# ---- game_status_packetizer ----
--- src/rtl/game_status_packetizer.sv ---
// game_status_packetizer: queues game events and streams them to the MCU as 4-byte checksummed frames
module game_status_packetizer #(
    parameter int unsigned EVENT_FIFO_DEPTH = 8,
    parameter logic [7:0]  HEADER_BYTE      = 8'hA5,
    parameter int unsigned HEARTBEAT_PERIOD = 64
) (
    input  logic                              game_clk,
    input  logic                              reset_n,
    input  logic                              piece_locked,
    input  logic [2:0]                        lines_cleared,
    input  logic                              game_over,
    input  logic                              piece_request,
    input  logic                              tx_ready,
    output logic [7:0]                        tx_byte,
    output logic                              tx_valid,
    output logic                              tx_frame_start,
    output logic                              overflow,
    output logic [$clog2(EVENT_FIFO_DEPTH):0] fifo_level
);
    localparam int AW = $clog2(EVENT_FIFO_DEPTH);
    localparam int HW = HEARTBEAT_PERIOD > 1 ? $clog2(HEARTBEAT_PERIOD) : 1;
    localparam int HB_LAST = HEARTBEAT_PERIOD > 0 ? HEARTBEAT_PERIOD - 1 : 0;
    localparam logic [AW:0] FULL_LVL = EVENT_FIFO_DEPTH[AW:0];

    typedef enum logic [2:0] {IDLE, HDR, TYPE, PAY, CSUM} state_t;

    state_t        state;
    logic [11:0]   mem [EVENT_FIFO_DEPTH];
    logic [AW:0]   wr_ptr, rd_ptr;
    logic [11:0]   frame;
    logic [3:0]    seq;
    logic          pend_go, pend_lk, pend_pr, pend_hb;
    logic [7:0]    pay_go, pay_lk, pay_hb, total_lines, hb_count;
    logic [HW-1:0] hb_timer;
    logic          go_q;
    logic          fire_go, fire_hb, push, pop;
    logic          push_go, push_lk, push_pr, push_hb;
    logic [7:0]    total_nxt, lk_sat, type_byte;
    logic [8:0]    lk_sum;
    logic [11:0]   push_entry;

    assign fifo_level = wr_ptr - rd_ptr;

    always_comb begin
        fire_go    = game_over & ~go_q;
        fire_hb    = HEARTBEAT_PERIOD != 0 && hb_timer == HW'(HB_LAST);
        total_nxt  = total_lines + (piece_locked ? {5'd0, lines_cleared} : 8'd0);
        lk_sum     = {1'b0, pay_lk} + {6'd0, lines_cleared};
        lk_sat     = lk_sum[8] ? 8'hFF : lk_sum[7:0];
        push       = (pend_go | pend_lk | pend_pr | pend_hb) && fifo_level != FULL_LVL;
        pop        = state == IDLE && fifo_level != '0;
        push_go    = push & pend_go;
        push_lk    = push & ~pend_go & pend_lk;
        push_pr    = push & ~pend_go & ~pend_lk & pend_pr;
        push_hb    = push & ~pend_go & ~pend_lk & ~pend_pr;
        push_entry = pend_go ? {4'h2, pay_go} :
                     pend_lk ? {4'h1, pay_lk} :
                     pend_pr ? {4'h3, 8'h00}  : {4'h4, pay_hb};
        type_byte  = {seq, frame[11:8]};
    end

    // A source that fires on the edge its entry is pushed starts a fresh pending entry.
    always_ff @(posedge game_clk) begin
        if (!reset_n) begin
            {pend_go, pend_lk, pend_pr, pend_hb} <= '0;
            {pay_go, pay_lk, pay_hb}             <= '0;
            total_lines                          <= '0;
            hb_count                             <= '0;
            hb_timer                             <= '0;
            go_q                                 <= 1'b0;
            overflow                             <= 1'b0;
        end else begin
            go_q        <= game_over;
            total_lines <= total_nxt;
            hb_timer    <= (HEARTBEAT_PERIOD == 0 || fire_hb) ? '0 : hb_timer + 1'b1;
            if (fire_hb)
                hb_count <= hb_count + 1'b1;
            if (fire_go) begin
                if (pend_go && !push_go) overflow <= 1'b1;
                else begin
                    pend_go <= 1'b1;
                    pay_go  <= total_nxt;
                end
            end else if (push_go) pend_go <= 1'b0;
            if (piece_locked) begin
                if (pend_lk && !push_lk) begin
                    overflow <= 1'b1;
                    pay_lk   <= lk_sat;
                end else begin
                    pend_lk <= 1'b1;
                    pay_lk  <= {5'd0, lines_cleared};
                end
            end else if (push_lk) pend_lk <= 1'b0;
            if (piece_request) begin
                if (pend_pr && !push_pr) overflow <= 1'b1;
                else pend_pr <= 1'b1;
            end else if (push_pr) pend_pr <= 1'b0;
            if (fire_hb) begin
                if (pend_hb && !push_hb) overflow <= 1'b1;
                else begin
                    pend_hb <= 1'b1;
                    pay_hb  <= hb_count;
                end
            end else if (push_hb) pend_hb <= 1'b0;
        end
    end

    always_ff @(posedge game_clk) begin
        if (!reset_n) begin
            wr_ptr <= '0;
            rd_ptr <= '0;
        end else begin
            if (push) wr_ptr <= wr_ptr + 1'b1;
            if (pop) rd_ptr <= rd_ptr + 1'b1;
        end
    end

    always_ff @(posedge game_clk) begin
        if (push) mem[wr_ptr[AW-1:0]] <= push_entry;
    end

    always_ff @(posedge game_clk) begin
        if (!reset_n) begin
            state          <= IDLE;
            frame          <= '0;
            seq            <= '0;
            tx_byte        <= '0;
            tx_valid       <= 1'b0;
            tx_frame_start <= 1'b0;
        end else begin
            case (state)
                IDLE: if (pop) begin
                    frame          <= mem[rd_ptr[AW-1:0]];
                    state          <= HDR;
                    tx_byte        <= HEADER_BYTE;
                    tx_valid       <= 1'b1;
                    tx_frame_start <= 1'b1;
                end
                HDR: if (tx_ready) begin
                    state          <= TYPE;
                    tx_byte        <= type_byte;
                    tx_frame_start <= 1'b0;
                end
                TYPE: if (tx_ready) begin
                    state   <= PAY;
                    tx_byte <= frame[7:0];
                end
                PAY: if (tx_ready) begin
                    state   <= CSUM;
                    tx_byte <= HEADER_BYTE ^ type_byte ^ frame[7:0];
                end
                CSUM: if (tx_ready) begin
                    state    <= IDLE;
                    tx_valid <= 1'b0;
                    seq      <= seq + 1'b1;
                end
                default: state <= IDLE;
            endcase
        end
    end
endmodule
--- config.mk ---
export PLATFORM = sky130hd
export DESIGN_NAME = game_status_packetizer
export DESIGN_NICKNAME = d
export VERILOG_FILES = /design/src/rtl/game_status_packetizer.sv
export SDC_FILE = /design/constraint.sdc
export NUM_CORES = 1
export LEC_CHECK = 0
export ABC_CLOCK_PERIOD_IN_PS = 4000
export CAP_MARGIN = 15
export CELL_PAD_IN_SITES_DETAIL_PLACEMENT = 1
export CELL_PAD_IN_SITES_GLOBAL_PLACEMENT = 2
export CORE_ASPECT_RATIO = 0.5
export CORE_MARGIN = 2
export CORE_UTILIZATION = 30
export DETAILED_ROUTE_END_ITERATION = 10
export PLACE_DENSITY_LB_ADDON = 0.2
export SLEW_MARGIN = 0
export SYNTH_ARGS = -nofsm -noshare
export SYNTH_HDL_FRONTEND = slang
export SYNTH_SLANG_ARGS = --single-unit
--- constraint.sdc ---
create_clock -name game_clk -period 4 [get_ports game_clk]
set_input_delay 0.8 -clock game_clk [delete_from_list [all_inputs] [get_ports game_clk]]
set_output_delay 0.8 -clock game_clk [all_outputs]
set_load 0.01 [all_outputs]
# ---- overload_responder ----
[config.mk]
export PLATFORM = sky130hd
export DESIGN_NAME = overload_responder
export DESIGN_NICKNAME = d
export VERILOG_FILES = /design/src/rtl/elevator_emergency_pkg.sv /design/src/rtl/beep_timer.sv /design/src/rtl/overload_responder.sv
export SDC_FILE = /design/constraint.sdc
export NUM_CORES = 1
export LEC_CHECK = 0
export CAP_MARGIN = 10
export CORE_AREA = 2 2 39 41
export DETAILED_ROUTE_END_ITERATION = 10
export DIE_AREA = 0 0 41 43
export GPL_TIMING_DRIVEN = 0
export PLACE_DENSITY = 0.69
export SYNTH_ARGS = -nofsm -noshare
export SYNTH_HDL_FRONTEND = slang
export SYNTH_SLANG_ARGS = --single-unit
[constraint.sdc]
create_clock -name clk -period 1.4 [get_ports clk]
set_input_delay 0.42 -clock clk [delete_from_list [all_inputs] [get_ports clk]]
set_output_delay 0.42 -clock clk [all_outputs]
set_load 0.03 [all_outputs]
[src/rtl/elevator_emergency_pkg.sv]
// Shared types and defaults for the elevator emergency subsystem.
package elevator_emergency_pkg;

  typedef enum logic [2:0] {
    ST_IDLE      = 3'd0,
    ST_ALARM     = 3'd1,
    ST_WAIT_EXIT = 3'd2,
    ST_CLEAR     = 3'd3,
    ST_SETTLE    = 3'd4
  } overload_state_t;

  localparam int unsigned EXIT_COUNT_DEF    = 1;
  localparam int unsigned BEEP_HALF_DEF     = 8;
  localparam int unsigned SETTLE_CYCLES_DEF = 4;

  // States in which the alarm buzzer is sounding.
  function automatic logic is_beep_state(input overload_state_t s);
    return (s == ST_ALARM) || (s == ST_WAIT_EXIT);
  endfunction

endpackage

[src/rtl/beep_timer.sv]
// Square-wave generator for the overload buzzer: tone flips every BEEP_HALF
// enabled cycles and restarts low whenever enable drops.
module beep_timer
  import elevator_emergency_pkg::*;
#(
  parameter int unsigned BEEP_HALF = BEEP_HALF_DEF
) (
  input  logic clk,
  input  logic reset_n,
  input  logic enable,
  output logic tone
);

  localparam int unsigned CW = (BEEP_HALF > 1) ? $clog2(BEEP_HALF) : 1;
  localparam logic [CW-1:0] HALF_TC = CW'(BEEP_HALF - 1);

  logic [CW-1:0] count;

  // Half-period counter; tone toggles at the terminal count.
  always_ff @(posedge clk) begin
    if (!reset_n || !enable) begin
      count <= '0;
      tone  <= 1'b0;
    end else if (count == HALF_TC) begin
      count <= '0;
      tone  <= ~tone;
    end else begin
      count <= count + 1'b1;
    end
  end

endmodule

[src/rtl/overload_responder.sv]
// Overload responder: reacts to the weight controller's overload flag by
// inhibiting motion, holding the doors once stopped, and sounding the alarm
// until enough passengers have left, then clears the flag and re-arms.
// Build option: define OVERLOAD_BUZZER_EN to instantiate the beep timer;
// otherwise buzzer is tied low.
//
// state        | meaning
// -------------+-------------------------------------------------------
// ST_IDLE      | no overload, all outputs low
// ST_ALARM     | overload seen, car may still be moving, lamp + buzzer
// ST_WAIT_EXIT | car stopped, doors held, counting passenger exits
// ST_CLEAR     | one-cycle reset_weight_flip pulse to weight controller
// ST_SETTLE    | waiting for the flag to drop; timeout means re-overload
module overload_responder
  import elevator_emergency_pkg::*;
#(
  parameter int unsigned EXIT_COUNT    = EXIT_COUNT_DEF,
  parameter int unsigned BEEP_HALF     = BEEP_HALF_DEF,
  parameter int unsigned SETTLE_CYCLES = SETTLE_CYCLES_DEF
) (
  input  logic clk,
  input  logic reset_n,
  input  logic weight_limit_exceeded,
  input  logic elevator_moving,
  input  logic passenger_exit,
  output logic reset_weight_flip,
  output logic motion_inhibit,
  output logic door_hold,
  output logic overload_led,
  output logic buzzer
);

  localparam int unsigned EW = $clog2(EXIT_COUNT + 1);
  localparam int unsigned SW = (SETTLE_CYCLES > 1) ? $clog2(SETTLE_CYCLES) : 1;
  localparam logic [EW-1:0] EXIT_TARGET = EW'(EXIT_COUNT);
  localparam logic [EW-1:0] EXIT_LAST   = EW'(EXIT_COUNT - 1);
  localparam logic [SW-1:0] SETTLE_TC   = SW'(SETTLE_CYCLES - 1);

  if (EXIT_COUNT < 1 || EXIT_COUNT > 15) begin : g_bad_exit_count
    $error("overload_responder: EXIT_COUNT must be 1..15");
  end
  if (BEEP_HALF < 1) begin : g_bad_beep_half
    $error("overload_responder: BEEP_HALF must be at least 1");
  end
  if (SETTLE_CYCLES < 1) begin : g_bad_settle
    $error("overload_responder: SETTLE_CYCLES must be at least 1");
  end

  overload_state_t state, state_next;
  logic [EW-1:0]   exit_count, exit_next;
  logic [SW-1:0]   settle_count, settle_next;

  // Next-state and counter update rules.
  always_comb begin
    state_next  = state;
    exit_next   = exit_count;
    settle_next = settle_count;
    case (state)
      ST_IDLE: begin
        if (weight_limit_exceeded) state_next = ST_ALARM;
      end
      ST_ALARM: begin
        if (!elevator_moving) begin
          state_next = ST_WAIT_EXIT;
          exit_next  = '0;
        end
      end
      ST_WAIT_EXIT: begin
        if (passenger_exit) begin
          if (exit_count == EXIT_TARGET) begin
            exit_next = EXIT_TARGET;
          end else begin
            exit_next = exit_count + 1'b1;
          end
          // The pulse that completes the count moves us on in the same edge.
          if (exit_count >= EXIT_LAST) state_next = ST_CLEAR;
        end
      end
      ST_CLEAR: begin
        state_next  = ST_SETTLE;
        settle_next = '0;
      end
      ST_SETTLE: begin
        if (!weight_limit_exceeded) begin
          state_next = ST_IDLE;
        end else if (settle_count == SETTLE_TC) begin
          // Flag refused to drop: load is still too high, go back to waiting.
          state_next = ST_WAIT_EXIT;
          exit_next  = '0;
        end else begin
          settle_next = settle_count + 1'b1;
        end
      end
      default: begin
        state_next = ST_IDLE;
      end
    endcase
  end

  // State, counters and outputs registered together, outputs decoded from next state.
  always_ff @(posedge clk) begin
    if (!reset_n) begin
      state             <= ST_IDLE;
      exit_count        <= '0;
      settle_count      <= '0;
      reset_weight_flip <= 1'b0;
      motion_inhibit    <= 1'b0;
      door_hold         <= 1'b0;
      overload_led      <= 1'b0;
    end else begin
      state             <= state_next;
      exit_count        <= exit_next;
      settle_count      <= settle_next;
      reset_weight_flip <= (state_next == ST_CLEAR);
      motion_inhibit    <= (state_next != ST_IDLE);
      door_hold         <= (state_next == ST_WAIT_EXIT) || (state_next == ST_CLEAR) ||
                           (state_next == ST_SETTLE);
      overload_led      <= is_beep_state(state_next);
    end
  end

`ifdef OVERLOAD_BUZZER_EN
  // Timer runs only while staying inside an alarm episode, so the tone starts
  // low on entry and is already low on the first cycle after leaving.
  logic beep_enable;
  assign beep_enable = is_beep_state(state) && is_beep_state(state_next);

  beep_timer #(
    .BEEP_HALF(BEEP_HALF)
  ) u_beep_timer (
    .clk    (clk),
    .reset_n(reset_n),
    .enable (beep_enable),
    .tone   (buzzer)
  );
`else
  assign buzzer = 1'b0;
`endif

endmodule

# ---- alu_dispatcher ----
`src/rtl/alu_dispatcher.sv`:
```
// Initiator for the shared ALU slice bus: runs the enabled-reset clear sequence,
// issues one operation at a time and returns the selected slice result on a valid/ready port.
//
// state   | meaning
// --------+---------------------------------------------------------------
// INIT    | enabled-reset pulse on the slice bus (entered from rst)
// CLEAR   | bus idle for one settle cycle after the clear pulse
// IDLE    | waiting for a request, req_ready=1
// ISSUE   | alu_en=1 with latched op/A/B, slices capture at the closing edge
// CAPTURE | bus quiet, selected slice result registered at the closing edge
// RESP    | rsp_valid=1 until rsp_ready

module alu_dispatcher #(
  parameter int DATA_W  = 3,
  parameter int RES_W   = 6,
  parameter int NUM_OPS = 4,
  parameter int CNT_W   = 8
) (
  input  logic                     clk,
  input  logic                     rst,
  input  logic                     req_valid,
  output logic                     req_ready,
  input  logic [1:0]               req_op,
  input  logic [DATA_W-1:0]        req_a,
  input  logic [DATA_W-1:0]        req_b,
  output logic [1:0]               alu_op,
  output logic                     alu_en,
  output logic                     alu_rst_n,
  output logic [DATA_W-1:0]        alu_a,
  output logic [DATA_W-1:0]        alu_b,
  input  logic [NUM_OPS*RES_W-1:0] alu_res,
  output logic                     rsp_valid,
  input  logic                     rsp_ready,
  output logic [RES_W-1:0]         rsp_data,
  output logic [1:0]               rsp_op,
  output logic                     busy,
  output logic [CNT_W-1:0]         op_count
);

  typedef enum logic [2:0] {
    ST_INIT,
    ST_CLEAR,
    ST_IDLE,
    ST_ISSUE,
    ST_CAPTURE,
    ST_RESP
  } state_t;

  state_t           state;
  logic             init_sent;
  logic [RES_W-1:0] sel_res;

  // The bus registers double as the operation latch; out-of-range ops select 0.
  always_comb begin
    sel_res = '0;
    for (int k = 0; k < NUM_OPS; k++) begin
      if (int'(alu_op) == k) sel_res = alu_res[k*RES_W +: RES_W];
    end
  end

  always_ff @(posedge clk or posedge rst) begin
    if (rst) begin
      state     <= ST_INIT;
      init_sent <= 1'b0;
      req_ready <= 1'b0;
      busy      <= 1'b0;
      alu_en    <= 1'b0;
      alu_rst_n <= 1'b1;
      alu_op    <= '0;
      alu_a     <= '0;
      alu_b     <= '0;
      rsp_valid <= 1'b0;
      rsp_data  <= '0;
      rsp_op    <= '0;
      op_count  <= '0;
    end else begin
      case (state)
        // First edge after reset drives the clear pulse, second edge ends it.
        ST_INIT: begin
          busy <= 1'b1;
          if (!init_sent) begin
            init_sent <= 1'b1;
            alu_en    <= 1'b1;
            alu_rst_n <= 1'b0;
            alu_op    <= '0;
            alu_a     <= '0;
            alu_b     <= '0;
          end else begin
            alu_en    <= 1'b0;
            alu_rst_n <= 1'b1;
            state     <= ST_CLEAR;
          end
        end

        ST_CLEAR: begin
          init_sent <= 1'b0;
          req_ready <= 1'b1;
          busy      <= 1'b0;
          state     <= ST_IDLE;
        end

        ST_IDLE: begin
          if (req_valid) begin
            alu_op    <= req_op;
            alu_a     <= req_a;
            alu_b     <= req_b;
            alu_en    <= 1'b1;
            req_ready <= 1'b0;
            busy      <= 1'b1;
            state     <= ST_ISSUE;
          end
        end

        ST_ISSUE: begin
          alu_en <= 1'b0;
          state  <= ST_CAPTURE;
        end

        ST_CAPTURE: begin
          rsp_data  <= sel_res;
          rsp_op    <= alu_op;
          rsp_valid <= 1'b1;
          state     <= ST_RESP;
        end

        ST_RESP: begin
          if (rsp_ready) begin
            rsp_valid <= 1'b0;
            op_count  <= op_count + CNT_W'(1);
            req_ready <= 1'b1;
            busy      <= 1'b0;
            state     <= ST_IDLE;
          end
        end

        default: begin
          state     <= ST_INIT;
          init_sent <= 1'b0;
          alu_en    <= 1'b0;
          alu_rst_n <= 1'b1;
          req_ready <= 1'b0;
          rsp_valid <= 1'b0;
          busy      <= 1'b1;
        end
      endcase
    end
  end

endmodule

```
`config.mk`:
```
export PLATFORM = sky130hd
export DESIGN_NAME = alu_dispatcher
export DESIGN_NICKNAME = d
export VERILOG_FILES = /design/src/rtl/alu_dispatcher.sv
export SDC_FILE = /design/constraint.sdc
export NUM_CORES = 1
export LEC_CHECK = 0
export CAP_MARGIN = 5
export CORE_ASPECT_RATIO = 1.1
export CORE_MARGIN = 1.5
export CORE_UTILIZATION = 40
export DETAILED_ROUTE_END_ITERATION = 10
export PLACE_DENSITY = 0.75
export SYNTH_ARGS = -nofsm -noshare
export SYNTH_HDL_FRONTEND = slang
export SYNTH_SLANG_ARGS = --single-unit
```
`constraint.sdc`:
```
create_clock -name clk -period 4 [get_ports clk]
set_clock_uncertainty 0.15 [all_clocks]
set_input_delay 0.8 -clock clk [delete_from_list [all_inputs] [get_ports clk]]
set_output_delay 0.8 -clock clk [all_outputs]
set_load 0.02 [all_outputs]
```
# ---- sram_rd_streamer_flat ----
**src/rtl/sram_rd_streamer_if.sv**
```systemverilog
// Stream bundle from sram_rd_streamer to the solver datapath.
// Ports: out_valid/out_data/out_last (master out), out_ready (master in).
interface sram_rd_streamer_if #(
  parameter int BITS = 32
);
  logic            out_valid;
  logic            out_ready;
  logic [BITS-1:0] out_data;
  logic            out_last;

  modport master (
    output out_valid,
    output out_data,
    output out_last,
    input  out_ready
  );

  modport slave (
    input  out_valid,
    input  out_data,
    input  out_last,
    output out_ready
  );
endinterface

```
**src/rtl/sram_rd_streamer.sv**
```systemverilog
// Strided read streamer for the 1024x32 SRAM port B.
// Ports: CLK/RST, start/base_addr/stride/len command,
//   SRAM B (CENB WENB AB DB QB), strm stream, busy, done.
module sram_rd_streamer #(
  parameter int BITS       = 32,
  parameter int ADDR_WIDTH = 10,
  parameter int LEN_WIDTH  = 11
) (
  input  logic                  CLK,
  input  logic                  RST,
  input  logic                  start,
  input  logic [ADDR_WIDTH-1:0] base_addr,
  input  logic [ADDR_WIDTH-1:0] stride,
  input  logic [LEN_WIDTH-1:0]  len,
  output logic                  CENB,
  output logic                  WENB,
  output logic [ADDR_WIDTH-1:0] AB,
  output logic [BITS-1:0]       DB,
  input  logic [BITS-1:0]       QB,
  sram_rd_streamer_if.master    strm,
  output logic                  busy,
  output logic                  done
);

  typedef enum logic [1:0] {
    IDLE,
    RUN,
    DRAIN
  } state_e;

  state_e                state_q, state_d;
  logic [ADDR_WIDTH-1:0] addr_q;
  logic [ADDR_WIDTH-1:0] stride_q;
  logic [LEN_WIDTH-1:0]  rem_q;
  logic                  infl_q;
  logic                  infl_last_q;
  logic [BITS-1:0]       fdat_q [2];
  logic [1:0]            flast_q;
  logic                  rd_q;
  logic                  wr_q;
  logic [1:0]            cnt_q;
  logic                  done_q;

  logic [1:0] occ;
  logic       pop;
  logic       push;
  logic       issue;
  logic       accept;
  logic       fin;
  logic       last_rd;

  assign pop     = strm.out_valid && strm.out_ready;
  assign push    = infl_q;
  assign occ     = cnt_q + {1'b0, infl_q};
  assign last_rd = rem_q == LEN_WIDTH'(1);
  assign accept  = (state_q == IDLE) && start;
  assign fin     = (state_q == DRAIN) && pop
                && flast_q[rd_q];

  // A slot freed by this cycle's pop may be refilled now,
  // which keeps one word per cycle with ready held high.
  assign issue = (state_q == RUN)
              && (rem_q != '0)
              && ((occ - {1'b0, pop}) < 2'd2);

  always_comb begin
    state_d = state_q;
    unique case (state_q)
      IDLE:
        if (start && (len != '0)) state_d = RUN;
      RUN:
        if (issue && last_rd) state_d = DRAIN;
      DRAIN:
        if (fin) state_d = IDLE;
      default:
        state_d = IDLE;
    endcase
  end

  always_ff @(posedge CLK) begin
    if (RST) begin
      state_q     <= IDLE;
      addr_q      <= '0;
      stride_q    <= '0;
      rem_q       <= '0;
      infl_q      <= 1'b0;
      infl_last_q <= 1'b0;
      fdat_q[0]   <= '0;
      fdat_q[1]   <= '0;
      flast_q     <= '0;
      rd_q        <= 1'b0;
      wr_q        <= 1'b0;
      cnt_q       <= '0;
      done_q      <= 1'b0;
    end else begin
      state_q     <= state_d;
      done_q      <= (accept && (len == '0)) || fin;
      infl_q      <= issue;
      infl_last_q <= issue && last_rd;
      if (accept) begin
        addr_q   <= base_addr;
        stride_q <= stride;
        rem_q    <= len;
      end else if (issue) begin
        addr_q <= addr_q + stride_q;
        rem_q  <= rem_q - LEN_WIDTH'(1);
      end
      // The last flag travels with the read so the
      // head entry knows it is the final word.
      if (push) begin
        fdat_q[wr_q]  <= QB;
        flast_q[wr_q] <= infl_last_q;
        wr_q          <= ~wr_q;
      end
      if (pop) rd_q <= ~rd_q;
      cnt_q <= cnt_q + {1'b0, push} - {1'b0, pop};
    end
  end

  assign strm.out_valid = cnt_q != '0;
  assign strm.out_data  = strm.out_valid ?
                          fdat_q[rd_q] : '0;
  assign strm.out_last  = strm.out_valid
                       && flast_q[rd_q];

  assign CENB = ~issue;
  assign WENB = 1'b1;
  assign DB   = '0;
  assign AB   = addr_q;
  assign busy = state_q != IDLE;
  assign done = done_q;

endmodule

```
**src/flat_wrapper.sv**
```systemverilog
// flat-port wrapper written by rule: the top's interface ports become plain ports
module sram_rd_streamer_flat 
#(
  parameter int BITS       = 32,
  parameter int ADDR_WIDTH = 10,
  parameter int LEN_WIDTH  = 11
)
  (CLK, RST, start, base_addr, stride, len, CENB, WENB, AB, DB, QB, busy, done, strm_out_valid, strm_out_data, strm_out_last, strm_out_ready);
  sram_rd_streamer_if #(.BITS(BITS)) strm_i ();
  input  logic CLK;
  input  logic RST;
  input  logic start;
  input  logic [ADDR_WIDTH-1:0] base_addr;
  input  logic [ADDR_WIDTH-1:0] stride;
  input  logic [LEN_WIDTH-1:0] len;
  output logic CENB;
  output logic WENB;
  output logic [ADDR_WIDTH-1:0] AB;
  output logic [BITS-1:0] DB;
  input  logic [BITS-1:0] QB;
  output logic busy;
  output logic done;
  output wire logic [$bits(strm_i.out_valid)-1:0] strm_out_valid;
  output wire logic [$bits(strm_i.out_data)-1:0] strm_out_data;
  output wire logic [$bits(strm_i.out_last)-1:0] strm_out_last;
  input wire logic [$bits(strm_i.out_ready)-1:0] strm_out_ready;
  assign strm_out_valid = strm_i.out_valid;
  assign strm_out_data = strm_i.out_data;
  assign strm_out_last = strm_i.out_last;
  assign strm_i.out_ready = strm_out_ready;
  sram_rd_streamer #(.BITS(BITS), .ADDR_WIDTH(ADDR_WIDTH), .LEN_WIDTH(LEN_WIDTH)) u_core (.CLK(CLK), .RST(RST), .start(start), .base_addr(base_addr), .stride(stride), .len(len), .CENB(CENB), .WENB(WENB), .AB(AB), .DB(DB), .QB(QB), .strm(strm_i), .busy(busy), .done(done));
endmodule
```
**config.mk**
```make
export PLATFORM = sky130hd
export DESIGN_NAME = sram_rd_streamer_flat
export DESIGN_NICKNAME = d
export VERILOG_FILES = /design/src/rtl/sram_rd_streamer_if.sv /design/src/rtl/sram_rd_streamer.sv /design/src/flat_wrapper.sv
export SDC_FILE = /design/constraint.sdc
export NUM_CORES = 1
export LEC_CHECK = 0
export ABC_CLOCK_PERIOD_IN_PS = 3130
export CAP_MARGIN = 15
export CORE_ASPECT_RATIO = 1.4
export CORE_MARGIN = 2
export CORE_UTILIZATION = 44
export DETAILED_ROUTE_END_ITERATION = 8
export GPL_ROUTABILITY_DRIVEN = 1
export PLACE_DENSITY = 0.77
export SLEW_MARGIN = 20
export SYNTH_ARGS = -nofsm -noshare
export SYNTH_HDL_FRONTEND = slang
export SYNTH_SLANG_ARGS = --single-unit
```
**constraint.sdc**
```tcl
create_clock -name CLK -period 3.13 [get_ports CLK]
set_input_delay 0.626 -clock CLK [delete_from_list [all_inputs] [get_ports CLK]]
set_output_delay 0.626 -clock CLK [all_outputs]
set_load 0.005 [all_outputs]
```
Figure 1. Clock wires, drivers and flops (overload_responder).
The bar under the picture is 10 um long.
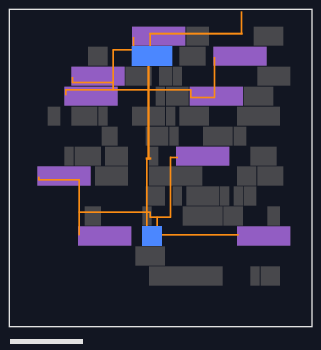
orange -> clock wires  # length 142 um
blue -> clock-net drivers  # count 3
purple -> flip-flops  # count 9
routed clock nets = 4
Insertion Delay late pin: 260 ps
Clk power: 206 uW
clock power share: 0.339

==> results.json, overload_responder <==
{
  "ys_cells": 47,
  "met2WireLength_um": 425,
  "cts_buffers": 3,
  "crit_required_ps": 980,
  "seqPwrFrac": 0.451,
  "synth_cell_types": 28,
  "dr_wl_met3_um": 46,
  "place_worst_setup_slack_ps": -288,
  "edf_count": 0,
  "totalWireLength_um": 862,
  "crit_chain": "dlygate4sd2_1",
  "top_layer": "met4",
  "min_to": "settle_count[1]$_SDFFE_PN0P_",
  "grt_pass1_vias": 320,
  "drt_iter0_drc": 3,
  "post-route-util": 0.450,
  "antenna_found_initial": 0,
  "grt_pass1_wl_um": 1410,
  "fin_ws_ps": 35.5,
  "combPwrFrac": 0.210,
  "routed_via_density": 4.95,
  "seq_power_uw": 274,
  "flop_cell": "dfxtp_1",
  "status": "complete, no violations",
  "clk_share": 0.0422,
  "clkTransAtPathRegs_ps": 60,
  "post-route-drc-count": 0,
  "yosys-stat-area_um2": 495,
  "ys_seq_frac": 0.364,
  "logic_gates": 30,
  "path_class": "reg -> out",
  "critical_path.startpoint": "reset_weight_flip$_SDFF_PN0_",
  "reg2reg_from": "state[0]$_SDFF_PN0_",
  "hold_path.class": "reg -> reg",
  "holdBufCountCts": 0
}
==> overload_responder: layout by cell type (no fill, tap or decap), types with 2 or more instances in the layout <==
master           n
dfxtp_1          9
nor2_1           4
nand2_1          3
buf_6            3
inv_1            3
clkbuf_4         3
clkbuf_2         2
mux2i_1          2
buf_4            2
clkdlybuf4s50_1  2
clkdlybuf4s15_1  2
==> overload_responder: repair_timing <==
item                                    in CTS  in global routing
endpoints found under the setup margin       5                  6
resized                                      5                  5
pin swaps                                    1                  2
setup buffers                                0                  1
==> overload_responder: logic make-up (layout without fill, tap and decap cells) <==
group	count (synthesis)	count (layout)	synth area share
buf+inv	8	20	0.116
simple gates	16	16	0.225
compound gates	9	9	0.199
flops	9	9	0.364
other cells	1	1	0.00757
mux	3	3	0.0631
fa+ha+maj	1	1	0.0252
==> overload_responder: metrics by stage <==
stage	instances	cell area, um2	setup TNS [ps]	hold WS (ps)
after floorplan	47	495	0	438
after global routing	75	623	0	494
final	75	623	0	474
after detailed placement	70	586	-1550	460
after CTS	74	614	0	469
after global placement	70	586	-1510	453
==> overload_responder: registers in the layout, summed over array words and instances, names as in the netlist <==
signal,cells
settle_count,2
motion_inhibit,1
reset_weight_flip,1
door_hold,1
overload_led,1
state,3
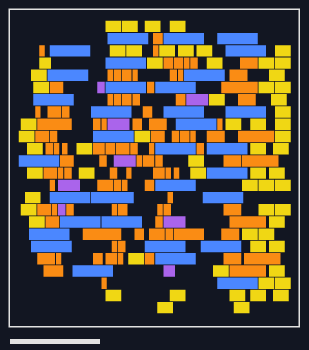
Figure 2: alu_dispatcher, placed cells, one color a class.
The bar under the picture is 20 um long.
blue -> registers  # cells 33
purple -> clock drivers and dummy loads  # cells 8
yellow -> remaining buffers and delay cells  # cells 65
orange -> remaining logic cells  # cells 102
core area: 3960 um2
final instance area: 2400 um2
fin util: 0.605
flop share of the area: 0.345

==> results.json, alu_dispatcher <==
{
  "slew_violations": 0,
  "startpoint_type": "flop",
  "status": "complete, no violations",
  "cts_sinks": 33,
  "holdBufCountCts": 0,
  "seqPwrFrac": 0.401,
  "cts_buffers": 5,
  "min_to": "op_count[7]$_DFFE_PP0P_",
  "period_used_share": 0.632,
  "hold_path.class": "reg -> reg",
  "crit_chain": "clkdlybuf4s50_1",
  "syn-num-nets": 181,
  "row_count": 24,
  "adder_share": 0.00760,
  "rrSetupSlack_ps": 1780,
  "tool_warnings": 26,
  "p_per_area_nw_per_um2": 638,
  "path_class": "reg -> out",
  "grt_max_degree": 34,
  "die-width_um": 64.2,
  "total_power_uw": 1530,
  "clock_path_buffers": 2,
  "ant_nets": 0,
  "ys_seq_frac": 0.502,
  "yosys.area.top_type": "dfrtp_1",
  "combPwrFrac": 0.440,
  "ys_sh_simple": 0.141,
  "dpl.cell_count": 252,
  "post_drt_wl_per_cell_um": 14.6,
  "combinationalPower_uw": 673,
  "period_minus_slack_ps": 2530,
  "antenna_cells": 0,
  "drt_iter0_drc": 40,
  "totalWireLength_um": 3800,
  "fillers": 323,
  "cts_tree": "done",
  "power.leakage_uw": 0.00100,
  "grt_usage": 0.174,
  "critPathMaxFanout": 9,
  "crit_required_ps": 3050,
  "finalHoldViolations": 0,
  "clkPwrFrac": 0.159,
  "cp_top_family": "buffers and inverters"
}
==> alu_dispatcher: final cells by class <==
cell class,instances,area (um2),area share
timing repair buffer,65,648,0.270
clock inverter,3,17.5,0.00731
sequential,33,827,0.345
inverter,16,60.1,0.0251
tap,52,65.1,0.0271
multi-input combinational,86,711,0.296
clock buffer,5,68.8,0.0287
==> alu_dispatcher: routing by layer <==
layer / global-route usage / vias to the layer above / part of all wire
met2: 0.291 / 65 / 0.47
li1: - / 629 / -
met4: 0.0496 / 0 / 0.0092
met1: 0.212 / 647 / 0.42
met3: 0.0612 / 4 / 0.10
met5: 0 / - / 0
==> alu_dispatcher: synth_stat cells, drive strengths merged <==
library cell / instances
a221oi: 1
inv: 16
a21oi: 5
nor2: 7
nor3b: 1
or2: 1
o22ai: 2
nand2b: 2
nor4: 1
nand4: 8
nor3: 3
a22oi: 1
dfrtp: 32
nand3b: 1
ha: 1
o21a: 1
nand3: 3
mux4: 6
o32ai: 1
a211oi: 1
nor2b: 2
o21ai: 12
nand2: 6
nand4b: 1
buf: 6
a21boi: 1
xnor2: 2
o32a: 2
xor2: 5
mux2: 9
clkbuf: 3
dfstp: 1
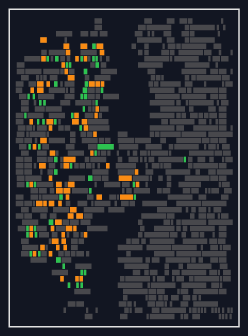
Figure 3: sram_rd_streamer_flat, logic cells by family.
green -> nand cells  # cells 57
orange -> aoi and oai cells  # cells 74
Non-Filler Instances: 812
Comb/total area: 0.346
most numerous logic cell after layout: clkdlybuf4s50_1

==> results.json, sram_rd_streamer_flat <==
{
  "dp_hpwl_um": 8910,
  "mostFrequentLayoutCells": "clkdlybuf4s50_1 (112), and2_1 (66), edfxtp_1 (64), nor2_1 (56)",
  "rsz0062_at_grt": "no",
  "clockBufferCount": 10,
  "logic_gates": 387,
  "finalNetCount": 739,
  "row_count": 48,
  "ys_seq_frac": 0.503,
  "flops": 107,
  "die_h_um": 137,
  "yosys-stat-area_um2": 5540,
  "status": "complete, no violations",
  "largest_registers": "u_core.fdat_q (64), u_core.rem_q (11)",
  "hp-start": "u_core.stride_q[5]$_SDFFE_PP0P_",
  "netlist_top_cells_count": "and2_1 (66), edfxtp_1 (64), nor2_1 (57)",
  "cts-root-buf": "clkbuf_16",
  "post_drt_wl_per_cell_um": 15.7,
  "ys_cells": 547,
  "syn_avg_cell_area_um2": 10.1,
  "period_minus_slack_ps": 3040,
  "yosysTopAreaCellShare": 0.347,
  "worst-path-stages": 11,
  "drt_iter0_drc": 175,
  "crit_chain": "clkdlybuf4s50_1 -> nand2_1 -> inv_1 -> ha_1 -> inv_1 -> ha_1 -> xnor3_2 -> nand3b_4 -> nor2_4 -> inv_2 -> dlygate4sd2_1",
  "synth_flop_count": 107,
  "crit_buf_inv": 5,
  "layout.area.seq_um2": 2780,
  "power.leakage_uw": 0.00273,
  "combPwrFrac": 0.376,
  "clock.fmax_ghz": 0.329,
  "min_to": "u_core.stride_q[5]$_SDFFE_PP0P_",
  "rrSetupSlack_ps": 470,
  "buffers": 131
}
## sram_rd_streamer_flat: power groups by stage
| stage | Combinational, uW | Clock, uW | Sequential, uW |
|---|---|---|---|
| 2_1_floorplan | 1040 | 0 | 1800 |
| 3_3_place_gp | 1710 | 0 | 1850 |
| 3_5_place_dp | 1750 | 0 | 1860 |
| 4_1_cts | 1780 | 1120 | 1830 |
| 5_1_grt | 1940 | 1190 | 1860 |
| 6_report | 1770 | 1100 | 1830 |
## sram_rd_streamer_flat: per-stage QoR
step / cell area, um2 / utilization / total power (uW) / hold slack, ps
after floorplan: 5650 / - / 2840 / 425
after global placement: 6770 / 0.550 / 3560 / 441
after detailed placement: 6770 / 0.550 / 3610 / 454
after CTS: 7060 / 0.574 / 4730 / 465
after global routing: 7090 / 0.576 / 4980 / 494
final: 7090 / 0.576 / 4700 / 460
## sram_rd_streamer_flat: layer usage
metal / up-vias / routed length [um] / share of wire / track usage
li1: 2069 / - / - / -
met1: 2006 / 5230 / 0.41 / 0.225
met2: 155 / 6420 / 0.50 / 0.322
met3: 28 / 703 / 0.055 / 0.0250
met4: 0 / 370 / 0.029 / 0.0928
met5: - / 0 / 0 / 0
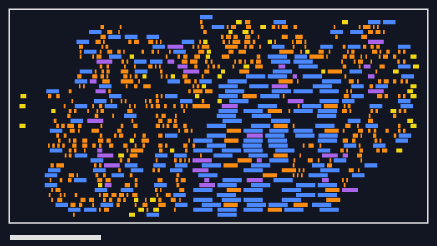
Figure 4: game_status_packetizer, placed cells, one color a class.
The bar under the picture is 50 um long.
blue -> registers  # cells 176
yellow -> remaining buffers and delay cells  # cells 43
purple -> clock drivers and dummy loads  # cells 32
orange -> remaining logic cells  # cells 453

==> results.json, game_status_packetizer <==
{
  "status": "complete, no violations",
  "die_area_um2": 26800,
  "syn_avg_cell_area_um2": 11.5,
  "logic_family": "simple AND/OR/NAND/NOR gates",
  "comb_area_um2": 3020,
  "cts_sinks": 176,
  "die-width_um": 230,
  "antenna_cells": 0,
  "drt_iter0_drc": 316,
  "row_count": 41,
  "r2r_cells": 11,
  "path_class": "reg -> out",
  "cts-root-buf": "clkbuf_16",
  "async_flop_share": 0,
  "startpoint_type": "flop",
  "hold_path.class": "reg -> reg",
  "hp-start": "hb_timer[0]$_SDFF_PP0_",
  "slew_violations": 0,
  "clock.fmax_ghz": 0.295,
  "adder_share": 0.0308,
  "wl_met1_um": 9540
}
game_status_packetizer: flip-flops by register name, indices dropped and copies added (netlist names):
register        count
hb_timer            6
tx_valid            1
frame              11
wr_ptr              4
pend_pr             1
seq                 4
pay_go              8
overflow            1
state               3
tx_frame_start      1
rd_ptr              4
pend_go             1
pend_lk             1
tx_byte             8
go_q                1
hb_count            8
total_lines         8
pay_hb              8
mem                88
pend_hb             1
pay_lk              8
game_status_packetizer: cell usage after synthesis, drive strengths merged, types with 11 or more instances:
cell	n
dfxtp	88
edfxtp	88
nand2	77
nor2	57
o21ai	41
a21oi	34
clkbuf	24
mux4	22
inv	20
xnor2	18
xor2	15
ha	14
nand3	14
nor3	14
a311oi	11
game_status_packetizer: cell type report:
type	instances	share of cell area
Clock buffer	17	0.0477
Clock inverter	15	0.0206
Inverter	21	0.00883
Multi-Input combinational cell	432	0.339
Sequential cell	176	0.493
Tap cell	344	0.0482
Timing Repair Buffer	43	0.0426
game_status_packetizer: where the power goes:
part	switching, uW	internal, uW	total (uW)
Sequential	163	2180	2350
Combinational	1130	822	1950
Clock	812	903	1720
Total	2100	3910	6010

# ---- delay_sweep_ctrl ----
Figure 5. Cell placement (delay_sweep_ctrl).
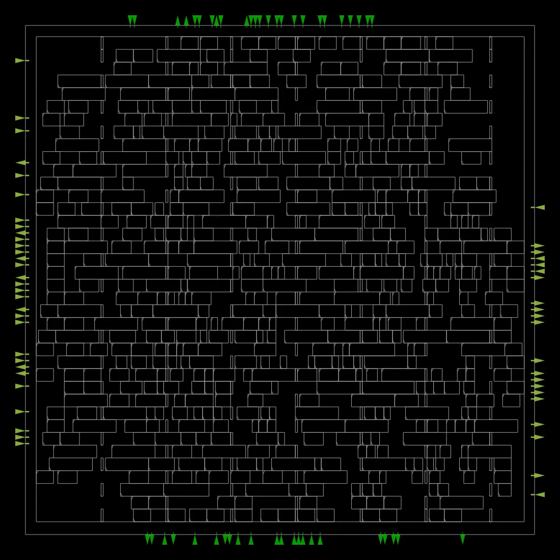

[src/rtl/delay_sweep_pkg.sv]
// Shared types and default widths for the delay sweep controller.
package delay_sweep_pkg;

    localparam int DW_DEFAULT = 16;
    localparam int NW_DEFAULT = 8;

    typedef enum logic [1:0] {
        ST_IDLE  = 2'd0,
        ST_ARM   = 2'd1,
        ST_DWELL = 2'd2,
        ST_DONE  = 2'd3
    } sweep_state_t;

endpackage

[src/rtl/sync_edge_det.sv]
// Two-flop synchronizer plus registered rising-edge detector for the SYNC level.
// sedge is a one-cycle pulse asserted on the third clk edge after sync rises.
module sync_edge_det (
    input  logic clk,
    input  logic resetn,
    input  logic sync,
    output logic sedge
);

    logic sync_m;
    logic sync_s;
    logic sync_d;

    always_ff @(posedge clk or negedge resetn) begin
        if (!resetn) begin
            sync_m <= 1'b0;
            sync_s <= 1'b0;
            sync_d <= 1'b0;
            sedge  <= 1'b0;
        end else begin
            sync_m <= sync;
            sync_s <= sync_m;
            sync_d <= sync_s;
            sedge  <= sync_s & ~sync_d;
        end
    end

endmodule

[src/rtl/delay_sweep_ctrl.sv]
// Steps a delay word from del_start towards del_stop, holding each point for navg
// SYNC periods. Define DELAY_SWEEP_LOOP_EN to add the free-running 'loop' input.
module delay_sweep_ctrl
    import delay_sweep_pkg::*;
#(
    parameter int DW = DW_DEFAULT,
    parameter int NW = NW_DEFAULT
) (
    input  logic          clk,
    input  logic          resetn,
    input  logic          start,
    input  logic          abort,
    input  logic          sync,
`ifdef DELAY_SWEEP_LOOP_EN
    input  logic          loop,
`endif
    input  logic [DW-1:0] del_start,
    input  logic [DW-1:0] del_step,
    input  logic [DW-1:0] del_stop,
    input  logic [NW-1:0] navg,
    output logic [DW-1:0] del_out,
    output logic          upd,
    output logic          busy,
    output logic          done,
    output logic [DW-1:0] pt_idx,
    output sweep_state_t  state_dbg
);

    // start/abort are single-cycle request strobes accepted without a ready;
    // upd/done are single-cycle status strobes with no backpressure.
    sweep_state_t  state_q, state_d;
    logic [DW-1:0] del_q, del_d;
    logic [DW-1:0] idx_q, idx_d;
    logic [NW-1:0] cnt_q, cnt_d;
    logic [DW-1:0] step_q, step_d;
    logic [DW-1:0] stop_q, stop_d;
    logic [NW-1:0] navg_q, navg_d;
    logic          upd_q, upd_d;
    logic          done_q, done_d;
    logic [DW:0]   next_del;
    logic [NW-1:0] navg_eff;
    logic          last_pt;
    logic          sedge;
`ifdef DELAY_SWEEP_LOOP_EN
    logic [DW-1:0] base_q, base_d;
    logic          loop_q, loop_d;
`endif

    sync_edge_det u_sync (
        .clk    (clk),
        .resetn (resetn),
        .sync   (sync),
        .sedge  (sedge)
    );

    assign navg_eff = (navg_q == '0) ? NW'(1) : navg_q;
    assign next_del = {1'b0, del_q} + {1'b0, step_q};
    // Zero step or a carry would never reach del_stop, so both end the sweep.
    assign last_pt  = (step_q == '0) || next_del[DW] || (next_del[DW-1:0] > stop_q);

    always_comb begin
        state_d = state_q;
        del_d   = del_q;
        idx_d   = idx_q;
        cnt_d   = cnt_q;
        step_d  = step_q;
        stop_d  = stop_q;
        navg_d  = navg_q;
        upd_d   = 1'b0;
        done_d  = 1'b0;
`ifdef DELAY_SWEEP_LOOP_EN
        base_d  = base_q;
        loop_d  = loop_q;
`endif
        if (abort && (state_q != ST_IDLE)) begin
            state_d = ST_IDLE;
        end else begin
            case (state_q)
                ST_IDLE: begin
                    if (start && !abort) begin
                        step_d  = del_step;
                        stop_d  = del_stop;
                        navg_d  = navg;
                        del_d   = del_start;
                        idx_d   = '0;
                        cnt_d   = '0;
                        upd_d   = 1'b1;
                        state_d = ST_ARM;
`ifdef DELAY_SWEEP_LOOP_EN
                        base_d  = del_start;
                        loop_d  = loop;
`endif
                    end
                end
                ST_ARM: begin
                    if (sedge) begin
                        cnt_d   = NW'(1);
                        state_d = ST_DWELL;
                    end
                end
                ST_DWELL: begin
                    if (sedge) begin
                        if (cnt_q != navg_eff) begin
                            cnt_d = cnt_q + NW'(1);
                        end else if (!last_pt) begin
                            del_d = next_del[DW-1:0];
                            idx_d = idx_q + DW'(1);
                            upd_d = 1'b1;
                            cnt_d = NW'(1);
                        end else
`ifdef DELAY_SWEEP_LOOP_EN
                        if (loop_q) begin
                            del_d  = base_q;
                            idx_d  = '0;
                            upd_d  = 1'b1;
                            done_d = 1'b1;
                            cnt_d  = NW'(1);
                        end else
`endif
                        begin
                            done_d  = 1'b1;
                            state_d = ST_DONE;
                        end
                    end
                end
                ST_DONE: begin
                    state_d = ST_IDLE;
                end
                default: begin
                    state_d = ST_IDLE;
                end
            endcase
        end
    end

    always_ff @(posedge clk or negedge resetn) begin
        if (!resetn) begin
            state_q <= ST_IDLE;
            del_q   <= '0;
            idx_q   <= '0;
            cnt_q   <= '0;
            step_q  <= '0;
            stop_q  <= '0;
            navg_q  <= '0;
            upd_q   <= 1'b0;
            done_q  <= 1'b0;
        end else begin
            state_q <= state_d;
            del_q   <= del_d;
            idx_q   <= idx_d;
            cnt_q   <= cnt_d;
            step_q  <= step_d;
            stop_q  <= stop_d;
            navg_q  <= navg_d;
            upd_q   <= upd_d;
            done_q  <= done_d;
        end
    end

`ifdef DELAY_SWEEP_LOOP_EN
    always_ff @(posedge clk or negedge resetn) begin
        if (!resetn) begin
            base_q <= '0;
            loop_q <= 1'b0;
        end else begin
            base_q <= base_d;
            loop_q <= loop_d;
        end
    end
`endif

    assign del_out   = del_q;
    assign pt_idx    = idx_q;
    assign upd       = upd_q;
    assign done      = done_q;
    assign busy      = (state_q != ST_IDLE);
    assign state_dbg = state_q;

endmodule

[config.mk]
export PLATFORM = sky130hd
export DESIGN_NAME = delay_sweep_ctrl
export DESIGN_NICKNAME = d
export VERILOG_FILES = /design/src/rtl/delay_sweep_pkg.sv /design/src/rtl/sync_edge_det.sv /design/src/rtl/delay_sweep_ctrl.sv
export SDC_FILE = /design/constraint.sdc
export NUM_CORES = 1
export LEC_CHECK = 0
export ABC_AREA = 0
export CORE_MARGIN = 2
export CORE_UTILIZATION = 48
export DETAILED_ROUTE_END_ITERATION = 8
export GPL_ROUTABILITY_DRIVEN = 0
export HOLD_SLACK_MARGIN = 0.15
export MAX_ROUTING_LAYER = met4
export PLACE_DENSITY_LB_ADDON = 0.1
export SYNTH_ARGS = -nofsm -noshare
export SYNTH_HDL_FRONTEND = slang
export SYNTH_SLANG_ARGS = --single-unit
[constraint.sdc]
create_clock -name clk -period 4 [get_ports clk]
set_clock_uncertainty 0.15 [all_clocks]
set_input_delay 0.6 -clock clk [delete_from_list [all_inputs] [get_ports clk]]
set_output_delay 0.6 -clock clk [all_outputs]
set_load 0.05 [all_outputs]
# ---- bus_sequencer ----
==> config.mk <==
export PLATFORM = sky130hd
export DESIGN_NAME = bus_sequencer
export DESIGN_NICKNAME = d
export VERILOG_FILES = /design/src/rtl/i8080_pkg.sv /design/src/rtl/bus_sequencer.sv
export SDC_FILE = /design/constraint.sdc
export NUM_CORES = 1
export LEC_CHECK = 0
export CAP_MARGIN = 20
export CORE_MARGIN = 2
export CORE_UTILIZATION = 40
export CTS_BUF_LIST = sky130_fd_sc_hd__clkbuf_16
export DETAILED_ROUTE_END_ITERATION = 8
export PLACE_DENSITY = 0.81
export SLEW_MARGIN = 20
export SYNTH_ARGS = -nofsm -noshare
export SYNTH_HDL_FRONTEND = slang
export SYNTH_SLANG_ARGS = --single-unit
==> constraint.sdc <==
create_clock -name clk -period 1.58 [get_ports clk]
set_clock_uncertainty 0.15 [all_clocks]
set_input_delay 0.316 -clock clk [delete_from_list [all_inputs] [get_ports clk]]
set_output_delay 0.316 -clock clk [all_outputs]
set_load 0.02 [all_outputs]
==> src/rtl/i8080_pkg.sv <==
// Shared 8080 bus definitions: machine-cycle state encoding and status-byte bit positions.
package i8080_pkg;

    typedef enum logic [2:0] {
        ST_IDLE = 3'd0,
        ST_T1   = 3'd1,
        ST_T2   = 3'd2,
        ST_TW   = 3'd3,
        ST_T3   = 3'd4,
        ST_HOLD = 3'd5
    } bus_state_t;

    localparam int STATUS_INTA  = 0;
    localparam int STATUS_WO_N  = 1;
    localparam int STATUS_STACK = 2;
    localparam int STATUS_HLTA  = 3;
    localparam int STATUS_OUT   = 4;
    localparam int STATUS_M1    = 5;
    localparam int STATUS_INP   = 6;
    localparam int STATUS_MEMR  = 7;

    // A cleared WO_n bit in the status byte marks a write machine cycle.
    function automatic logic is_write_cycle(input logic [7:0] status);
        return ~status[STATUS_WO_N];
    endfunction

endpackage

==> src/rtl/bus_sequencer.sv <==
// 8080-style machine-cycle sequencer (T1/T2/TW/T3) driving a split external data bus.
// Optional bus hold/acknowledge support is enabled by defining BUS_HOLD_EN.
module bus_sequencer
    import i8080_pkg::*;
(
    input  logic        clk,
    input  logic        rst,
    input  logic        req_valid,
    output logic        req_ready,
    input  logic [15:0] req_addr,
    input  logic [7:0]  req_status,
    input  logic [7:0]  req_wdata,
    output logic        rsp_valid,
    output logic [7:0]  rsp_rdata,
    output logic [15:0] addr,
    output logic        addr_oe,
    output logic [7:0]  data_out,
    output logic        data_oe,
    input  logic [7:0]  data_in,
    output logic        sync,
    output logic        dbin,
    output logic        write_n,
    output logic        wwait,
    input  logic        ready,
    input  logic        hold,
    output logic        hlda
);

    bus_state_t  state;
    logic [7:0]  status_q;
    logic [7:0]  wdata_q;
    logic        hold_req;
    logic        wr_cycle;

`ifdef BUS_HOLD_EN
    assign hold_req = hold;
    assign hlda     = (state == ST_HOLD);
`else
    logic unused_hold;
    assign unused_hold = hold;
    assign hold_req    = 1'b0;
    assign hlda        = 1'b0;
`endif

    assign wr_cycle  = is_write_cycle(status_q);
    assign req_ready = (state == ST_IDLE) && !hold_req;
    assign addr_oe   = (state != ST_HOLD);

    // NOTE: sequential state uses non-blocking assignments so every register
    // samples pre-edge values, independent of statement order.
    always_ff @(posedge clk) begin
        if (rst) begin
            state     <= ST_IDLE;
            addr      <= '0;
            status_q  <= '0;
            wdata_q   <= '0;
            rsp_valid <= 1'b0;
            rsp_rdata <= '0;
        end else begin
            rsp_valid <= 1'b0;
            case (state)
                ST_IDLE: begin
                    if (hold_req) begin
                        state <= ST_HOLD;
                    end else if (req_valid) begin
                        addr     <= req_addr;
                        status_q <= req_status;
                        wdata_q  <= req_wdata;
                        state    <= ST_T1;
                    end
                end
                ST_T1:        state <= ST_T2;
                ST_T2, ST_TW: state <= ready ? ST_T3 : ST_TW;
                ST_T3: begin
                    rsp_valid <= 1'b1;
                    if (!wr_cycle) rsp_rdata <= data_in;
                    state <= hold_req ? ST_HOLD : ST_IDLE;
                end
                ST_HOLD: if (!hold_req) state <= ST_IDLE;
                default: state <= ST_IDLE;
            endcase
        end
    end

    // NOTE: every strobe gets its inactive default before the case so no
    // path leaves a signal unassigned, which would infer a latch.
    always_comb begin
        sync     = 1'b0;
        dbin     = 1'b0;
        write_n  = 1'b1;
        wwait    = 1'b0;
        data_oe  = 1'b0;
        data_out = '0;
        case (state)
            ST_T1: begin
                sync     = 1'b1;
                data_oe  = 1'b1;
                data_out = status_q;
            end
            ST_T2, ST_TW, ST_T3: begin
                wwait = (state == ST_TW);
                if (wr_cycle) begin
                    data_oe  = 1'b1;
                    data_out = wdata_q;
                    write_n  = (state != ST_T3);
                end else begin
                    dbin = 1'b1;
                end
            end
            default: ;
        endcase
    end

endmodule

# ---- code_serializer ----
==> src/rtl/code_serializer.sv <==
// Frame serialiser: a one-deep holding register feeding a preamble/data/gap bit sequencer.
// All outputs are registered; code_ready is taken straight from the holding-register flag.
module code_serializer #(
    parameter int unsigned CODE_W     = 8,
    parameter int unsigned PREAMBLE_W = 4,
    parameter logic [(PREAMBLE_W > 0 ? PREAMBLE_W : 1)-1:0] PREAMBLE = 4'b1010,
    parameter int unsigned GAP_CYCLES = 2,
    parameter logic        IDLE_LEVEL = 1'b0,
    parameter bit          MSB_FIRST  = 1'b1
) (
    input  logic              clk,
    input  logic              rst_n,
    input  logic              code_valid,
    input  logic [CODE_W-1:0] code,
    output logic              code_ready,
    output logic              tx_bit,
    output logic              tx_active,
    output logic              frame_done
);

    localparam int unsigned FRAME_W = PREAMBLE_W + CODE_W;
    localparam int unsigned MAX_PC  = (PREAMBLE_W > CODE_W) ? PREAMBLE_W : CODE_W;
    localparam int unsigned MAX_CNT = (MAX_PC > GAP_CYCLES) ? MAX_PC : GAP_CYCLES;
    localparam int unsigned CNT_W   = $clog2(MAX_CNT + 1);

    typedef enum logic [1:0] {StIdle, StPre, StData, StGap} state_e;

    state_e             state_q, state_d;
    logic [CNT_W-1:0]   cnt_q, cnt_d;
    logic [31:0]        cnt_ext;
    logic [FRAME_W-1:0] frame_q, frame_d, frame_load;
    logic [CODE_W-1:0]  pend_q, pend_d;
    logic               pend_full_q, pend_full_d;
    logic               tx_bit_d, tx_active_d, frame_done_d;
    logic               start;

    assign code_ready = ~pend_full_q;
    assign cnt_ext    = 32'(cnt_q);

    // Whole frame laid out so it always shifts out from the top bit.
    always_comb begin
        frame_load = '0;
        for (int i = 0; i < int'(CODE_W); i++) begin
            frame_load[i] = MSB_FIRST ? pend_q[i] : pend_q[CODE_W-1-i];
        end
        for (int i = 0; i < int'(PREAMBLE_W); i++) begin
            frame_load[CODE_W+i] = PREAMBLE[i];
        end
    end

    always_comb begin
        state_d      = state_q;
        cnt_d        = cnt_q;
        frame_d      = frame_q;
        pend_d       = pend_q;
        pend_full_d  = pend_full_q;
        tx_bit_d     = IDLE_LEVEL;
        tx_active_d  = 1'b0;
        frame_done_d = 1'b0;
        start        = 1'b0;

        // The state names the bit currently on tx_bit; cnt_q is its index within that state.
        case (state_q)
            StIdle: start = pend_full_q;
            StPre: begin
                tx_bit_d    = frame_q[FRAME_W-1];
                frame_d     = frame_q << 1;
                tx_active_d = 1'b1;
                if (cnt_ext + 32'd1 == PREAMBLE_W) begin
                    state_d      = StData;
                    cnt_d        = '0;
                    frame_done_d = (CODE_W == 1);
                end else begin
                    cnt_d = cnt_q + CNT_W'(1);
                end
            end
            StData: begin
                if (cnt_ext + 32'd1 == CODE_W) begin
                    cnt_d = '0;
                    if (GAP_CYCLES > 0) begin
                        state_d = StGap;
                    end else begin
                        state_d = StIdle;
                        start   = pend_full_q;
                    end
                end else begin
                    tx_bit_d     = frame_q[FRAME_W-1];
                    frame_d      = frame_q << 1;
                    tx_active_d  = 1'b1;
                    frame_done_d = (cnt_ext + 32'd2 == CODE_W);
                    cnt_d        = cnt_q + CNT_W'(1);
                end
            end
            StGap: begin
                if (cnt_ext + 32'd1 >= GAP_CYCLES) begin
                    state_d = StIdle;
                    cnt_d   = '0;
                    start   = pend_full_q;
                end else begin
                    cnt_d = cnt_q + CNT_W'(1);
                end
            end
            default: state_d = StIdle;
        endcase

        if (start) begin
            state_d      = (PREAMBLE_W > 0) ? StPre : StData;
            cnt_d        = '0;
            tx_bit_d     = frame_load[FRAME_W-1];
            frame_d      = frame_load << 1;
            tx_active_d  = 1'b1;
            frame_done_d = (PREAMBLE_W == 0) && (CODE_W == 1);
            pend_full_d  = 1'b0;
        end

        // Accept and start are exclusive: one needs the holding register empty, the other full.
        if (code_valid && !pend_full_q) begin
            pend_full_d = 1'b1;
            pend_d      = code;
        end
    end

    always_ff @(posedge clk or negedge rst_n) begin
        if (!rst_n) begin
            state_q     <= StIdle;
            cnt_q       <= '0;
            frame_q     <= '0;
            pend_q      <= '0;
            pend_full_q <= 1'b0;
            tx_bit      <= IDLE_LEVEL;
            tx_active   <= 1'b0;
            frame_done  <= 1'b0;
        end else begin
            state_q     <= state_d;
            cnt_q       <= cnt_d;
            frame_q     <= frame_d;
            pend_q      <= pend_d;
            pend_full_q <= pend_full_d;
            tx_bit      <= tx_bit_d;
            tx_active   <= tx_active_d;
            frame_done  <= frame_done_d;
        end
    end

endmodule

==> config.mk <==
export PLATFORM = sky130hd
export DESIGN_NAME = code_serializer
export DESIGN_NICKNAME = d
export VERILOG_FILES = /design/src/rtl/code_serializer.sv
export SDC_FILE = /design/constraint.sdc
export NUM_CORES = 1
export LEC_CHECK = 0
export CAP_MARGIN = 20
export CORE_MARGIN = 2
export CORE_UTILIZATION = 63
export CTS_BUF_LIST = sky130_fd_sc_hd__clkbuf_4
export CTS_CLUSTER_DIAMETER = 200
export DETAILED_ROUTE_END_ITERATION = 7
export HOLD_SLACK_MARGIN = 0.06
export PLACE_DENSITY = 0.95
export SLEW_MARGIN = 20
export SYNTH_ARGS = -nofsm -noshare
export SYNTH_HDL_FRONTEND = slang
export SYNTH_SLANG_ARGS = --single-unit
==> constraint.sdc <==
create_clock -name clk -period 3.9 [get_ports clk]
set_input_delay 1.17 -clock clk [delete_from_list [all_inputs] [get_ports clk]]
set_output_delay 1.17 -clock clk [all_outputs]
set_load 0.05 [all_outputs]
Figure 6. The metal 2 layer (bus_sequencer).
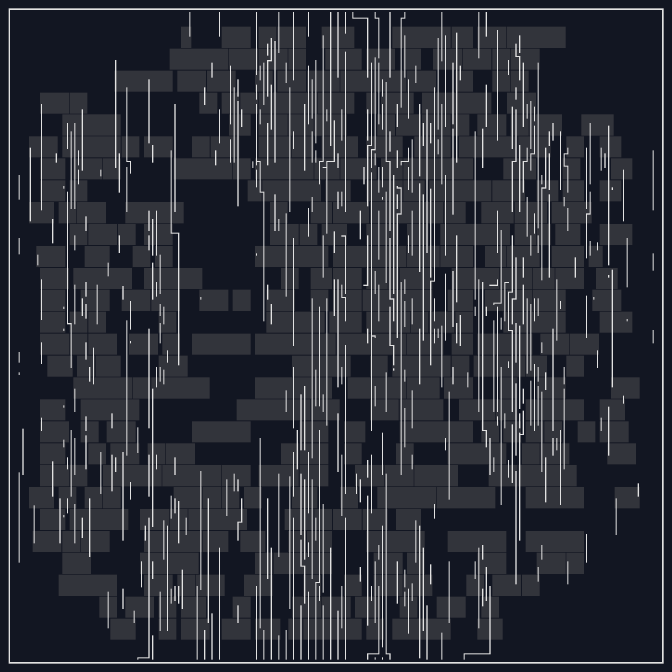
longest straight run = 32.0 um
main direction = vertical
nets with wire on the layer = 335
vias: 2003
met2 Usage GRT: 0.304
detailed-route wire length: 5690 um

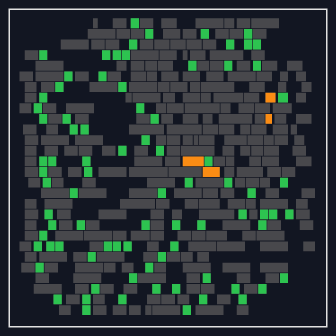
Figure 7: bus_sequencer, logic cells by family.
green -> nand cells  # cells 82, where spread over the die
orange -> aoi and oai cells  # cells 4, where middle right
Non-Filler Instances: 412
Comb/total area: 0.378
most numerous logic cell after layout: nand2b_1

==> results.json, bus_sequencer <==
{
  "dpl.cell_count": 400,
  "logic_family": "simple AND/OR/NAND/NOR gates",
  "status": "finished, violations left",
  "die_h_um": 80.9,
  "grt-ovfl-total": 0,
  "critPathCapture": "data_out[1]",
  "xor_area_frac": 0,
  "hold_slack_ps": 322,
  "clkPwrFrac": 0.326,
  "async_flop_share": 0,
  "setup_viol": 47,
  "seqPwrFrac": 0.414,
  "ys_cells": 235,
  "finalNetCount": 382,
  "crit_required_ps": 1110,
  "die-width_um": 80.9,
  "violations": "setup timing",
  "finalWeightedCongestion": 0.757,
  "core-area_um2": 5820,
  "grt_pass1_vias": 1902,
  "hold_path.class": "reg -> reg",
  "rrSetupSlack_ps": -80,
  "antenna_found_initial": 0,
  "edf_count": 0,
  "fin_ws_ps": -347,
  "hold_path_depth": 2,
  "grt_use_met1": 0.217,
  "worstPathArrival_ps": 1460,
  "post_drt_wl_per_cell_um": 13.8,
  "path_class": "reg -> out",
  "die_area_um2": 6550,
  "adder_share": 0,
  "grt_pass1_wl_um": 8970,
  "combPwrFrac": 0.260,
  "yosys.area_share.aoi": 0.0497,
  "post-route-drc-count": 0,
  "postCtsSetupBuffers": 2,
  "startpoint_type": "flop",
  "dr_wl_met3_um": 310,
  "maxCapViolCount": 0,
  "area_delta_synth_final_pct": 56.5,
  "yosys-stat-area_um2": 2370
}
==> bus_sequencer: synth_stat cells, drive strengths merged (2+ instances only) <==
master	instances	area share
buf	9	0.031
or4bb	3	0.014
dfxtp	44	0.37
and4bb	10	0.053
clkbuf	14	0.022
nor3b	2	0.0063
nor2b	4	0.011
mux2i	40	0.17
nor4bb	5	0.021
a211o	7	0.026
nand2b	81	0.21
nor4b	2	0.016
==> bus_sequencer: final cells by class <==
| type | instances | area, um2 | area share |
|---|---|---|---|
| inverter | 1 | 3.75 | 0.00101 |
| multi-input combinational | 167 | 1400 | 0.378 |
| clock inverter | 2 | 12.5 | 0.00338 |
| timing repair buffer | 118 | 1180 | 0.318 |
| tap | 75 | 93.8 | 0.0253 |
| sequential | 44 | 893 | 0.241 |
| clock buffer | 5 | 125 | 0.0338 |
==> bus_sequencer: flip-flops by register name, indices dropped and copies added, names as in the netlist <==
name / cells
addr: 16
rsp_rdata: 8
status_q: 8
wdata_q: 8
state: 3
rsp_valid: 1
==> bus_sequencer: worst max-delay path, cell delays in order (launching register included) <==
cell,delay (ps)
dfxtp_2,350
or4bb_1,490
o211ai_1,170
buf_4,170
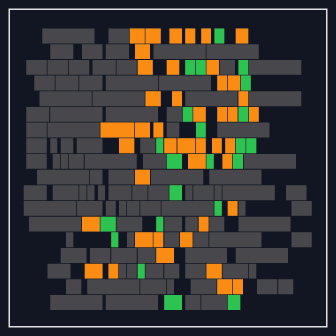
Figure 8: code_serializer, logic cells by family.
green -> nand cells  # cells 22
orange -> aoi and oai cells  # cells 43

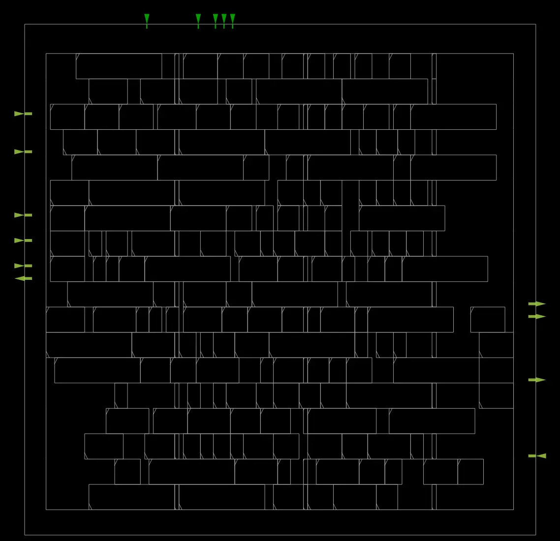
Figure 9: code_serializer, cell placement.
fillers: 152
well tap count: 30
row cnt: 18
Seq Cell Count: 29
core area: 2450 um2

==> results.json, code_serializer <==
{
  "status": "complete, no violations",
  "power.group.top": "combinational logic",
  "crit_slowest_cell": "clkdlybuf4s50_1",
  "syn-cell-area_um2": 1630,
  "clkPwrFrac": 0.106,
  "yosys-stat-area_um2": 1630,
  "rrSetupSlack_ps": 1300,
  "p_clk_uw": 170,
  "slowest_delay_ps": 800,
  "netlist_top_cells_count": "dfrtp_1 (29), o21ai_0 (13), nand3_1 (11)",
  "grt-ovfl-total": 0,
  "numPortBuffers": 14,
  "cts_tree": "done",
  "wl_met1_um": 1480,
  "p_per_area_nw_per_um2": 874,
  "p_switching_uw": 731,
  "largest_register_ffs": 11,
  "cp-end-kind": "output pin",
  "combinationalPower_uw": 885,
  "synthCells": 157,
  "place_area_um2": 1790,
  "grt_max_degree": 30,
  "cp_top_family": "buffers and inverters",
  "synth_flop_count": 29,
  "seqPwrFrac": 0.342,
  "cts_buffers": 5,
  "worstReg2RegEnd": "frame_q[1]$_DFFE_PN0P_",
  "rsz0062_at_grt": "no",
  "htree_num_levels": 2,
  "yosys.area.top_type": "dfrtp_1",
  "path_class": "reg -> out",
  "die_h_um": 54.8,
  "cts_sinks": 29,
  "worstPathArrival_ps": 1600,
  "r2r_cells": 6,
  "switching_share": 0.456,
  "drt_iter0_drc": 67,
  "regMostFlops": "frame_q",
  "mux_area_frac": 0.0623,
  "place_worst_setup_slack_ps": 1150,
  "period_used_share": 0.711,
  "power.leakage_uw": 0.000784,
  "clock.latency.late_pin_ps": 340,
  "top_layer": "met4",
  "clkTransAtPathRegs_ps": 90,
  "logic_family": "AND-OR/OR-AND gates",
  "syn_avg_cell_area_um2": 10.4,
  "xor_area_frac": 0.0108,
  "finalNetCount": 192,
  "totalWireLength_um": 3600,
  "clock.fmax_ghz": 0.361
}
code_serializer: worst max path at each step:
stage / from / to / slack (ps) / cells past startpoint
floorplan: cnt_q[0]$_DFFE_PN0P_ / frame_q[1]$_DFFE_PN0P_ / 1760 / 6
global placement: code_valid / pend_q[3]$_DFFE_PN0P_ / 1250 / 3
detailed placement: code_valid / pend_q[0]$_DFFE_PN0P_ / 1150 / 3
CTS: pend_full_q$_DFFE_PN0P_ / code_ready / 1120 / 2
global route: pend_full_q$_DFFE_PN0P_ / code_ready / 1060 / 2
finish: pend_full_q$_DFFE_PN0P_ / code_ready / 1130 / 2
code_serializer: logic make-up (layout without fill, tap and decap cells):
| logic type | Yosys count | in the layout |
|---|---|---|
| AOI/OAI and AO/OA | 53 | 53 |
| DFF | 29 | 29 |
| xor gates and xnor gates | 2 | 2 |
| buffers and inverters | 17 | 32 |
| adders and majority gates | 9 | 9 |
| and+or+nand+nor | 38 | 38 |
| muxes | 9 | 9 |
code_serializer: layout make-up:
type	instances	area [um2]
well taps	30	37.5
fillers	152	619
multi-input cells	111	831
repair buffers	17	163
clock buffers	6	45.0
inverters	8	30.0
clock inverters	1	3.75
flip-flops and latches	29	726
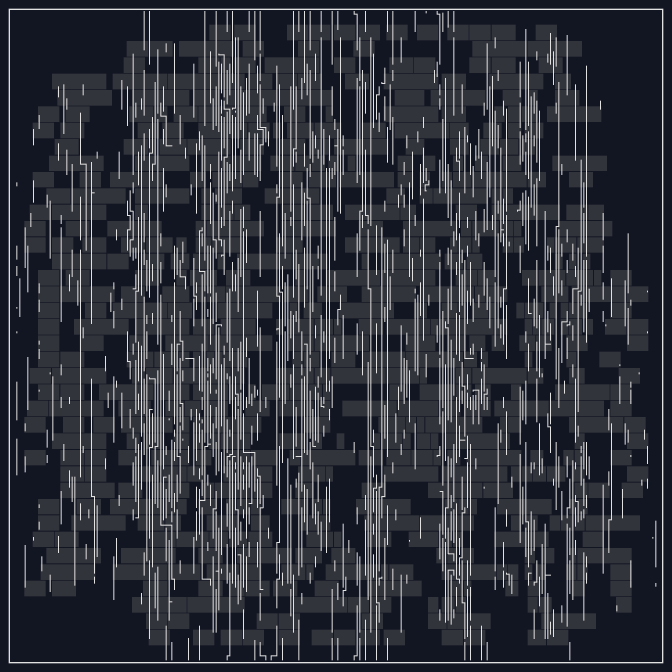
Figure 10: delay_sweep_ctrl, the metal 2 layer.
wire length on this layer = 6220 um
nets with wire on the layer = 602
detailed-route wire length: 12400 um
vias: 4065
met2 Usage GRT: 0.371

## Picture notes: Figure 5
row cnt: 38
well tap count: 140

==> results.json, delay_sweep_ctrl <==
{
  "status": "complete, no violations",
  "routed_via_density": 5.54,
  "crit_required_ps": 4110,
  "clockBufferCount": 9,
  "ctsResizeCount": 7,
  "slowest_delay_ps": 440,
  "fin_ws_ps": 13.2,
  "layout.area.seq_um2": 2200,
  "ys_seq_frac": 0.420,
  "p_switching_uw": 3020,
  "ys_cells": 479,
  "clkPwrFrac": 0.099,
  "antenna_cells": 0,
  "fin_setup_tns_ps": 0,
  "tool_warnings": 30,
  "yosysTopAreaCellShare": 0.420,
  "holdBufCountCts": 0,
  "final_cells": 734,
  "top_layer": "met4",
  "dpl.cell_count": 711,
  "cts-root-buf": "clkbuf_8",
  "syn-num-nets": 579,
  "p_int_uw": 3580,
  "die-width_um": 108,
  "worst_pin_slew_ps": 857,
  "cts_tree": "done",
  "async_flop_share": 1.00,
  "yosys.area.top_type": "dfrtp_1",
  "bufAreaShareNonClock": 0.168,
  "xor_area_frac": 0.0401,
  "total_power_uw": 6610,
  "path_class": "reg -> reg",
  "buffers": 113,
  "postCtsSetupBuffers": 0,
  "ys_warn_count": 0,
  "area_delta_synth_final_pct": 31.0,
  "period_used_share": 0.997,
  "top_usage_layer": "met2",
  "firstDrtPassIters": 4
}
delay_sweep_ctrl: worst register-to-register path: cells and delay by family, from the launching register on:
family	cells	cell delay, ps
AOI/OAI and AO/OA	7	1500
adders and majority gates	2	660
xor gates and xnor gates	1	170
and+or+nand+nor	3	460
buffers and inverters	1	190
muxes	1	310
DFF	1	440
delay_sweep_ctrl: path summary, 6_finish.rpt:
kind / from / end / slack [ps] / depth (start not counted)
max: step_q[8]$_DFFE_PN0P_ / del_out[0]$_DFFE_PN0P_ / 10 / 15
min: resetn / pt_idx[12]$_DFFE_PN0P_ / 170 / 1
max reg2reg: step_q[8]$_DFFE_PN0P_ / del_out[0]$_DFFE_PN0P_ / 10 / 15
min reg2reg: u_sync.sync_m$_DFF_PN0_ / u_sync.sync_s$_DFF_PN0_ / 210 / 0
max in group asynchronous: resetn / done$_DFF_PN0_ / 2700 / 2
min in group clk: u_sync.sync_m$_DFF_PN0_ / u_sync.sync_s$_DFF_PN0_ / 210 / 0

# ---- rope_line_raster ----
Figure 11. The metal 2 layer (rope_line_raster).
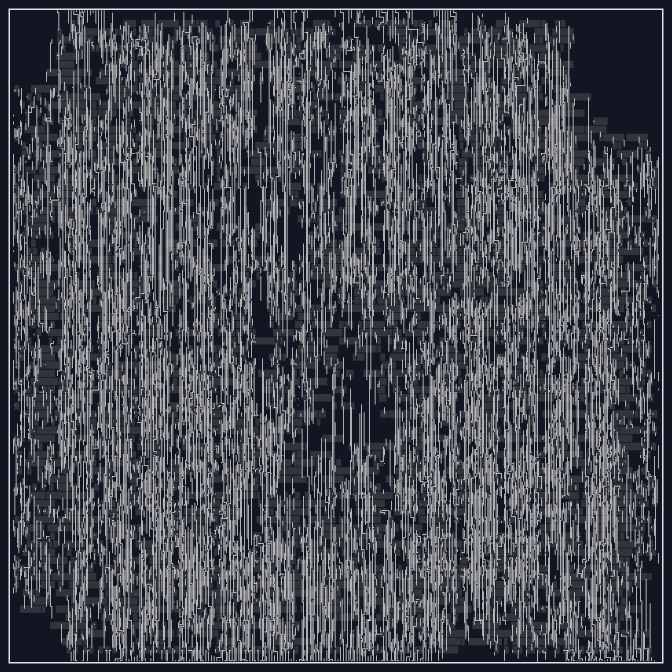

==> src/rtl/rope_line_raster.sv <==
// rope_line_raster: on start, snapshots rope node coordinates and Bresenham-walks each segment, emitting visible pixels over valid/ready (in: clk, reset, nodes_x/y, start, pix_ready; out: pix_valid, pix_x/y, busy, done)
module rope_line_raster #(
  parameter int NODE_COUNT = 20,
  parameter int H_RES = 640,
  parameter int V_RES = 480
) (
  input  logic                     clk,
  input  logic                     reset,
  input  logic [NODE_COUNT*10-1:0] nodes_x,
  input  logic [NODE_COUNT*10-1:0] nodes_y,
  input  logic                     start,
  input  logic                     pix_ready,
  output logic                     pix_valid,
  output logic [9:0]               pix_x,
  output logic [9:0]               pix_y,
  output logic                     busy,
  output logic                     done
);
  localparam logic [1:0] IDLE = 2'd0, SETUP = 2'd1, DRAW = 2'd2, FIN = 2'd3;
  localparam int SW = NODE_COUNT > 2 ? $clog2(NODE_COUNT - 1) : 1;
  localparam int W = NODE_COUNT * 10;
  logic [1:0] state_q, state_d;
  logic [W-1:0] snx_q, snx_d, sny_q, sny_d;
  logic [SW-1:0] seg_q, seg_d;
  logic [9:0] x_q, x_d, y_q, y_d, xb_q, xb_d, yb_q, yb_d;
  logic signed [11:0] dx_q, dx_d, dy_q, dy_d, err_q, err_d;
  logic sxn_q, sxn_d, syn_q, syn_d;
  logic [31:0] sa;
  logic [9:0] xa, ya, xe, ye, adx, ady;
  logic signed [12:0] e2;
  logic vis, adv, stx, sty, last, fin_seg;
  always_ff @(posedge clk) begin
    if (reset) begin
      state_q <= IDLE;
      snx_q   <= '0;
      sny_q   <= '0;
      seg_q   <= '0;
      x_q     <= '0;
      y_q     <= '0;
      xb_q    <= '0;
      yb_q    <= '0;
      dx_q    <= '0;
      dy_q    <= '0;
      err_q   <= '0;
      sxn_q   <= 1'b0;
      syn_q   <= 1'b0;
    end else begin
      state_q <= state_d;
      snx_q   <= snx_d;
      sny_q   <= sny_d;
      seg_q   <= seg_d;
      x_q     <= x_d;
      y_q     <= y_d;
      xb_q    <= xb_d;
      yb_q    <= yb_d;
      dx_q    <= dx_d;
      dy_q    <= dy_d;
      err_q   <= err_d;
      sxn_q   <= sxn_d;
      syn_q   <= syn_d;
    end
  end
  always_comb begin
    sa      = 32'(seg_q) * 10;
    xa      = snx_q[sa +: 10];
    ya      = sny_q[sa +: 10];
    xe      = snx_q[sa + 10 +: 10];
    ye      = sny_q[sa + 10 +: 10];
    adx     = xa < xe ? xe - xa : xa - xe;
    ady     = ya < ye ? ye - ya : ya - ye;
    vis     = 32'(x_q) < H_RES && 32'(y_q) < V_RES;
    adv     = !vis || pix_ready;
    e2      = {err_q, 1'b0};
    stx     = e2 >= 13'(dy_q);
    sty     = e2 <= 13'(dx_q);
    last    = x_q == xb_q && y_q == yb_q;
    fin_seg = 32'(seg_q) == NODE_COUNT - 2;
    state_d = state_q;
    snx_d   = snx_q;
    sny_d   = sny_q;
    seg_d   = seg_q;
    x_d     = x_q;
    y_d     = y_q;
    xb_d    = xb_q;
    yb_d    = yb_q;
    dx_d    = dx_q;
    dy_d    = dy_q;
    err_d   = err_q;
    sxn_d   = sxn_q;
    syn_d   = syn_q;
    case (state_q)
      IDLE: if (start) begin
        state_d = SETUP;
        snx_d   = nodes_x;
        sny_d   = nodes_y;
        seg_d   = '0;
      end
      SETUP: begin
        state_d = DRAW;
        x_d     = xa;
        y_d     = ya;
        xb_d    = xe;
        yb_d    = ye;
        dx_d    = 12'(adx);
        dy_d    = -12'(ady);
        err_d   = 12'(adx) - 12'(ady);
        sxn_d   = !(xa < xe);
        syn_d   = !(ya < ye);
      end
      DRAW: if (adv) begin
        if (last) begin
          state_d = fin_seg ? FIN : SETUP;
          seg_d   = fin_seg ? seg_q : seg_q + 1'b1;
        end else begin
          err_d = err_q + (stx ? dy_q : 12'sd0) + (sty ? dx_q : 12'sd0);
          x_d   = stx ? (sxn_q ? x_q - 10'd1 : x_q + 10'd1) : x_q;
          y_d   = sty ? (syn_q ? y_q - 10'd1 : y_q + 10'd1) : y_q;
        end
      end
      default: state_d = IDLE;
    endcase
  end
  assign pix_valid = state_q == DRAW && vis;
  assign pix_x     = x_q;
  assign pix_y     = y_q;
  assign busy      = state_q != IDLE;
  assign done      = state_q == FIN;
endmodule

==> config.mk <==
export PLATFORM = sky130hd
export DESIGN_NAME = rope_line_raster
export DESIGN_NICKNAME = d
export VERILOG_FILES = /design/src/rtl/rope_line_raster.sv
export SDC_FILE = /design/constraint.sdc
export NUM_CORES = 2
export LEC_CHECK = 0
export ABC_AREA = 1
export CORE_UTILIZATION = 60
export CTS_BUF_LIST = sky130_fd_sc_hd__clkbuf_8
export CTS_CLUSTER_DIAMETER = 100
export DETAILED_ROUTE_END_ITERATION = 6
export DONT_BUFFER_PORTS = 1
export HOLD_SLACK_MARGIN = 0.06
export PLACE_DENSITY = 0.76
export SYNTH_ARGS = -nofsm -noshare
export SYNTH_HDL_FRONTEND = slang
export SYNTH_SLANG_ARGS = --single-unit
==> constraint.sdc <==
create_clock -name clk -period 11.2 [get_ports clk]
set_input_delay 1.68 -clock clk [delete_from_list [all_inputs] [get_ports clk]]
set_output_delay 1.68 -clock clk [all_outputs]
set_load 0.03 [all_outputs]
# ---- cache_arbiter_flat ----
===== src/rtl/cache_arbiter_pkg.sv =====
// Shared types for the cache-side memory arbiters (this arbiter and the future L2 arbiter).
// Latency: n/a (types and a pure selection function only).
// Backpressure: n/a.
package cache_arbiter_pkg;

    localparam int ADDR_W = 32;
    localparam int LINE_W = 256;
    localparam int WD_W   = 16;

    typedef logic [ADDR_W-1:0] addr_t;
    typedef logic [LINE_W-1:0] line_t;
    typedef logic [WD_W-1:0]   wd_cnt_t;

    // Arbiter FSM: one line transaction in flight at a time.
    typedef enum logic [1:0] {
        IDLE    = 2'd0,
        GRANT_I = 2'd1,
        GRANT_D = 2'd2
    } arb_state_t;

    // Identity of a requester. Also used to remember the previous grant.
    typedef enum logic {
        REQ_I = 1'b0,
        REQ_D = 1'b1
    } arb_req_t;

    // Winner selection for one arbitration slot.
    // A lone requester always wins. On a tie, D wins outright when d_priority
    // is set; otherwise the grant alternates away from last_grant. Because
    // last_grant resets to REQ_I, the first tie after reset goes to D.
    // The result is only meaningful when at least one request is pending.
    function automatic arb_req_t pick_winner(
        input logic     i_pend,
        input logic     d_pend,
        input logic     d_priority,
        input arb_req_t last_grant
    );
        arb_req_t w;
        if (i_pend && !d_pend) begin
            w = REQ_I;
        end else if (d_pend && !i_pend) begin
            w = REQ_D;
        end else if (d_priority) begin
            w = REQ_D;
        end else begin
            w = (last_grant == REQ_I) ? REQ_D : REQ_I;
        end
        return w;
    endfunction

endpackage


===== src/rtl/cache_arbiter_if.sv =====
// One line-granular memory port: a requester (master) asks for a 256-bit line read or write-back.
// Latency: request is a level held until the 1-cycle resp pulse; rdata valid only while resp is high.
// Backpressure: the responder simply delays resp; the requester holds address/read/write/wdata stable.
interface cache_arbiter_if;
    import cache_arbiter_pkg::*;

    addr_t address;
    logic  read;
    logic  write;
    line_t wdata;
    line_t rdata;
    logic  resp;

    // Requester side (a cache, or the arbiter toward the adaptor).
    modport master (
        output address,
        output read,
        output write,
        output wdata,
        input  rdata,
        input  resp
    );

    // Responder side (the arbiter toward a cache, or the adaptor).
    modport slave (
        input  address,
        input  read,
        input  write,
        input  wdata,
        output rdata,
        output resp
    );

endinterface


===== src/rtl/cache_arbiter.sv =====
// Shares the single cacheline-adaptor port between the I-cache (read-only) and the D-cache (read/write-back).
// Latency: m_read/m_write rise 1 cycle after a request is first seen in IDLE; resp is forwarded combinationally.
// Backpressure: requesters hold their level request until resp; at most one transaction outstanding, idle gap between.
module cache_arbiter
    import cache_arbiter_pkg::*;
#(
    parameter logic          D_PRIORITY = 1'b0,
    parameter logic [WD_W-1:0] TIMEOUT  = 16'd0
) (
    input  logic              clk,
    input  logic              reset_n,
    cache_arbiter_if.slave    icache,
    cache_arbiter_if.slave    dcache,
    cache_arbiter_if.master   mem,
    output logic              timeout_err
);

    // ------------------------------------------------------------------
    // State
    // ------------------------------------------------------------------
    arb_state_t state;
    arb_req_t   last_grant;
    addr_t      m_address;
    logic       m_read;
    logic       m_write;
    line_t      m_wdata;
    wd_cnt_t    wd_cnt;

    // ------------------------------------------------------------------
    // Combinational helpers
    // ------------------------------------------------------------------
    logic     i_pend;
    logic     d_pend;
    logic     any_pend;
    arb_req_t winner;
    logic     d_op_write;
    wd_cnt_t  wd_next;
    logic     wd_hit;

    // The I-cache never writes; its write strobe and data lines exist only
    // because it shares the port type with the D-cache.
    logic unused_icache_wr;
    assign unused_icache_wr = ^{icache.write, icache.wdata};

    // Request decode, winner pick and watchdog next-count.
    always_comb begin
        i_pend     = icache.read;
        d_pend     = dcache.read | dcache.write;
        any_pend   = i_pend | d_pend;
        winner     = pick_winner(i_pend, d_pend, D_PRIORITY, last_grant);
        // read and write together is illegal; write wins so a dirty line is never lost
        d_op_write = dcache.write;
        wd_next    = (wd_cnt == {WD_W{1'b1}}) ? wd_cnt : wd_cnt + 1'b1;
        // timeout_err is set on the edge that brings wd_cnt to TIMEOUT, so it
        // rises in the same cycle the count reaches the limit
        wd_hit     = (TIMEOUT != '0) && (wd_next == TIMEOUT);
    end

    // ------------------------------------------------------------------
    // Downstream (adaptor) port: registered request, shared read data
    // ------------------------------------------------------------------
    assign mem.address = m_address;
    assign mem.read    = m_read;
    assign mem.write   = m_write;
    assign mem.wdata   = m_wdata;

    // Responses are steered to whichever cache owns the grant; a stray
    // resp while IDLE reaches neither cache.
    assign icache.resp  = (state == GRANT_I) && mem.resp;
    assign dcache.resp  = (state == GRANT_D) && mem.resp;
    assign icache.rdata = mem.rdata;
    assign dcache.rdata = mem.rdata;

    // Arbitration FSM, latched downstream request, round-robin history and watchdog.
    always_ff @(posedge clk or negedge reset_n) begin
        if (!reset_n) begin
            state       <= IDLE;
            last_grant  <= REQ_I;
            m_address   <= '0;
            m_read      <= 1'b0;
            m_write     <= 1'b0;
            m_wdata     <= '0;
            wd_cnt      <= '0;
            timeout_err <= 1'b0;
        end else begin
            case (state)
                IDLE: begin
                    wd_cnt <= '0;
                    if (any_pend) begin
                        if (winner == REQ_D) begin
                            state     <= GRANT_D;
                            m_address <= dcache.address;
                            m_write   <= d_op_write;
                            m_read    <= ~d_op_write;
                            m_wdata   <= dcache.wdata;
                        end else begin
                            state     <= GRANT_I;
                            m_address <= icache.address;
                            m_write   <= 1'b0;
                            m_read    <= 1'b1;
                            m_wdata   <= '0;
                        end
                    end
                end

                GRANT_I, GRANT_D: begin
                    if (mem.resp) begin
                        // Completion: drop the request and always pass through
                        // IDLE, so new requests are only seen next cycle.
                        state      <= IDLE;
                        m_read     <= 1'b0;
                        m_write    <= 1'b0;
                        last_grant <= (state == GRANT_D) ? REQ_D : REQ_I;
                        wd_cnt     <= '0;
                    end else begin
                        // Watchdog only reports; the transaction is never aborted.
                        wd_cnt <= wd_next;
                        if (wd_hit) begin
                            timeout_err <= 1'b1;
                        end
                    end
                end

                default: begin
                    state   <= IDLE;
                    m_read  <= 1'b0;
                    m_write <= 1'b0;
                    wd_cnt  <= '0;
                end
            endcase
        end
    end

    // Protocol checks on the cache and adaptor sides; simulation only.
    always @(posedge clk) begin
        if (reset_n) begin
            assert (!((state == IDLE) && mem.resp))
                else $warning("cache_arbiter: adaptor resp while IDLE ignored");
            assert (!(dcache.read && dcache.write))
                else $error("cache_arbiter: dcache read and write both asserted");
            assert (!icache.write)
                else $error("cache_arbiter: icache write asserted");
        end
    end

endmodule


===== src/flat_wrapper.sv =====
// flat-port wrapper written by rule: the top's interface ports become plain ports
module cache_arbiter_flat import cache_arbiter_pkg::*;
#(
    parameter logic          D_PRIORITY = 1'b0,
    parameter logic [WD_W-1:0] TIMEOUT  = 16'd0
)
  (clk, reset_n, timeout_err, icache_address, icache_read, icache_write, icache_wdata, icache_rdata, icache_resp, dcache_address, dcache_read, dcache_write, dcache_wdata, dcache_rdata, dcache_resp, mem_address, mem_read, mem_write, mem_wdata, mem_rdata, mem_resp);
  cache_arbiter_if icache_i ();
  cache_arbiter_if dcache_i ();
  cache_arbiter_if mem_i ();
  input  logic clk;
  input  logic reset_n;
  output logic timeout_err;
  input wire logic [$bits(icache_i.address)-1:0] icache_address;
  input wire logic [$bits(icache_i.read)-1:0] icache_read;
  input wire logic [$bits(icache_i.write)-1:0] icache_write;
  input wire logic [$bits(icache_i.wdata)-1:0] icache_wdata;
  output wire logic [$bits(icache_i.rdata)-1:0] icache_rdata;
  output wire logic [$bits(icache_i.resp)-1:0] icache_resp;
  input wire logic [$bits(dcache_i.address)-1:0] dcache_address;
  input wire logic [$bits(dcache_i.read)-1:0] dcache_read;
  input wire logic [$bits(dcache_i.write)-1:0] dcache_write;
  input wire logic [$bits(dcache_i.wdata)-1:0] dcache_wdata;
  output wire logic [$bits(dcache_i.rdata)-1:0] dcache_rdata;
  output wire logic [$bits(dcache_i.resp)-1:0] dcache_resp;
  output wire logic [$bits(mem_i.address)-1:0] mem_address;
  output wire logic [$bits(mem_i.read)-1:0] mem_read;
  output wire logic [$bits(mem_i.write)-1:0] mem_write;
  output wire logic [$bits(mem_i.wdata)-1:0] mem_wdata;
  input wire logic [$bits(mem_i.rdata)-1:0] mem_rdata;
  input wire logic [$bits(mem_i.resp)-1:0] mem_resp;
  assign icache_i.address = icache_address;
  assign icache_i.read = icache_read;
  assign icache_i.write = icache_write;
  assign icache_i.wdata = icache_wdata;
  assign icache_rdata = icache_i.rdata;
  assign icache_resp = icache_i.resp;
  assign dcache_i.address = dcache_address;
  assign dcache_i.read = dcache_read;
  assign dcache_i.write = dcache_write;
  assign dcache_i.wdata = dcache_wdata;
  assign dcache_rdata = dcache_i.rdata;
  assign dcache_resp = dcache_i.resp;
  assign mem_address = mem_i.address;
  assign mem_read = mem_i.read;
  assign mem_write = mem_i.write;
  assign mem_wdata = mem_i.wdata;
  assign mem_i.rdata = mem_rdata;
  assign mem_i.resp = mem_resp;
  cache_arbiter #(.D_PRIORITY(D_PRIORITY), .TIMEOUT(TIMEOUT)) u_core (.clk(clk), .reset_n(reset_n), .icache(icache_i), .dcache(dcache_i), .mem(mem_i), .timeout_err(timeout_err));
endmodule

===== config.mk =====
export PLATFORM = sky130hd
export DESIGN_NAME = cache_arbiter_flat
export DESIGN_NICKNAME = d
export VERILOG_FILES = /design/src/rtl/cache_arbiter_pkg.sv /design/src/rtl/cache_arbiter_if.sv /design/src/rtl/cache_arbiter.sv /design/src/flat_wrapper.sv
export SDC_FILE = /design/constraint.sdc
export NUM_CORES = 1
export LEC_CHECK = 0
export CAP_MARGIN = 20
export CORE_AREA = 2 2 643 645
export CTS_BUF_LIST = sky130_fd_sc_hd__clkbuf_16
export CTS_CLUSTER_SIZE = 10
export DETAILED_ROUTE_END_ITERATION = 10
export DIE_AREA = 0 0 645 647
export SYNTH_ARGS = -nofsm -noshare
export SYNTH_HDL_FRONTEND = slang
export SYNTH_SLANG_ARGS = --single-unit

===== constraint.sdc =====
create_clock -name clk -period 3.6 [get_ports clk]
set_clock_uncertainty 0.15 [all_clocks]
set_input_delay 0.54 -clock clk [delete_from_list [all_inputs] [get_ports clk]]
set_output_delay 0.54 -clock clk [all_outputs]
set_load 0.05 [all_outputs]

# ---- regfile_sb ----
**src/rtl/regfile_sb.sv**
```systemverilog
// 2-read/1-write register file with registered reads, optional zero register,
// selectable write-first bypass and a per-entry busy scoreboard.
module regfile_sb #(
  parameter int DATA_W   = 8,
  parameter int ADDR_W   = 2,
  parameter int ZERO_REG = 0,
  parameter int BYPASS   = 1
) (
  input  logic              clk,
  input  logic              reset,
  input  logic              rd_en,
  input  logic [ADDR_W-1:0] address_a,
  input  logic [ADDR_W-1:0] address_b,
  input  logic              write_enable,
  input  logic [ADDR_W-1:0] write_addr,
  input  logic [DATA_W-1:0] write_data,
  input  logic              reserve_en,
  input  logic [ADDR_W-1:0] reserve_addr,
  output logic [DATA_W-1:0] data_a,
  output logic [DATA_W-1:0] data_b,
  output logic              busy_a,
  output logic              busy_b,
  output logic              any_busy
);

  localparam int unsigned DEPTH = 2 ** ADDR_W;

  logic [DATA_W-1:0] regs [DEPTH];
  logic [DEPTH-1:0]  busy;
  logic [DEPTH-1:0]  next_busy;
  logic              wr_eff;
  logic [DATA_W-1:0] rd_val_a;
  logic [DATA_W-1:0] rd_val_b;

  assign wr_eff = write_enable && !((ZERO_REG != 0) && (write_addr == '0));

  // Release happens before reserve so a same-edge reserve keeps the entry busy.
  always_comb begin
    next_busy = busy;
    if (write_enable) next_busy[write_addr] = 1'b0;
    if (reserve_en)   next_busy[reserve_addr] = 1'b1;
    if (ZERO_REG != 0) next_busy[0] = 1'b0;
  end

  function automatic logic [DATA_W-1:0] read_port(input logic [ADDR_W-1:0] addr);
    if ((ZERO_REG != 0) && (addr == '0))
      return '0;
    else if ((BYPASS != 0) && wr_eff && (write_addr == addr))
      return write_data;
    else
      return regs[addr];
  endfunction

  always_comb begin
    rd_val_a = read_port(address_a);
    rd_val_b = read_port(address_b);
  end

  always_ff @(posedge clk or posedge reset) begin
    if (reset) begin
      for (int unsigned i = 0; i < DEPTH; i++) regs[i] <= '0;
      busy     <= '0;
      data_a   <= '0;
      data_b   <= '0;
      busy_a   <= 1'b0;
      busy_b   <= 1'b0;
      any_busy <= 1'b0;
    end else begin
      if (wr_eff) regs[write_addr] <= write_data;
      busy     <= next_busy;
      any_busy <= |next_busy;
      if (rd_en) begin
        data_a <= rd_val_a;
        data_b <= rd_val_b;
        busy_a <= next_busy[address_a];
        busy_b <= next_busy[address_b];
      end
    end
  end

endmodule

```
**config.mk**
```make
export PLATFORM = sky130hd
export DESIGN_NAME = regfile_sb
export DESIGN_NICKNAME = d
export VERILOG_FILES = /design/src/rtl/regfile_sb.sv
export SDC_FILE = /design/constraint.sdc
export NUM_CORES = 1
export LEC_CHECK = 0
export CORE_MARGIN = 5
export CORE_UTILIZATION = 45
export DETAILED_ROUTE_END_ITERATION = 12
export GPL_TIMING_DRIVEN = 0
export PLACE_DENSITY = 0.68
export SYNTH_ARGS = -nofsm -noshare
export SYNTH_HDL_FRONTEND = slang
export SYNTH_SLANG_ARGS = --single-unit
export TNS_END_PERCENT = 10
```
**constraint.sdc**
```tcl
create_clock -name clk -period 2.5 [get_ports clk]
set_input_delay 0.375 -clock clk [delete_from_list [all_inputs] [get_ports clk]]
set_output_delay 0.375 -clock clk [all_outputs]
set_load 0.005 [all_outputs]
```
# ---- regfile_2w2r ----
`src/rtl/regfile_2w2r.sv`:
```
// Two-write, two-read register file with write-to-read bypass,
// optional hardwired zero entry and a one-entry-per-cycle clear sweep.
module regfile_2w2r #(
  parameter  int WIDTH    = 16,
  parameter  int DEPTH    = 16,
  parameter  int BYPASS   = 1,
  parameter  int ZERO_REG = 0,
  localparam int AW       = $clog2(DEPTH)
) (
  input  logic             clk,
  input  logic             rst,
  input  logic [WIDTH-1:0] din0,
  input  logic [AW-1:0]    waddr0,
  input  logic             we0,
  input  logic [WIDTH-1:0] din1,
  input  logic [AW-1:0]    waddr1,
  input  logic             we1,
  input  logic [AW-1:0]    raddra,
  input  logic [AW-1:0]    raddrb,
  output logic [WIDTH-1:0] douta,
  output logic [WIDTH-1:0] doutb,
  input  logic             clr,
  output logic             busy
);

  typedef enum logic {
    IDLE,
    CLEAR
  } state_t;

  localparam logic [AW-1:0] LAST = AW'(DEPTH - 1);
  localparam logic [AW:0]   DEP  = (AW + 1)'(DEPTH);

  logic [WIDTH-1:0] mem [DEPTH];
  state_t           state;
  state_t           state_nx;
  logic [AW-1:0]    ptr;
  logic [AW-1:0]    ptr_nx;

  function automatic logic in_range(
    input logic [AW-1:0] a
  );
    return {1'b0, a} < DEP;
  endfunction

  // Entry 0 is not a real storage location when hardwired to zero
  function automatic logic live(
    input logic [AW-1:0] a
  );
    return in_range(a) &&
           !(ZERO_REG != 0 && a == '0);
  endfunction

  function automatic logic [WIDTH-1:0] rd(
    input logic [AW-1:0] a
  );
    logic [WIDTH-1:0] v;
    v = '0;
    if (live(a)) begin
      v = mem[a];
      if (BYPASS != 0 && !busy) begin
        if (we1 && waddr1 == a)
          v = din1;
        else if (we0 && waddr0 == a)
          v = din0;
      end
    end
    return v;
  endfunction

  assign busy  = (state == CLEAR);
  assign douta = rd(raddra);
  assign doutb = rd(raddrb);

  always_comb begin
    state_nx = state;
    ptr_nx   = ptr;
    unique case (state)
      IDLE: begin
        if (clr) begin
          state_nx = CLEAR;
          ptr_nx   = '0;
        end
      end
      CLEAR: begin
        ptr_nx = ptr + 1'b1;
        if (ptr == LAST) begin
          state_nx = IDLE;
          ptr_nx   = '0;
        end
      end
      default: begin
        state_nx = IDLE;
        ptr_nx   = '0;
      end
    endcase
  end

  always_ff @(posedge clk) begin
    if (rst) begin
      state <= IDLE;
      ptr   <= '0;
    end else begin
      state <= state_nx;
      ptr   <= ptr_nx;
    end
  end

  // Port 1 is written last so it wins on an address collision
  always_ff @(posedge clk) begin
    if (rst) begin
      for (int i = 0; i < DEPTH; i++)
        mem[i] <= '0;
    end else if (busy) begin
      mem[ptr] <= '0;
    end else begin
      if (we0 && live(waddr0))
        mem[waddr0] <= din0;
      if (we1 && live(waddr1))
        mem[waddr1] <= din1;
    end
  end

endmodule

```
`config.mk`:
```
export PLATFORM = sky130hd
export DESIGN_NAME = regfile_2w2r
export DESIGN_NICKNAME = d
export VERILOG_FILES = /design/src/rtl/regfile_2w2r.sv
export SDC_FILE = /design/constraint.sdc
export NUM_CORES = 1
export LEC_CHECK = 0
export ABC_AREA = 1
export CELL_PAD_IN_SITES_DETAIL_PLACEMENT = 1
export CELL_PAD_IN_SITES_GLOBAL_PLACEMENT = 1
export CORE_MARGIN = 1
export CORE_UTILIZATION = 46
export CTS_CLUSTER_SIZE = 30
export DETAILED_ROUTE_END_ITERATION = 8
export HOLD_SLACK_MARGIN = 0.15
export PLACE_DENSITY_LB_ADDON = 0.12
export SYNTH_ARGS = -nofsm -noshare
export SYNTH_HDL_FRONTEND = slang
export SYNTH_SLANG_ARGS = --single-unit
```
`constraint.sdc`:
```
create_clock -name clk -period 2.7 [get_ports clk]
set_input_delay 0.54 -clock clk [delete_from_list [all_inputs] [get_ports clk]]
set_output_delay 0.54 -clock clk [all_outputs]
set_load 0.05 [all_outputs]
```
# ---- hamming_uart_tx ----
## src/rtl/hamming_uart_tx.sv

```systemverilog
// SECDED (13,8) Hamming encoder feeding a UART serialiser: start bit,
// 13 codeword bits LSB first, then STOP_BITS stop bits.
module hamming_uart_tx #(
    parameter int unsigned CLKS_PER_BIT = 868,
    parameter int unsigned STOP_BITS    = 1
) (
    input  logic        clk,
    input  logic        rst_n,
    input  logic [7:0]  tx_data,
    input  logic        tx_valid,
    output logic        tx_ready,
    output logic        tx,
    output logic        busy,
    output logic [12:0] codeword,
    output logic [15:0] frames_sent
);

    localparam int unsigned   BW        = $clog2(CLKS_PER_BIT);
    localparam logic [BW-1:0] BAUD_LAST = BW'(CLKS_PER_BIT - 1);
    localparam logic          STOP_LAST = 1'(STOP_BITS - 1);

    typedef enum logic [1:0] {IDLE, START, DATA, STOP} state_t;

    state_t        state;
    logic [BW-1:0] baud_cnt;
    logic [3:0]    bit_idx;
    logic [3:0]    bit_next;
    logic          stop_cnt;
    logic          baud_end;
    logic [12:0]   enc;

    // Bit index equals Hamming position; bit 0 makes the whole word even parity.
    function automatic logic [12:0] encode(input logic [7:0] d);
        logic [12:0] c;
        c      = '0;
        c[3]   = d[0];
        c[5]   = d[1];
        c[6]   = d[2];
        c[7]   = d[3];
        c[9]   = d[4];
        c[10]  = d[5];
        c[11]  = d[6];
        c[12]  = d[7];
        c[1]   = d[0] ^ d[1] ^ d[3] ^ d[4] ^ d[6];
        c[2]   = d[0] ^ d[2] ^ d[3] ^ d[5] ^ d[6];
        c[4]   = d[1] ^ d[2] ^ d[3] ^ d[7];
        c[8]   = d[4] ^ d[5] ^ d[6] ^ d[7];
        c[0]   = ^c[12:1];
        return c;
    endfunction

    always_comb begin
        enc      = encode(tx_data);
        baud_end = (baud_cnt == BAUD_LAST);
        bit_next = bit_idx + 4'd1;
    end

    always_ff @(posedge clk or negedge rst_n) begin
        if (!rst_n) begin
            state       <= IDLE;
            baud_cnt    <= '0;
            bit_idx     <= '0;
            stop_cnt    <= '0;
            tx          <= 1'b1;
            tx_ready    <= 1'b1;
            busy        <= 1'b0;
            codeword    <= '0;
            frames_sent <= '0;
        end else begin
            case (state)
                IDLE: begin
                    tx <= 1'b1;
                    if (tx_valid) begin
                        codeword <= enc;
                        state    <= START;
                        tx       <= 1'b0;
                        tx_ready <= 1'b0;
                        busy     <= 1'b1;
                        baud_cnt <= '0;
                    end
                end
                START: begin
                    if (baud_end) begin
                        baud_cnt <= '0;
                        bit_idx  <= '0;
                        state    <= DATA;
                        tx       <= codeword[0];
                    end else begin
                        baud_cnt <= baud_cnt + 1'b1;
                    end
                end
                DATA: begin
                    if (baud_end) begin
                        baud_cnt <= '0;
                        if (bit_idx == 4'd12) begin
                            state    <= STOP;
                            stop_cnt <= '0;
                            tx       <= 1'b1;
                        end else begin
                            bit_idx <= bit_next;
                            tx      <= codeword[bit_next];
                        end
                    end else begin
                        baud_cnt <= baud_cnt + 1'b1;
                    end
                end
                STOP: begin
                    tx <= 1'b1;
                    if (baud_end) begin
                        baud_cnt <= '0;
                        if (stop_cnt == STOP_LAST) begin
                            state       <= IDLE;
                            stop_cnt    <= '0;
                            busy        <= 1'b0;
                            tx_ready    <= 1'b1;
                            frames_sent <= frames_sent + 16'd1;
                        end else begin
                            stop_cnt <= stop_cnt + 1'b1;
                        end
                    end else begin
                        baud_cnt <= baud_cnt + 1'b1;
                    end
                end
                default: begin
                    state    <= IDLE;
                    tx       <= 1'b1;
                    tx_ready <= 1'b1;
                    busy     <= 1'b0;
                end
            endcase
        end
    end

endmodule
```

## config.mk

```make
export PLATFORM = sky130hd
export DESIGN_NAME = hamming_uart_tx
export DESIGN_NICKNAME = d
export VERILOG_FILES = /design/src/rtl/hamming_uart_tx.sv
export SDC_FILE = /design/constraint.sdc
export NUM_CORES = 1
export LEC_CHECK = 0
export ABC_AREA = 1
export CAP_MARGIN = 0
export CELL_PAD_IN_SITES_DETAIL_PLACEMENT = 1
export CELL_PAD_IN_SITES_GLOBAL_PLACEMENT = 1
export CORE_ASPECT_RATIO = 1.25
export CORE_MARGIN = 5
export CORE_UTILIZATION = 35
export CTS_BUF_LIST = sky130_fd_sc_hd__clkbuf_8 sky130_fd_sc_hd__clkbuf_16
export CTS_CLUSTER_SIZE = 40
export DETAILED_ROUTE_END_ITERATION = 10
export PLACE_DENSITY_LB_ADDON = 0.1
export SYNTH_ARGS = -nofsm -noshare
export SYNTH_HDL_FRONTEND = slang
export SYNTH_SLANG_ARGS = --single-unit
```

## constraint.sdc

```tcl
create_clock -name clk -period 1.78 [get_ports clk]
set_input_delay 0.356 -clock clk [delete_from_list [all_inputs] [get_ports clk]]
set_output_delay 0.356 -clock clk [all_outputs]
set_load 0.02 [all_outputs]
```

Figure 12. The metal 2 layer (hamming_uart_tx).
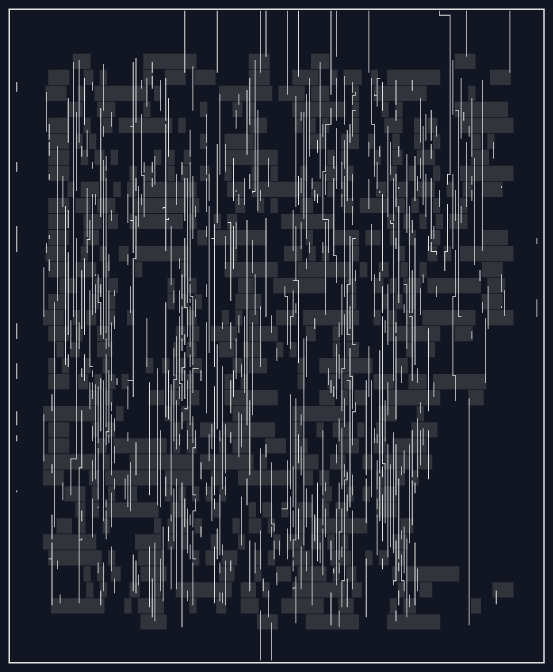
wire length on this layer = 4060 um
main direction = vertical
longest straight run = 43.2 um
share of all routed wire = 52%
vias: 2642
met2 Usage GRT: 0.289

==> results.json, hamming_uart_tx <==
{
  "grt_use_met3": 0.0346,
  "xor_area_frac": 0.0740,
  "finalNetCount": 459,
  "adder_share": 0.0396,
  "mostFrequentLayoutCell": "nand2_1",
  "die-width_um": 90.6,
  "worstReg2RegEnd": "baud_cnt[7]$_DFFE_PN0P_",
  "cp-end-kind": "output pin",
  "reg2reg_from": "state[0]$_DFFE_PN0P_",
  "ys_seq_frac": 0.424,
  "dp_hpwl_um": 6340,
  "synth_flop_count": 48,
  "total_power_uw": 4140,
  "synth_cell_types": 33,
  "hp-start": "tx_ready$_DFFE_PN1P_",
  "crit_buf_inv": 1,
  "antenna_found_initial": 0,
  "clock.latency.late_pin_ps": 320,
  "mostFrequentLayoutCells": "nand2_1 (113), inv_1 (48), dfrtp_1 (46), nand3_1 (33), clkdlybuf4s50_1 (30)",
  "combinationalPower_uw": 1810,
  "finalHoldViolations": 0,
  "p_int_uw": 2500,
  "fp_util": 0.360,
  "tool_warnings": 31,
  "ys_sh_simple": 0.314,
  "p_per_area_nw_per_um2": 1140,
  "worst-path-stages": 1,
  "worstPathArrival_ps": 1370,
  "status": "complete, no violations",
  "period_used_share": 0.970,
  "slew_violations": 0,
  "hold_path.class": "reg -> reg",
  "setup_viol": 0,
  "clkPwrFrac": 0.193,
  "grt_pass1_wl_um": 13000,
  "fin_skew_ps": 11.4,
  "dr_wl_met3_um": 336
}
hamming_uart_tx: synth_stat cells (all sizes together):
master  number  area, um2
a211oi       1       7.51
a21oi        9       48.8
a22oi        1       7.51
and2         1       6.26
and3         1       6.26
buf          3       15.0
clkbuf       2       7.51
dfrtp       46       1150
dfstp        2       52.6
ha           9        113
inv         49        184
mux2i        1       10.0
nand2      115        437
nand3       36        195
nand3b       1       7.51
nand4        6       43.8
nor2        31        119
nor3         8       56.3
nor3b        1       7.51
nor4         1       12.5
o21ai       25        129
o22ai        1       6.26
o31ai        1       7.51
xnor2       14        123
xor2        10       87.6
hamming_uart_tx: state kept, by name (all words and copies together), names as in the netlist:
register,cells
baud_cnt,10
frames_sent,16
bit_idx,4
tx_ready,1
busy,1
codeword,13
state,2
tx,1
hamming_uart_tx: layout make-up:
type	instances	area, um2
fillers	987	4250
well taps	95	119
flip-flops and latches	48	1200
clock buffers	5	68.8
inverters	49	184
clock inverters	3	38.8
multi-input cells	273	1440
repair buffers	62	582
hamming_uart_tx: metrics by stage:
step,hold slack (ps),instances
2_1_floorplan,60.4,375
3_3_place_gp,302,526
3_5_place_dp,304,526
4_1_cts,482,535
5_1_grt,503,535
6_report,478,535
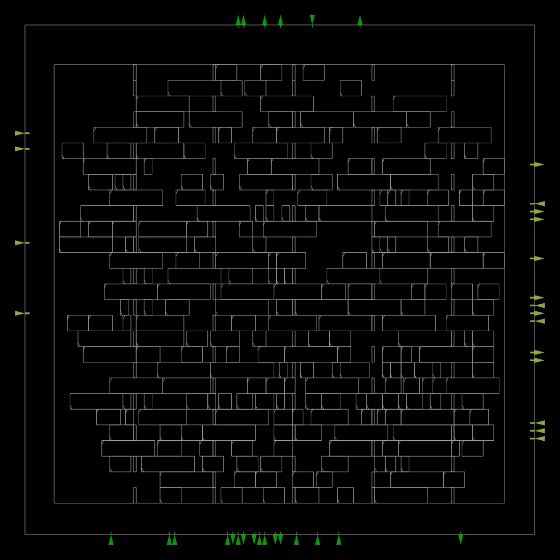
Figure 13: regfile_sb, cell placement.
core area: 5960 um2
Non-Filler Instances: 325
fin util: 0.562

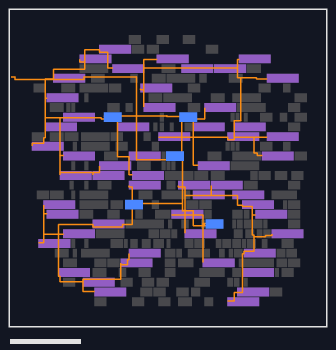
Figure 14: regfile_sb, clock wires, drivers and flops.
The bar under the picture is 20 um long.
purple -> flip-flops  # count 55
blue -> clock-net drivers  # count 5
orange -> clock wires  # length 626 um
routed clock nets = 6
flops lie = spread over the die
Clk power: 563 uW
clock power share: 0.242

==> results.json, regfile_sb <==
{
  "status": "complete, no violations",
  "rrSetupSlack_ps": 1200,
  "slew_violations": 0,
  "row_count": 28,
  "drive_above_1_share": 0.252,
  "total_power_uw": 2320,
  "clock.latency.late_pin_ps": 300,
  "seqPwrFrac": 0.498,
  "yosys.area_share.aoi": 0.104,
  "worstPathArrival_ps": 2200,
  "finalHoldViolations": 0,
  "yosys.area.top_type": "dfrtp_1",
  "area_delta_synth_final_pct": 20.8,
  "clockBufferCount": 6,
  "synth_flop_count": 55,
  "routed_via_density": 5.89,
  "finalNetCount": 271,
  "syn-cell-area_um2": 2770,
  "grt_use_met1": 0.233,
  "place_worst_setup_slack_ps": 152,
  "ctsResizeCount": 0,
  "fp_util": 0.466,
  "grt_use_met3": 0.0335,
  "peakVddDrop_v": 0.000339,
  "antenna_cells": 0,
  "startpoint_type": "primary input",
  "cts-root-buf": "clkbuf_8",
  "period_minus_slack_ps": 2010,
  "top_usage_layer": "met2",
  "numPortBuffers": 36,
  "synthTopCellsByArea": "dfrtp_1 (50%), mux4_2 (13%), mux2_2 (9.7%)",
  "finalWeightedCongestion": 0.759,
  "grt_max_degree": 39,
  "seq_power_uw": 1160
}
[regfile_sb: placed cells by master, fill, tap and decap left out, types with 2 or more instances in the layout]
cell type / Yosys / layout
clkdlybuf4s50_1: 0 / 36
inv_1: 7 / 6
o22ai_1: 2 / 2
o211ai_1: 4 / 4
mux2_2: 24 / 24
dfrtp_1: 55 / 55
nand2_1: 25 / 25
mux4_2: 16 / 16
o21ai_1: 2 / 2
a211oi_1: 2 / 2
and4_1: 4 / 4
buf_2: 4 / 4
nand3b_1: 2 / 2
xnor2_1: 4 / 4
buf_4: 4 / 4
clkbuf_8: 0 / 5
a221o_1: 16 / 16
clkbuf_1: 4 / 5
nand3_1: 2 / 2
nor3_1: 2 / 2
nor2b_1: 16 / 16
a31oi_2: 2 / 2
[regfile_sb: critical path, delay by kind of cell]
| kind | cells | cell delay, ps |
|---|---|---|
| buffers and inverters | 2 | 1100 |
| multiplexers | 1 | 410 |
| AND-OR/OR-AND | 1 | 310 |
[regfile_sb: flip-flops by register name, indices dropped and copies added, names as in the netlist]
name / count
busy_a: 1
data_b: 8
any_busy: 1
regs: 32
busy_b: 1
data_a: 8
busy: 4
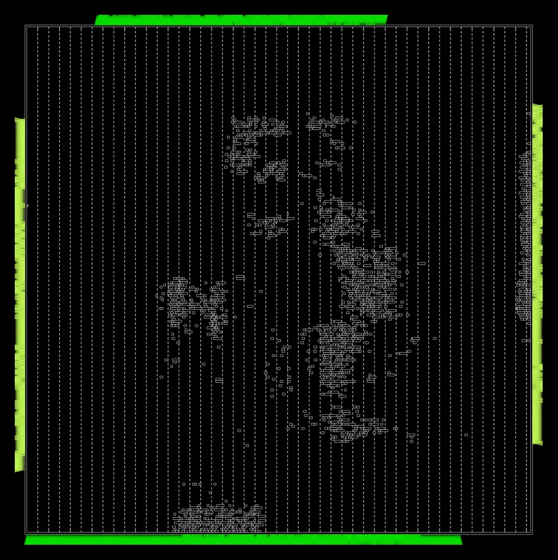
Figure 15: cache_arbiter_flat, cell placement.
core area: 411000 um2
fillers: 48200
flop share of the area: 0.297
fin util: 0.0600
well tap count: 5474

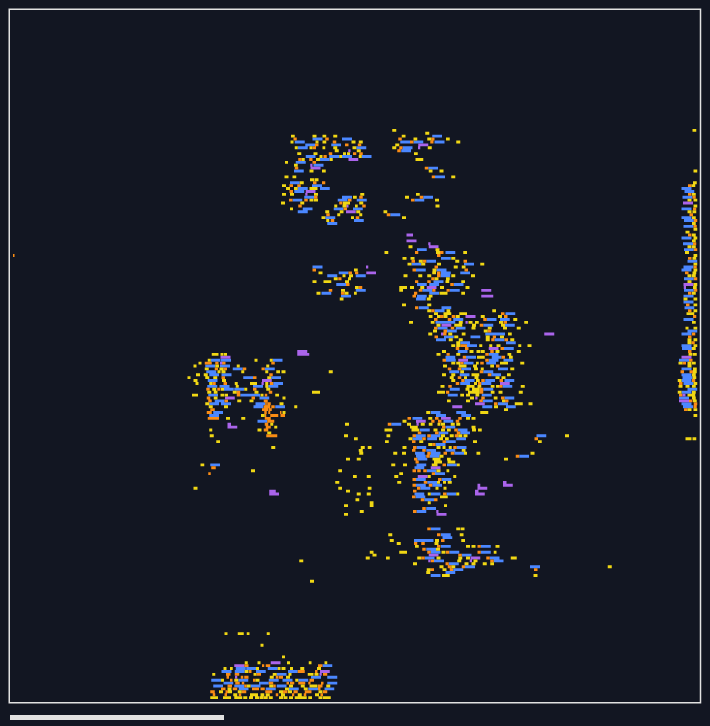
Figure 16: cache_arbiter_flat, placed cells, one color a class.
The bar under the picture is 200 um long.
orange -> remaining logic cells  # cells 347
yellow -> remaining buffers and delay cells  # cells 636
purple -> clock drivers and dummy loads  # cells 69
blue -> registers  # cells 293

==> results.json, cache_arbiter_flat <==
{
  "drive_above_1_share": 0.161,
  "syn-num-nets": 2064,
  "seq_power_uw": 5790,
  "crit_required_ps": 2910,
  "synthTopCellsByArea": "dfrtp_1 (50%), buf_4 (28%), a22o_1 (15%)",
  "fp_util": 0.0356,
  "critPathCapture": "mem_address[15]",
  "crit_slowest_cell": "clkdlybuf4s50_1",
  "period_minus_slack_ps": 3000,
  "p_int_uw": 11300,
  "syn_avg_cell_area_um2": 12.0,
  "status": "complete, no violations",
  "yosysTopAreaCellShare": 0.502,
  "path_class": "reg -> out",
  "routed_via_density": 1.67,
  "dominant_cells": "registers",
  "p_per_area_nw_per_um2": 1080,
  "top_cell": "buf_4",
  "maxCapViolCount": 0,
  "firstDrtPassIters": 4,
  "slew_headroom": 0.280,
  "clockBufferCount": 41,
  "power.leakage_uw": 0.00818,
  "synth_flop_count": 293,
  "async_flop_share": 1.00,
  "combinationalPower_uw": 16900,
  "r2r_cells": 4,
  "mostFrequentLayoutCells": "clkdlybuf4s50_1 (511), dfrtp_1 (293), a22o_1 (258), buf_4 (113), clkbuf_16 (41)",
  "fin_setup_tns_ps": 0,
  "dp_hpwl_um": 221000,
  "power.group.top": "combinational logic",
  "total_power_uw": 26700,
  "mostFrequentLayoutCell": "clkdlybuf4s50_1",
  "critPathMaxFanout": 2,
  "die_area_um2": 417000,
  "numPortBuffers": 617,
  "dpl.cell_count": 6749,
  "grt_pass1_wl_um": 264000,
  "hold_path.class": "in -> async",
  "finalHoldViolations": 0
}
-- cache_arbiter_flat: flip-flops by register name (all words and copies together), names as in the netlist --
signal,flops
u_core.mem.write,1
u_core.state,2
u_core.mem.address,32
u_core.mem.wdata,256
u_core.last_grant,1
u_core.mem.read,1
-- cache_arbiter_flat: per-stage QoR --
step                      area [um2]  setup slack [ps]
final                          24700               602
after global routing           24600               501
after CTS                      24600               506
after detailed placement       23400               466
after global placement         23400               491
after floorplan                14600              1760
-- cache_arbiter_flat: layer usage --
metal	up-vias	track usage	share of wire
met5	-	0.00567	0.0016
met4	18	0.0235	0.034
met3	652	0.126	0.24
met2	1674	0.181	0.45
met1	5014	0.0845	0.27
li1	4036	-	-
-- cache_arbiter_flat: kinds of logic (layout without fill, tap and decap cells) --
group           Yosys count  after routing  share of synthesized area
compound gates          296            296                      0.183
buf+inv                 586            709                      0.294
mux                       1              1                   0.000770
other cells               1              8                   0.000257
fa+ha+maj                 3              3                    0.00257
flops                   293            293                      0.502
simple gates             42             42                     0.0178
-- cache_arbiter_flat: timing repair --
action                     4_1_cts  5_1_grt
resized                          0        0
setup endpoints to repair        0        0
hold endpoints to repair        38        0
hold buffers                     1        0
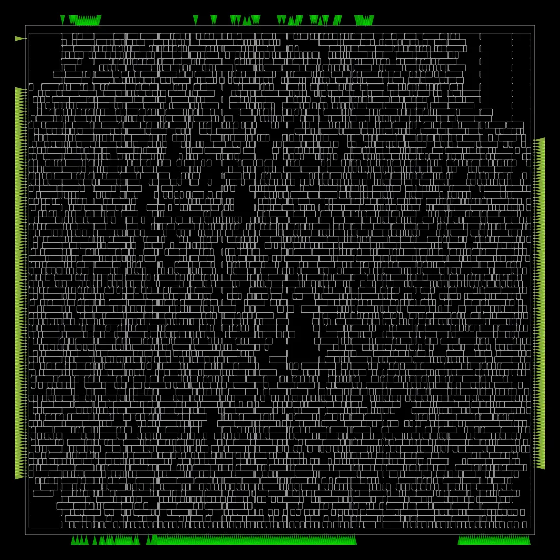
Figure 17: rope_line_raster, cell placement.
flop share of the area: 0.328
well tap count: 600
Non-Filler Instances: 4474
fin util: 0.646

About Figure 11:
main direction = vertical
longest straight run = 100 um
wire length on this layer = 42.5 mm
share of all routed wire = 44%
nets with wire on the layer = 3569

==> results.json, rope_line_raster <==
{
  "status": "complete, no violations",
  "slew_headroom": 0.327,
  "yosys-stat-area_um2": 28000,
  "mux_area_frac": 0.00107,
  "layout.area.seq_um2": 9670,
  "dpl.cell_count": 4328,
  "synth_cell_types": 54,
  "netlist_top_cells_count": "a21oi_1 (716), o21ai_0 (620), inv_1 (562)",
  "period_minus_slack_ps": 6820,
  "syn-num-nets": 4531,
  "crit_top_cell": "nand2_1",
  "synth_flop_count": 483,
  "cp_top_family": "simple AND/OR/NAND/NOR gates",
  "startpoint_type": "flop",
  "drt_iter0_drc": 3247,
  "crit_slowest_cell": "buf_4",
  "top_layer": "met4",
  "synthCells": 4011,
  "ys_cells": 4011,
  "fin_skew_ps": 49.2,
  "flops": 483,
  "fillers": 4267,
  "hold_path_depth": 2,
  "slowest_delay_ps": 780,
  "fin_setup_tns_ps": 0,
  "vias": 28000,
  "yosys.area.top_type": "dfxtp_1",
  "die_area_um2": 47600,
  "holdBufCountCts": 0,
  "worst-path-stages": 26,
  "rsz0062_at_grt": "no",
  "critPathMaxFanout": 82,
  "crit_buf_inv": 4,
  "xor_area_frac": 0.0200,
  "pin_count": 427,
  "total_power_uw": 11300,
  "final.signal_inverter_count": 581,
  "totalWireLength_um": 95800,
  "maxCapViolCount": 0,
  "cts_buffers": 80,
  "comb_area_frac": 0.505,
  "clockBufferCount": 100,
  "hold_slack_ps": 457,
  "worstReg2RegEnd": "err_q[9]$_SDFFE_PP0P_",
  "drive_above_1_share": 0.0553,
  "routed_via_density": 6.26
}
rope_line_raster: layout by cell type, fill, tap and decap left out, drive strengths merged, types with 4 or more instances in the layout:
cell and count:
a21o 9, a21oi 723, a22o 15, a22oi 5, a31oi 12, buf 26, bufinv 4, clkbuf 100
clkinv 16, clkinvlp 4, dfxtp 483, diode 7, fa 18, ha 98, inv 596, nand2 503
nand3 110, nand3b 6, nand4 17, nor2 93, nor3 13, o2111ai 33, o211ai 49, o21ai 694
o21bai 4, o221ai 147, or2 7, xnor2 26, xor2 38
rope_line_raster: worst min-delay path, stage by stage (launching register included):
cell and delay, ps:
dfxtp_1 290, inv_1 60, a21oi_1 60
rope_line_raster: flip-flops by register name, summed over array words and instances, names as in the netlist:
| signal | flops |
|---|---|
| snx_q | 200 |
| sny_q | 200 |
| dy_q | 12 |
| err_q | 12 |
| dx_q | 10 |
| pix_x | 10 |
| pix_y | 10 |
| xb_q | 10 |
| yb_q | 10 |
| seg_q | 5 |
| state_q | 2 |
| sxn_q | 1 |
| syn_q | 1 |
rope_line_raster: where the power goes:
part           internal (uW)  switching [uW]
registers               2110             345
logic                   2390            4760
clock network            907             773
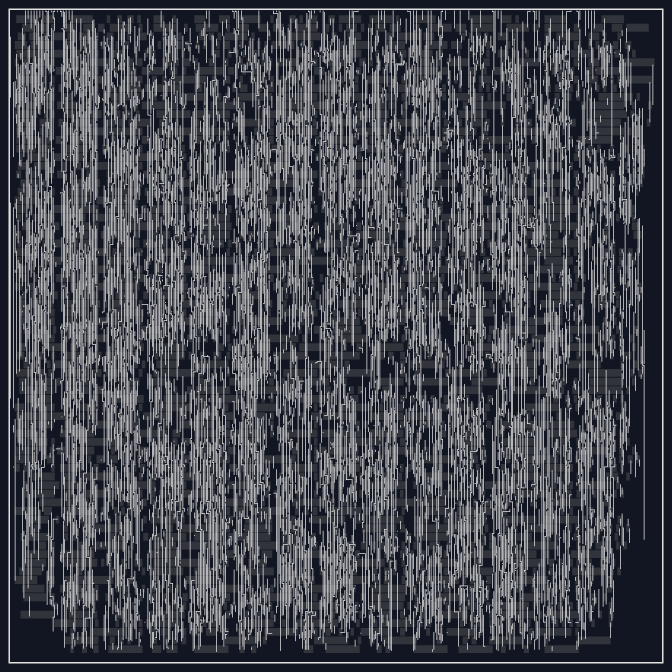
Figure 18: regfile_2w2r, the metal 2 layer.
nets with wire on the layer = 2512
wire length on this layer = 39.9 mm
longest straight run = 69.7 um
main direction = vertical
share of all routed wire = 48%
vias: 20900
met2 Usage GRT: 0.650

==> results.json, regfile_2w2r <==
{
  "hp-start": "ptr[1]$_SDFFE_PP0P_",
  "syn_avg_cell_area_um2": 7.09,
  "setup_viol": 7,
  "fin_setup_tns_ps": -143,
  "die_h_um": 206,
  "synth_cell_types": 36,
  "antenna_cells": 0,
  "crit_slowest_cell": "buf_4",
  "seqPwrFrac": 0.386,
  "finalHoldViolations": 0,
  "violations": "setup timing",
  "status": "finished, violations left",
  "clock_path_buffers": 3,
  "fin_ws_ps": -50.3,
  "ys_seq_frac": 0.409,
  "ys_warn_count": 0,
  "hold_slack_ps": 495,
  "grt_pass1_wl_um": 125000
}
==> regfile_2w2r: Yosys cell counts, types with 30 or more instances <==
cell type  count  area [um2]
buf_1         30         113
a21oi_1       39         195
o21ai_0      177         886
nor2_1       113         424
clkbuf_1     147         552
o211ai_1      32         240
nand3_1      662        3310
o21ai_1       81         405
edfxtp_1     256        7690
inv_1        291        1090
buf_2         33         165
nand2_1      713        2680
==> regfile_2w2r: layer usage <==
metal	vias up	share of wire	GRT usage	wire [um]
li1	9170	-	-	-
met1	10400	0.37	0.462	30900
met2	1036	0.48	0.650	39900
met3	340	0.073	0.0573	6120
met4	0	0.077	0.282	6390
met5	-	0	0	0
==> regfile_2w2r: sequential cells by signal, indices dropped and copies added, names as in the netlist <==
register	count
mem	256
busy	1
ptr	4
==> regfile_2w2r: cells by family after synthesis <==
| logic type | share of synthesized area |
|---|---|
| and+or+nand+nor | 0.377 |
| buffers and inverters | 0.114 |
| AOI/OAI and AO/OA | 0.0988 |
| DFF | 0.409 |
| xor gates and xnor gates | 0.000920 |
| adders and majority gates | 0.000657 |

# ---- chroma_trans_pipe ----
Figure 19. Placed cells, one color a class (chroma_trans_pipe).
The bar under the picture is 50 um long.
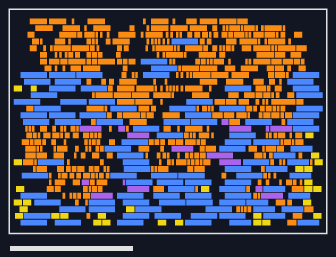

### src/rtl/skin_pkg.sv
// Skin-tone chroma transform constants and per-channel MEAN/GAIN tables.
// Tables are functions of luma Y (clipped to Y_MIN..Y_MAX); GAIN is Q2.8.
// Inside the pass band [K_L, K_H] the table values are unused by the pipe.
package skin_pkg;

  localparam int unsigned K_L       = 125;
  localparam int unsigned K_H       = 188;
  localparam int unsigned Y_MIN     = 16;
  localparam int unsigned Y_MAX     = 235;
  localparam int unsigned CENTER_CB = 108;
  localparam int unsigned CENTER_CR = 154;
  localparam int unsigned FRAC_W    = 8;

  // Clip luma into the nominal video range before table lookup.
  function automatic int unsigned y_clip(input int unsigned y);
    if (y < Y_MIN) return Y_MIN;
    if (y > Y_MAX) return Y_MAX;
    return y;
  endfunction

  // Mean chroma of the skin cluster as a function of Y.
  function automatic int unsigned mean_of(input int unsigned chan, input int unsigned y);
    int unsigned yc;
    yc = y_clip(y);
    if (chan == 0) begin
      if (yc < K_L) return 118 - ((yc - Y_MIN) >> 3);
      if (yc > K_H) return 108 + ((yc - K_H) >> 2);
      return CENTER_CB;
    end
    if (yc < K_L) return 150 + ((yc - Y_MIN) >> 4);
    if (yc > K_H) return 154 - ((yc - K_H) >> 3);
    return CENTER_CR;
  endfunction

  // Spread-compensation gain (Q2.8) as a function of Y.
  function automatic int unsigned gain_of(input int unsigned chan, input int unsigned y);
    int unsigned yc;
    yc = y_clip(y);
    if (chan == 0) begin
      if (yc < K_L) return 523 - ((yc - Y_MIN) >> 1);
      if (yc > K_H) return 400;
      return 256;
    end
    if (yc < K_L) return 480 - ((yc - Y_MIN) >> 2);
    if (yc > K_H) return 360;
    return 256;
  endfunction

endpackage

### src/rtl/chroma_lut.sv
// Combinational MEAN/GAIN lookup for one chroma channel.
// Params: DATA_W, GAIN_W, CHAN (0 = Cb, 1 = Cr)
// Ports : y (luma) -> mean (DATA_W), gain (GAIN_W, Q2.8)
module chroma_lut
  import skin_pkg::*;
#(
  parameter int unsigned DATA_W = 8,
  parameter int unsigned GAIN_W = 10,
  parameter int unsigned CHAN   = 0
) (
  input  logic [DATA_W-1:0] y,
  output logic [DATA_W-1:0] mean,
  output logic [GAIN_W-1:0] gain
);

  always_comb begin
    mean = DATA_W'(mean_of(CHAN, 32'(y)));
    gain = GAIN_W'(gain_of(CHAN, 32'(y)));
  end

endmodule

### src/rtl/chroma_trans_pipe.sv
// 5-stage skin-tone chroma transform: S0 reg, S1 LUT, S2 subtract,
// S3 multiply, S4 shift/add/clamp. Valid/ready with global stall.
// Ports: clk, rst_n (async, active-low), in_valid/in_ready, y_in, c_in,
//        out_valid/out_ready, c_out.
// Macro CHROMA_SAT_EN: saturate the final sum to 0..2^DATA_W-1;
// undefined, the sum wraps to its low DATA_W bits.
module chroma_trans_pipe
  import skin_pkg::*;
#(
  parameter int unsigned DATA_W = 8,
  parameter int unsigned GAIN_W = 10,
  parameter int unsigned CHAN   = 0
) (
  input  logic              clk,
  input  logic              rst_n,
  input  logic              in_valid,
  output logic              in_ready,
  input  logic [DATA_W-1:0] y_in,
  input  logic [DATA_W-1:0] c_in,
  output logic              out_valid,
  input  logic              out_ready,
  output logic [DATA_W-1:0] c_out
);

  localparam int unsigned PROD_W = DATA_W + GAIN_W + 1;
  localparam int unsigned CENTER = (CHAN == 0) ? CENTER_CB : CENTER_CR;
  localparam logic signed [PROD_W-1:0] CENTER_S = PROD_W'(CENTER);
`ifdef CHROMA_SAT_EN
  localparam logic signed [PROD_W-1:0] MAX_S = PROD_W'((1 << DATA_W) - 1);
`endif

  logic adv;
  logic v0, v1, v2, v3;

  logic [DATA_W-1:0] y0, c0, c1, c2, c3, mean1;
  logic [GAIN_W-1:0] gain1, gain2;
  logic              pass1, pass2, pass3;
  logic signed [DATA_W:0]   diff2;
  logic signed [PROD_W-1:0] prod3;

  logic [DATA_W-1:0]        lut_mean;
  logic [GAIN_W-1:0]        lut_gain;
  logic                     pass_c;
  logic signed [DATA_W:0]   diff_c;
  logic signed [PROD_W-1:0] diff_x, gain_x, prod_c, shifted_c, sum_c;
  logic [DATA_W-1:0]        result_c;

  // Whole pipe advances together whenever the output slot can move.
  assign adv      = !out_valid || out_ready;
  assign in_ready = adv;

  chroma_lut #(.DATA_W(DATA_W), .GAIN_W(GAIN_W), .CHAN(CHAN)) u_lut (
    .y    (y0),
    .mean (lut_mean),
    .gain (lut_gain)
  );

  // Stage datapath arithmetic.
  always_comb begin
    pass_c    = (y0 >= DATA_W'(K_L)) && (y0 <= DATA_W'(K_H));
    diff_c    = $signed({1'b0, c1}) - $signed({1'b0, mean1});
    diff_x    = PROD_W'(diff2);
    gain_x    = PROD_W'({1'b0, gain2});
    prod_c    = diff_x * gain_x;
    shifted_c = prod3 >>> FRAC_W;
    sum_c     = shifted_c + CENTER_S;
`ifdef CHROMA_SAT_EN
    if (sum_c[PROD_W-1])    result_c = '0;
    else if (sum_c > MAX_S) result_c = '1;
    else                    result_c = DATA_W'(sum_c);
`else
    result_c = DATA_W'(sum_c);
`endif
  end

  // Valid chain and output register; cleared by reset so in-flight pixels vanish.
  always_ff @(posedge clk or negedge rst_n) begin
    if (!rst_n) begin
      v0        <= 1'b0;
      v1        <= 1'b0;
      v2        <= 1'b0;
      v3        <= 1'b0;
      out_valid <= 1'b0;
      c_out     <= '0;
    end else if (adv) begin
      v0        <= in_valid;
      v1        <= v0;
      v2        <= v1;
      v3        <= v2;
      out_valid <= v3;
      c_out     <= pass3 ? c3 : result_c;
    end
  end

  // Data stages carry no reset; their validity is tracked by the chain above.
  always_ff @(posedge clk) begin
    if (adv) begin
      y0    <= y_in;
      c0    <= c_in;
      c1    <= c0;
      mean1 <= lut_mean;
      gain1 <= lut_gain;
      pass1 <= pass_c;
      c2    <= c1;
      diff2 <= diff_c;
      gain2 <= gain1;
      pass2 <= pass1;
      c3    <= c2;
      prod3 <= prod_c;
      pass3 <= pass2;
    end
  end

endmodule

### config.mk
export PLATFORM = sky130hd
export DESIGN_NAME = chroma_trans_pipe
export DESIGN_NICKNAME = d
export VERILOG_FILES = /design/src/rtl/skin_pkg.sv /design/src/rtl/chroma_lut.sv /design/src/rtl/chroma_trans_pipe.sv
export SDC_FILE = /design/constraint.sdc
export NUM_CORES = 1
export LEC_CHECK = 0
export CAP_MARGIN = 20
export CORE_ASPECT_RATIO = 0.7
export CORE_UTILIZATION = 60
export DETAILED_ROUTE_END_ITERATION = 8
export PLACE_DENSITY_LB_ADDON = 0.08
export SLEW_MARGIN = 20
export SYNTH_ARGS = -nofsm -noshare
export SYNTH_HDL_FRONTEND = slang
export SYNTH_SLANG_ARGS = --single-unit
### constraint.sdc
create_clock -name clk -period 6.32 [get_ports clk]
set_input_delay 0.632 -clock clk [delete_from_list [all_inputs] [get_ports clk]]
set_output_delay 0.632 -clock clk [all_outputs]
set_load 0.02 [all_outputs]
# ---- mem_writeback ----
<file path="src/rtl/mem_writeback.sv">
// Memory/writeback stage: aligns and extends load data, registers the register-file write port,
// keeps RAM read data across input stalls and counts retired instructions.
module mem_writeback #(
    parameter int unsigned INSTRET_WIDTH = 64
) (
    input  logic                     clk,
    input  logic                     rst,
    input  logic                     valid_i,
    output logic                     ready_o,
    input  logic [31:0]              pc_i,
    input  logic [31:0]              inst_i,
    input  logic [31:0]              r0data_i,
    input  logic [31:0]              result_i,
    input  logic [31:0]              memrdata_i,
    output logic                     valid_ro,
    input  logic                     ready_i,
    output logic [31:0]              pc_ro,
    output logic [31:0]              inst_ro,
    output logic                     rd_we_ro,
    output logic [4:0]               rd_addr_ro,
    output logic [31:0]              rd_data_ro,
    output logic [INSTRET_WIDTH-1:0] instret_o
);

    typedef enum logic [6:0] {
        OP_LOAD   = 7'b0000011,
        OP_OPIMM  = 7'b0010011,
        OP_OP     = 7'b0110011,
        OP_LUI    = 7'b0110111,
        OP_AUIPC  = 7'b0010111,
        OP_JAL    = 7'b1101111,
        OP_JALR   = 7'b1100111
    } opcode_e;

    logic                     r_valid;
    logic [31:0]              r_pc;
    logic [31:0]              r_inst;
    logic                     r_rd_we;
    logic [4:0]               r_rd_addr;
    logic [31:0]              r_rd_data;
    logic [INSTRET_WIDTH-1:0] r_instret;
    logic                     r_fresh;
    logic [31:0]              r_hold;

    logic                     w_cke;
    logic [6:0]               w_opcode;
    logic [4:0]               w_rd;
    logic [2:0]               w_funct3;
    logic                     w_is_load;
    logic                     w_writes;
    logic [1:0]               w_addr;
    logic [31:0]              w_ldraw;
    logic [15:0]              w_shifted;
    logic [31:0]              w_load_data;
    logic                     w_unused;

    assign w_cke   = ~r_valid | ready_i;
    assign ready_o = w_cke;

    assign w_opcode = inst_i[6:0];
    assign w_rd     = inst_i[11:7];
    assign w_funct3 = inst_i[14:12];

    // Only the low two address bits matter for alignment.
    assign w_unused = ^r0data_i[31:2];

    // r_fresh marks a cycle whose RAM data belongs to the beat on the input.
    always_ff @(posedge clk or posedge rst) begin
        if (rst) begin
            r_fresh <= 1'b1;
            r_hold  <= '0;
        end else begin
            r_fresh <= ~valid_i | w_cke;
            if (r_fresh) begin
                r_hold <= memrdata_i;
            end
        end
    end

    assign w_ldraw   = r_fresh ? memrdata_i : r_hold;
    assign w_addr    = r0data_i[1:0] + inst_i[21:20];
    assign w_shifted = 16'(w_ldraw >> {w_addr, 3'b000});

    always_comb begin
        w_is_load = 1'b0;
        w_writes  = 1'b0;
        case (w_opcode)
            OP_LOAD: begin
                w_is_load = 1'b1;
                w_writes  = 1'b1;
            end
            OP_OPIMM, OP_OP, OP_LUI, OP_AUIPC, OP_JAL, OP_JALR: begin
                w_writes = 1'b1;
            end
            default: begin
                w_writes = 1'b0;
            end
        endcase
    end

    always_comb begin
        w_load_data = '1;
        case (w_funct3)
            3'b000:  w_load_data = {{24{w_shifted[7]}}, w_shifted[7:0]};
            3'b100:  w_load_data = {24'h000000, w_shifted[7:0]};
            3'b001:  w_load_data = {{16{w_shifted[15]}}, w_shifted[15:0]};
            3'b101:  w_load_data = {16'h0000, w_shifted[15:0]};
            3'b010:  w_load_data = w_ldraw;
            default: w_load_data = '1;
        endcase
    end

    always_ff @(posedge clk or posedge rst) begin
        if (rst) begin
            r_valid   <= 1'b0;
            r_pc      <= '0;
            r_inst    <= '0;
            r_rd_we   <= 1'b0;
            r_rd_addr <= '0;
            r_rd_data <= '0;
        end else if (w_cke) begin
            r_valid   <= valid_i;
            r_pc      <= pc_i;
            r_inst    <= inst_i;
            r_rd_we   <= valid_i & w_writes & (w_rd != 5'd0);
            r_rd_addr <= w_rd;
            r_rd_data <= w_is_load ? w_load_data : result_i;
        end
    end

    always_ff @(posedge clk or posedge rst) begin
        if (rst) begin
            r_instret <= '0;
        end else if (r_valid & ready_i) begin
            r_instret <= r_instret + INSTRET_WIDTH'(1);
        end
    end

    assign valid_ro   = r_valid;
    assign pc_ro      = r_pc;
    assign inst_ro    = r_inst;
    assign rd_we_ro   = r_rd_we;
    assign rd_addr_ro = r_rd_addr;
    assign rd_data_ro = r_rd_data;
    assign instret_o  = r_instret;

endmodule
</file>
<file path="config.mk">
export PLATFORM = sky130hd
export DESIGN_NAME = mem_writeback
export DESIGN_NICKNAME = d
export VERILOG_FILES = /design/src/rtl/mem_writeback.sv
export SDC_FILE = /design/constraint.sdc
export NUM_CORES = 1
export LEC_CHECK = 0
export ABC_AREA = 1
export CAP_MARGIN = 20
export CORE_MARGIN = 2
export CORE_UTILIZATION = 42
export DETAILED_ROUTE_END_ITERATION = 12
export PLACE_DENSITY = 0.77
export SLEW_MARGIN = 20
export SYNTH_ARGS = -nofsm -noshare
export SYNTH_HDL_FRONTEND = slang
export SYNTH_SLANG_ARGS = --single-unit
</file>
<file path="constraint.sdc">
create_clock -name clk -period 7.3 [get_ports clk]
set_input_delay 2.19 -clock clk [delete_from_list [all_inputs] [get_ports clk]]
set_output_delay 2.19 -clock clk [all_outputs]
set_load 0.01 [all_outputs]
</file>
# ---- lane_sum_acc_flat ----
<file path="config.mk">
export PLATFORM = sky130hd
export DESIGN_NAME = lane_sum_acc_flat
export DESIGN_NICKNAME = d
export VERILOG_FILES = /design/src/rtl/lane_sum_acc_pkg.sv /design/src/rtl/lane_sum_acc_if.sv /design/src/rtl/lane_sum_acc_tree.sv /design/src/rtl/lane_sum_acc.sv /design/src/flat_wrapper.sv
export SDC_FILE = /design/constraint.sdc
export NUM_CORES = 1
export LEC_CHECK = 0
export ABC_AREA = 1
export CORE_MARGIN = 5
export CORE_UTILIZATION = 40
export CTS_BUF_LIST = sky130_fd_sc_hd__clkbuf_4
export DETAILED_ROUTE_END_ITERATION = 8
export HOLD_SLACK_MARGIN = 0.06
export PLACE_DENSITY_LB_ADDON = 0.12
export RECOVER_POWER = 50
export SLEW_MARGIN = 20
export SYNTH_ARGS = -nofsm -noshare
export SYNTH_HDL_FRONTEND = slang
export SYNTH_SLANG_ARGS = --single-unit
</file>
<file path="constraint.sdc">
create_clock -name clk -period 2 [get_ports clk]
set_clock_uncertainty 0.1 [all_clocks]
set_input_delay 0.3 -clock clk [delete_from_list [all_inputs] [get_ports clk]]
set_output_delay 0.3 -clock clk [all_outputs]
set_load 0.02 [all_outputs]
</file>
<file path="src/rtl/lane_sum_acc_pkg.sv">
// Shared definitions for the lane sum / accumulate block: width helpers and
// mode encoding used by the datapath and the surrounding checksum logic.
package lane_sum_acc_pkg;

  localparam logic MODE_BEAT = 1'b0;
  localparam logic MODE_ACC  = 1'b1;

  // Ceiling log2; clog2(1) = 0.
  function automatic int clog2(input int value);
    int r;
    int v;
    r = 0;
    v = value - 1;
    while (v > 0) begin
      r++;
      v = v >> 1;
    end
    return r;
  endfunction

  // Lossless width of NLANES lanes of W bits plus a carry-in.
  function automatic int sum_width(input int nlanes, input int w);
    return w + clog2(nlanes) + 1;
  endfunction

endpackage

</file>
<file path="src/rtl/lane_sum_acc_if.sv">
// Valid/ready bundle for the lane sum / accumulate block: input beat side
// and result side. The producer/consumer uses master, the block uses slave.
interface lane_sum_acc_if #(
  parameter int NLANES = 8,
  parameter int W      = 8,
  parameter int ACC_W  = 16,
  parameter int BCNT_W = 8
);
  logic                  in_valid;
  logic                  in_ready;
  logic [NLANES*W-1:0]   in_data;
  logic                  in_cin;
  logic                  in_mode;
  logic                  in_last;
  logic                  out_valid;
  logic                  out_ready;
  logic [ACC_W-1:0]      out_sum;
  logic                  out_zero;
  logic                  out_ovf;
  logic [BCNT_W-1:0]     out_beats;

  modport master (
    output in_valid, in_data, in_cin, in_mode, in_last, out_ready,
    input  in_ready, out_valid, out_sum, out_zero, out_ovf, out_beats
  );

  modport slave (
    input  in_valid, in_data, in_cin, in_mode, in_last, out_ready,
    output in_ready, out_valid, out_sum, out_zero, out_ovf, out_beats
  );
endinterface

</file>
<file path="src/rtl/lane_sum_acc_tree.sv">
// Combinational balanced adder tree: NLANES unsigned W-bit lanes plus a
// carry-in, summed losslessly at SW bits. Lanes are padded with zeros up to
// the next power of two so every level halves cleanly.
module lane_sum_tree
  import lane_sum_acc_pkg::*;
#(
  parameter int NLANES = 8,
  parameter int W      = 8,
  parameter int SW     = sum_width(NLANES, W)
) (
  input  logic [NLANES*W-1:0] i_data,
  input  logic                i_cin,
  output logic [SW-1:0]       o_sum
);

  localparam int LVL = clog2(NLANES);
  localparam int NP  = 1 << LVL;

  // Level 0 holds the (padded) lanes; level gi holds NP>>gi partial sums.
  for (genvar gi = 0; gi <= LVL; gi++) begin : g_lvl
    logic [SW-1:0] w_sum [NP >> gi];
    for (genvar gk = 0; gk < (NP >> gi); gk++) begin : g_n
      if (gi == 0) begin : g_leaf
        if (gk < NLANES) begin : g_lane
          assign w_sum[gk] = SW'(i_data[gk*W +: W]);
        end else begin : g_pad
          assign w_sum[gk] = '0;
        end
      end else begin : g_add
        assign w_sum[gk] = g_lvl[gi-1].w_sum[2*gk] + g_lvl[gi-1].w_sum[2*gk+1];
      end
    end
  end

  assign o_sum = g_lvl[LVL].w_sum[0] + SW'(i_cin);

endmodule

</file>
<file path="src/rtl/lane_sum_acc.sv">
// Two-stage lane sum with accumulate mode. S1 registers the beat sum; S2
// folds it into the accumulator and either emits a result (with zero,
// sticky overflow and beat count) or keeps accumulating until in_last.
module lane_sum_acc
  import lane_sum_acc_pkg::*;
#(
  parameter int NLANES = 8,
  parameter int W      = 8,
  parameter int ACC_W  = 16,
  parameter bit SAT    = 1'b1,
  parameter int BCNT_W = 8
) (
  input  logic clk,
  input  logic rst_n,
  input  logic clr,
  lane_sum_acc_if.slave bus
);

  localparam int SW = sum_width(NLANES, W);

  if (ACC_W < SW) begin : g_acc_w_chk
    $error("lane_sum_acc: ACC_W must be >= W + clog2(NLANES) + 1");
  end
  if (NLANES < 2) begin : g_nlanes_chk
    $error("lane_sum_acc: NLANES must be >= 2");
  end

  logic              r_ready_en;
  logic              r_s1_valid;
  logic [SW-1:0]     r_s1_sum;
  logic              r_s1_emit;
  logic [ACC_W-1:0]  r_acc;
  logic              r_acc_ovf;
  logic [BCNT_W-1:0] r_cnt;
  logic              r_out_valid;
  logic [ACC_W-1:0]  r_out_sum;
  logic              r_out_zero;
  logic              r_out_ovf;
  logic [BCNT_W-1:0] r_out_beats;

  logic [SW-1:0]     w_beat_sum;
  logic              w_s1_adv;
  logic              w_in_ready;
  logic              w_accept;
  logic [ACC_W:0]    w_sum_ext;
  logic              w_ovf_beat;
  logic [ACC_W-1:0]  w_res;
  logic [BCNT_W-1:0] w_beats;

  lane_sum_tree #(
    .NLANES (NLANES),
    .W      (W),
    .SW     (SW)
  ) u_tree (
    .i_data (bus.in_data),
    .i_cin  (bus.in_cin),
    .o_sum  (w_beat_sum)
  );

  // Accumulate beats never wait on the output; only emitting beats need the
  // result register to be free (or being taken this cycle).
  assign w_s1_adv   = r_s1_valid & (~r_s1_emit | ~r_out_valid | bus.out_ready);
  assign w_in_ready = r_ready_en & ~clr & (~r_s1_valid | w_s1_adv);
  assign w_accept   = bus.in_valid & w_in_ready;

  assign w_sum_ext  = {1'b0, r_acc} + (ACC_W+1)'(r_s1_sum);
  assign w_ovf_beat = w_sum_ext[ACC_W] | r_acc_ovf;
  assign w_res      = (SAT && w_ovf_beat) ? '1 : w_sum_ext[ACC_W-1:0];
  assign w_beats    = (r_cnt == '1) ? r_cnt : r_cnt + BCNT_W'(1);

  assign bus.in_ready  = w_in_ready;
  assign bus.out_valid = r_out_valid;
  assign bus.out_sum   = r_out_sum;
  assign bus.out_zero  = r_out_zero;
  assign bus.out_ovf   = r_out_ovf;
  assign bus.out_beats = r_out_beats;

  // Hold off in_ready until the first clock after reset release.
  always_ff @(posedge clk or negedge rst_n) begin
    if (!rst_n) r_ready_en <= 1'b0;
    else        r_ready_en <= 1'b1;
  end

  // Stage 1: register the beat sum and whether it closes a packet.
  always_ff @(posedge clk or negedge rst_n) begin
    if (!rst_n) begin
      r_s1_valid <= 1'b0;
      r_s1_sum   <= '0;
      r_s1_emit  <= 1'b0;
    end else if (clr) begin
      r_s1_valid <= 1'b0;
    end else if (w_accept) begin
      r_s1_valid <= 1'b1;
      r_s1_sum   <= w_beat_sum;
      r_s1_emit  <= (bus.in_mode == MODE_BEAT) | bus.in_last;
    end else if (w_s1_adv) begin
      r_s1_valid <= 1'b0;
    end
  end

  // Stage 2 state: accumulator, sticky overflow and beat count, cleared when
  // a packet is emitted.
  always_ff @(posedge clk or negedge rst_n) begin
    if (!rst_n) begin
      r_acc     <= '0;
      r_acc_ovf <= 1'b0;
      r_cnt     <= '0;
    end else if (clr || (w_s1_adv && r_s1_emit)) begin
      r_acc     <= '0;
      r_acc_ovf <= 1'b0;
      r_cnt     <= '0;
    end else if (w_s1_adv) begin
      r_acc     <= w_res;
      r_acc_ovf <= w_ovf_beat;
      r_cnt     <= w_beats;
    end
  end

  // Result register: loads on an emitting advance (also on the same edge the
  // previous result is taken), otherwise drops valid once taken.
  always_ff @(posedge clk or negedge rst_n) begin
    if (!rst_n) begin
      r_out_valid <= 1'b0;
      r_out_sum   <= '0;
      r_out_zero  <= 1'b0;
      r_out_ovf   <= 1'b0;
      r_out_beats <= '0;
    end else if (clr) begin
      r_out_valid <= 1'b0;
    end else if (w_s1_adv && r_s1_emit) begin
      r_out_valid <= 1'b1;
      r_out_sum   <= w_res;
      r_out_zero  <= (w_res == '0);
      r_out_ovf   <= w_ovf_beat;
      r_out_beats <= w_beats;
    end else if (bus.out_ready) begin
      r_out_valid <= 1'b0;
    end
  end

endmodule

</file>
<file path="src/flat_wrapper.sv">
// flat-port wrapper written by rule: the top's interface ports become plain ports
module lane_sum_acc_flat import lane_sum_acc_pkg::*;
#(
  parameter int NLANES = 8,
  parameter int W      = 8,
  parameter int ACC_W  = 16,
  parameter bit SAT    = 1'b1,
  parameter int BCNT_W = 8
)
  (clk, rst_n, clr, bus_in_valid, bus_in_data, bus_in_cin, bus_in_mode, bus_in_last, bus_out_ready, bus_in_ready, bus_out_valid, bus_out_sum, bus_out_zero, bus_out_ovf, bus_out_beats);
  lane_sum_acc_if #(.NLANES(NLANES), .W(W), .ACC_W(ACC_W), .BCNT_W(BCNT_W)) bus_i ();
  input  logic clk;
  input  logic rst_n;
  input  logic clr;
  input wire logic [$bits(bus_i.in_valid)-1:0] bus_in_valid;
  input wire logic [$bits(bus_i.in_data)-1:0] bus_in_data;
  input wire logic [$bits(bus_i.in_cin)-1:0] bus_in_cin;
  input wire logic [$bits(bus_i.in_mode)-1:0] bus_in_mode;
  input wire logic [$bits(bus_i.in_last)-1:0] bus_in_last;
  input wire logic [$bits(bus_i.out_ready)-1:0] bus_out_ready;
  output wire logic [$bits(bus_i.in_ready)-1:0] bus_in_ready;
  output wire logic [$bits(bus_i.out_valid)-1:0] bus_out_valid;
  output wire logic [$bits(bus_i.out_sum)-1:0] bus_out_sum;
  output wire logic [$bits(bus_i.out_zero)-1:0] bus_out_zero;
  output wire logic [$bits(bus_i.out_ovf)-1:0] bus_out_ovf;
  output wire logic [$bits(bus_i.out_beats)-1:0] bus_out_beats;
  assign bus_i.in_valid = bus_in_valid;
  assign bus_i.in_data = bus_in_data;
  assign bus_i.in_cin = bus_in_cin;
  assign bus_i.in_mode = bus_in_mode;
  assign bus_i.in_last = bus_in_last;
  assign bus_i.out_ready = bus_out_ready;
  assign bus_in_ready = bus_i.in_ready;
  assign bus_out_valid = bus_i.out_valid;
  assign bus_out_sum = bus_i.out_sum;
  assign bus_out_zero = bus_i.out_zero;
  assign bus_out_ovf = bus_i.out_ovf;
  assign bus_out_beats = bus_i.out_beats;
  lane_sum_acc #(.NLANES(NLANES), .W(W), .ACC_W(ACC_W), .SAT(SAT), .BCNT_W(BCNT_W)) u_core (.clk(clk), .rst_n(rst_n), .clr(clr), .bus(bus_i));
endmodule
</file>

==> notes/layouts.md <==
Pictures saved along the way, in no particular order.

Logic cells by family.
panel A
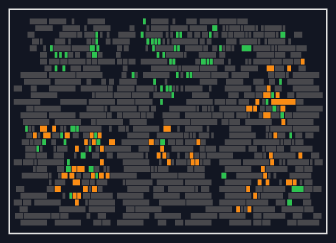
panel B
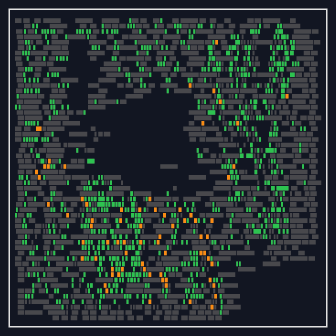
panel C
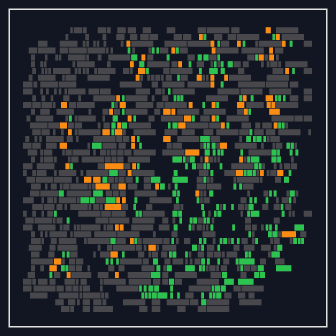
- most cells: panel B
- fewest cells: panel A
mem_writeback -> panel B
chroma_trans_pipe -> panel A
lane_sum_acc_flat -> panel C

Figure 20. The metal 2 layer (chroma_trans_pipe).
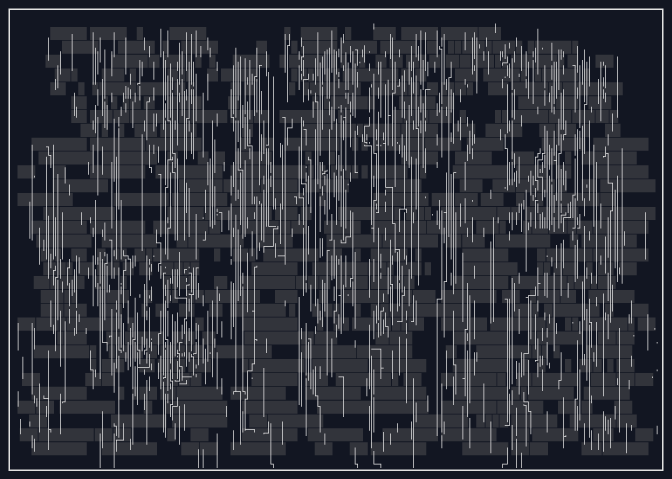
nets with wire on the layer = 620
main direction = vertical
wire length on this layer = 5980 um

Notes on Figure 19 above:
purple -> clock drivers and dummy loads  # cells 16
blue -> registers  # cells 101
orange -> remaining logic cells  # cells 453
yellow -> remaining buffers and delay cells  # cells 30

==> results.json, chroma_trans_pipe <==
{
  "status": "complete, no violations",
  "adder_share": 0.261,
  "clock.latency.late_pin_ps": 340,
  "critPathMaxFanout": 10,
  "flop_cell": "edfxtp_1",
  "clock_path_buffers": 2,
  "finalHoldViolations": 0,
  "netlist_top_cells_count": "edfxtp_1 (88), inv_1 (73), fa_1 (56)",
  "synthTopCellsByArea": "edfxtp_1 (40%), fa_1 (17%), ha_1 (9.4%)",
  "seq_share": 0.401,
  "die_area_um2": 11600,
  "tool_warnings": 31,
  "top_cell": "edfxtp_1",
  "yosys.area.top_type": "edfxtp_1",
  "fin_ws_ps": 1220,
  "vias": 4162,
  "period_minus_slack_ps": 5100,
  "critPathCapture": "prod3[14]$_DFFE_PP_",
  "numPortBuffers": 29,
  "hold_path_depth": 0,
  "final.signal_inverter_count": 73,
  "totalWireLength_um": 12900,
  "grt_use_met3": 0.0598,
  "ctsResizeCount": 0,
  "clk_share": 0.0404,
  "edf_count": 88,
  "clock.fmax_ghz": 0.196,
  "synthCells": 569,
  "grt_pass1_wl_um": 21700,
  "yosys.area_share.aoi": 0.0775,
  "xor_area_frac": 0.0341,
  "hp-start": "gain1[1]$_SDFFCE_PN0P_",
  "area_delta_synth_final_pct": 10.8,
  "post_drt_wl_per_cell_um": 17.2,
  "ys_seq_frac": 0.444,
  "dpl.cell_count": 732,
  "die_h_um": 90.3,
  "met2_usage": 0.383,
  "worstPathArrival_ps": 5190,
  "cts_buffers": 9,
  "logic_family": "adder cells",
  "dominant_cells": "logic gates",
  "routed_via_density": 5.56,
  "row_count": 31,
  "postCtsSetupBuffers": 0,
  "cts_tree": "done",
  "syn_avg_cell_area_um2": 11.7
}
[chroma_trans_pipe: sequential cells by signal, summed over array words and instances, names as in the netlist, 8 cells and up]
signal	flops
diff2	9
c2	8
y0	8
gain2	10
c1	8
c3	8
prod3	8
c_out	8
mean1	8
gain1	10
c0	8
[chroma_trans_pipe: metrics by stage]
stage / area, um2 / util
after floorplan: 6680 / -
after global placement: 7110 / 0.671
after detailed placement: 7110 / 0.671
after CTS: 7410 / 0.700
after global routing: 7410 / 0.700
final: 7410 / 0.700
[chroma_trans_pipe: worst max-delay path, stage by stage, from the launching register on]
cell	delay (ps)
edfxtp_1	590
nand2_1	150
fa_1	570
inv_1	60
fa_1	530
fa_1	440
fa_1	570
fa_1	430
ha_1	400
inv_1	70
or4_4	560
a21oi_2	240
a31oi_1	130
xnor2_1	130
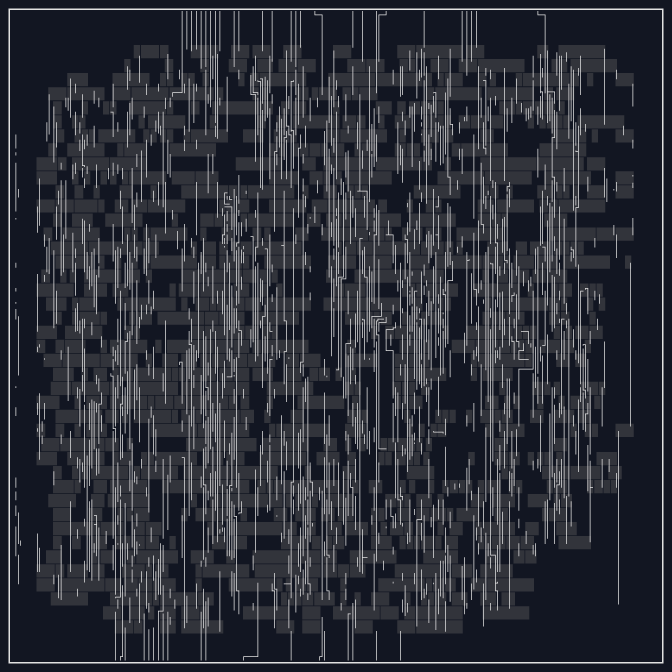
Figure 21: lane_sum_acc_flat, the metal 2 layer.
share of all routed wire = 53%
main direction = vertical
longest straight run = 64.6 um
nets with wire on the layer = 890

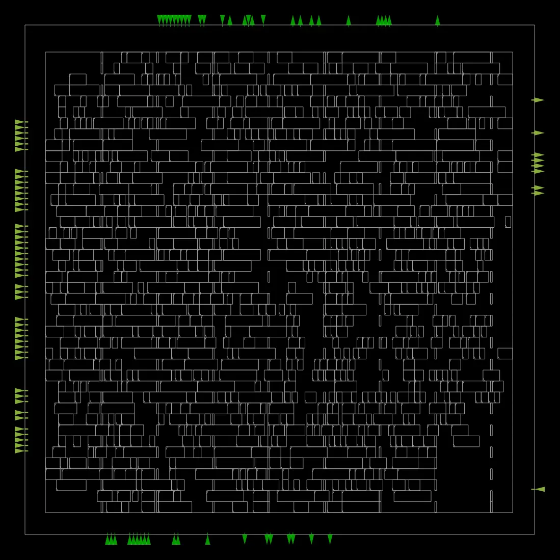
Figure 22: lane_sum_acc_flat, cell placement.
fin util: 0.617
row cnt: 42
flop share of the area: 0.205
fillers: 1204

==> results.json, lane_sum_acc_flat <==
{
  "startpoint_type": "primary input",
  "wl_met1_um": 6000,
  "ys_seq_frac": 0.309,
  "mux_area_frac": 0,
  "edf_count": 0,
  "synth_cell_types": 35,
  "drive_above_1_share": 0.358,
  "fin_ws_ps": -1520,
  "crit_buf_inv": 5,
  "slowest_delay_ps": 550,
  "rsz0062_at_grt": "yes",
  "place_area_um2": 7450,
  "cts-root-buf": "clkbuf_4",
  "slew_violations": 0,
  "yosys-stat-area_um2": 5420,
  "clock.latency.late_pin_ps": 440,
  "status": "finished, violations left",
  "cp_top_family": "adder cells",
  "setup_viol": 44,
  "grt_usage": 0.184,
  "dp_hpwl_um": 11400,
  "path_class": "in -> reg",
  "totalWireLength_um": 14300,
  "violations": "setup timing"
}
-- lane_sum_acc_flat: cell usage in the layout (no fill, tap or decap), types with 14 or more instances in the layout --
master / count
nand2_1: 154
inv_1: 109
buf_4: 93
dfrtp_1: 67
inv_2: 42
clkdlybuf4s50_1: 39
fa_1: 34
nand2_2: 28
nor2_1: 24
nand3_1: 22
o21ai_1: 20
ha_1: 18
buf_6: 18
o21ai_0: 17
buf_2: 14
clkbuf_2: 14
-- lane_sum_acc_flat: layout make-up --
| type | instances | area (um2) |
|---|---|---|
| Clock buffer | 9 | 67.6 |
| Clock inverter | 7 | 80.1 |
| Inverter | 159 | 647 |
| Timing Repair Buffer | 206 | 1730 |
| Fill cell | 1204 | 5070 |
| Multi-Input combinational cell | 466 | 3750 |
| Sequential cell | 67 | 1680 |
| Antenna cell | 1 | 2.50 |
| Tap cell | 176 | 220 |
-- lane_sum_acc_flat: stage by stage --
stage,hold WS (ps),utilization,setup WS (ps)
floorplan,-95.6,-,-1680
global placement,129,0.563,-2340
global route,225,0.617,-1590
detailed placement,131,0.563,-2390
finish,230,0.617,-1520
CTS,210,0.600,-1470
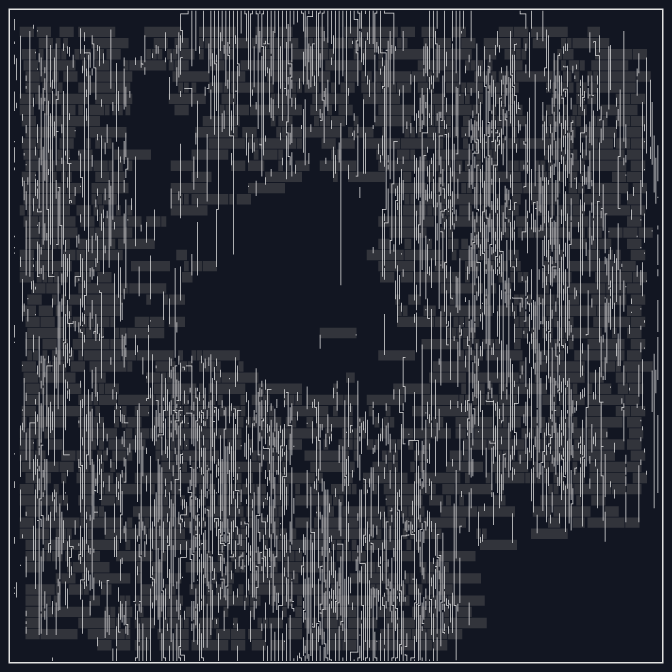
Figure 23: mem_writeback, the metal 2 layer.
share of all routed wire = 46%
wire length on this layer = 14100 um
main direction = vertical
detailed-route wire length: 30400 um
vias: 9766
met2 Usage GRT: 0.386

==> results.json, mem_writeback <==
{
  "status": "complete, no violations",
  "seq_share": 0.351,
  "htree_num_levels": 4,
  "crit_required_ps": 5110,
  "worst_pin_slew_ps": 973,
  "finalHoldViolations": 0,
  "period_used_share": 0.771,
  "path_class": "in -> out",
  "drt_iter0_drc": 651,
  "grt_max_degree": 121,
  "cts_sinks": 195,
  "met2WireLength_um": 14100,
  "numPortBuffers": 301,
  "cts_buffers": 17,
  "syn_avg_cell_area_um2": 7.38,
  "die_area_um2": 25300,
  "fin_area_um2": 13900,
  "worstPathArrival_ps": 3440,
  "synthCells": 1368,
  "antenna_found_initial": 1,
  "cts-root-buf": "clkbuf_16",
  "finalNetCount": 1809,
  "hp-start": "r_hold[0]$_DFF_PP0_",
  "setup_viol": 0,
  "hold_path.class": "reg -> reg",
  "reg2reg_from": "r_fresh$_DFF_PP1_",
  "mostFrequentLayoutCell": "nand2_1",
  "fillers": 2148,
  "final_cells": 1976,
  "grt_usage": 0.242,
  "layout.area.seq_um2": 4880,
  "ant_nets": 0,
  "ctsResizeCount": 0,
  "fin_skew_ps": 15.2,
  "yosys-stat-area_um2": 10100,
  "synthTopCellsByArea": "dfrtp_1 (48%), nand2_1 (22%), nor2_1 (5.5%)",
  "top_cell": "nand2_1",
  "clkTransAtPathRegs_ps": 80,
  "flops": 195,
  "fin_ws_ps": 1670,
  "final.signal_inverter_count": 112,
  "die_h_um": 159,
  "dominant_cells": "registers",
  "fp_util": 0.429,
  "synth_cell_types": 38,
  "netlist_top_cells_count": "nand2_1 (600), dfrtp_1 (194), nor2_1 (149)"
}
mem_writeback: registers in the layout, summed over array words and instances, names as in the netlist:
register    flops
inst_ro        32
instret_o      64
pc_ro          32
r_fresh         1
r_hold         32
rd_data_ro     32
rd_we_ro        1
valid_ro        1
mem_writeback: cells by family (layout without fill, tap and decap cells):
family,after synthesis,in the layout,share of synthesized area
AND/OR/NAND/NOR,896,896,0.375
flip-flops,195,195,0.484
buffers and inverters,163,451,0.0678
AND-OR/OR-AND,71,71,0.0356
XOR/XNOR,41,41,0.0356
adder cells (fa/ha/maj),2,2,0.00248
other,0,1,0
mem_writeback: worst paths after layout:
path                                               to  slack, ps  cells after the start
max in group asynchronous     inst_ro[23]$_DFFE_PP0P_       4180                      3
min in group asynchronous   instret_o[12]$_DFFE_PP0P_       2310                      3
setup / recovery                              ready_o       1670                      4
hold / removal                    r_hold[0]$_DFF_PP0_        470                      2
setup reg to reg           rd_data_ro[28]$_DFFE_PP0P_       4670                     11
hold reg to reg                   r_hold[0]$_DFF_PP0_        470                      2
mem_writeback: worst max-delay path, stage by stage:
cell and delay, ps:
clkdlybuf4s50_1 570, nor2_4 60, inv_2 50, clkdlybuf4s50_1 560

# ---- rand_range ----
Figure 24. The metal 2 layer (rand_range).
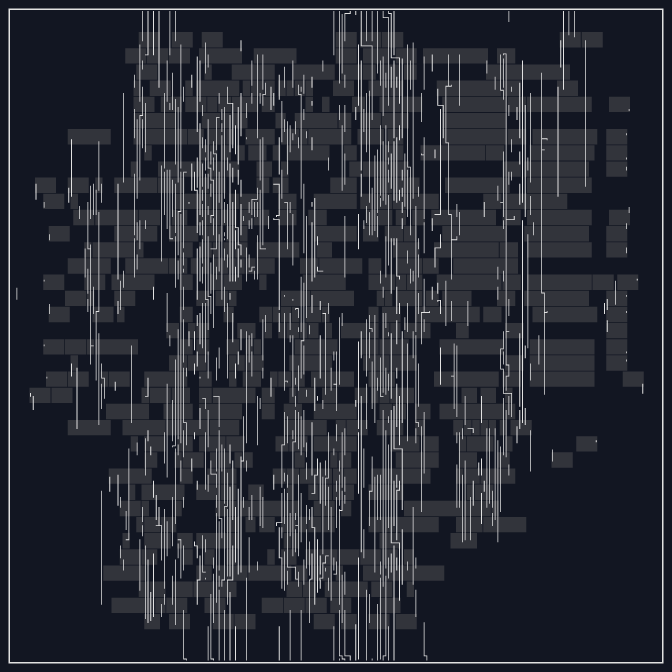

## src/rtl/rand_range.sv

```systemverilog
// ---------------------------------------------------------------------------
// rand_range
//
// Turns a stream of 32-bit PRNG words into uniformly distributed values in
// [0, limit) by mask-and-reject sampling. The upper WIDTH bits of each PRNG
// word are masked down to the smallest power-of-two span that covers the
// range. A candidate that falls outside the range is discarded and counted.
// Accepted values are queued in a 2-entry output FIFO.
//
// Ports
//   clk          : clock, all state changes on the rising edge
//   reset        : synchronous, active-high reset
//   rnd_data     : current 32-bit word from the upstream PRNG
//   rnd_next     : combinational; consumes rnd_data and advances the PRNG
//   enable       : permits draws from the PRNG
//   cfg_load     : single-cycle pulse that latches a new range from limit
//   limit        : exclusive upper bound; 0 selects the full 2^WIDTH range
//   out_valid    : an output word is available
//   out_ready    : the consumer accepts the output word this cycle
//   out_data     : head of the output FIFO
//   reject_count : saturating count of rejected candidates since reset or
//                  the last cfg_load
// ---------------------------------------------------------------------------
module rand_range #(
   parameter int unsigned WIDTH = 16
) (
   input  logic             clk,
   input  logic             reset,
   input  logic [31:0]      rnd_data,
   output logic             rnd_next,
   input  logic             enable,
   input  logic             cfg_load,
   input  logic [WIDTH-1:0] limit,
   output logic             out_valid,
   input  logic             out_ready,
   output logic [WIDTH-1:0] out_data,
   output logic [15:0]      reject_count
);

   typedef enum logic {
      RUN = 1'b0,
      CFG = 1'b1
   } state_t;

   state_t           state;
   logic [WIDTH-1:0] limit_q;
   logic [WIDTH-1:0] mask_q;
   logic [WIDTH-1:0] mask_next;
   logic [WIDTH-1:0] limit_m1;
   logic [WIDTH-1:0] candidate;
   logic [WIDTH-1:0] head_q;
   logic [WIDTH-1:0] tail_q;
   logic [1:0]       count;
   logic             pop;
   logic             draw;
   logic             accept;
   logic             push;
   logic             smear;

   // Mask covers every bit up to the MSB of (limit_q - 1). Built by smearing
   // set bits downward from the top; limit_q == 1 yields an all-zero mask.
   always_comb begin
      limit_m1  = limit_q - WIDTH'(1);
      mask_next = '0;
      smear     = 1'b0;
      for (int unsigned i = 0; i < WIDTH; i++) begin
         smear                   = smear | limit_m1[WIDTH-1-i];
         mask_next[WIDTH-1-i]    = smear;
      end
      if (limit_q == '0) begin
         mask_next = '1;
      end
   end

   always_comb begin
      candidate = rnd_data[31 -: WIDTH] & mask_q;
      accept    = (limit_q == '0) || (candidate < limit_q);
      out_valid = (count != 2'd0);
      out_data  = head_q;
      pop       = out_valid & out_ready;
      // count never exceeds 2, so ~count[1] means "room for one more".
      draw      = ~reset & (state == RUN) & enable & ~cfg_load
                  & (~count[1] | pop);
      push      = draw & accept;
      rnd_next  = draw;
   end

   always_ff @(posedge clk) begin
      if (reset) begin
         state        <= RUN;
         limit_q      <= '0;
         mask_q       <= '1;
         count        <= 2'd0;
         reject_count <= '0;
      end else if (cfg_load) begin
         // Flush wins over any pop this cycle; the mask follows in CFG.
         limit_q      <= limit;
         count        <= 2'd0;
         reject_count <= '0;
         state        <= CFG;
      end else begin
         if (state == CFG) begin
            mask_q <= mask_next;
            state  <= RUN;
         end

         // Head always holds the oldest word; tail is only meaningful at
         // count == 2.
         unique case ({push, pop})
            2'b10: begin
               if (count == 2'd0) begin
                  head_q <= candidate;
               end else begin
                  tail_q <= candidate;
               end
               count <= count + 2'd1;
            end
            2'b01: begin
               head_q <= tail_q;
               count  <= count - 2'd1;
            end
            2'b11: begin
               if (count == 2'd1) begin
                  head_q <= candidate;
               end else begin
                  head_q <= tail_q;
               end
               tail_q <= candidate;
            end
            default: ;
         endcase

         if (draw && !accept && (reject_count != 16'hFFFF)) begin
            reject_count <= reject_count + 16'd1;
         end
      end
   end

endmodule

```

## config.mk

```make
export PLATFORM = sky130hd
export DESIGN_NAME = rand_range
export DESIGN_NICKNAME = d
export VERILOG_FILES = /design/src/rtl/rand_range.sv
export SDC_FILE = /design/constraint.sdc
export NUM_CORES = 1
export LEC_CHECK = 0
export CAP_MARGIN = 10
export CORE_MARGIN = 3
export CORE_UTILIZATION = 40
export DETAILED_ROUTE_END_ITERATION = 6
export PLACE_DENSITY = 0.68
export SLEW_MARGIN = 20
export SYNTH_ARGS = -nofsm -noshare
export SYNTH_HDL_FRONTEND = slang
export SYNTH_SLANG_ARGS = --single-unit
```

## constraint.sdc

```tcl
create_clock -name clk -period 4.4 [get_ports clk]
set_clock_uncertainty 0.2 [all_clocks]
set_input_delay 0.44 -clock clk [delete_from_list [all_inputs] [get_ports clk]]
set_output_delay 0.44 -clock clk [all_outputs]
set_load 0.05 [all_outputs]
```

# ---- reg_file ----
File: config.mk
export PLATFORM = sky130hd
export DESIGN_NAME = reg_file
export DESIGN_NICKNAME = d
export VERILOG_FILES = /design/src/rtl/reg_file_pkg.sv /design/src/rtl/reg_file_read_port.sv /design/src/rtl/reg_file.sv
export SDC_FILE = /design/constraint.sdc
export NUM_CORES = 2
export LEC_CHECK = 0
export CAP_MARGIN = 20
export CORE_ASPECT_RATIO = 0.5
export CORE_UTILIZATION = 60
export CTS_CLUSTER_SIZE = 40
export DETAILED_ROUTE_END_ITERATION = 6
export HOLD_SLACK_MARGIN = 0.08
export PLACE_DENSITY = 0.8
export SYNTH_ARGS = -nofsm -noshare
export SYNTH_HDL_FRONTEND = slang
export SYNTH_HIERARCHICAL = 1
export SYNTH_SLANG_ARGS = --single-unit
File: constraint.sdc
create_clock -name clk -period 22.9 [get_ports clk]
set_input_delay 6.87 -clock clk [delete_from_list [all_inputs] [get_ports clk]]
set_output_delay 6.87 -clock clk [all_outputs]
set_load 0.02 [all_outputs]
File: src/rtl/reg_file_pkg.sv
// Shared register-file types. The global widths normally come from head.v;
// they are provided here (guarded) so this slice builds on its own.
// Optional feature macro: RF_CMT_BYPASS_EN (commit-to-read bypass).
`ifndef REG_BIT
`define REG_BIT 5
`endif
`ifndef ROB_BIT
`define ROB_BIT 5
`endif
`ifndef DAT_W
`define DAT_W 32
`endif
`ifndef REG_S
`define REG_S 32
`endif

package reg_file_pkg;

  typedef logic [`REG_BIT-1:0] reg_idx_t;
  typedef logic [`ROB_BIT-1:0] rob_tag_t;
  typedef logic [`DAT_W-1:0]   dat_t;

  // x0 is hardwired: any write or rename aimed at it is dropped.
  function automatic logic is_live_rd(input reg_idx_t rd);
    return rd != '0;
  endfunction

endpackage

File: src/rtl/reg_file_read_port.sv
// rf_read_port: combinational operand resolve for one source register.
// Priority: x0, committed value, commit bypass (RF_CMT_BYPASS_EN only),
// ROB ready value, otherwise the pending producer tag.
module rf_read_port
  import reg_file_pkg::*;
(
  input  logic [`REG_BIT-1:0] rs_i,
  input  logic [`ROB_BIT-1:0] tag_i,
  input  logic [`DAT_W-1:0]   val_i,
  input  logic                rob_rdy_i,
  input  logic [`DAT_W-1:0]   rob_rdyv_i,
  input  logic                cmt_en_i,
  input  logic [`REG_BIT-1:0] cmt_rd_i,
  input  logic [`ROB_BIT-1:0] cmt_q_i,
  input  logic [`DAT_W-1:0]   cmt_v_i,
  output logic [`ROB_BIT-1:0] q_o,
  output logic [`DAT_W-1:0]   v_o
);

`ifndef RF_CMT_BYPASS_EN
  // Commit inputs only matter when the bypass is built in.
  logic unused_cmt;
  assign unused_cmt = ^{cmt_en_i, cmt_rd_i, cmt_q_i, cmt_v_i};
`endif

  // Resolve the operand; value is forced to 0 whenever a tag is returned.
  always_comb begin
    q_o = '0;
    v_o = '0;
    if (rs_i != '0) begin
      if (tag_i == '0) begin
        v_o = val_i;
      end
`ifdef RF_CMT_BYPASS_EN
      else if (cmt_en_i && (cmt_rd_i == rs_i) && (tag_i == cmt_q_i)) begin
        v_o = cmt_v_i;
      end
`endif
      else if (rob_rdy_i) begin
        v_o = rob_rdyv_i;
      end else begin
        q_o = tag_i;
      end
    end
  end

endmodule

File: src/rtl/reg_file.sv
// reg_file: architectural register file with rename tags for a
// Tomasulo/ROB core. Two combinational read ports, one issue (rename)
// write and one commit write per cycle; branch flush clears every tag.
// Optional feature macro: RF_CMT_BYPASS_EN (same-cycle commit bypass on reads).
module reg_file
  import reg_file_pkg::*;
(
  input  logic                clk,
  input  logic                rst,
  input  logic                en,
  input  logic                br_flag_i,
  input  logic                is_en_i,
  input  logic [`REG_BIT-1:0] is_rd_i,
  input  logic [`ROB_BIT-1:0] is_q_i,
  input  logic [`REG_BIT-1:0] is_rs1_i,
  input  logic [`REG_BIT-1:0] is_rs2_i,
  output logic [`ROB_BIT-1:0] qj_o,
  output logic [`ROB_BIT-1:0] qk_o,
  output logic [`DAT_W-1:0]   vj_o,
  output logic [`DAT_W-1:0]   vk_o,
  output logic [`ROB_BIT-1:0] rob_reqqj_o,
  output logic [`ROB_BIT-1:0] rob_reqqk_o,
  input  logic                rob_rdyj_i,
  input  logic                rob_rdyk_i,
  input  logic [`DAT_W-1:0]   rob_rdyvj_i,
  input  logic [`DAT_W-1:0]   rob_rdyvk_i,
  input  logic                cmt_en_i,
  input  logic [`REG_BIT-1:0] cmt_rd_i,
  input  logic [`ROB_BIT-1:0] cmt_q_i,
  input  logic [`DAT_W-1:0]   cmt_v_i
);

  dat_t     val_q [`REG_S];
  dat_t     val_d [`REG_S];
  rob_tag_t tag_q [`REG_S];
  rob_tag_t tag_d [`REG_S];

  // Next state: commit writes value and retires a matching tag; a flush
  // then wipes all tags (dropping any issue), else issue renames rd.
  // Issue is applied after the commit clear so a same-rd rename survives.
  always_comb begin
    val_d = val_q;
    tag_d = tag_q;
    if (en) begin
      if (cmt_en_i && is_live_rd(cmt_rd_i)) begin
        val_d[cmt_rd_i] = cmt_v_i;
        if (tag_q[cmt_rd_i] == cmt_q_i) begin
          tag_d[cmt_rd_i] = '0;
        end
      end
      if (br_flag_i) begin
        for (int i = 0; i < `REG_S; i++) begin
          tag_d[i] = '0;
        end
      end else if (is_en_i && is_live_rd(is_rd_i)) begin
        tag_d[is_rd_i] = is_q_i;
      end
    end
  end

  // State registers; reset wins over everything else.
  always_ff @(posedge clk) begin
    if (rst) begin
      for (int i = 0; i < `REG_S; i++) begin
        val_q[i] <= '0;
        tag_q[i] <= '0;
      end
    end else begin
      val_q <= val_d;
      tag_q <= tag_d;
    end
  end

  // ROB lookup requests use the pre-edge tags; entry 0 is never written,
  // so x0 always requests tag 0.
  assign rob_reqqj_o = tag_q[is_rs1_i];
  assign rob_reqqk_o = tag_q[is_rs2_i];

  rf_read_port u_port_j (
    .rs_i       (is_rs1_i),
    .tag_i      (tag_q[is_rs1_i]),
    .val_i      (val_q[is_rs1_i]),
    .rob_rdy_i  (rob_rdyj_i),
    .rob_rdyv_i (rob_rdyvj_i),
    .cmt_en_i   (cmt_en_i),
    .cmt_rd_i   (cmt_rd_i),
    .cmt_q_i    (cmt_q_i),
    .cmt_v_i    (cmt_v_i),
    .q_o        (qj_o),
    .v_o        (vj_o)
  );

  rf_read_port u_port_k (
    .rs_i       (is_rs2_i),
    .tag_i      (tag_q[is_rs2_i]),
    .val_i      (val_q[is_rs2_i]),
    .rob_rdy_i  (rob_rdyk_i),
    .rob_rdyv_i (rob_rdyvk_i),
    .cmt_en_i   (cmt_en_i),
    .cmt_rd_i   (cmt_rd_i),
    .cmt_q_i    (cmt_q_i),
    .cmt_v_i    (cmt_v_i),
    .q_o        (qk_o),
    .v_o        (vk_o)
  );

endmodule

Figure 25. Cell placement (reg_file).
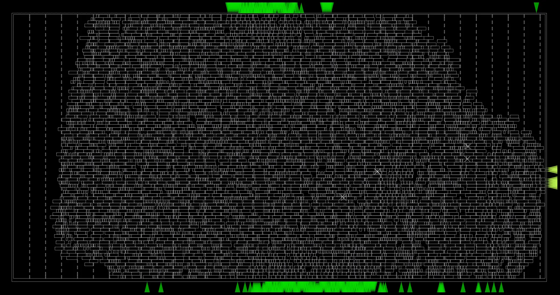
well tap count: 1419
core area: 105000 um2
Non-Filler Instances: 8172
flop share of the area: 0.335

==> results.json, reg_file <==
{
  "hold_path_depth": 2,
  "drt_iter0_drc": 13000,
  "htree_num_levels": 3,
  "yosys-stat-area_um2": 63700,
  "ys_sh_simple": 0.162,
  "p_int_uw": 3280,
  "clock_path_buffers": 3,
  "combinationalPower_uw": 372,
  "fin_setup_tns_ps": 0,
  "cp-end-kind": "output pin",
  "critPathCapture": "vk_o[5]",
  "top_layer": "met5",
  "hp-start": "val_q[163]$_SDFFE_PP0P_",
  "clock.fmax_ghz": 0.0539,
  "logic_gates": 5000,
  "seq_power_uw": 2070,
  "place_worst_setup_slack_ps": 4420,
  "period_used_share": 0.810,
  "setup_viol": 0,
  "xor_area_frac": 0.000138,
  "flops": 1184,
  "post-route-drc-count": 9,
  "fin_area_um2": 70700,
  "flop_cell": "dfxtp_1",
  "met2WireLength_um": 101000,
  "drive_above_1_share": 0.193,
  "met2_usage": 0.633,
  "routed_via_density": 7.38,
  "async_flop_share": 0,
  "ys_seq_frac": 0.372,
  "ys_warn_count": 6,
  "p_clk_uw": 1960,
  "fillers": 7490,
  "cts-root-buf": "clkbuf_16",
  "switching_share": 0.256,
  "startpoint_type": "primary input",
  "syn-num-nets": 7007,
  "bufAreaShareNonClock": 0.0542,
  "grt_use_met1": 0.542,
  "buffers": 357,
  "violations": "DRC",
  "row_count": 84,
  "p_switching_uw": 1130,
  "wl_met1_um": 77700,
  "status": "finished, violations left",
  "syn_avg_cell_area_um2": 9.26
}
[reg_file: flip-flops by register name, indices dropped and copies added (netlist names)]
name / flops
tag_q: 160
val_q: 1024
[reg_file: cell usage after synthesis (27+ instances only)]
library cell,n,area [um2]
a21oi_1,1206,6040
buf_1,73,274
clkbuf_1,568,2130
dfxtp_1,1184,23700
mux2_2,74,833
mux2i_1,48,480
mux4_2,756,17000
nand2_1,2232,8380
nand3_1,94,470
nor2_1,204,766
nor2b_1,35,219
o211ai_1,54,405
o21ai_1,135,676
o41ai_4,27,743
[reg_file: worst max-delay path, stage by stage]
cell,delay (ps)
buf_8,500
buf_4,750
mux4_2,610
mux4_2,480
mux2_2,380
nor2_4,870
nand3_1,240
a21oi_1,220
clkdlybuf4s50_1,630
[reg_file: cell usage in the layout, fill, tap and decap left out, types with 54 or more instances in the layout]
master / synthesis / layout
nand2_1: 2232 / 2201
a21oi_1: 1206 / 1206
dfxtp_1: 1184 / 1184
mux4_2: 756 / 756
clkdlybuf4s50_1: 0 / 203
nor2_1: 204 / 169
o21ai_1: 135 / 135
clkbuf_16: 0 / 107
buf_4: 9 / 105
nand3_1: 94 / 89
mux2_2: 74 / 74
o211ai_1: 54 / 54
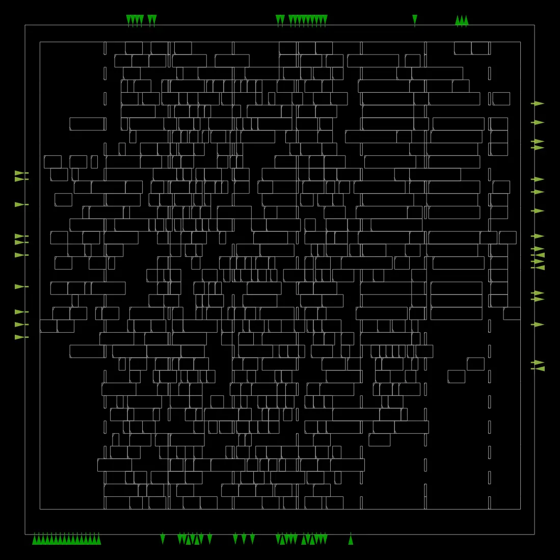
Figure 26: rand_range, cell placement.
core area: 10400 um2
Seq Cell Count: 83
row cnt: 37
well tap count: 136
Non-Filler Instances: 653

Notes on Figure 24 above:
wire length on this layer = 4590 um
nets with wire on the layer = 454
main direction = vertical
share of all routed wire = 47%
vias: 3467
detailed-route wire length: 9710 um
met2 Usage GRT: 0.271

==> results.json, rand_range <==
{
  "die_area_um2": 12000,
  "xor_area_frac": 0.0183,
  "clkTransAtPathRegs_ps": 100,
  "period_used_share": 0.874,
  "cts_sinks": 83,
  "synth_flop_count": 83,
  "setup_viol": 0,
  "yosysTopAreaCellShare": 0.237,
  "ys_seq_frac": 0.460,
  "clock_path_buffers": 2,
  "mostFrequentLayoutCell": "clkdlybuf4s50_1",
  "dominant_cells": "logic gates",
  "tool_warnings": 45,
  "maxCapViolCount": 0,
  "comb_area_um2": 2140,
  "ctsResizeCount": 0,
  "numPortBuffers": 70,
  "fp_util": 0.413,
  "worst_pin_slew_ps": 900,
  "status": "complete, no violations",
  "grt_use_met1": 0.225,
  "holdBufCountCts": 0,
  "cp_top_family": "AND-OR/OR-AND gates",
  "pin_count": 87,
  "async_flop_share": 0,
  "worstPathArrival_ps": 3880,
  "area_delta_synth_final_pct": 24.0,
  "grt_max_degree": 30
}
[rand_range: per-stage QoR]
step	hold slack, ps	setup slack, ps	cell area (um2)	total power, uW	std cells
6_report	260	555	5340	1660	653
3_5_place_dp	242	175	5150	1140	637
2_1_floorplan	218	332	4300	1050	442
4_1_cts	263	559	5340	1670	653
3_3_place_gp	238	296	5150	1130	637
5_1_grt	300	248	5340	1730	653
[rand_range: path summary, 6_finish.rpt]
check	end	depth (start not counted)
setup / recovery	out_data[2]$_DFFE_PP_	13
setup reg to reg	out_data[2]$_DFFE_PP_	12
hold / removal	mask_q[15]$_SDFFE_PP1P_	1
hold reg to reg	mask_q[15]$_SDFFE_PP1P_	1
[rand_range: sequential cells by signal (all words and copies together) (netlist names)]
| signal | flops |
|---|---|
| count | 2 |
| tail_q | 16 |
| state | 1 |
| limit_q | 16 |
| mask_q | 16 |
| reject_count | 16 |
| out_data | 16 |
[rand_range: power breakdown]
| part | internal, uW | switching (uW) | total, uW | leakage [uW] |
|---|---|---|---|---|
| Clock | 221 | 311 | 531 | 0.0000922 |
| Combinational | 127 | 156 | 284 | 0.00115 |
| Sequential | 818 | 22.4 | 840 | 0.000705 |

==> screenshots <==
Clock wires, drivers and flops.
(a)
The bar under the picture is 20 um long.
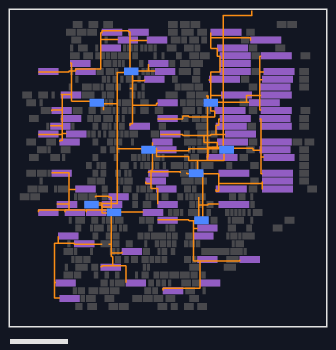
(b)
The bar under the picture is 100 um long.
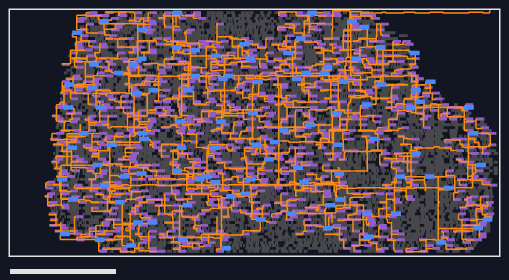
Of these, most sequential cells: (b)
Of these, largest die: (b)
rand_range is (a).
reg_file is (b).

Key to (b):
blue -> clock-net drivers  # count 104
purple -> flip-flops  # count 1184
orange -> clock wires  # length 14200 um
routed clock nets = 105


# ---- lzrw1_decompressor_top ----
Figure 27. Clock wires, drivers and flops (lzrw1_decompressor_top).
The bar under the picture is 200 um long.
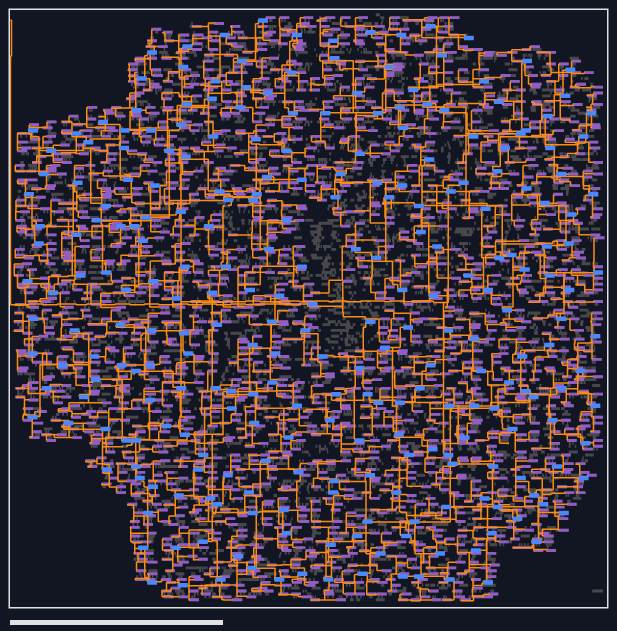

===== config.mk =====
export PLATFORM = sky130hd
export DESIGN_NAME = lzrw1_decompressor_top
export DESIGN_NICKNAME = d
export VERILOG_FILES = /design/src/rtl/lzrw1_decompressor_top.sv
export SDC_FILE = /design/constraint.sdc
export NUM_CORES = 2
export LEC_CHECK = 0
export ABC_CLOCK_PERIOD_IN_PS = 7500
export CELL_PAD_IN_SITES_DETAIL_PLACEMENT = 0
export CELL_PAD_IN_SITES_GLOBAL_PLACEMENT = 1
export CORE_MARGIN = 2
export CORE_UTILIZATION = 30
export DETAILED_ROUTE_END_ITERATION = 10
export PLACE_DENSITY_LB_ADDON = 0.08
export SYNTH_ARGS = -nofsm -noshare
export SYNTH_HDL_FRONTEND = slang
export SYNTH_SLANG_ARGS = --single-unit

===== constraint.sdc =====
create_clock -name clock -period 7.5 [get_ports clock]
set_input_delay 1.5 -clock clock [delete_from_list [all_inputs] [get_ports clock]]
set_output_delay 1.5 -clock clock [all_outputs]
set_load 0.05 [all_outputs]

===== src/rtl/lzrw1_decompressor_top.sv =====
// Streaming LZRW1 decompressor: one literal or copy item in,
// one reconstructed byte out per cycle, backed by a circular history.
module lzrw1_decompressor_top #(
   parameter int HISTORY_SIZE = 256
) (
   input  logic        clock,
   input  logic        reset,
   input  logic [15:0] data_in,
   input  logic        control_word_in,
   input  logic        data_in_valid,
   output logic [7:0]  decompressed_byte,
   output logic        out_valid,
   output logic        decompressor_busy
);

   localparam int PW = $clog2(HISTORY_SIZE);

   typedef enum logic {
      IDLE,
      EMIT
   } state_t;

   state_t        state;
   state_t        state_nxt;

   logic [7:0]    history [HISTORY_SIZE];
   logic [PW-1:0] wr_ptr;
   logic [PW-1:0] offset_q;
   logic [PW-1:0] offset_nxt;
   logic [PW-1:0] item_offset;
   logic [PW-1:0] src_addr;
   logic [7:0]    rd_byte;
   logic [4:0]    remaining;
   logic [4:0]    remaining_nxt;
   logic [7:0]    byte_nxt;
   logic          valid_nxt;
   logic          wr_en;

   // The 12-bit offset field is split around the length nibble.
   assign item_offset = PW'({data_in[15:12], data_in[7:0]});

   // While idle the copy source comes straight from the new item.
   assign src_addr = wr_ptr -
      ((state == IDLE) ? item_offset : offset_q);

   assign rd_byte = history[src_addr];

   assign decompressor_busy = (state == EMIT);

   // Next-state, next-output and history write decision.
   always_comb begin
      state_nxt     = state;
      offset_nxt    = offset_q;
      remaining_nxt = remaining;
      byte_nxt      = decompressed_byte;
      valid_nxt     = 1'b0;
      wr_en         = 1'b0;
      unique case (state)
         IDLE: begin
            if (data_in_valid) begin
               state_nxt = EMIT;
               valid_nxt = 1'b1;
               wr_en     = 1'b1;
               if (control_word_in) begin
                  offset_nxt    = item_offset;
                  byte_nxt      = rd_byte;
                  remaining_nxt = 5'(data_in[11:8]) + 5'd2;
               end else begin
                  byte_nxt      = data_in[7:0];
                  remaining_nxt = 5'd0;
               end
            end
         end
         EMIT: begin
            if (remaining == 5'd0) begin
               state_nxt = IDLE;
            end else begin
               valid_nxt     = 1'b1;
               wr_en         = 1'b1;
               byte_nxt      = rd_byte;
               remaining_nxt = remaining - 5'd1;
            end
         end
         default: begin
            state_nxt = IDLE;
         end
      endcase
   end

   // Control and output registers.
   always_ff @(posedge clock or negedge reset) begin
      if (!reset) begin
         state             <= IDLE;
         offset_q          <= '0;
         remaining         <= '0;
         decompressed_byte <= '0;
         out_valid         <= 1'b0;
         wr_ptr            <= '0;
      end else begin
         state             <= state_nxt;
         offset_q          <= offset_nxt;
         remaining         <= remaining_nxt;
         decompressed_byte <= byte_nxt;
         out_valid         <= valid_nxt;
         if (wr_en) begin
            wr_ptr <= wr_ptr + PW'(1);
         end
      end
   end

   // History: every emitted byte lands at wr_ptr.
   always_ff @(posedge clock or negedge reset) begin
      if (!reset) begin
         for (int i = 0; i < HISTORY_SIZE; i++) begin
            history[i] <= 8'h00;
         end
      end else if (wr_en) begin
         history[wr_ptr] <= byte_nxt;
      end
   end

endmodule


# ---- a10_sata_xcvr_reset_ctrl ----
--- src/rtl/a10_sata_xcvr_rstctl_pkg.sv ---
// Shared types for the Arria 10 SATA transceiver reset sequencer.
// State encodings and counter sizing helper.
package a10_sata_xcvr_rstctl_pkg;

  typedef enum logic [1:0] {
    TX_RESET    = 2'd0,
    TX_WAIT_CAL = 2'd1,
    TX_DIG_WAIT = 2'd2,
    TX_READY    = 2'd3
  } tx_state_t;

  typedef enum logic [1:0] {
    RX_RESET    = 2'd0,
    RX_WAIT_CAL = 2'd1,
    RX_WAIT_LTD = 2'd2,
    RX_READY    = 2'd3
  } rx_state_t;

  // Bit positions of the status bundle fed through the synchronizer
  localparam int SB_PLL_LOCKED = 4;
  localparam int SB_PLL_CAL    = 3;
  localparam int SB_TX_CAL     = 2;
  localparam int SB_RX_CAL     = 1;
  localparam int SB_LTD        = 0;
  localparam int SB_W          = 5;

  // Width able to hold the largest delay, with one spare bit
  function automatic int cnt_width(
    input int a,
    input int b,
    input int c
  );
    int m;
    m = a;
    if (b > m) m = b;
    if (c > m) m = c;
    return $clog2(m) + 1;
  endfunction

endpackage

--- src/rtl/a10_sata_xcvr_reset_ctrl_status_sync.sv ---
// Two-flop synchronizer for the asynchronous transceiver status bits.
// Clears to zero under the synchronous reset.
module a10_sata_xcvr_status_sync #(
  parameter int W = 1
) (
  input  logic         clk,
  input  logic         reset_n,
  input  logic [W-1:0] i_d,
  output logic [W-1:0] o_q
);

  logic [W-1:0] r_meta;
  logic [W-1:0] r_sync;

  // Double-register each bit into the clk domain
  always_ff @(posedge clk) begin
    if (!reset_n) begin
      r_meta <= '0;
      r_sync <= '0;
    end else begin
      r_meta <= i_d;
      r_sync <= r_meta;
    end
  end

  assign o_q = r_sync;

endmodule

--- src/rtl/a10_sata_xcvr_reset_ctrl.sv ---
// Reset sequencer for the Arria 10 SATA transceiver channel.
// Independent TX and RX FSMs; outputs registered from next state.
module a10_sata_xcvr_reset_ctrl
  import a10_sata_xcvr_rstctl_pkg::*;
#(
  parameter int ANALOG_RESET_CYCLES     = 100,
  parameter int TX_DIGITAL_DELAY_CYCLES = 100,
  parameter int LTD_STABLE_CYCLES       = 500
) (
  input  logic clk,
  input  logic reset_n,
  input  logic tx_reset_req,
  input  logic rx_reset_req,
  input  logic pll_locked,
  input  logic pll_cal_busy,
  input  logic tx_cal_busy,
  input  logic rx_cal_busy,
  input  logic rx_is_lockedtodata,
  output logic tx_analogreset,
  output logic tx_digitalreset,
  output logic rx_analogreset,
  output logic rx_digitalreset,
  output logic tx_ready,
  output logic rx_ready
);

  localparam int CW = cnt_width(ANALOG_RESET_CYCLES,
                                TX_DIGITAL_DELAY_CYCLES,
                                LTD_STABLE_CYCLES);

  // Counter value seen on the last cycle of each timed wait
  localparam logic [CW-1:0] AN_LAST  = CW'(ANALOG_RESET_CYCLES - 1);
  localparam logic [CW-1:0] DIG_LAST = CW'(TX_DIGITAL_DELAY_CYCLES - 1);
  localparam logic [CW-1:0] LTD_LAST = CW'(LTD_STABLE_CYCLES - 1);

  logic [SB_W-1:0] w_sync;
  logic            w_pll_locked;
  logic            w_pll_cal_busy;
  logic            w_tx_cal_busy;
  logic            w_rx_cal_busy;
  logic            w_ltd;
  logic            w_tx_lost;

  tx_state_t       r_tx_st;
  tx_state_t       w_tx_nxt;
  logic [CW-1:0]   r_tx_cnt;
  logic [CW-1:0]   w_tx_cnt;
  logic            r_tx_ana;
  logic            r_tx_dig;
  logic            r_tx_rdy;

  rx_state_t       r_rx_st;
  rx_state_t       w_rx_nxt;
  logic [CW-1:0]   r_rx_cnt;
  logic [CW-1:0]   w_rx_cnt;
  logic            r_rx_ana;
  logic            r_rx_dig;
  logic            r_rx_rdy;

  a10_sata_xcvr_status_sync #(
    .W (SB_W)
  ) u_sync (
    .clk     (clk),
    .reset_n (reset_n),
    .i_d     ({pll_locked, pll_cal_busy, tx_cal_busy,
               rx_cal_busy, rx_is_lockedtodata}),
    .o_q     (w_sync)
  );

  assign w_pll_locked   = w_sync[SB_PLL_LOCKED];
  assign w_pll_cal_busy = w_sync[SB_PLL_CAL];
  assign w_tx_cal_busy  = w_sync[SB_TX_CAL];
  assign w_rx_cal_busy  = w_sync[SB_RX_CAL];
  assign w_ltd          = w_sync[SB_LTD];
  assign w_tx_lost      = !w_pll_locked || w_tx_cal_busy;

  // TX next-state: request, then lock/cal loss, then progress
  always_comb begin
    w_tx_nxt = r_tx_st;
    if (tx_reset_req) begin
      w_tx_nxt = TX_RESET;
    end else begin
      unique case (r_tx_st)
        TX_RESET: begin
          if (r_tx_cnt == AN_LAST) w_tx_nxt = TX_WAIT_CAL;
        end
        TX_WAIT_CAL: begin
          if (w_pll_locked && !w_pll_cal_busy && !w_tx_cal_busy)
            w_tx_nxt = TX_DIG_WAIT;
        end
        TX_DIG_WAIT: begin
          if (w_tx_lost) w_tx_nxt = TX_RESET;
          else if (r_tx_cnt == DIG_LAST) w_tx_nxt = TX_READY;
        end
        TX_READY: begin
          if (w_tx_lost) w_tx_nxt = TX_RESET;
        end
        default: w_tx_nxt = TX_RESET;
      endcase
    end
  end

  // TX counter: clears on any state entry, otherwise saturates
  always_comb begin
    w_tx_cnt = r_tx_cnt;
    if (tx_reset_req || (w_tx_nxt != r_tx_st)) w_tx_cnt = '0;
    else if (r_tx_cnt != '1) w_tx_cnt = r_tx_cnt + 1'b1;
  end

  // RX next-state: request, then cal busy, then lock loss, then progress
  always_comb begin
    w_rx_nxt = r_rx_st;
    if (rx_reset_req) begin
      w_rx_nxt = RX_RESET;
    end else begin
      unique case (r_rx_st)
        RX_RESET: begin
          if (r_rx_cnt == AN_LAST) w_rx_nxt = RX_WAIT_CAL;
        end
        RX_WAIT_CAL: begin
          if (!w_rx_cal_busy) w_rx_nxt = RX_WAIT_LTD;
        end
        RX_WAIT_LTD: begin
          if (w_rx_cal_busy) w_rx_nxt = RX_WAIT_CAL;
          else if (w_ltd && (r_rx_cnt == LTD_LAST)) w_rx_nxt = RX_READY;
        end
        RX_READY: begin
          if (w_rx_cal_busy) w_rx_nxt = RX_WAIT_CAL;
          else if (!w_ltd) w_rx_nxt = RX_WAIT_LTD;
        end
        default: w_rx_nxt = RX_RESET;
      endcase
    end
  end

  // RX counter: also restarts whenever lock-to-data drops while waiting
  always_comb begin
    w_rx_cnt = r_rx_cnt;
    if (rx_reset_req || (w_rx_nxt != r_rx_st)) w_rx_cnt = '0;
    else if ((r_rx_st == RX_WAIT_LTD) && !w_ltd) w_rx_cnt = '0;
    else if (r_rx_cnt != '1) w_rx_cnt = r_rx_cnt + 1'b1;
  end

  // TX state, counter and next-state-decoded outputs
  always_ff @(posedge clk) begin
    if (!reset_n) begin
      r_tx_st  <= TX_RESET;
      r_tx_cnt <= '0;
      r_tx_ana <= 1'b1;
      r_tx_dig <= 1'b1;
      r_tx_rdy <= 1'b0;
    end else begin
      r_tx_st  <= w_tx_nxt;
      r_tx_cnt <= w_tx_cnt;
      r_tx_ana <= (w_tx_nxt == TX_RESET) || (w_tx_nxt == TX_WAIT_CAL);
      r_tx_dig <= (w_tx_nxt != TX_READY);
      r_tx_rdy <= (w_tx_nxt == TX_READY);
    end
  end

  // RX state, counter and next-state-decoded outputs
  always_ff @(posedge clk) begin
    if (!reset_n) begin
      r_rx_st  <= RX_RESET;
      r_rx_cnt <= '0;
      r_rx_ana <= 1'b1;
      r_rx_dig <= 1'b1;
      r_rx_rdy <= 1'b0;
    end else begin
      r_rx_st  <= w_rx_nxt;
      r_rx_cnt <= w_rx_cnt;
      r_rx_ana <= (w_rx_nxt == RX_RESET) || (w_rx_nxt == RX_WAIT_CAL);
      r_rx_dig <= (w_rx_nxt != RX_READY);
      r_rx_rdy <= (w_rx_nxt == RX_READY);
    end
  end

  assign tx_analogreset  = r_tx_ana;
  assign tx_digitalreset = r_tx_dig;
  assign tx_ready        = r_tx_rdy;
  assign rx_analogreset  = r_rx_ana;
  assign rx_digitalreset = r_rx_dig;
  assign rx_ready        = r_rx_rdy;

endmodule

--- config.mk ---
export PLATFORM = sky130hd
export DESIGN_NAME = a10_sata_xcvr_reset_ctrl
export DESIGN_NICKNAME = d
export VERILOG_FILES = /design/src/rtl/a10_sata_xcvr_rstctl_pkg.sv /design/src/rtl/a10_sata_xcvr_reset_ctrl_status_sync.sv /design/src/rtl/a10_sata_xcvr_reset_ctrl.sv
export SDC_FILE = /design/constraint.sdc
export NUM_CORES = 1
export LEC_CHECK = 0
export CORE_AREA = 2 2 87 89
export CTS_CLUSTER_DIAMETER = 40
export CTS_CLUSTER_SIZE = 28
export DETAILED_ROUTE_END_ITERATION = 8
export DIE_AREA = 0 0 89 91
export PLACE_DENSITY = 0.46
export RECOVER_POWER = 50
export SLEW_MARGIN = 20
export SYNTH_ARGS = -nofsm -noshare
export SYNTH_HDL_FRONTEND = slang
export SYNTH_SLANG_ARGS = --single-unit
export TNS_END_PERCENT = 1
--- constraint.sdc ---
create_clock -name clk -period 3 [get_ports clk]
set_clock_uncertainty 0.2 [all_clocks]
set_input_delay 0.6 -clock clk [delete_from_list [all_inputs] [get_ports clk]]
set_output_delay 0.6 -clock clk [all_outputs]
set_load 0.005 [all_outputs]
# ---- dht11_poll_scheduler ----
File: config.mk
export PLATFORM = sky130hd
export DESIGN_NAME = dht11_poll_scheduler
export DESIGN_NICKNAME = d
export VERILOG_FILES = /design/src/rtl/dht11_poll_scheduler.sv
export SDC_FILE = /design/constraint.sdc
export NUM_CORES = 1
export LEC_CHECK = 0
export ABC_AREA = 0
export CAP_MARGIN = 40
export CORE_MARGIN = 4
export CORE_UTILIZATION = 40
export CTS_CLUSTER_DIAMETER = 50
export DETAILED_ROUTE_END_ITERATION = 12
export PLACE_DENSITY = 0.64
export SYNTH_ARGS = -nofsm -noshare
export SYNTH_HDL_FRONTEND = slang
export SYNTH_SLANG_ARGS = --single-unit
File: constraint.sdc
create_clock -name clk1Mhz -period 3 [get_ports clk1Mhz]
set_input_delay 0.9 -clock clk1Mhz [delete_from_list [all_inputs] [get_ports clk1Mhz]]
set_output_delay 0.9 -clock clk1Mhz [all_outputs]
set_load 0.005 [all_outputs]
File: src/rtl/dht11_poll_scheduler.sv
// DHT11 poll scheduler: periodic/early read triggering, timeout and retry handling, result publishing.
// rd_start/rd_abort are combinational from state; results and upd_stb land one cycle after rd_done; no backpressure.
module dht11_poll_scheduler #(
  parameter int unsigned PERIOD_US    = 2_000_000,
  parameter int unsigned TIMEOUT_US   = 30_000,
  parameter int unsigned RETRY_GAP_US = 1_000_000,
  parameter int unsigned MIN_GAP_US   = 1_000_000,
  parameter int unsigned MAX_RETRY    = 3
) (
  input  logic       reset,
  input  logic       clk1Mhz,
  input  logic       enable,
  input  logic       trigger_now,
  output logic       rd_start,
  output logic       rd_abort,
  input  logic       rd_done,
  input  logic       rd_crc_ok,
  input  logic [7:0] rd_hum,
  input  logic [7:0] rd_temp,
  output logic [7:0] humidity,
  output logic [7:0] temperature,
  output logic       data_valid,
  output logic       upd_stb,
  output logic       fault,
  output logic [7:0] err_count,
  output logic [2:0] state_dbg
);

  typedef enum logic [2:0] {
    IDLE       = 3'd0,
    WAIT_GAP   = 3'd1,
    START      = 3'd2,
    WAIT_DONE  = 3'd3,
    RETRY_WAIT = 3'd4
  } state_t;

  localparam logic [21:0] PERIOD_END  = 22'(PERIOD_US - 1);
  localparam logic [21:0] TIMEOUT_END = 22'(TIMEOUT_US - 1);
  localparam logic [21:0] RETRY_END   = 22'(RETRY_GAP_US - 1);
  localparam logic [21:0] MIN_GAP_END = 22'(MIN_GAP_US - 1);
  localparam logic [4:0]  RETRY_LIMIT = 5'(MAX_RETRY);

  state_t      state;
  state_t      state_nxt;
  logic [21:0] us_cnt;
  logic [3:0]  retry_cnt;
  logic        read_ok;
  logic        read_fail;
  logic        drop_retry;
  logic        last_try;

  assign last_try  = ({1'b0, retry_cnt} + 5'd1) >= RETRY_LIMIT;
  assign state_dbg = state;

  always_comb begin
    state_nxt  = state;
    rd_start   = 1'b0;
    rd_abort   = 1'b0;
    read_ok    = 1'b0;
    read_fail  = 1'b0;
    drop_retry = 1'b0;
    case (state)
      IDLE: begin
        if (enable) state_nxt = WAIT_GAP;
      end
      WAIT_GAP: begin
        if (!enable)
          state_nxt = IDLE;
        else if (us_cnt == PERIOD_END || (trigger_now && us_cnt >= MIN_GAP_END))
          state_nxt = START;
      end
      START: begin
        rd_start  = 1'b1;
        state_nxt = enable ? WAIT_DONE : IDLE;
      end
      WAIT_DONE: begin
        if (!enable) begin
          rd_abort   = 1'b1;
          drop_retry = 1'b1;
          state_nxt  = IDLE;
        end else if (rd_done) begin
          // a frame arriving on the timeout cycle still counts as an answer
          if (rd_crc_ok) begin
            read_ok   = 1'b1;
            state_nxt = WAIT_GAP;
          end else begin
            read_fail = 1'b1;
          end
        end else if (us_cnt == TIMEOUT_END) begin
          read_fail = 1'b1;
          rd_abort  = 1'b1;
        end
        if (read_fail) state_nxt = last_try ? WAIT_GAP : RETRY_WAIT;
      end
      RETRY_WAIT: begin
        if (!enable)
          state_nxt = IDLE;
        else if (us_cnt == RETRY_END)
          state_nxt = START;
      end
      default: state_nxt = IDLE;
    endcase
  end

  always_ff @(posedge clk1Mhz or negedge reset) begin
    if (!reset) begin
      state       <= IDLE;
      us_cnt      <= '0;
      retry_cnt   <= '0;
      humidity    <= '0;
      temperature <= '0;
      data_valid  <= 1'b0;
      fault       <= 1'b0;
      err_count   <= '0;
      upd_stb     <= 1'b0;
    end else begin
      state   <= state_nxt;
      us_cnt  <= (state_nxt != state) ? 22'd0 : us_cnt + 22'd1;
      upd_stb <= read_ok;
      if (read_ok) begin
        humidity    <= rd_hum;
        temperature <= rd_temp;
        data_valid  <= 1'b1;
        fault       <= 1'b0;
        retry_cnt   <= '0;
      end
      if (read_fail) begin
        if (err_count != 8'hFF) err_count <= err_count + 8'd1;
        if (last_try) begin
          fault      <= 1'b1;
          data_valid <= 1'b0;
          retry_cnt  <= '0;
        end else begin
          retry_cnt  <= retry_cnt + 4'd1;
        end
      end
      if (drop_retry) retry_cnt <= '0;
    end
  end

endmodule

# ---- kick_arbiter ----
===== src/rtl/kick_pkg.sv =====
// Shared definitions for the kick arbiter: state encoding, command modes, strength width.
package kick_pkg;

    localparam int STRENGTH_W = 8;
    localparam int POWER_W    = 7;
    localparam int TICKS_W    = 16;

    typedef enum logic [1:0] {
        ST_IDLE     = 2'd0,
        ST_ARMED    = 2'd1,
        ST_FIRE     = 2'd2,
        ST_COOLDOWN = 2'd3
    } kick_state_t;

    localparam logic [1:0] MODE_NONE = 2'b00;
    localparam logic [1:0] MODE_FLAT = 2'b01;
    localparam logic [1:0] MODE_CHIP = 2'b10;

    // Reserved mode and zero power both behave as a cancel.
    function automatic logic is_kick(input logic [1:0] mode, input logic [POWER_W-1:0] power);
        return ((mode == MODE_FLAT) || (mode == MODE_CHIP)) && (power != '0);
    endfunction

endpackage


===== src/rtl/ir_debounce.sv =====
// Two-flop synchronizer plus debounce filter for the asynchronous ball-in-mouth IR sensor.
module ir_debounce #(
    parameter int IR_DEBOUNCE = 16
) (
    input  logic clk0,
    input  logic rst_n,
    input  logic ir_raw,
    output logic ir_db
);

    localparam int CW = (IR_DEBOUNCE > 1) ? $clog2(IR_DEBOUNCE + 1) : 1;

    logic          sync_1;
    logic          sync_2;
    logic [CW-1:0] cnt;

    // ir_db flips only after IR_DEBOUNCE consecutive synced samples disagree with it.
    always_ff @(posedge clk0 or negedge rst_n) begin
        if (!rst_n) begin
            sync_1 <= 1'b0;
            sync_2 <= 1'b0;
            cnt    <= '0;
            ir_db  <= 1'b0;
        end else begin
            sync_1 <= ir_raw;
            sync_2 <= sync_1;
            if (sync_2 == ir_db) begin
                cnt <= '0;
            end else if (cnt == CW'(IR_DEBOUNCE - 1)) begin
                ir_db <= sync_2;
                cnt   <= '0;
            end else begin
                cnt <= cnt + 1'b1;
            end
        end
    end

endmodule


===== src/rtl/kick_arbiter.sv =====
// Kick command initiator: latches an MCU kick request, waits for ball and charge, fires the
// shooter with a stable strength and an en pulse, then holds off through the shooter lockout.
module kick_arbiter
    import kick_pkg::*;
#(
    parameter int TICK_DIV          = 2502,
    parameter int ARM_TIMEOUT_TICKS = 4000,
    parameter int COOLDOWN_TICKS    = 10001,
    parameter int IR_DEBOUNCE       = 16,
    parameter int EN_PULSE_CYCLES   = 4
) (
    input  logic                  clk0,
    input  logic                  rst_n,
    input  logic                  cmd_valid,
    output logic                  cmd_ready,
    input  logic [1:0]            cmd_mode,
    input  logic [POWER_W-1:0]    cmd_power,
    input  logic                  cmd_force,
    input  logic                  ir_ball,
    input  logic                  cap_ready,
    output logic [STRENGTH_W-1:0] strength,
    output logic                  en,
    output logic                  busy,
    output logic                  kick_done,
    output logic                  timeout,
    output logic                  ir_db,
    output logic [1:0]            state_o
);

    localparam int DIV_W  = (TICK_DIV > 1) ? $clog2(TICK_DIV) : 1;
    localparam int FIRE_W = $clog2(EN_PULSE_CYCLES + 1);

    // Handshake: a command transfers on a rising clk0 edge where cmd_valid and cmd_ready are
    // both high; cmd_ready is high only in IDLE/ARMED and low while reset is asserted.
    kick_state_t          state;
    logic                 rst_done;
    logic [DIV_W-1:0]     div_cnt;
    logic [TICKS_W-1:0]   tick_cnt;
    logic [FIRE_W-1:0]    fire_cnt;
    logic                 lat_chip;
    logic [POWER_W-1:0]   lat_power;
    logic                 lat_force;

    logic                 tick;
    logic [TICKS_W:0]     tick_cnt_p1;
    logic                 accept;
    logic                 new_kick;
    logic                 cancel;
    logic                 fire_ok;
    logic                 arm_expired;
    logic                 cool_expired;

    ir_debounce #(
        .IR_DEBOUNCE(IR_DEBOUNCE)
    ) u_ir_debounce (
        .clk0  (clk0),
        .rst_n (rst_n),
        .ir_raw(ir_ball),
        .ir_db (ir_db)
    );

    assign cmd_ready = rst_done && ((state == ST_IDLE) || (state == ST_ARMED));
    assign busy      = (state != ST_IDLE);
    assign state_o   = state;

    assign tick         = (div_cnt == DIV_W'(TICK_DIV - 1));
    assign tick_cnt_p1  = {1'b0, tick_cnt} + 1'b1;
    assign accept       = cmd_valid && cmd_ready;
    assign new_kick     = accept && is_kick(cmd_mode, cmd_power);
    assign cancel       = accept && !is_kick(cmd_mode, cmd_power);
    assign fire_ok      = cap_ready && (ir_db || lat_force);
    // Limits compare against the count the current tick produces, so expiry lands exactly
    // LIMIT*TICK_DIV cycles after state entry.
    assign arm_expired  = (ARM_TIMEOUT_TICKS != 0) && tick &&
                          (tick_cnt_p1 >= (TICKS_W+1)'(ARM_TIMEOUT_TICKS));
    assign cool_expired = tick && (tick_cnt_p1 >= (TICKS_W+1)'(COOLDOWN_TICKS));

    always_ff @(posedge clk0 or negedge rst_n) begin
        if (!rst_n) begin
            state     <= ST_IDLE;
            rst_done  <= 1'b0;
            div_cnt   <= '0;
            tick_cnt  <= '0;
            fire_cnt  <= '0;
            lat_chip  <= 1'b0;
            lat_power <= '0;
            lat_force <= 1'b0;
            strength  <= '0;
            en        <= 1'b0;
            kick_done <= 1'b0;
            timeout   <= 1'b0;
        end else begin
            rst_done  <= 1'b1;
            kick_done <= 1'b0;
            timeout   <= 1'b0;

            if (tick) begin
                div_cnt <= '0;
                if (!tick_cnt_p1[TICKS_W]) tick_cnt <= tick_cnt_p1[TICKS_W-1:0];
            end else begin
                div_cnt <= div_cnt + 1'b1;
            end

            // Any timer clear below overrides the free-running update above.
            case (state)
                ST_IDLE: begin
                    if (new_kick) begin
                        lat_chip  <= (cmd_mode == MODE_CHIP);
                        lat_power <= cmd_power;
                        lat_force <= cmd_force;
                        state     <= ST_ARMED;
                        div_cnt   <= '0;
                        tick_cnt  <= '0;
                    end
                end
                ST_ARMED: begin
                    if (new_kick) begin
                        lat_chip  <= (cmd_mode == MODE_CHIP);
                        lat_power <= cmd_power;
                        lat_force <= cmd_force;
                        div_cnt   <= '0;
                        tick_cnt  <= '0;
                    end else if (cancel) begin
                        state    <= ST_IDLE;
                        div_cnt  <= '0;
                        tick_cnt <= '0;
                    end else if (fire_ok) begin
                        strength <= {lat_chip, lat_power};
                        fire_cnt <= '0;
                        state    <= ST_FIRE;
                        div_cnt  <= '0;
                        tick_cnt <= '0;
                    end else if (arm_expired) begin
                        timeout  <= 1'b1;
                        state    <= ST_IDLE;
                        div_cnt  <= '0;
                        tick_cnt <= '0;
                    end
                end
                ST_FIRE: begin
                    // First FIRE cycle is strength setup with en low.
                    if (fire_cnt == FIRE_W'(EN_PULSE_CYCLES)) begin
                        en       <= 1'b0;
                        state    <= ST_COOLDOWN;
                        div_cnt  <= '0;
                        tick_cnt <= '0;
                    end else begin
                        en       <= 1'b1;
                        fire_cnt <= fire_cnt + 1'b1;
                    end
                end
                ST_COOLDOWN: begin
                    if (cool_expired) begin
                        strength  <= '0;
                        kick_done <= 1'b1;
                        state     <= ST_IDLE;
                        div_cnt   <= '0;
                        tick_cnt  <= '0;
                    end
                end
                default: state <= ST_IDLE;
            endcase
        end
    end

endmodule


===== config.mk =====
export PLATFORM = sky130hd
export DESIGN_NAME = kick_arbiter
export DESIGN_NICKNAME = d
export VERILOG_FILES = /design/src/rtl/kick_pkg.sv /design/src/rtl/ir_debounce.sv /design/src/rtl/kick_arbiter.sv
export SDC_FILE = /design/constraint.sdc
export NUM_CORES = 1
export LEC_CHECK = 0
export CORE_MARGIN = 2
export CORE_UTILIZATION = 35
export CTS_CLUSTER_DIAMETER = 100
export DETAILED_ROUTE_END_ITERATION = 10
export SKIP_CTS_REPAIR_TIMING = 1
export SYNTH_ARGS = -nofsm -noshare
export SYNTH_HDL_FRONTEND = slang
export SYNTH_HIERARCHICAL = 1
export SYNTH_SLANG_ARGS = --single-unit

===== constraint.sdc =====
create_clock -name clk0 -period 4.2 [get_ports clk0]
set_input_delay 0.84 -clock clk0 [delete_from_list [all_inputs] [get_ports clk0]]
set_output_delay 0.84 -clock clk0 [all_outputs]
set_load 0.02 [all_outputs]


==> notes/layouts.md <==
Pictures saved along the way, in no particular order.

The metal 2 layer.
image #1
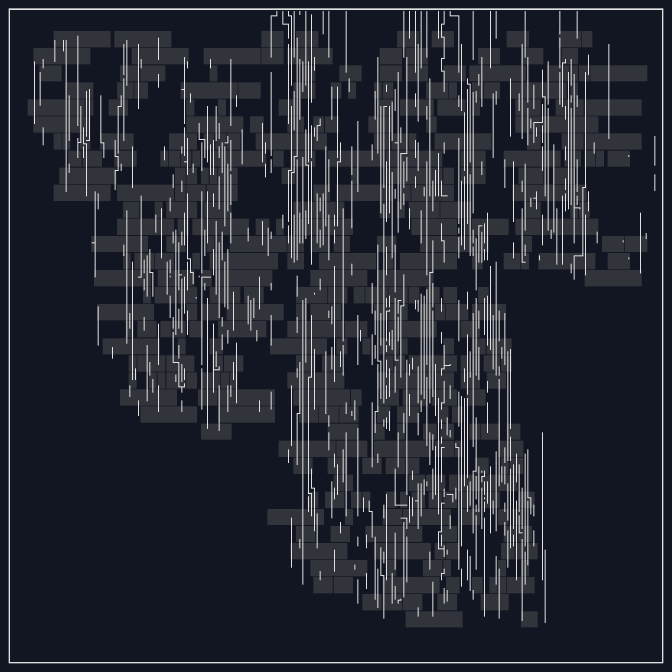
image #2
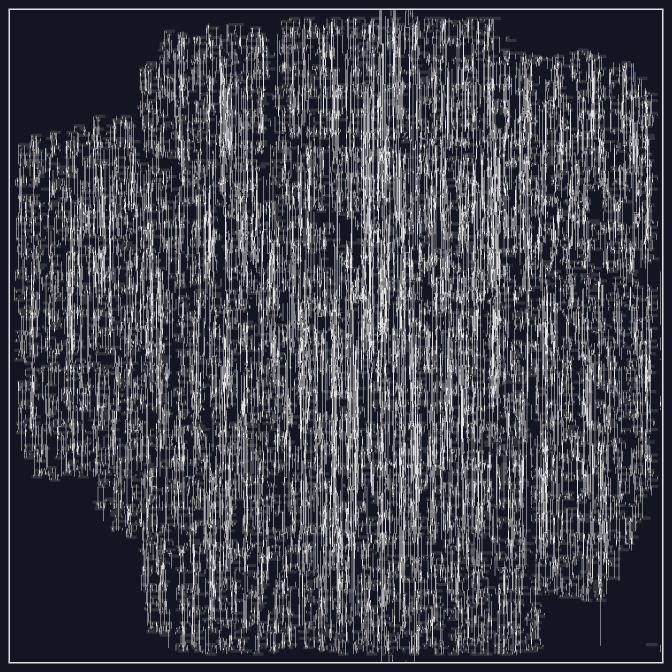
image #3
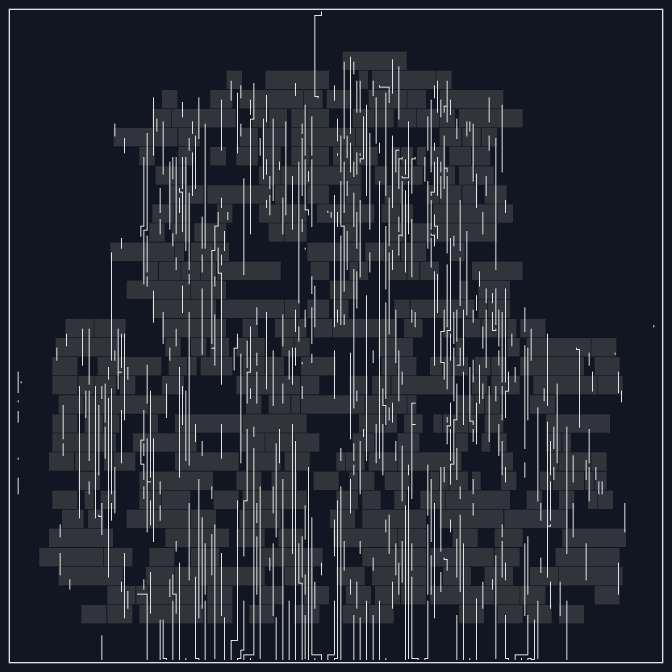
image #4
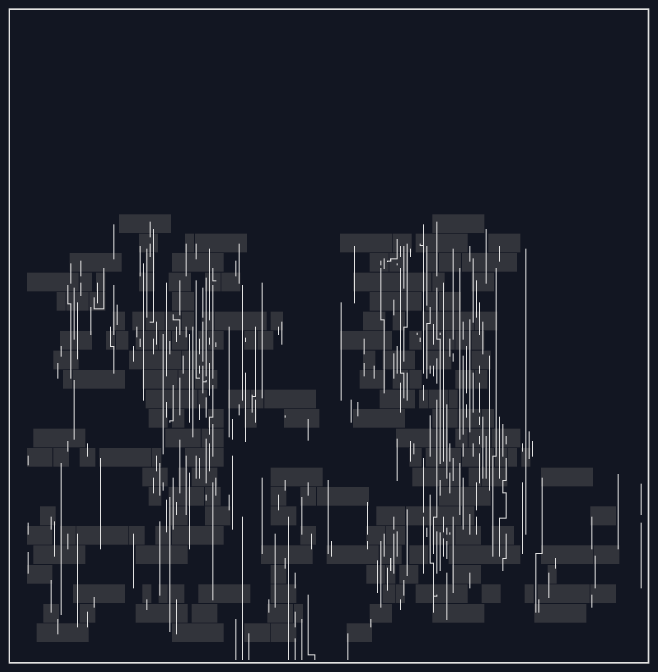
image #4 -> a10_sata_xcvr_reset_ctrl
image #1 -> kick_arbiter
image #3 -> dht11_poll_scheduler
image #2 -> lzrw1_decompressor_top

Figure 28. Cell placement (kick_arbiter).
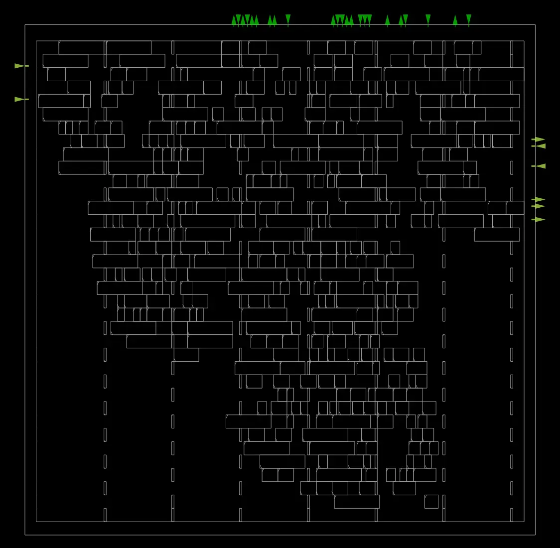
Seq Cell Count: 62
flop share of the area: 0.379

==> results.json, kick_arbiter <==
{
  "status": "complete, no violations",
  "finalWeightedCongestion": 0.819,
  "htree_num_levels": 3,
  "firstDrtPassIters": 4,
  "min_to": "u_ir_debounce/sync_2$_DFF_PN0_",
  "drt_iter0_drc": 116,
  "edf_count": 0,
  "mostFrequentLayoutCell": "dfrtp_1",
  "fin_ws_ps": 1120,
  "synthCells": 342,
  "numPortBuffers": 30,
  "place_worst_setup_slack_ps": 1190,
  "final.signal_inverter_count": 10,
  "critPathCapture": "tick_cnt[5]$_DFF_PN0_",
  "fillers": 992,
  "logic_family": "simple AND/OR/NAND/NOR gates",
  "ys_sh_simple": 0.210,
  "mostFrequentLayoutCells": "dfrtp_1 (62), clkdlybuf4s50_1 (29), nor2_1 (26), nand2_1 (22)",
  "die_area_um2": 10800,
  "period_minus_slack_ps": 3080,
  "flop_cell": "dfrtp_1",
  "fp_util": 0.359,
  "layout.area.seq_um2": 1550,
  "grt_max_degree": 37,
  "comb_area_um2": 1820,
  "synthTopCellsByArea": "dfrtp_1 (44%), xor2_1 (4.0%), xnor2_1 (3.3%)",
  "syn-num-nets": 365,
  "hold_path_depth": 0,
  "core-area_um2": 9730,
  "finalHoldViolations": 0
}
[kick_arbiter: registers in the layout, indices dropped and copies added, names as in the netlist, 3 cells and up, named ones only]
name / flops
lat_power: 7
strength: 8
u_ir_debounce/cnt: 5
div_cnt: 12
fire_cnt: 3
tick_cnt: 16
[kick_arbiter: worst max-delay path, cell delays in order (launching register included)]
cell and delay [ps]:
dfrtp_1 520, ha_1 370, nand3_1 110, buf_4 200, nor4_1 520, mux2i_1 310, nand3_1 190, o21ai_2 230
a311oi_4 110, buf_4 240, a21oi_1 170
[kick_arbiter: metrics by stage]
stage	area, um2	instances
2_1_floorplan	3500	342
3_3_place_gp	3900	493
3_5_place_dp	3900	493
4_1_cts	4090	509
5_1_grt	4090	509
6_report	4090	509
[kick_arbiter: metal layers]
| layer | wire length, um | global-route usage |
|---|---|---|
| met5 | 0 | 0 |
| met4 | 57 | 0.0434 |
| met3 | 172 | 0.0294 |
| met2 | 3580 | 0.232 |
| met1 | 3480 | 0.195 |
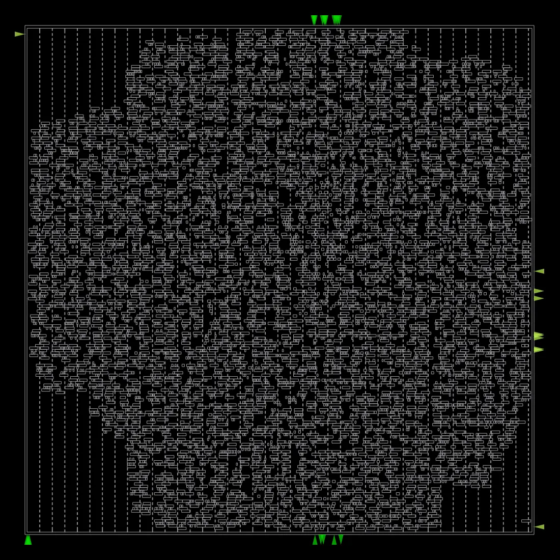
Figure 29: lzrw1_decompressor_top, cell placement.
fillers: 30900
row cnt: 204
flop share of the area: 0.487
fin util: 0.346

About Figure 27:
blue -> clock-net drivers  # count 265
purple -> flip-flops  # count 2078
orange -> clock wires  # length 33.0 mm
routed clock nets = 266
clk_skew: 56.2 ps
Insertion Delay late pin: 900 ps

==> results.json, lzrw1_decompressor_top <==
{
  "status": "complete, no violations",
  "numPortBuffers": 25,
  "critPathCapture": "history[617]$_DFFE_PN0P_",
  "worstPathArrival_ps": 7340,
  "rrSetupSlack_ps": 1360,
  "antenna_cells": 8,
  "hold_slack_ps": 471,
  "period_minus_slack_ps": 6650,
  "worst_pin_slew_ps": 1260,
  "dominant_cells": "registers",
  "largest_register_ffs": 2048,
  "ctsResizeCount": 0,
  "mux_area_frac": 0.145,
  "cp-end-kind": "flop",
  "buffers": 239,
  "slew_headroom": 0.158,
  "place_area_um2": 98000,
  "layout.area.seq_um2": 52000,
  "slowest_delay_ps": 1130,
  "routed_via_density": 5.02,
  "postCtsSetupBuffers": 0,
  "place_worst_setup_slack_ps": -46.0,
  "xor_area_frac": 0.00151,
  "pin_count": 30,
  "worst-path-stages": 13,
  "vias": 64600,
  "hold_path_depth": 2,
  "clock.fmax_ghz": 0.150,
  "worstReg2RegEnd": "history[617]$_DFFE_PN0P_",
  "finalNetCount": 8571,
  "comb_area_frac": 0.356,
  "die_area_um2": 314000,
  "grt_usage": 0.203,
  "maxCapViolCount": 0,
  "logic_gates": 5939,
  "tool_warnings": 96
}
==> lzrw1_decompressor_top: Yosys cell counts (9+ instances only) <==
cell type  instances  area share
buf_6              9      0.0011
buf_2            132      0.0071
o21ai_0         1780       0.096
a32oi_1           37      0.0035
clkbuf_1         573       0.023
mux2_2            15      0.0018
nand2b_1          21      0.0014
mux2i_1           72      0.0078
o21ai_1           30      0.0016
a21oi_1           51      0.0027
nand3_1          136      0.0073
nor3_1            10     0.00054
mux4_2           561        0.14
buf_4             26      0.0021
nand4_1           18      0.0012
inv_1             10     0.00040
o2111ai_1         15      0.0014
a22oi_1           15      0.0012
a41oi_1           25      0.0024
a31oi_1          234       0.016
dfrtp_1         2078        0.56
nor2_1           536       0.022
clkbuf_2          22      0.0012
ha_1              15      0.0020
xnor2_1           11      0.0010
buf_1             27      0.0011
nand2_1         2269       0.092
==> lzrw1_decompressor_top: metal layers <==
| layer | up-vias | GRT usage | part of all wire |
|---|---|---|---|
| li1 | 30300 | - | - |
| met1 | 32700 | 0.289 | 0.47 |
| met2 | 1195 | 0.328 | 0.47 |
| met3 | 404 | 0.0225 | 0.036 |
| met4 | 0 | 0.0529 | 0.025 |
| met5 | - | 0 | 0 |
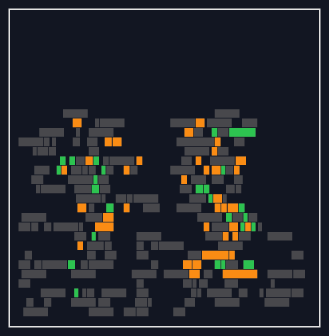
Figure 30: a10_sata_xcvr_reset_ctrl, logic cells by family.
green -> nand cells  # cells 25
orange -> aoi and oai cells  # cells 37

==> results.json, a10_sata_xcvr_reset_ctrl <==
{
  "status": "complete, no violations",
  "clock_path_buffers": 2,
  "async_flop_share": 0,
  "fillers": 754,
  "fp_util": 0.245,
  "ys_cells": 179,
  "post-route-drc-count": 0,
  "yosysTopAreaCellShare": 0.457,
  "area_delta_synth_final_pct": 21.9,
  "mostFrequentLayoutCells": "dfxtp_1 (40), a21oi_1 (12), nand2_1 (11), and2_1 (10), nand3_1 (8)",
  "final.signal_inverter_count": 7,
  "drt_iter0_drc": 45,
  "synthCells": 179,
  "met2WireLength_um": 1540,
  "routed_via_density": 4.54,
  "die_h_um": 91,
  "cts_buffers": 5,
  "wl_met1_um": 1520,
  "worstPathArrival_ps": 2480,
  "layout.area.seq_um2": 801
}
==> a10_sata_xcvr_reset_ctrl: logic make-up (layout without fill, tap and decap cells) <==
group | after synthesis | after routing | synth area share
and+or+nand+nor | 80 | 80 | 0.296
DFF | 40 | 40 | 0.457
AOI/OAI and AO/OA | 38 | 38 | 0.163
xor gates and xnor gates | 6 | 6 | 0.0300
buffers and inverters | 11 | 32 | 0.0279
adders and majority gates | 2 | 2 | 0.0143
muxes | 2 | 2 | 0.0114
==> a10_sata_xcvr_reset_ctrl: critical path, cell delays in order <==
cell and delay, ps:
dlygate4sd3_1 540, or2b_2 330, a211oi_1 200, or4bb_1 580, a22oi_1 230
==> a10_sata_xcvr_reset_ctrl: worst paths after layout <==
kind / end / slack [ps]
worst min register to register: u_sync.o_q[4]$_SDFF_PN0_ / 240
worst max-delay path: r_rx_cnt[5]$_SDFFE_PP0P_ / 520
worst min-delay path: u_sync.o_q[4]$_SDFF_PN0_ / 240
worst max register to register: r_rx_cnt[5]$_SDFFE_PP0P_ / 580
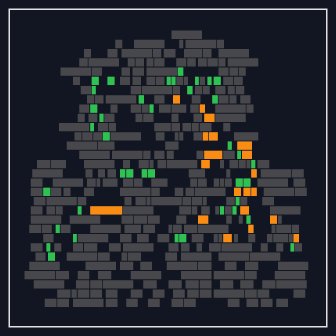
Figure 31: dht11_poll_scheduler, logic cells by family.
green -> nand cells  # cells 39
orange -> aoi and oai cells  # cells 20

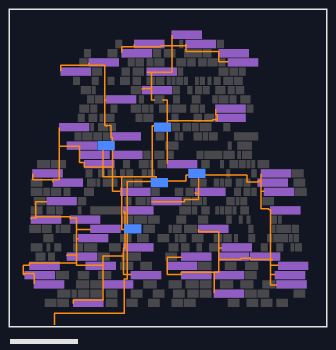
Figure 32: dht11_poll_scheduler, clock wires, drivers and flops.
The bar under the picture is 20 um long.
blue -> clock-net drivers  # count 5
orange -> clock wires  # length 643 um
purple -> flip-flops  # count 56
flops lie = spread over the die
routed clock nets = 6
Insertion Delay late pin: 310 ps

==> results.json, dht11_poll_scheduler <==
{
  "status": "complete, no violations",
  "worst_pin_slew_ps": 427,
  "worstPathArrival_ps": 1960,
  "fin_skew_ps": 13.3,
  "grt_use_met3": 0.0219,
  "cts_sinks": 56,
  "seq_share": 0.369,
  "antenna_found_initial": 0,
  "grt_max_degree": 25,
  "worstReg2RegEnd": "us_cnt[11]$_DFF_PN0_",
  "top_cell": "dfrtp_1",
  "largest_register_ffs": 22,
  "ys_seq_frac": 0.486,
  "ys_cells": 264,
  "syn-num-nets": 290,
  "crit_slowest_cell": "or3_4",
  "buffers": 85,
  "crit_buf_inv": 2,
  "firstDrtPassIters": 4,
  "top_usage_layer": "met2",
  "mostFrequentLayoutCell": "dfrtp_1",
  "reg2reg_from": "us_cnt[12]$_DFF_PN0_",
  "antenna_cells": 0,
  "logic_gates": 192,
  "edf_count": 0,
  "syn-cell-area_um2": 2890,
  "flop_cell": "dfrtp_1",
  "die_area_um2": 8640,
  "row_count": 30,
  "startpoint_type": "primary input",
  "dp_hpwl_um": 4590,
  "slew_violations": 0,
  "cts-root-buf": "clkbuf_8",
  "ctsResizeCount": 8,
  "vias": 2174,
  "area_delta_synth_final_pct": 31.8,
  "die_h_um": 92.9,
  "cts_buffers": 5,
  "syn_avg_cell_area_um2": 10.9,
  "crit_required_ps": 2100,
  "top_layer": "met4",
  "finalNetCount": 374,
  "grt_use_met1": 0.207,
  "cts_tree": "done",
  "critPathMaxFanout": 2,
  "ys_warn_count": 0,
  "post-route-drc-count": 0,
  "slew_headroom": 0.715,
  "yosys.area.top_type": "dfrtp_1",
  "layout.area.seq_um2": 1400,
  "dr_wl_met3_um": 75,
  "period_minus_slack_ps": 2860
}
==> dht11_poll_scheduler: stage by stage <==
step	cells	setup TNS, ps	hold slack [ps]	area [um2]
final	445	0	433	3800
after detailed placement	437	-631	481	3710
after floorplan	264	0	460	2890
after global placement	437	-604	477	3710
after global routing	445	0	423	3800
after CTS	445	0	428	3800
==> dht11_poll_scheduler: logic make-up (layout without fill, tap and decap cells) <==
family	Yosys count	in the layout	synth area share
fa+ha+maj	4	4	0.0173
buf+inv	16	101	0.0369
simple gates	117	117	0.234
flops	56	56	0.486
compound gates	26	26	0.0746
mux	18	18	0.0698
xor+xnor	27	27	0.0820
==> dht11_poll_scheduler: worst max-delay path by stage <==
stage / start / endpoint / slack, ps
floorplan: rd_done / rd_abort / 350
global placement: rd_done / rd_abort / -600
global route: us_cnt[4]$_DFF_PN0_ / rd_abort / 70
finish: rd_done / rd_abort / 140
CTS: rd_done / rd_abort / 130
detailed placement: rd_done / rd_abort / -630

# ---- encoder4to2_queue ----
Figure 33. Clock wires, drivers and flops (encoder4to2_queue).
The bar under the picture is 10 um long.
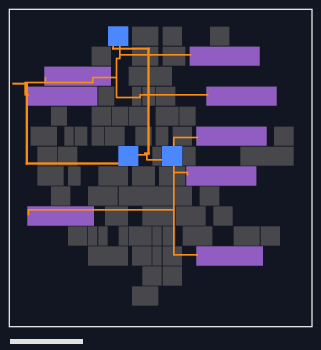

## src/rtl/encoder4to2_queue.sv

```systemverilog
// Sequential 4-to-2 encoder: collects request pulses into a pending set and emits one
// 2-bit index per request over valid/ready. Define ROUND_ROBIN_EN for rotating selection.
module encoder4to2_queue #(
    parameter int PRIO_HIGH_FIRST = 0
) (
    input  logic       clk,
    input  logic       rst_n,
    input  logic [3:0] in,
    input  logic       ready,
    output logic [1:0] out,
    output logic       valid,
    output logic [3:0] pending,
    output logic       overrun
);

    typedef enum logic {IDLE = 1'b0, HOLD = 1'b1} state_e;

    state_e     state_q, state_d;
    logic [3:0] pending_q, pending_d;
    logic [1:0] out_q, out_d;
    logic       valid_q, valid_d;
    logic       overrun_q, overrun_d;
    logic       handshake_s;
    logic [3:0] clr_s, rem_s;
    logic [1:0] sel_s;

    function automatic logic [3:0] onehot4(input logic [1:0] idx);
        return 4'b0001 << idx;
    endfunction

    function automatic logic [1:0] sel_low(input logic [3:0] req);
        logic [1:0] r;
        casez (req)
            4'b???1: r = 2'd0;
            4'b??10: r = 2'd1;
            4'b?100: r = 2'd2;
            4'b1000: r = 2'd3;
            default: r = 2'd0;
        endcase
        return r;
    endfunction

    assign handshake_s = valid_q & ready;
    assign clr_s       = handshake_s ? onehot4(out_q) : 4'b0000;
    // Bits arriving this cycle are excluded from this edge's selection.
    assign rem_s       = pending_q & ~clr_s;
    assign pending_d   = rem_s | in;
    assign overrun_d   = |(in & rem_s);

`ifdef ROUND_ROBIN_EN
    logic [1:0] last_q, last_d;
    logic [1:0] start_s;
    logic [7:0] rot_s;

    function automatic logic [1:0] sel_rr(input logic [3:0] req, input logic [1:0] start);
        logic [7:0] dbl;
        dbl = {req, req} >> start;
        return start + sel_low(dbl[3:0]);
    endfunction

    // The handshake completing this edge already counts as the most recent grant.
    assign last_d  = handshake_s ? out_q : last_q;
    assign start_s = last_d + 2'd1;
    assign rot_s   = 8'h00;
    assign sel_s   = sel_rr(rem_s, start_s);

    // Round-robin pointer register
    always_ff @(posedge clk or negedge rst_n) begin
        if (!rst_n) begin
            last_q <= 2'b11;
        end else begin
            last_q <= last_d;
        end
    end
`else
    function automatic logic [1:0] sel_high(input logic [3:0] req);
        logic [1:0] r;
        casez (req)
            4'b1???: r = 2'd3;
            4'b01??: r = 2'd2;
            4'b001?: r = 2'd1;
            4'b0001: r = 2'd0;
            default: r = 2'd0;
        endcase
        return r;
    endfunction

    assign sel_s = (PRIO_HIGH_FIRST != 0) ? sel_high(rem_s) : sel_low(rem_s);
`endif

    // State and output registers
    always_ff @(posedge clk or negedge rst_n) begin
        if (!rst_n) begin
            state_q   <= IDLE;
            pending_q <= 4'b0000;
            out_q     <= 2'b00;
            valid_q   <= 1'b0;
            overrun_q <= 1'b0;
        end else begin
            state_q   <= state_d;
            pending_q <= pending_d;
            out_q     <= out_d;
            valid_q   <= valid_d;
            overrun_q <= overrun_d;
        end
    end

    // Next-state logic
    always_comb begin
        state_d = state_q;
        case (state_q)
            IDLE: begin
                if (pending_q != 4'b0000) state_d = HOLD;
                else                      state_d = IDLE;
            end
            HOLD: begin
                if (!ready)                  state_d = HOLD;
                else if (rem_s != 4'b0000)   state_d = HOLD;
                else                         state_d = IDLE;
            end
            default: state_d = IDLE;
        endcase
    end

    // Output next-value logic; a stalled code never changes
    always_comb begin
        out_d   = out_q;
        valid_d = 1'b0;
        case (state_q)
            IDLE: begin
                if (pending_q != 4'b0000) begin
                    out_d   = sel_s;
                    valid_d = 1'b1;
                end else begin
                    out_d   = out_q;
                    valid_d = 1'b0;
                end
            end
            HOLD: begin
                if (!ready) begin
                    out_d   = out_q;
                    valid_d = 1'b1;
                end else if (rem_s != 4'b0000) begin
                    out_d   = sel_s;
                    valid_d = 1'b1;
                end else begin
                    out_d   = out_q;
                    valid_d = 1'b0;
                end
            end
            default: begin
                out_d   = out_q;
                valid_d = 1'b0;
            end
        endcase
    end

    assign out     = out_q;
    assign valid   = valid_q;
    assign pending = pending_q;
    assign overrun = overrun_q;

endmodule

```

## config.mk

```make
export PLATFORM = sky130hd
export DESIGN_NAME = encoder4to2_queue
export DESIGN_NICKNAME = d
export VERILOG_FILES = /design/src/rtl/encoder4to2_queue.sv
export SDC_FILE = /design/constraint.sdc
export NUM_CORES = 1
export LEC_CHECK = 0
export CAP_MARGIN = 25
export CORE_AREA = 2 2 39 41
export CTS_CLUSTER_DIAMETER = 120
export DETAILED_ROUTE_END_ITERATION = 8
export DIE_AREA = 0 0 41 43
export PLACE_DENSITY = 0.67
export SKIP_LAST_GASP = 1
export SLEW_MARGIN = 20
export SYNTH_ARGS = -nofsm -noshare
export SYNTH_HDL_FRONTEND = slang
export SYNTH_SLANG_ARGS = --single-unit
```

## constraint.sdc

```tcl
create_clock -name clk -period 1.97 [get_ports clk]
set_clock_uncertainty 0.2 [all_clocks]
set_input_delay 0.2955 -clock clk [delete_from_list [all_inputs] [get_ports clk]]
set_output_delay 0.2955 -clock clk [all_outputs]
set_load 0.05 [all_outputs]
```

# ---- calculation_divide ----
$ cat config.mk
export PLATFORM = sky130hd
export DESIGN_NAME = calculation_divide
export DESIGN_NICKNAME = d
export VERILOG_FILES = /design/src/rtl/calculation_divide.sv
export SDC_FILE = /design/constraint.sdc
export NUM_CORES = 1
export LEC_CHECK = 0
export CORE_UTILIZATION = 50
export DETAILED_ROUTE_END_ITERATION = 10
export PLACE_DENSITY = 0.87
export SKIP_LAST_GASP = 1
export SYNTH_ARGS = -nofsm -noshare
export SYNTH_HDL_FRONTEND = slang
export SYNTH_SLANG_ARGS = --single-unit
$ cat constraint.sdc
create_clock -name div_clk -period 2.5 [get_ports div_clk]
set_input_delay 0.5 -clock div_clk [delete_from_list [all_inputs] [get_ports div_clk]]
set_output_delay 0.5 -clock div_clk [all_outputs]
set_load 0.01 [all_outputs]
$ cat src/rtl/calculation_divide.sv
// 8-bit by 4-bit unsigned restoring divider, one quotient bit per cycle.
// Divide-by-zero skips the iteration and reports q=FF, r=a[3:0], err=1.
module calculation_divide (
  input  logic       div_clk,
  input  logic       div_rst,
  input  logic       div_start,
  input  logic [7:0] div_a,
  input  logic [3:0] div_b,
  output logic [7:0] div_q,
  output logic [3:0] div_r,
  output logic       div_busy,
  output logic       div_done,
  output logic       div_err,
  output logic [1:0] o_dbg_state
);

  localparam logic [1:0] S_IDLE = 2'd0;
  localparam logic [1:0] S_RUN  = 2'd1;
  localparam logic [1:0] S_DONE = 2'd2;

  logic [1:0] r_state;
  logic [7:0] r_dividend;
  logic [3:0] r_divisor;
  logic [4:0] r_prem;
  logic [7:0] r_quo;
  logic [2:0] r_cnt;

  logic [4:0] w_shift;
  logic       w_ge;
  logic [4:0] w_prem_next;
  logic [7:0] w_quo_next;

  // Partial remainder stays below the divisor, so the shifted value fits in 5 bits.
  assign w_shift     = (r_prem << 1) | {4'd0, r_dividend[7]};
  assign w_ge        = (w_shift >= {1'b0, r_divisor});
  assign w_prem_next = w_ge ? (w_shift - {1'b0, r_divisor}) : w_shift;
  assign w_quo_next  = {r_quo[6:0], w_ge};

  assign o_dbg_state = r_state;

  always_ff @(posedge div_clk) begin
    if (div_rst) begin
      r_state    <= S_IDLE;
      r_dividend <= 8'd0;
      r_divisor  <= 4'd0;
      r_prem     <= 5'd0;
      r_quo      <= 8'd0;
      r_cnt      <= 3'd0;
      div_q      <= 8'd0;
      div_r      <= 4'd0;
      div_busy   <= 1'b0;
      div_done   <= 1'b0;
      div_err    <= 1'b0;
    end else begin
      case (r_state)
        S_IDLE, S_DONE: begin
          div_done <= 1'b0;
          if (div_start) begin
            if (div_b != 4'd0) begin
              r_state    <= S_RUN;
              r_dividend <= div_a;
              r_divisor  <= div_b;
              r_prem     <= 5'd0;
              r_quo      <= 8'd0;
              r_cnt      <= 3'd0;
              div_busy   <= 1'b1;
            end else begin
              r_state  <= S_DONE;
              div_q    <= 8'hFF;
              div_r    <= div_a[3:0];
              div_err  <= 1'b1;
              div_done <= 1'b1;
              div_busy <= 1'b0;
            end
          end else begin
            r_state <= S_IDLE;
          end
        end
        S_RUN: begin
          r_prem     <= w_prem_next;
          r_quo      <= w_quo_next;
          r_dividend <= {r_dividend[6:0], 1'b0};
          r_cnt      <= r_cnt + 3'd1;
          if (r_cnt == 3'd7) begin
            r_state  <= S_DONE;
            div_q    <= w_quo_next;
            div_r    <= w_prem_next[3:0];
            div_done <= 1'b1;
            div_err  <= 1'b0;
            div_busy <= 1'b0;
          end
        end
        default: r_state <= S_IDLE;
      endcase
    end
  end

endmodule

# ---- intra_fdct4x4 ----
===== config.mk =====
export PLATFORM = sky130hd
export DESIGN_NAME = intra_fdct4x4
export DESIGN_NICKNAME = d
export VERILOG_FILES = /design/src/rtl/intra_fdct4x4.sv
export SDC_FILE = /design/constraint.sdc
export NUM_CORES = 1
export LEC_CHECK = 0
export ABC_CLOCK_PERIOD_IN_PS = 19600
export CELL_PAD_IN_SITES_DETAIL_PLACEMENT = 0
export CELL_PAD_IN_SITES_GLOBAL_PLACEMENT = 1
export CORE_MARGIN = 2
export CORE_UTILIZATION = 31
export DETAILED_ROUTE_END_ITERATION = 8
export PLACE_DENSITY_LB_ADDON = 0.08
export SYNTH_ARGS = -nofsm -noshare
export SYNTH_HDL_FRONTEND = slang
export SYNTH_SLANG_ARGS = --single-unit

===== constraint.sdc =====
create_clock -name clk -period 19.6 [get_ports clk]
set_input_delay 1.96 -clock clk [delete_from_list [all_inputs] [get_ports clk]]
set_output_delay 1.96 -clock clk [all_outputs]
set_load 0.01 [all_outputs]

===== src/rtl/intra_fdct4x4.sv =====
// intra_fdct4x4 - forward 4x4 H.264 integer core transform.
//
// Takes one 4x4 luma residual block plus its intra mode, runs the core
// transform as a row pass (one row per cycle) into an intermediate buffer,
// then a column pass (one column per cycle) into the coefficient registers.
// The result is presented under a valid/ready handshake. Only one block is
// buffered at a time, so a new block is accepted only after the previous
// one has been handed off.
//
// Optional feature macro: FDCT_CBF_EN adds the coded-block flag port 'cbf'.
//
// Ports:
//   clk        system clock, rising edge
//   reset      asynchronous, active-high reset
//   in_valid   residual block and mode present
//   in_ready   block can be accepted (high only in IDLE)
//   res        16 signed residuals, index 4*row+col, 0 = top-left
//   mode_in    intra 4x4 mode chosen for the block
//   out_valid  coefficients present (high only in DONE)
//   out_ready  consumer takes coefficients
//   coef       16 signed coefficients, index 4*v+u, 0 = DC
//   mode_out   mode_in captured with the block
//   cbf        coded-block flag, any coefficient nonzero (FDCT_CBF_EN only)

module intra_fdct4x4 #(
  parameter int IN_W  = 8,
  parameter int MID_W = 12,
  parameter int OUT_W = 16
) (
  input  logic                    clk,
  input  logic                    reset,
  input  logic                    in_valid,
  output logic                    in_ready,
  input  logic signed [IN_W-1:0]  res [16],
  input  logic        [2:0]       mode_in,
  output logic                    out_valid,
  input  logic                    out_ready,
  output logic signed [OUT_W-1:0] coef [16],
  output logic        [2:0]       mode_out
`ifdef FDCT_CBF_EN
  ,
  output logic                    cbf
`endif
);

  typedef enum logic [1:0] {
    IDLE,
    ROW,
    COL,
    DONE
  } state_t;

  state_t state, state_nxt;
  logic [1:0] cnt, cnt_nxt;
  logic accept;

  logic signed [IN_W-1:0]  in_buf [16];
  logic signed [MID_W-1:0] mid    [16];

  // Both passes are evaluated at OUT_W; the row result is narrowed to MID_W
  // on storage, which is exact because residual magnitudes bound it to 768.
  logic signed [OUT_W-1:0] row_x [4];
  logic signed [OUT_W-1:0] row_y [4];
  logic signed [OUT_W-1:0] col_x [4];
  logic signed [OUT_W-1:0] col_y [4];

  // One-dimensional 4-point core transform; the x2 factors are shifts.
  function automatic void bfly(
    input  logic signed [OUT_W-1:0] x0,
    input  logic signed [OUT_W-1:0] x1,
    input  logic signed [OUT_W-1:0] x2,
    input  logic signed [OUT_W-1:0] x3,
    output logic signed [OUT_W-1:0] y0,
    output logic signed [OUT_W-1:0] y1,
    output logic signed [OUT_W-1:0] y2,
    output logic signed [OUT_W-1:0] y3
  );
    logic signed [OUT_W-1:0] s03, s12, d03, d12;
    s03 = x0 + x3;
    s12 = x1 + x2;
    d03 = x0 - x3;
    d12 = x1 - x2;
    y0  = s03 + s12;
    y1  = (d03 <<< 1) + d12;
    y2  = s03 - s12;
    y3  = d03 - (d12 <<< 1);
  endfunction

  always_ff @(posedge clk or posedge reset) begin
    if (reset) begin
      state <= IDLE;
      cnt   <= 2'd0;
    end else begin
      state <= state_nxt;
      cnt   <= cnt_nxt;
    end
  end

  // The counter wraps naturally from 3 to 0, which is exactly the restart
  // value needed when moving from ROW to COL.
  always_comb begin
    state_nxt = state;
    cnt_nxt   = cnt;
    in_ready  = 1'b0;
    out_valid = 1'b0;
    accept    = 1'b0;
    case (state)
      IDLE: begin
        in_ready = 1'b1;
        if (in_valid) begin
          accept    = 1'b1;
          cnt_nxt   = 2'd0;
          state_nxt = ROW;
        end
      end
      ROW: begin
        cnt_nxt = cnt + 2'd1;
        if (cnt == 2'd3) state_nxt = COL;
      end
      COL: begin
        cnt_nxt = cnt + 2'd1;
        if (cnt == 2'd3) state_nxt = DONE;
      end
      DONE: begin
        out_valid = 1'b1;
        if (out_ready) state_nxt = IDLE;
      end
      default: state_nxt = IDLE;
    endcase
  end

  // Row cnt of the input buffer and column cnt of the intermediate buffer
  // are transformed every cycle; the state decides which result is stored.
  always_comb begin
    for (int i = 0; i < 4; i++) begin
      row_x[i] = OUT_W'(in_buf[{cnt, 2'(i)}]);
      col_x[i] = OUT_W'(mid[{2'(i), cnt}]);
    end
    bfly(row_x[0], row_x[1], row_x[2], row_x[3],
         row_y[0], row_y[1], row_y[2], row_y[3]);
    bfly(col_x[0], col_x[1], col_x[2], col_x[3],
         col_y[0], col_y[1], col_y[2], col_y[3]);
  end

  // coef is written only on COL edges, so it keeps the last block's values
  // between blocks and stays stable throughout DONE.
  always_ff @(posedge clk or posedge reset) begin
    if (reset) begin
      for (int i = 0; i < 16; i++) begin
        in_buf[i] <= '0;
        mid[i]    <= '0;
        coef[i]   <= '0;
      end
      mode_out <= 3'd0;
    end else begin
      if (accept) begin
        in_buf   <= res;
        mode_out <= mode_in;
      end
      if (state == ROW) begin
        for (int k = 0; k < 4; k++) begin
          mid[{cnt, 2'(k)}] <= MID_W'(row_y[k]);
        end
      end
      if (state == COL) begin
        for (int v = 0; v < 4; v++) begin
          coef[{2'(v), cnt}] <= col_y[v];
        end
      end
    end
  end

`ifdef FDCT_CBF_EN
  logic cbf_any;

  // On the last COL edge columns 0..2 already hold this block's values while
  // column 3 still holds the previous block's, so column 3 is taken from the
  // butterfly output instead of the register.
  always_comb begin
    cbf_any = 1'b0;
    for (int v = 0; v < 4; v++) begin
      for (int u = 0; u < 3; u++) begin
        if (coef[{2'(v), 2'(u)}] != '0) cbf_any = 1'b1;
      end
      if (col_y[v] != '0) cbf_any = 1'b1;
    end
  end

  always_ff @(posedge clk or posedge reset) begin
    if (reset) begin
      cbf <= 1'b0;
    end else if (state == COL && cnt == 2'd3) begin
      cbf <= cbf_any;
    end
  end
`endif

endmodule


Figure 34. Cell placement (encoder4to2_queue).
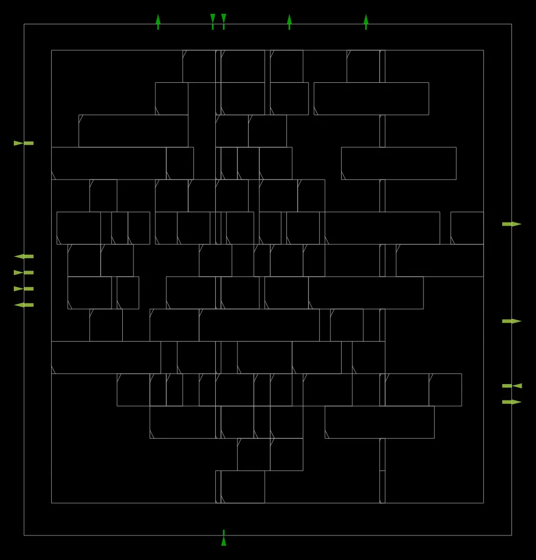
fin util: 0.539
Seq Cell Count: 8
Non-Filler Instances: 89

About Figure 33:
orange -> clock wires  # length 146 um
purple -> flip-flops  # count 8
blue -> clock-net drivers  # count 3
routed clock nets = 4
Insertion Delay late pin: 260 ps

==> results.json, encoder4to2_queue <==
{
  "seq_share": 0.277,
  "clock.fmax_ghz": 0.544,
  "ys_cells": 50,
  "critPathMaxFanout": 7,
  "worstPathArrival_ps": 1780,
  "dp_hpwl_um": 947,
  "cts_sinks": 8,
  "clkTransAtPathRegs_ps": 60,
  "period_used_share": 0.933,
  "taps": 16,
  "final.signal_inverter_count": 2,
  "crit_slowest_cell": "or4_4",
  "logic_gates": 37,
  "finalWeightedCongestion": 0.862,
  "syn-num-nets": 57,
  "yosys-stat-area_um2": 517,
  "post-route-drc-count": 0,
  "fin_area_um2": 746,
  "path_class": "reg -> reg",
  "drive_above_1_share": 0.438,
  "crit_buf_inv": 0,
  "status": "complete, no violations",
  "htree_num_levels": 1,
  "place_area_um2": 719,
  "pin_count": 15,
  "comb_area_frac": 0.393
}
## encoder4to2_queue: logic make-up (layout without fill, tap and decap cells)
| family | count (synthesis) | after routing | share of synthesized area |
|---|---|---|---|
| compound gates | 18 | 18 | 0.276 |
| buf+inv | 5 | 28 | 0.0678 |
| flops | 8 | 8 | 0.387 |
| mux | 4 | 4 | 0.0944 |
| simple gates | 15 | 15 | 0.174 |
## encoder4to2_queue: worst paths after layout
path | end | depth (start not counted) | slack, ps | startpoint
worst max register to register | out[0]$_DFFE_PN0P_ | 4 | 130 | pending[0]$_DFF_PN0_
max in group asynchronous | valid$_DFF_PN0_ | 1 | 1140 | rst_n
worst min-delay path | overrun$_DFF_PN0_ | 1 | 120 | rst_n
min in group clk | pending[3]$_DFF_PN0_ | 2 | 430 | in[3]
worst min register to register | pending[2]$_DFF_PN0_ | 3 | 440 | out[0]$_DFFE_PN0P_
worst max-delay path | out[0]$_DFFE_PN0P_ | 4 | 130 | pending[0]$_DFF_PN0_
## encoder4to2_queue: routing by layer
layer  track usage  routed length [um]  share of wire
met5             0                   0              0
met4        0.0600                  25          0.020
met3        0.0471                  62          0.049
met2         0.244                 567           0.45
met1         0.286                 602           0.48
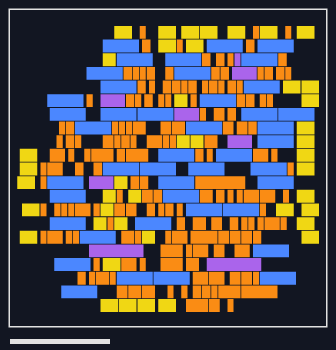
Figure 35: calculation_divide, placed cells, one color a class.
The bar under the picture is 20 um long.
orange -> remaining logic cells  # cells 165
yellow -> remaining buffers and delay cells  # cells 42
blue -> registers  # cells 43
purple -> clock drivers and dummy loads  # cells 8
core area: 3440 um2
flop share of the area: 0.362

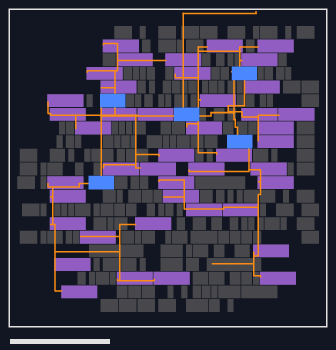
Figure 36: calculation_divide, clock wires, drivers and flops.
The bar under the picture is 20 um long.
blue -> clock-net drivers  # count 5
purple -> flip-flops  # count 43
orange -> clock wires  # length 433 um
routed clock nets = 6
clk_skew: 3.96 ps
Insertion Delay late pin: 290 ps

==> results.json, calculation_divide <==
{
  "status": "complete, no violations",
  "fin_area_um2": 2380,
  "slew_headroom": 0.647,
  "crit_buf_inv": 1,
  "antenna_found_initial": 0,
  "vias": 1722,
  "grt_pass1_vias": 1582,
  "mostFrequentLayoutCell": "nand2_1",
  "xor_area_frac": 0.00943,
  "wl_met1_um": 1870,
  "critical_path.startpoint": "r_dividend[7]$_SDFFE_PP0P_",
  "post-route-util": 0.690,
  "row_count": 21,
  "syn-cell-area_um2": 1860,
  "top_layer": "met4",
  "worst-path-stages": 7,
  "grt_pass1_wl_um": 7130,
  "tool_warnings": 26,
  "slowest_delay_ps": 480,
  "r2r_cells": 7,
  "rsz0062_at_grt": "no",
  "dp_hpwl_um": 3040,
  "yosys.area_share.aoi": 0.210,
  "period_minus_slack_ps": 2150,
  "ys_sh_simple": 0.221,
  "yosys.area.top_type": "dfxtp_1",
  "drive_above_1_share": 0.0891,
  "logic_family": "simple AND/OR/NAND/NOR gates",
  "numPortBuffers": 31,
  "hold_path.class": "reg -> reg",
  "path_class": "reg -> reg",
  "hold_slack_ps": 455,
  "ys_cells": 223,
  "synth_cell_types": 32,
  "holdBufCountCts": 0,
  "mostFrequentLayoutCells": "nand2_1 (46), dfxtp_1 (43), clkdlybuf4s50_1 (31), a21oi_1 (28), nor2_1 (20)",
  "yosys-stat-area_um2": 1860,
  "final_cells": 304,
  "firstDrtPassIters": 4,
  "synthCells": 223
}
calculation_divide: flip-flops by register name (all words and copies together) (netlist names):
register	flops
div_done	1
div_q	8
r_prem	4
div_busy	1
div_r	4
div_err	1
r_cnt	3
r_divisor	4
o_dbg_state	2
r_quo	7
r_dividend	8
calculation_divide: area by class of cell:
cell class,count,area (um2)
Fill cell,268,1070
Clock inverter,2,60.1
Tap cell,46,57.6
Inverter,5,18.8
Sequential cell,43,861
Clock buffer,6,72.6
Multi-Input combinational cell,160,913
Timing Repair Buffer,42,393
calculation_divide: synthesized netlist by cell type (all sizes together):
library cell and n:
nand2 46, dfxtp 43, a21oi 28, nor2 20, clkbuf 10, o21ai 10, a311oi 9, a22oi 6
ha 6, buf 5, inv 5, nand2b 4, nand3 4, nor2b 4, nor4 4, a31oi 3
or2 2, xor2 2, a2111oi 1, a221oi 1, and2 1, fa 1, nand3b 1, nand4 1
nand4b 1, nor3 1, nor4b 1, o21a 1, o31ai 1, or3 1
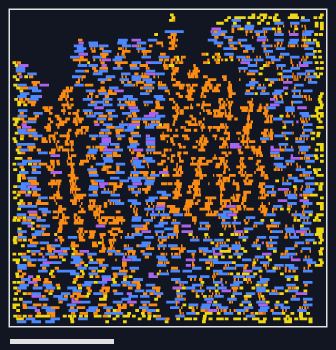
Figure 37: intra_fdct4x4, placed cells, one color a class.
The bar under the picture is 100 um long.
yellow -> remaining buffers and delay cells  # cells 418
blue -> registers  # cells 527
orange -> remaining logic cells  # cells 1974
purple -> clock drivers and dummy loads  # cells 114
flop share of the area: 0.375
fin util: 0.391
row cnt: 110
final instance area: 35200 um2

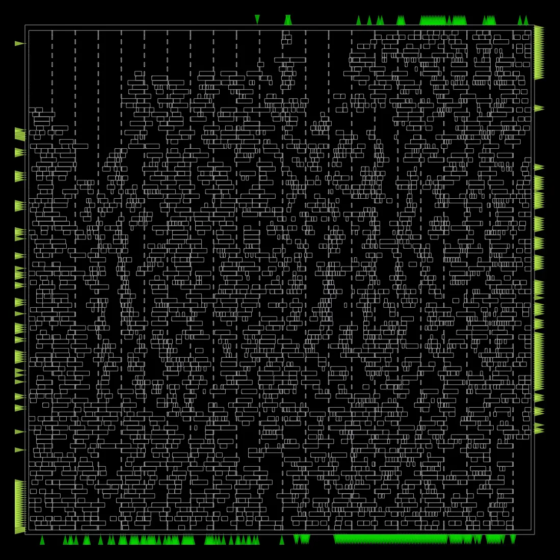
Figure 38: intra_fdct4x4, cell placement.
Non-Filler Instances: 4209
well tap count: 1176

==> results.json, intra_fdct4x4 <==
{
  "status": "complete, no violations",
  "cts-root-buf": "clkbuf_16",
  "crit_chain": "buf_4 -> mux4_2 -> inv_1 -> ha_1 -> nor2b_1 -> o21ai_0 -> a21oi_1 -> o41a_1 -> a21oi_1 -> xnor2_1 -> ha_1 -> a21o_1 -> a21o_1 -> a21oi_1 -> a21bo_2 -> maj3_2 -> a2111oi_2 -> a21oi_1 -> o21ai_1",
  "worst-path-stages": 19,
  "slew_violations": 0,
  "totalWireLength_um": 84800,
  "clock_path_buffers": 3,
  "maxCapViolCount": 0,
  "rsz0062_at_grt": "no",
  "cts_tree": "done",
  "clk_share": 0.0609,
  "yosys.area.top_type": "dfrtp_1",
  "grt-ovfl-total": 0,
  "flops": 527,
  "post_drt_wl_per_cell_um": 20.1,
  "grt_pass1_vias": 21200,
  "final.signal_inverter_count": 165,
  "holdBufCountCts": 0,
  "ant_nets": 0,
  "grt_usage": 0.182,
  "buffers": 418,
  "adder_share": 0.0882,
  "met2WireLength_um": 44300,
  "syn-num-nets": 2982,
  "r2r_cells": 19,
  "wl_met1_um": 35500,
  "dominant_cells": "logic gates",
  "cts_sinks": 527,
  "mostFrequentLayoutCell": "dfrtp_1",
  "crit_top_cell": "a21oi_1",
  "clkTransAtPathRegs_ps": 60,
  "grt_use_met3": 0.0229,
  "drt_iter0_drc": 971,
  "ys_cells": 2660,
  "grt_use_met1": 0.222,
  "synth_cell_types": 71,
  "ys_sh_simple": 0.105
}
intra_fdct4x4: worst paths after layout:
kind,startpoint,to,slack [ps]
worst min-delay path,mid[99]$_DFFE_PP0P_,mid[99]$_DFFE_PP0P_,470
worst max register to register,cnt[0]$_DFFE_PP0P_,coef[142]$_DFFE_PP0P_,13480
worst min register to register,mid[99]$_DFFE_PP0P_,mid[99]$_DFFE_PP0P_,470
worst max-delay path,cnt[0]$_DFFE_PP0P_,coef[142]$_DFFE_PP0P_,13480
min in group asynchronous,reset,coef[178]$_DFFE_PP0P_,1870
max in group asynchronous,reset,cnt[1]$_DFFE_PP0P_,14240
intra_fdct4x4: synth_stat cells (6+ instances only):
cell,n
buf_1,27
dfrtp_1,527
nor2_1,107
o21ai_1,9
a21boi_0,7
a211oi_1,9
o21a_1,9
ha_1,171
xor2_1,30
clkbuf_1,98
a21oi_1,99
buf_4,28
o211ai_1,6
o21ai_0,228
mux2_2,222
nor3_1,20
nand3_1,19
or3_1,6
o21bai_1,41
inv_1,164
nor3b_1,7
fa_1,16
mux2i_1,9
nand2b_1,19
mux4_2,72
o31ai_1,9
nor2b_1,19
xnor2_1,89
nand2_1,488
a21o_1,27

==> gallery <==
The metal 2 layer.
Plate I
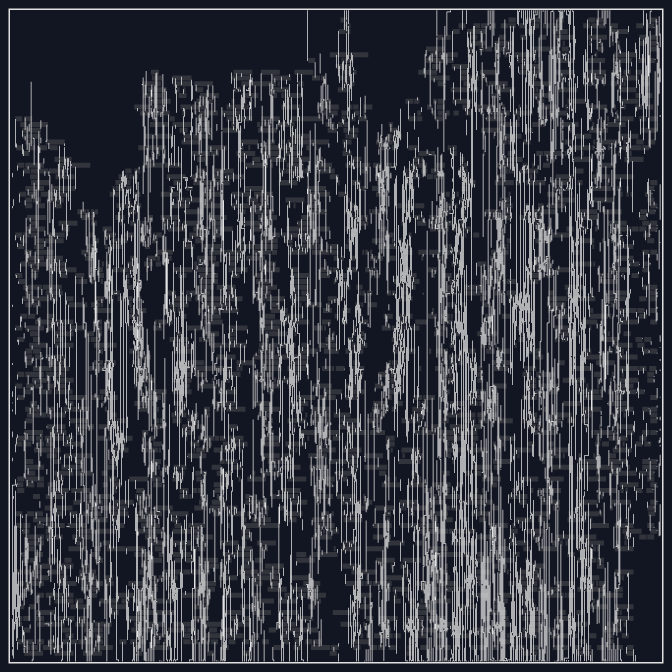
Plate II
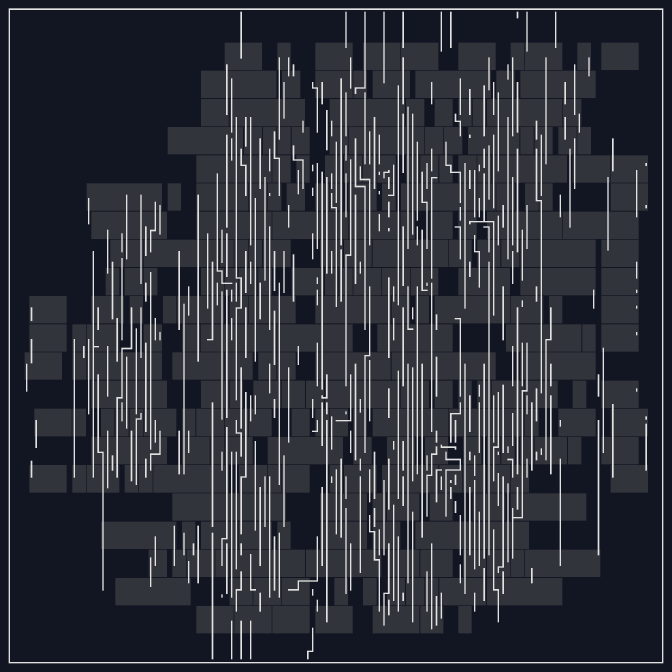
Plate III
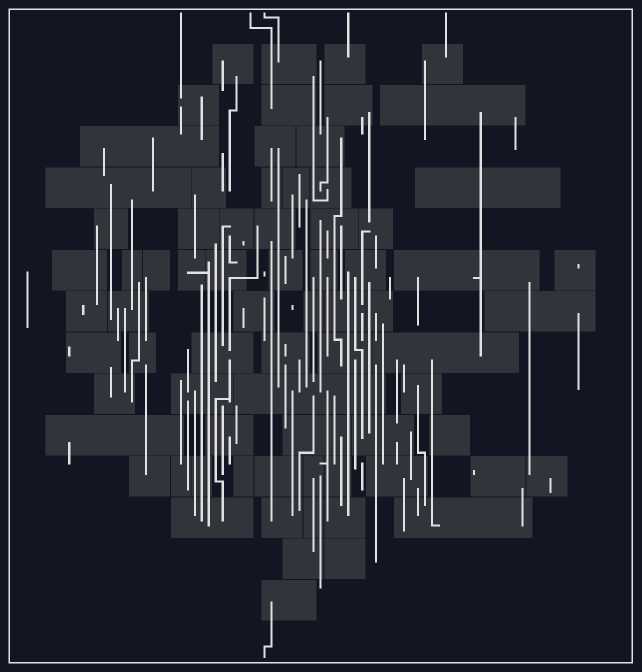
- intra_fdct4x4 = Plate I
- encoder4to2_queue = Plate III
- calculation_divide = Plate II



==> layout pictures side by side <==
Logic cells by family.
shot_01.png
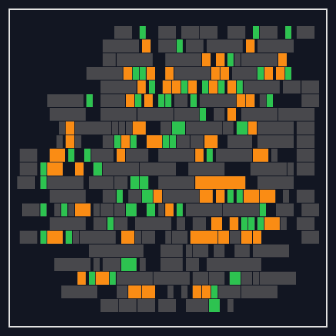
shot_02.png
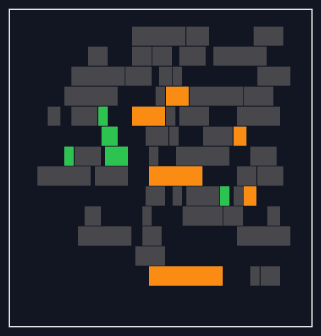
shot_03.png
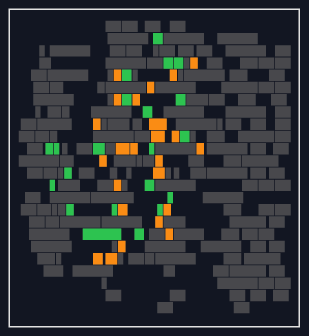
shot_04.png
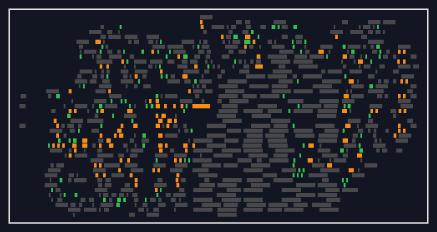
shot_05.png
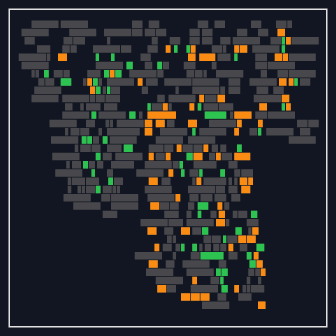
shot_06.png
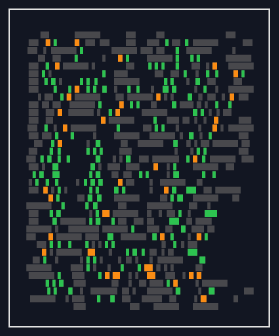
overload_responder -> shot_02.png
calculation_divide -> shot_01.png
alu_dispatcher -> shot_03.png
hamming_uart_tx -> shot_06.png
game_status_packetizer -> shot_04.png
kick_arbiter -> shot_05.png

Key to shot_06.png:
green -> nand cells  # cells 158
orange -> aoi and oai cells  # cells 38, where spread over the die


## Gallery

Clock wires, drivers and flops.
picture 1
The bar under the picture is 50 um long.
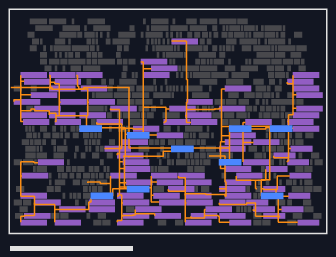
picture 2
The bar under the picture is 20 um long.
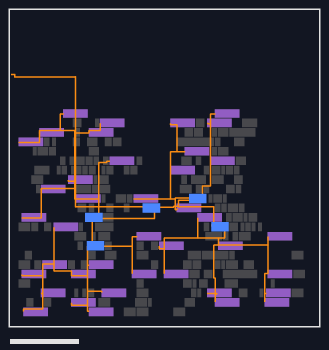
picture 3
The bar under the picture is 50 um long.
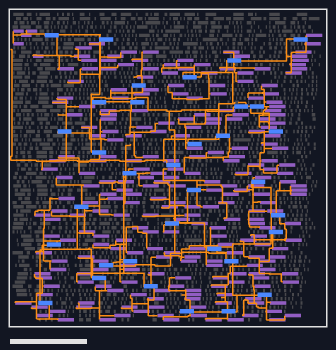
picture 4
The bar under the picture is 20 um long.
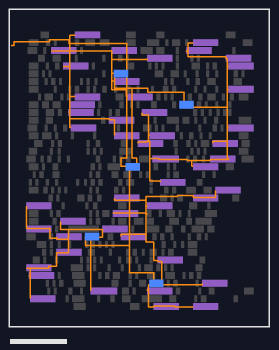
picture 5
The bar under the picture is 200 um long.
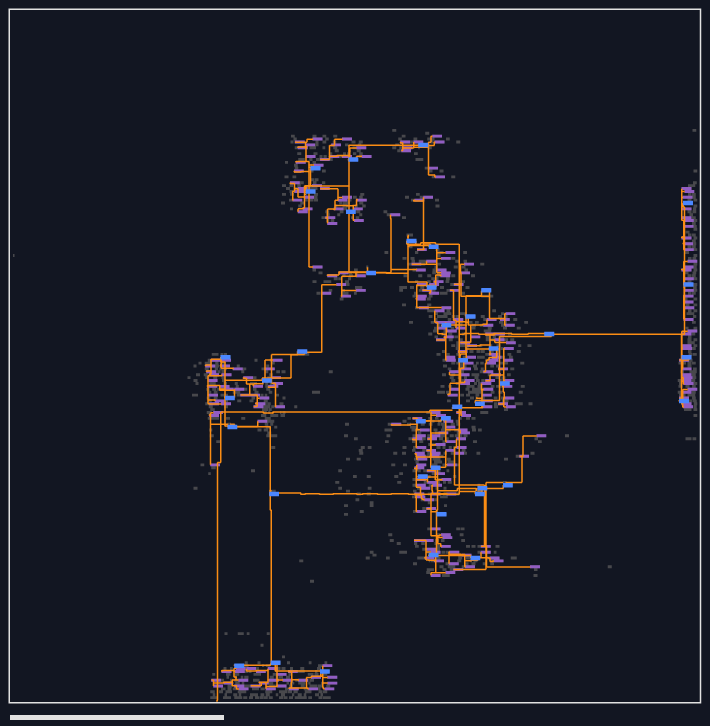
picture 6
The bar under the picture is 20 um long.
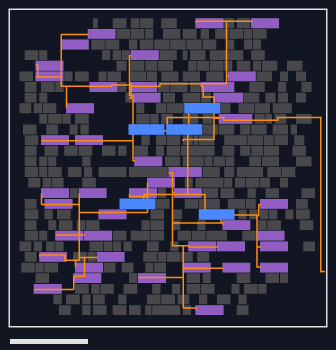
Picture 1 is chroma_trans_pipe.
Picture 6 is bus_sequencer.
Picture 5 is cache_arbiter_flat.
Picture 3 is regfile_2w2r.
Picture 2 is a10_sata_xcvr_reset_ctrl.
Picture 4 is hamming_uart_tx.

Key to picture 6:
orange -> clock wires  # length 575 um
blue -> clock-net drivers  # count 5
purple -> flip-flops  # count 44
flops lie = spread over the die
routed clock nets = 6

Power figures rest on the tool's default switching activity, not on a simulated workload.
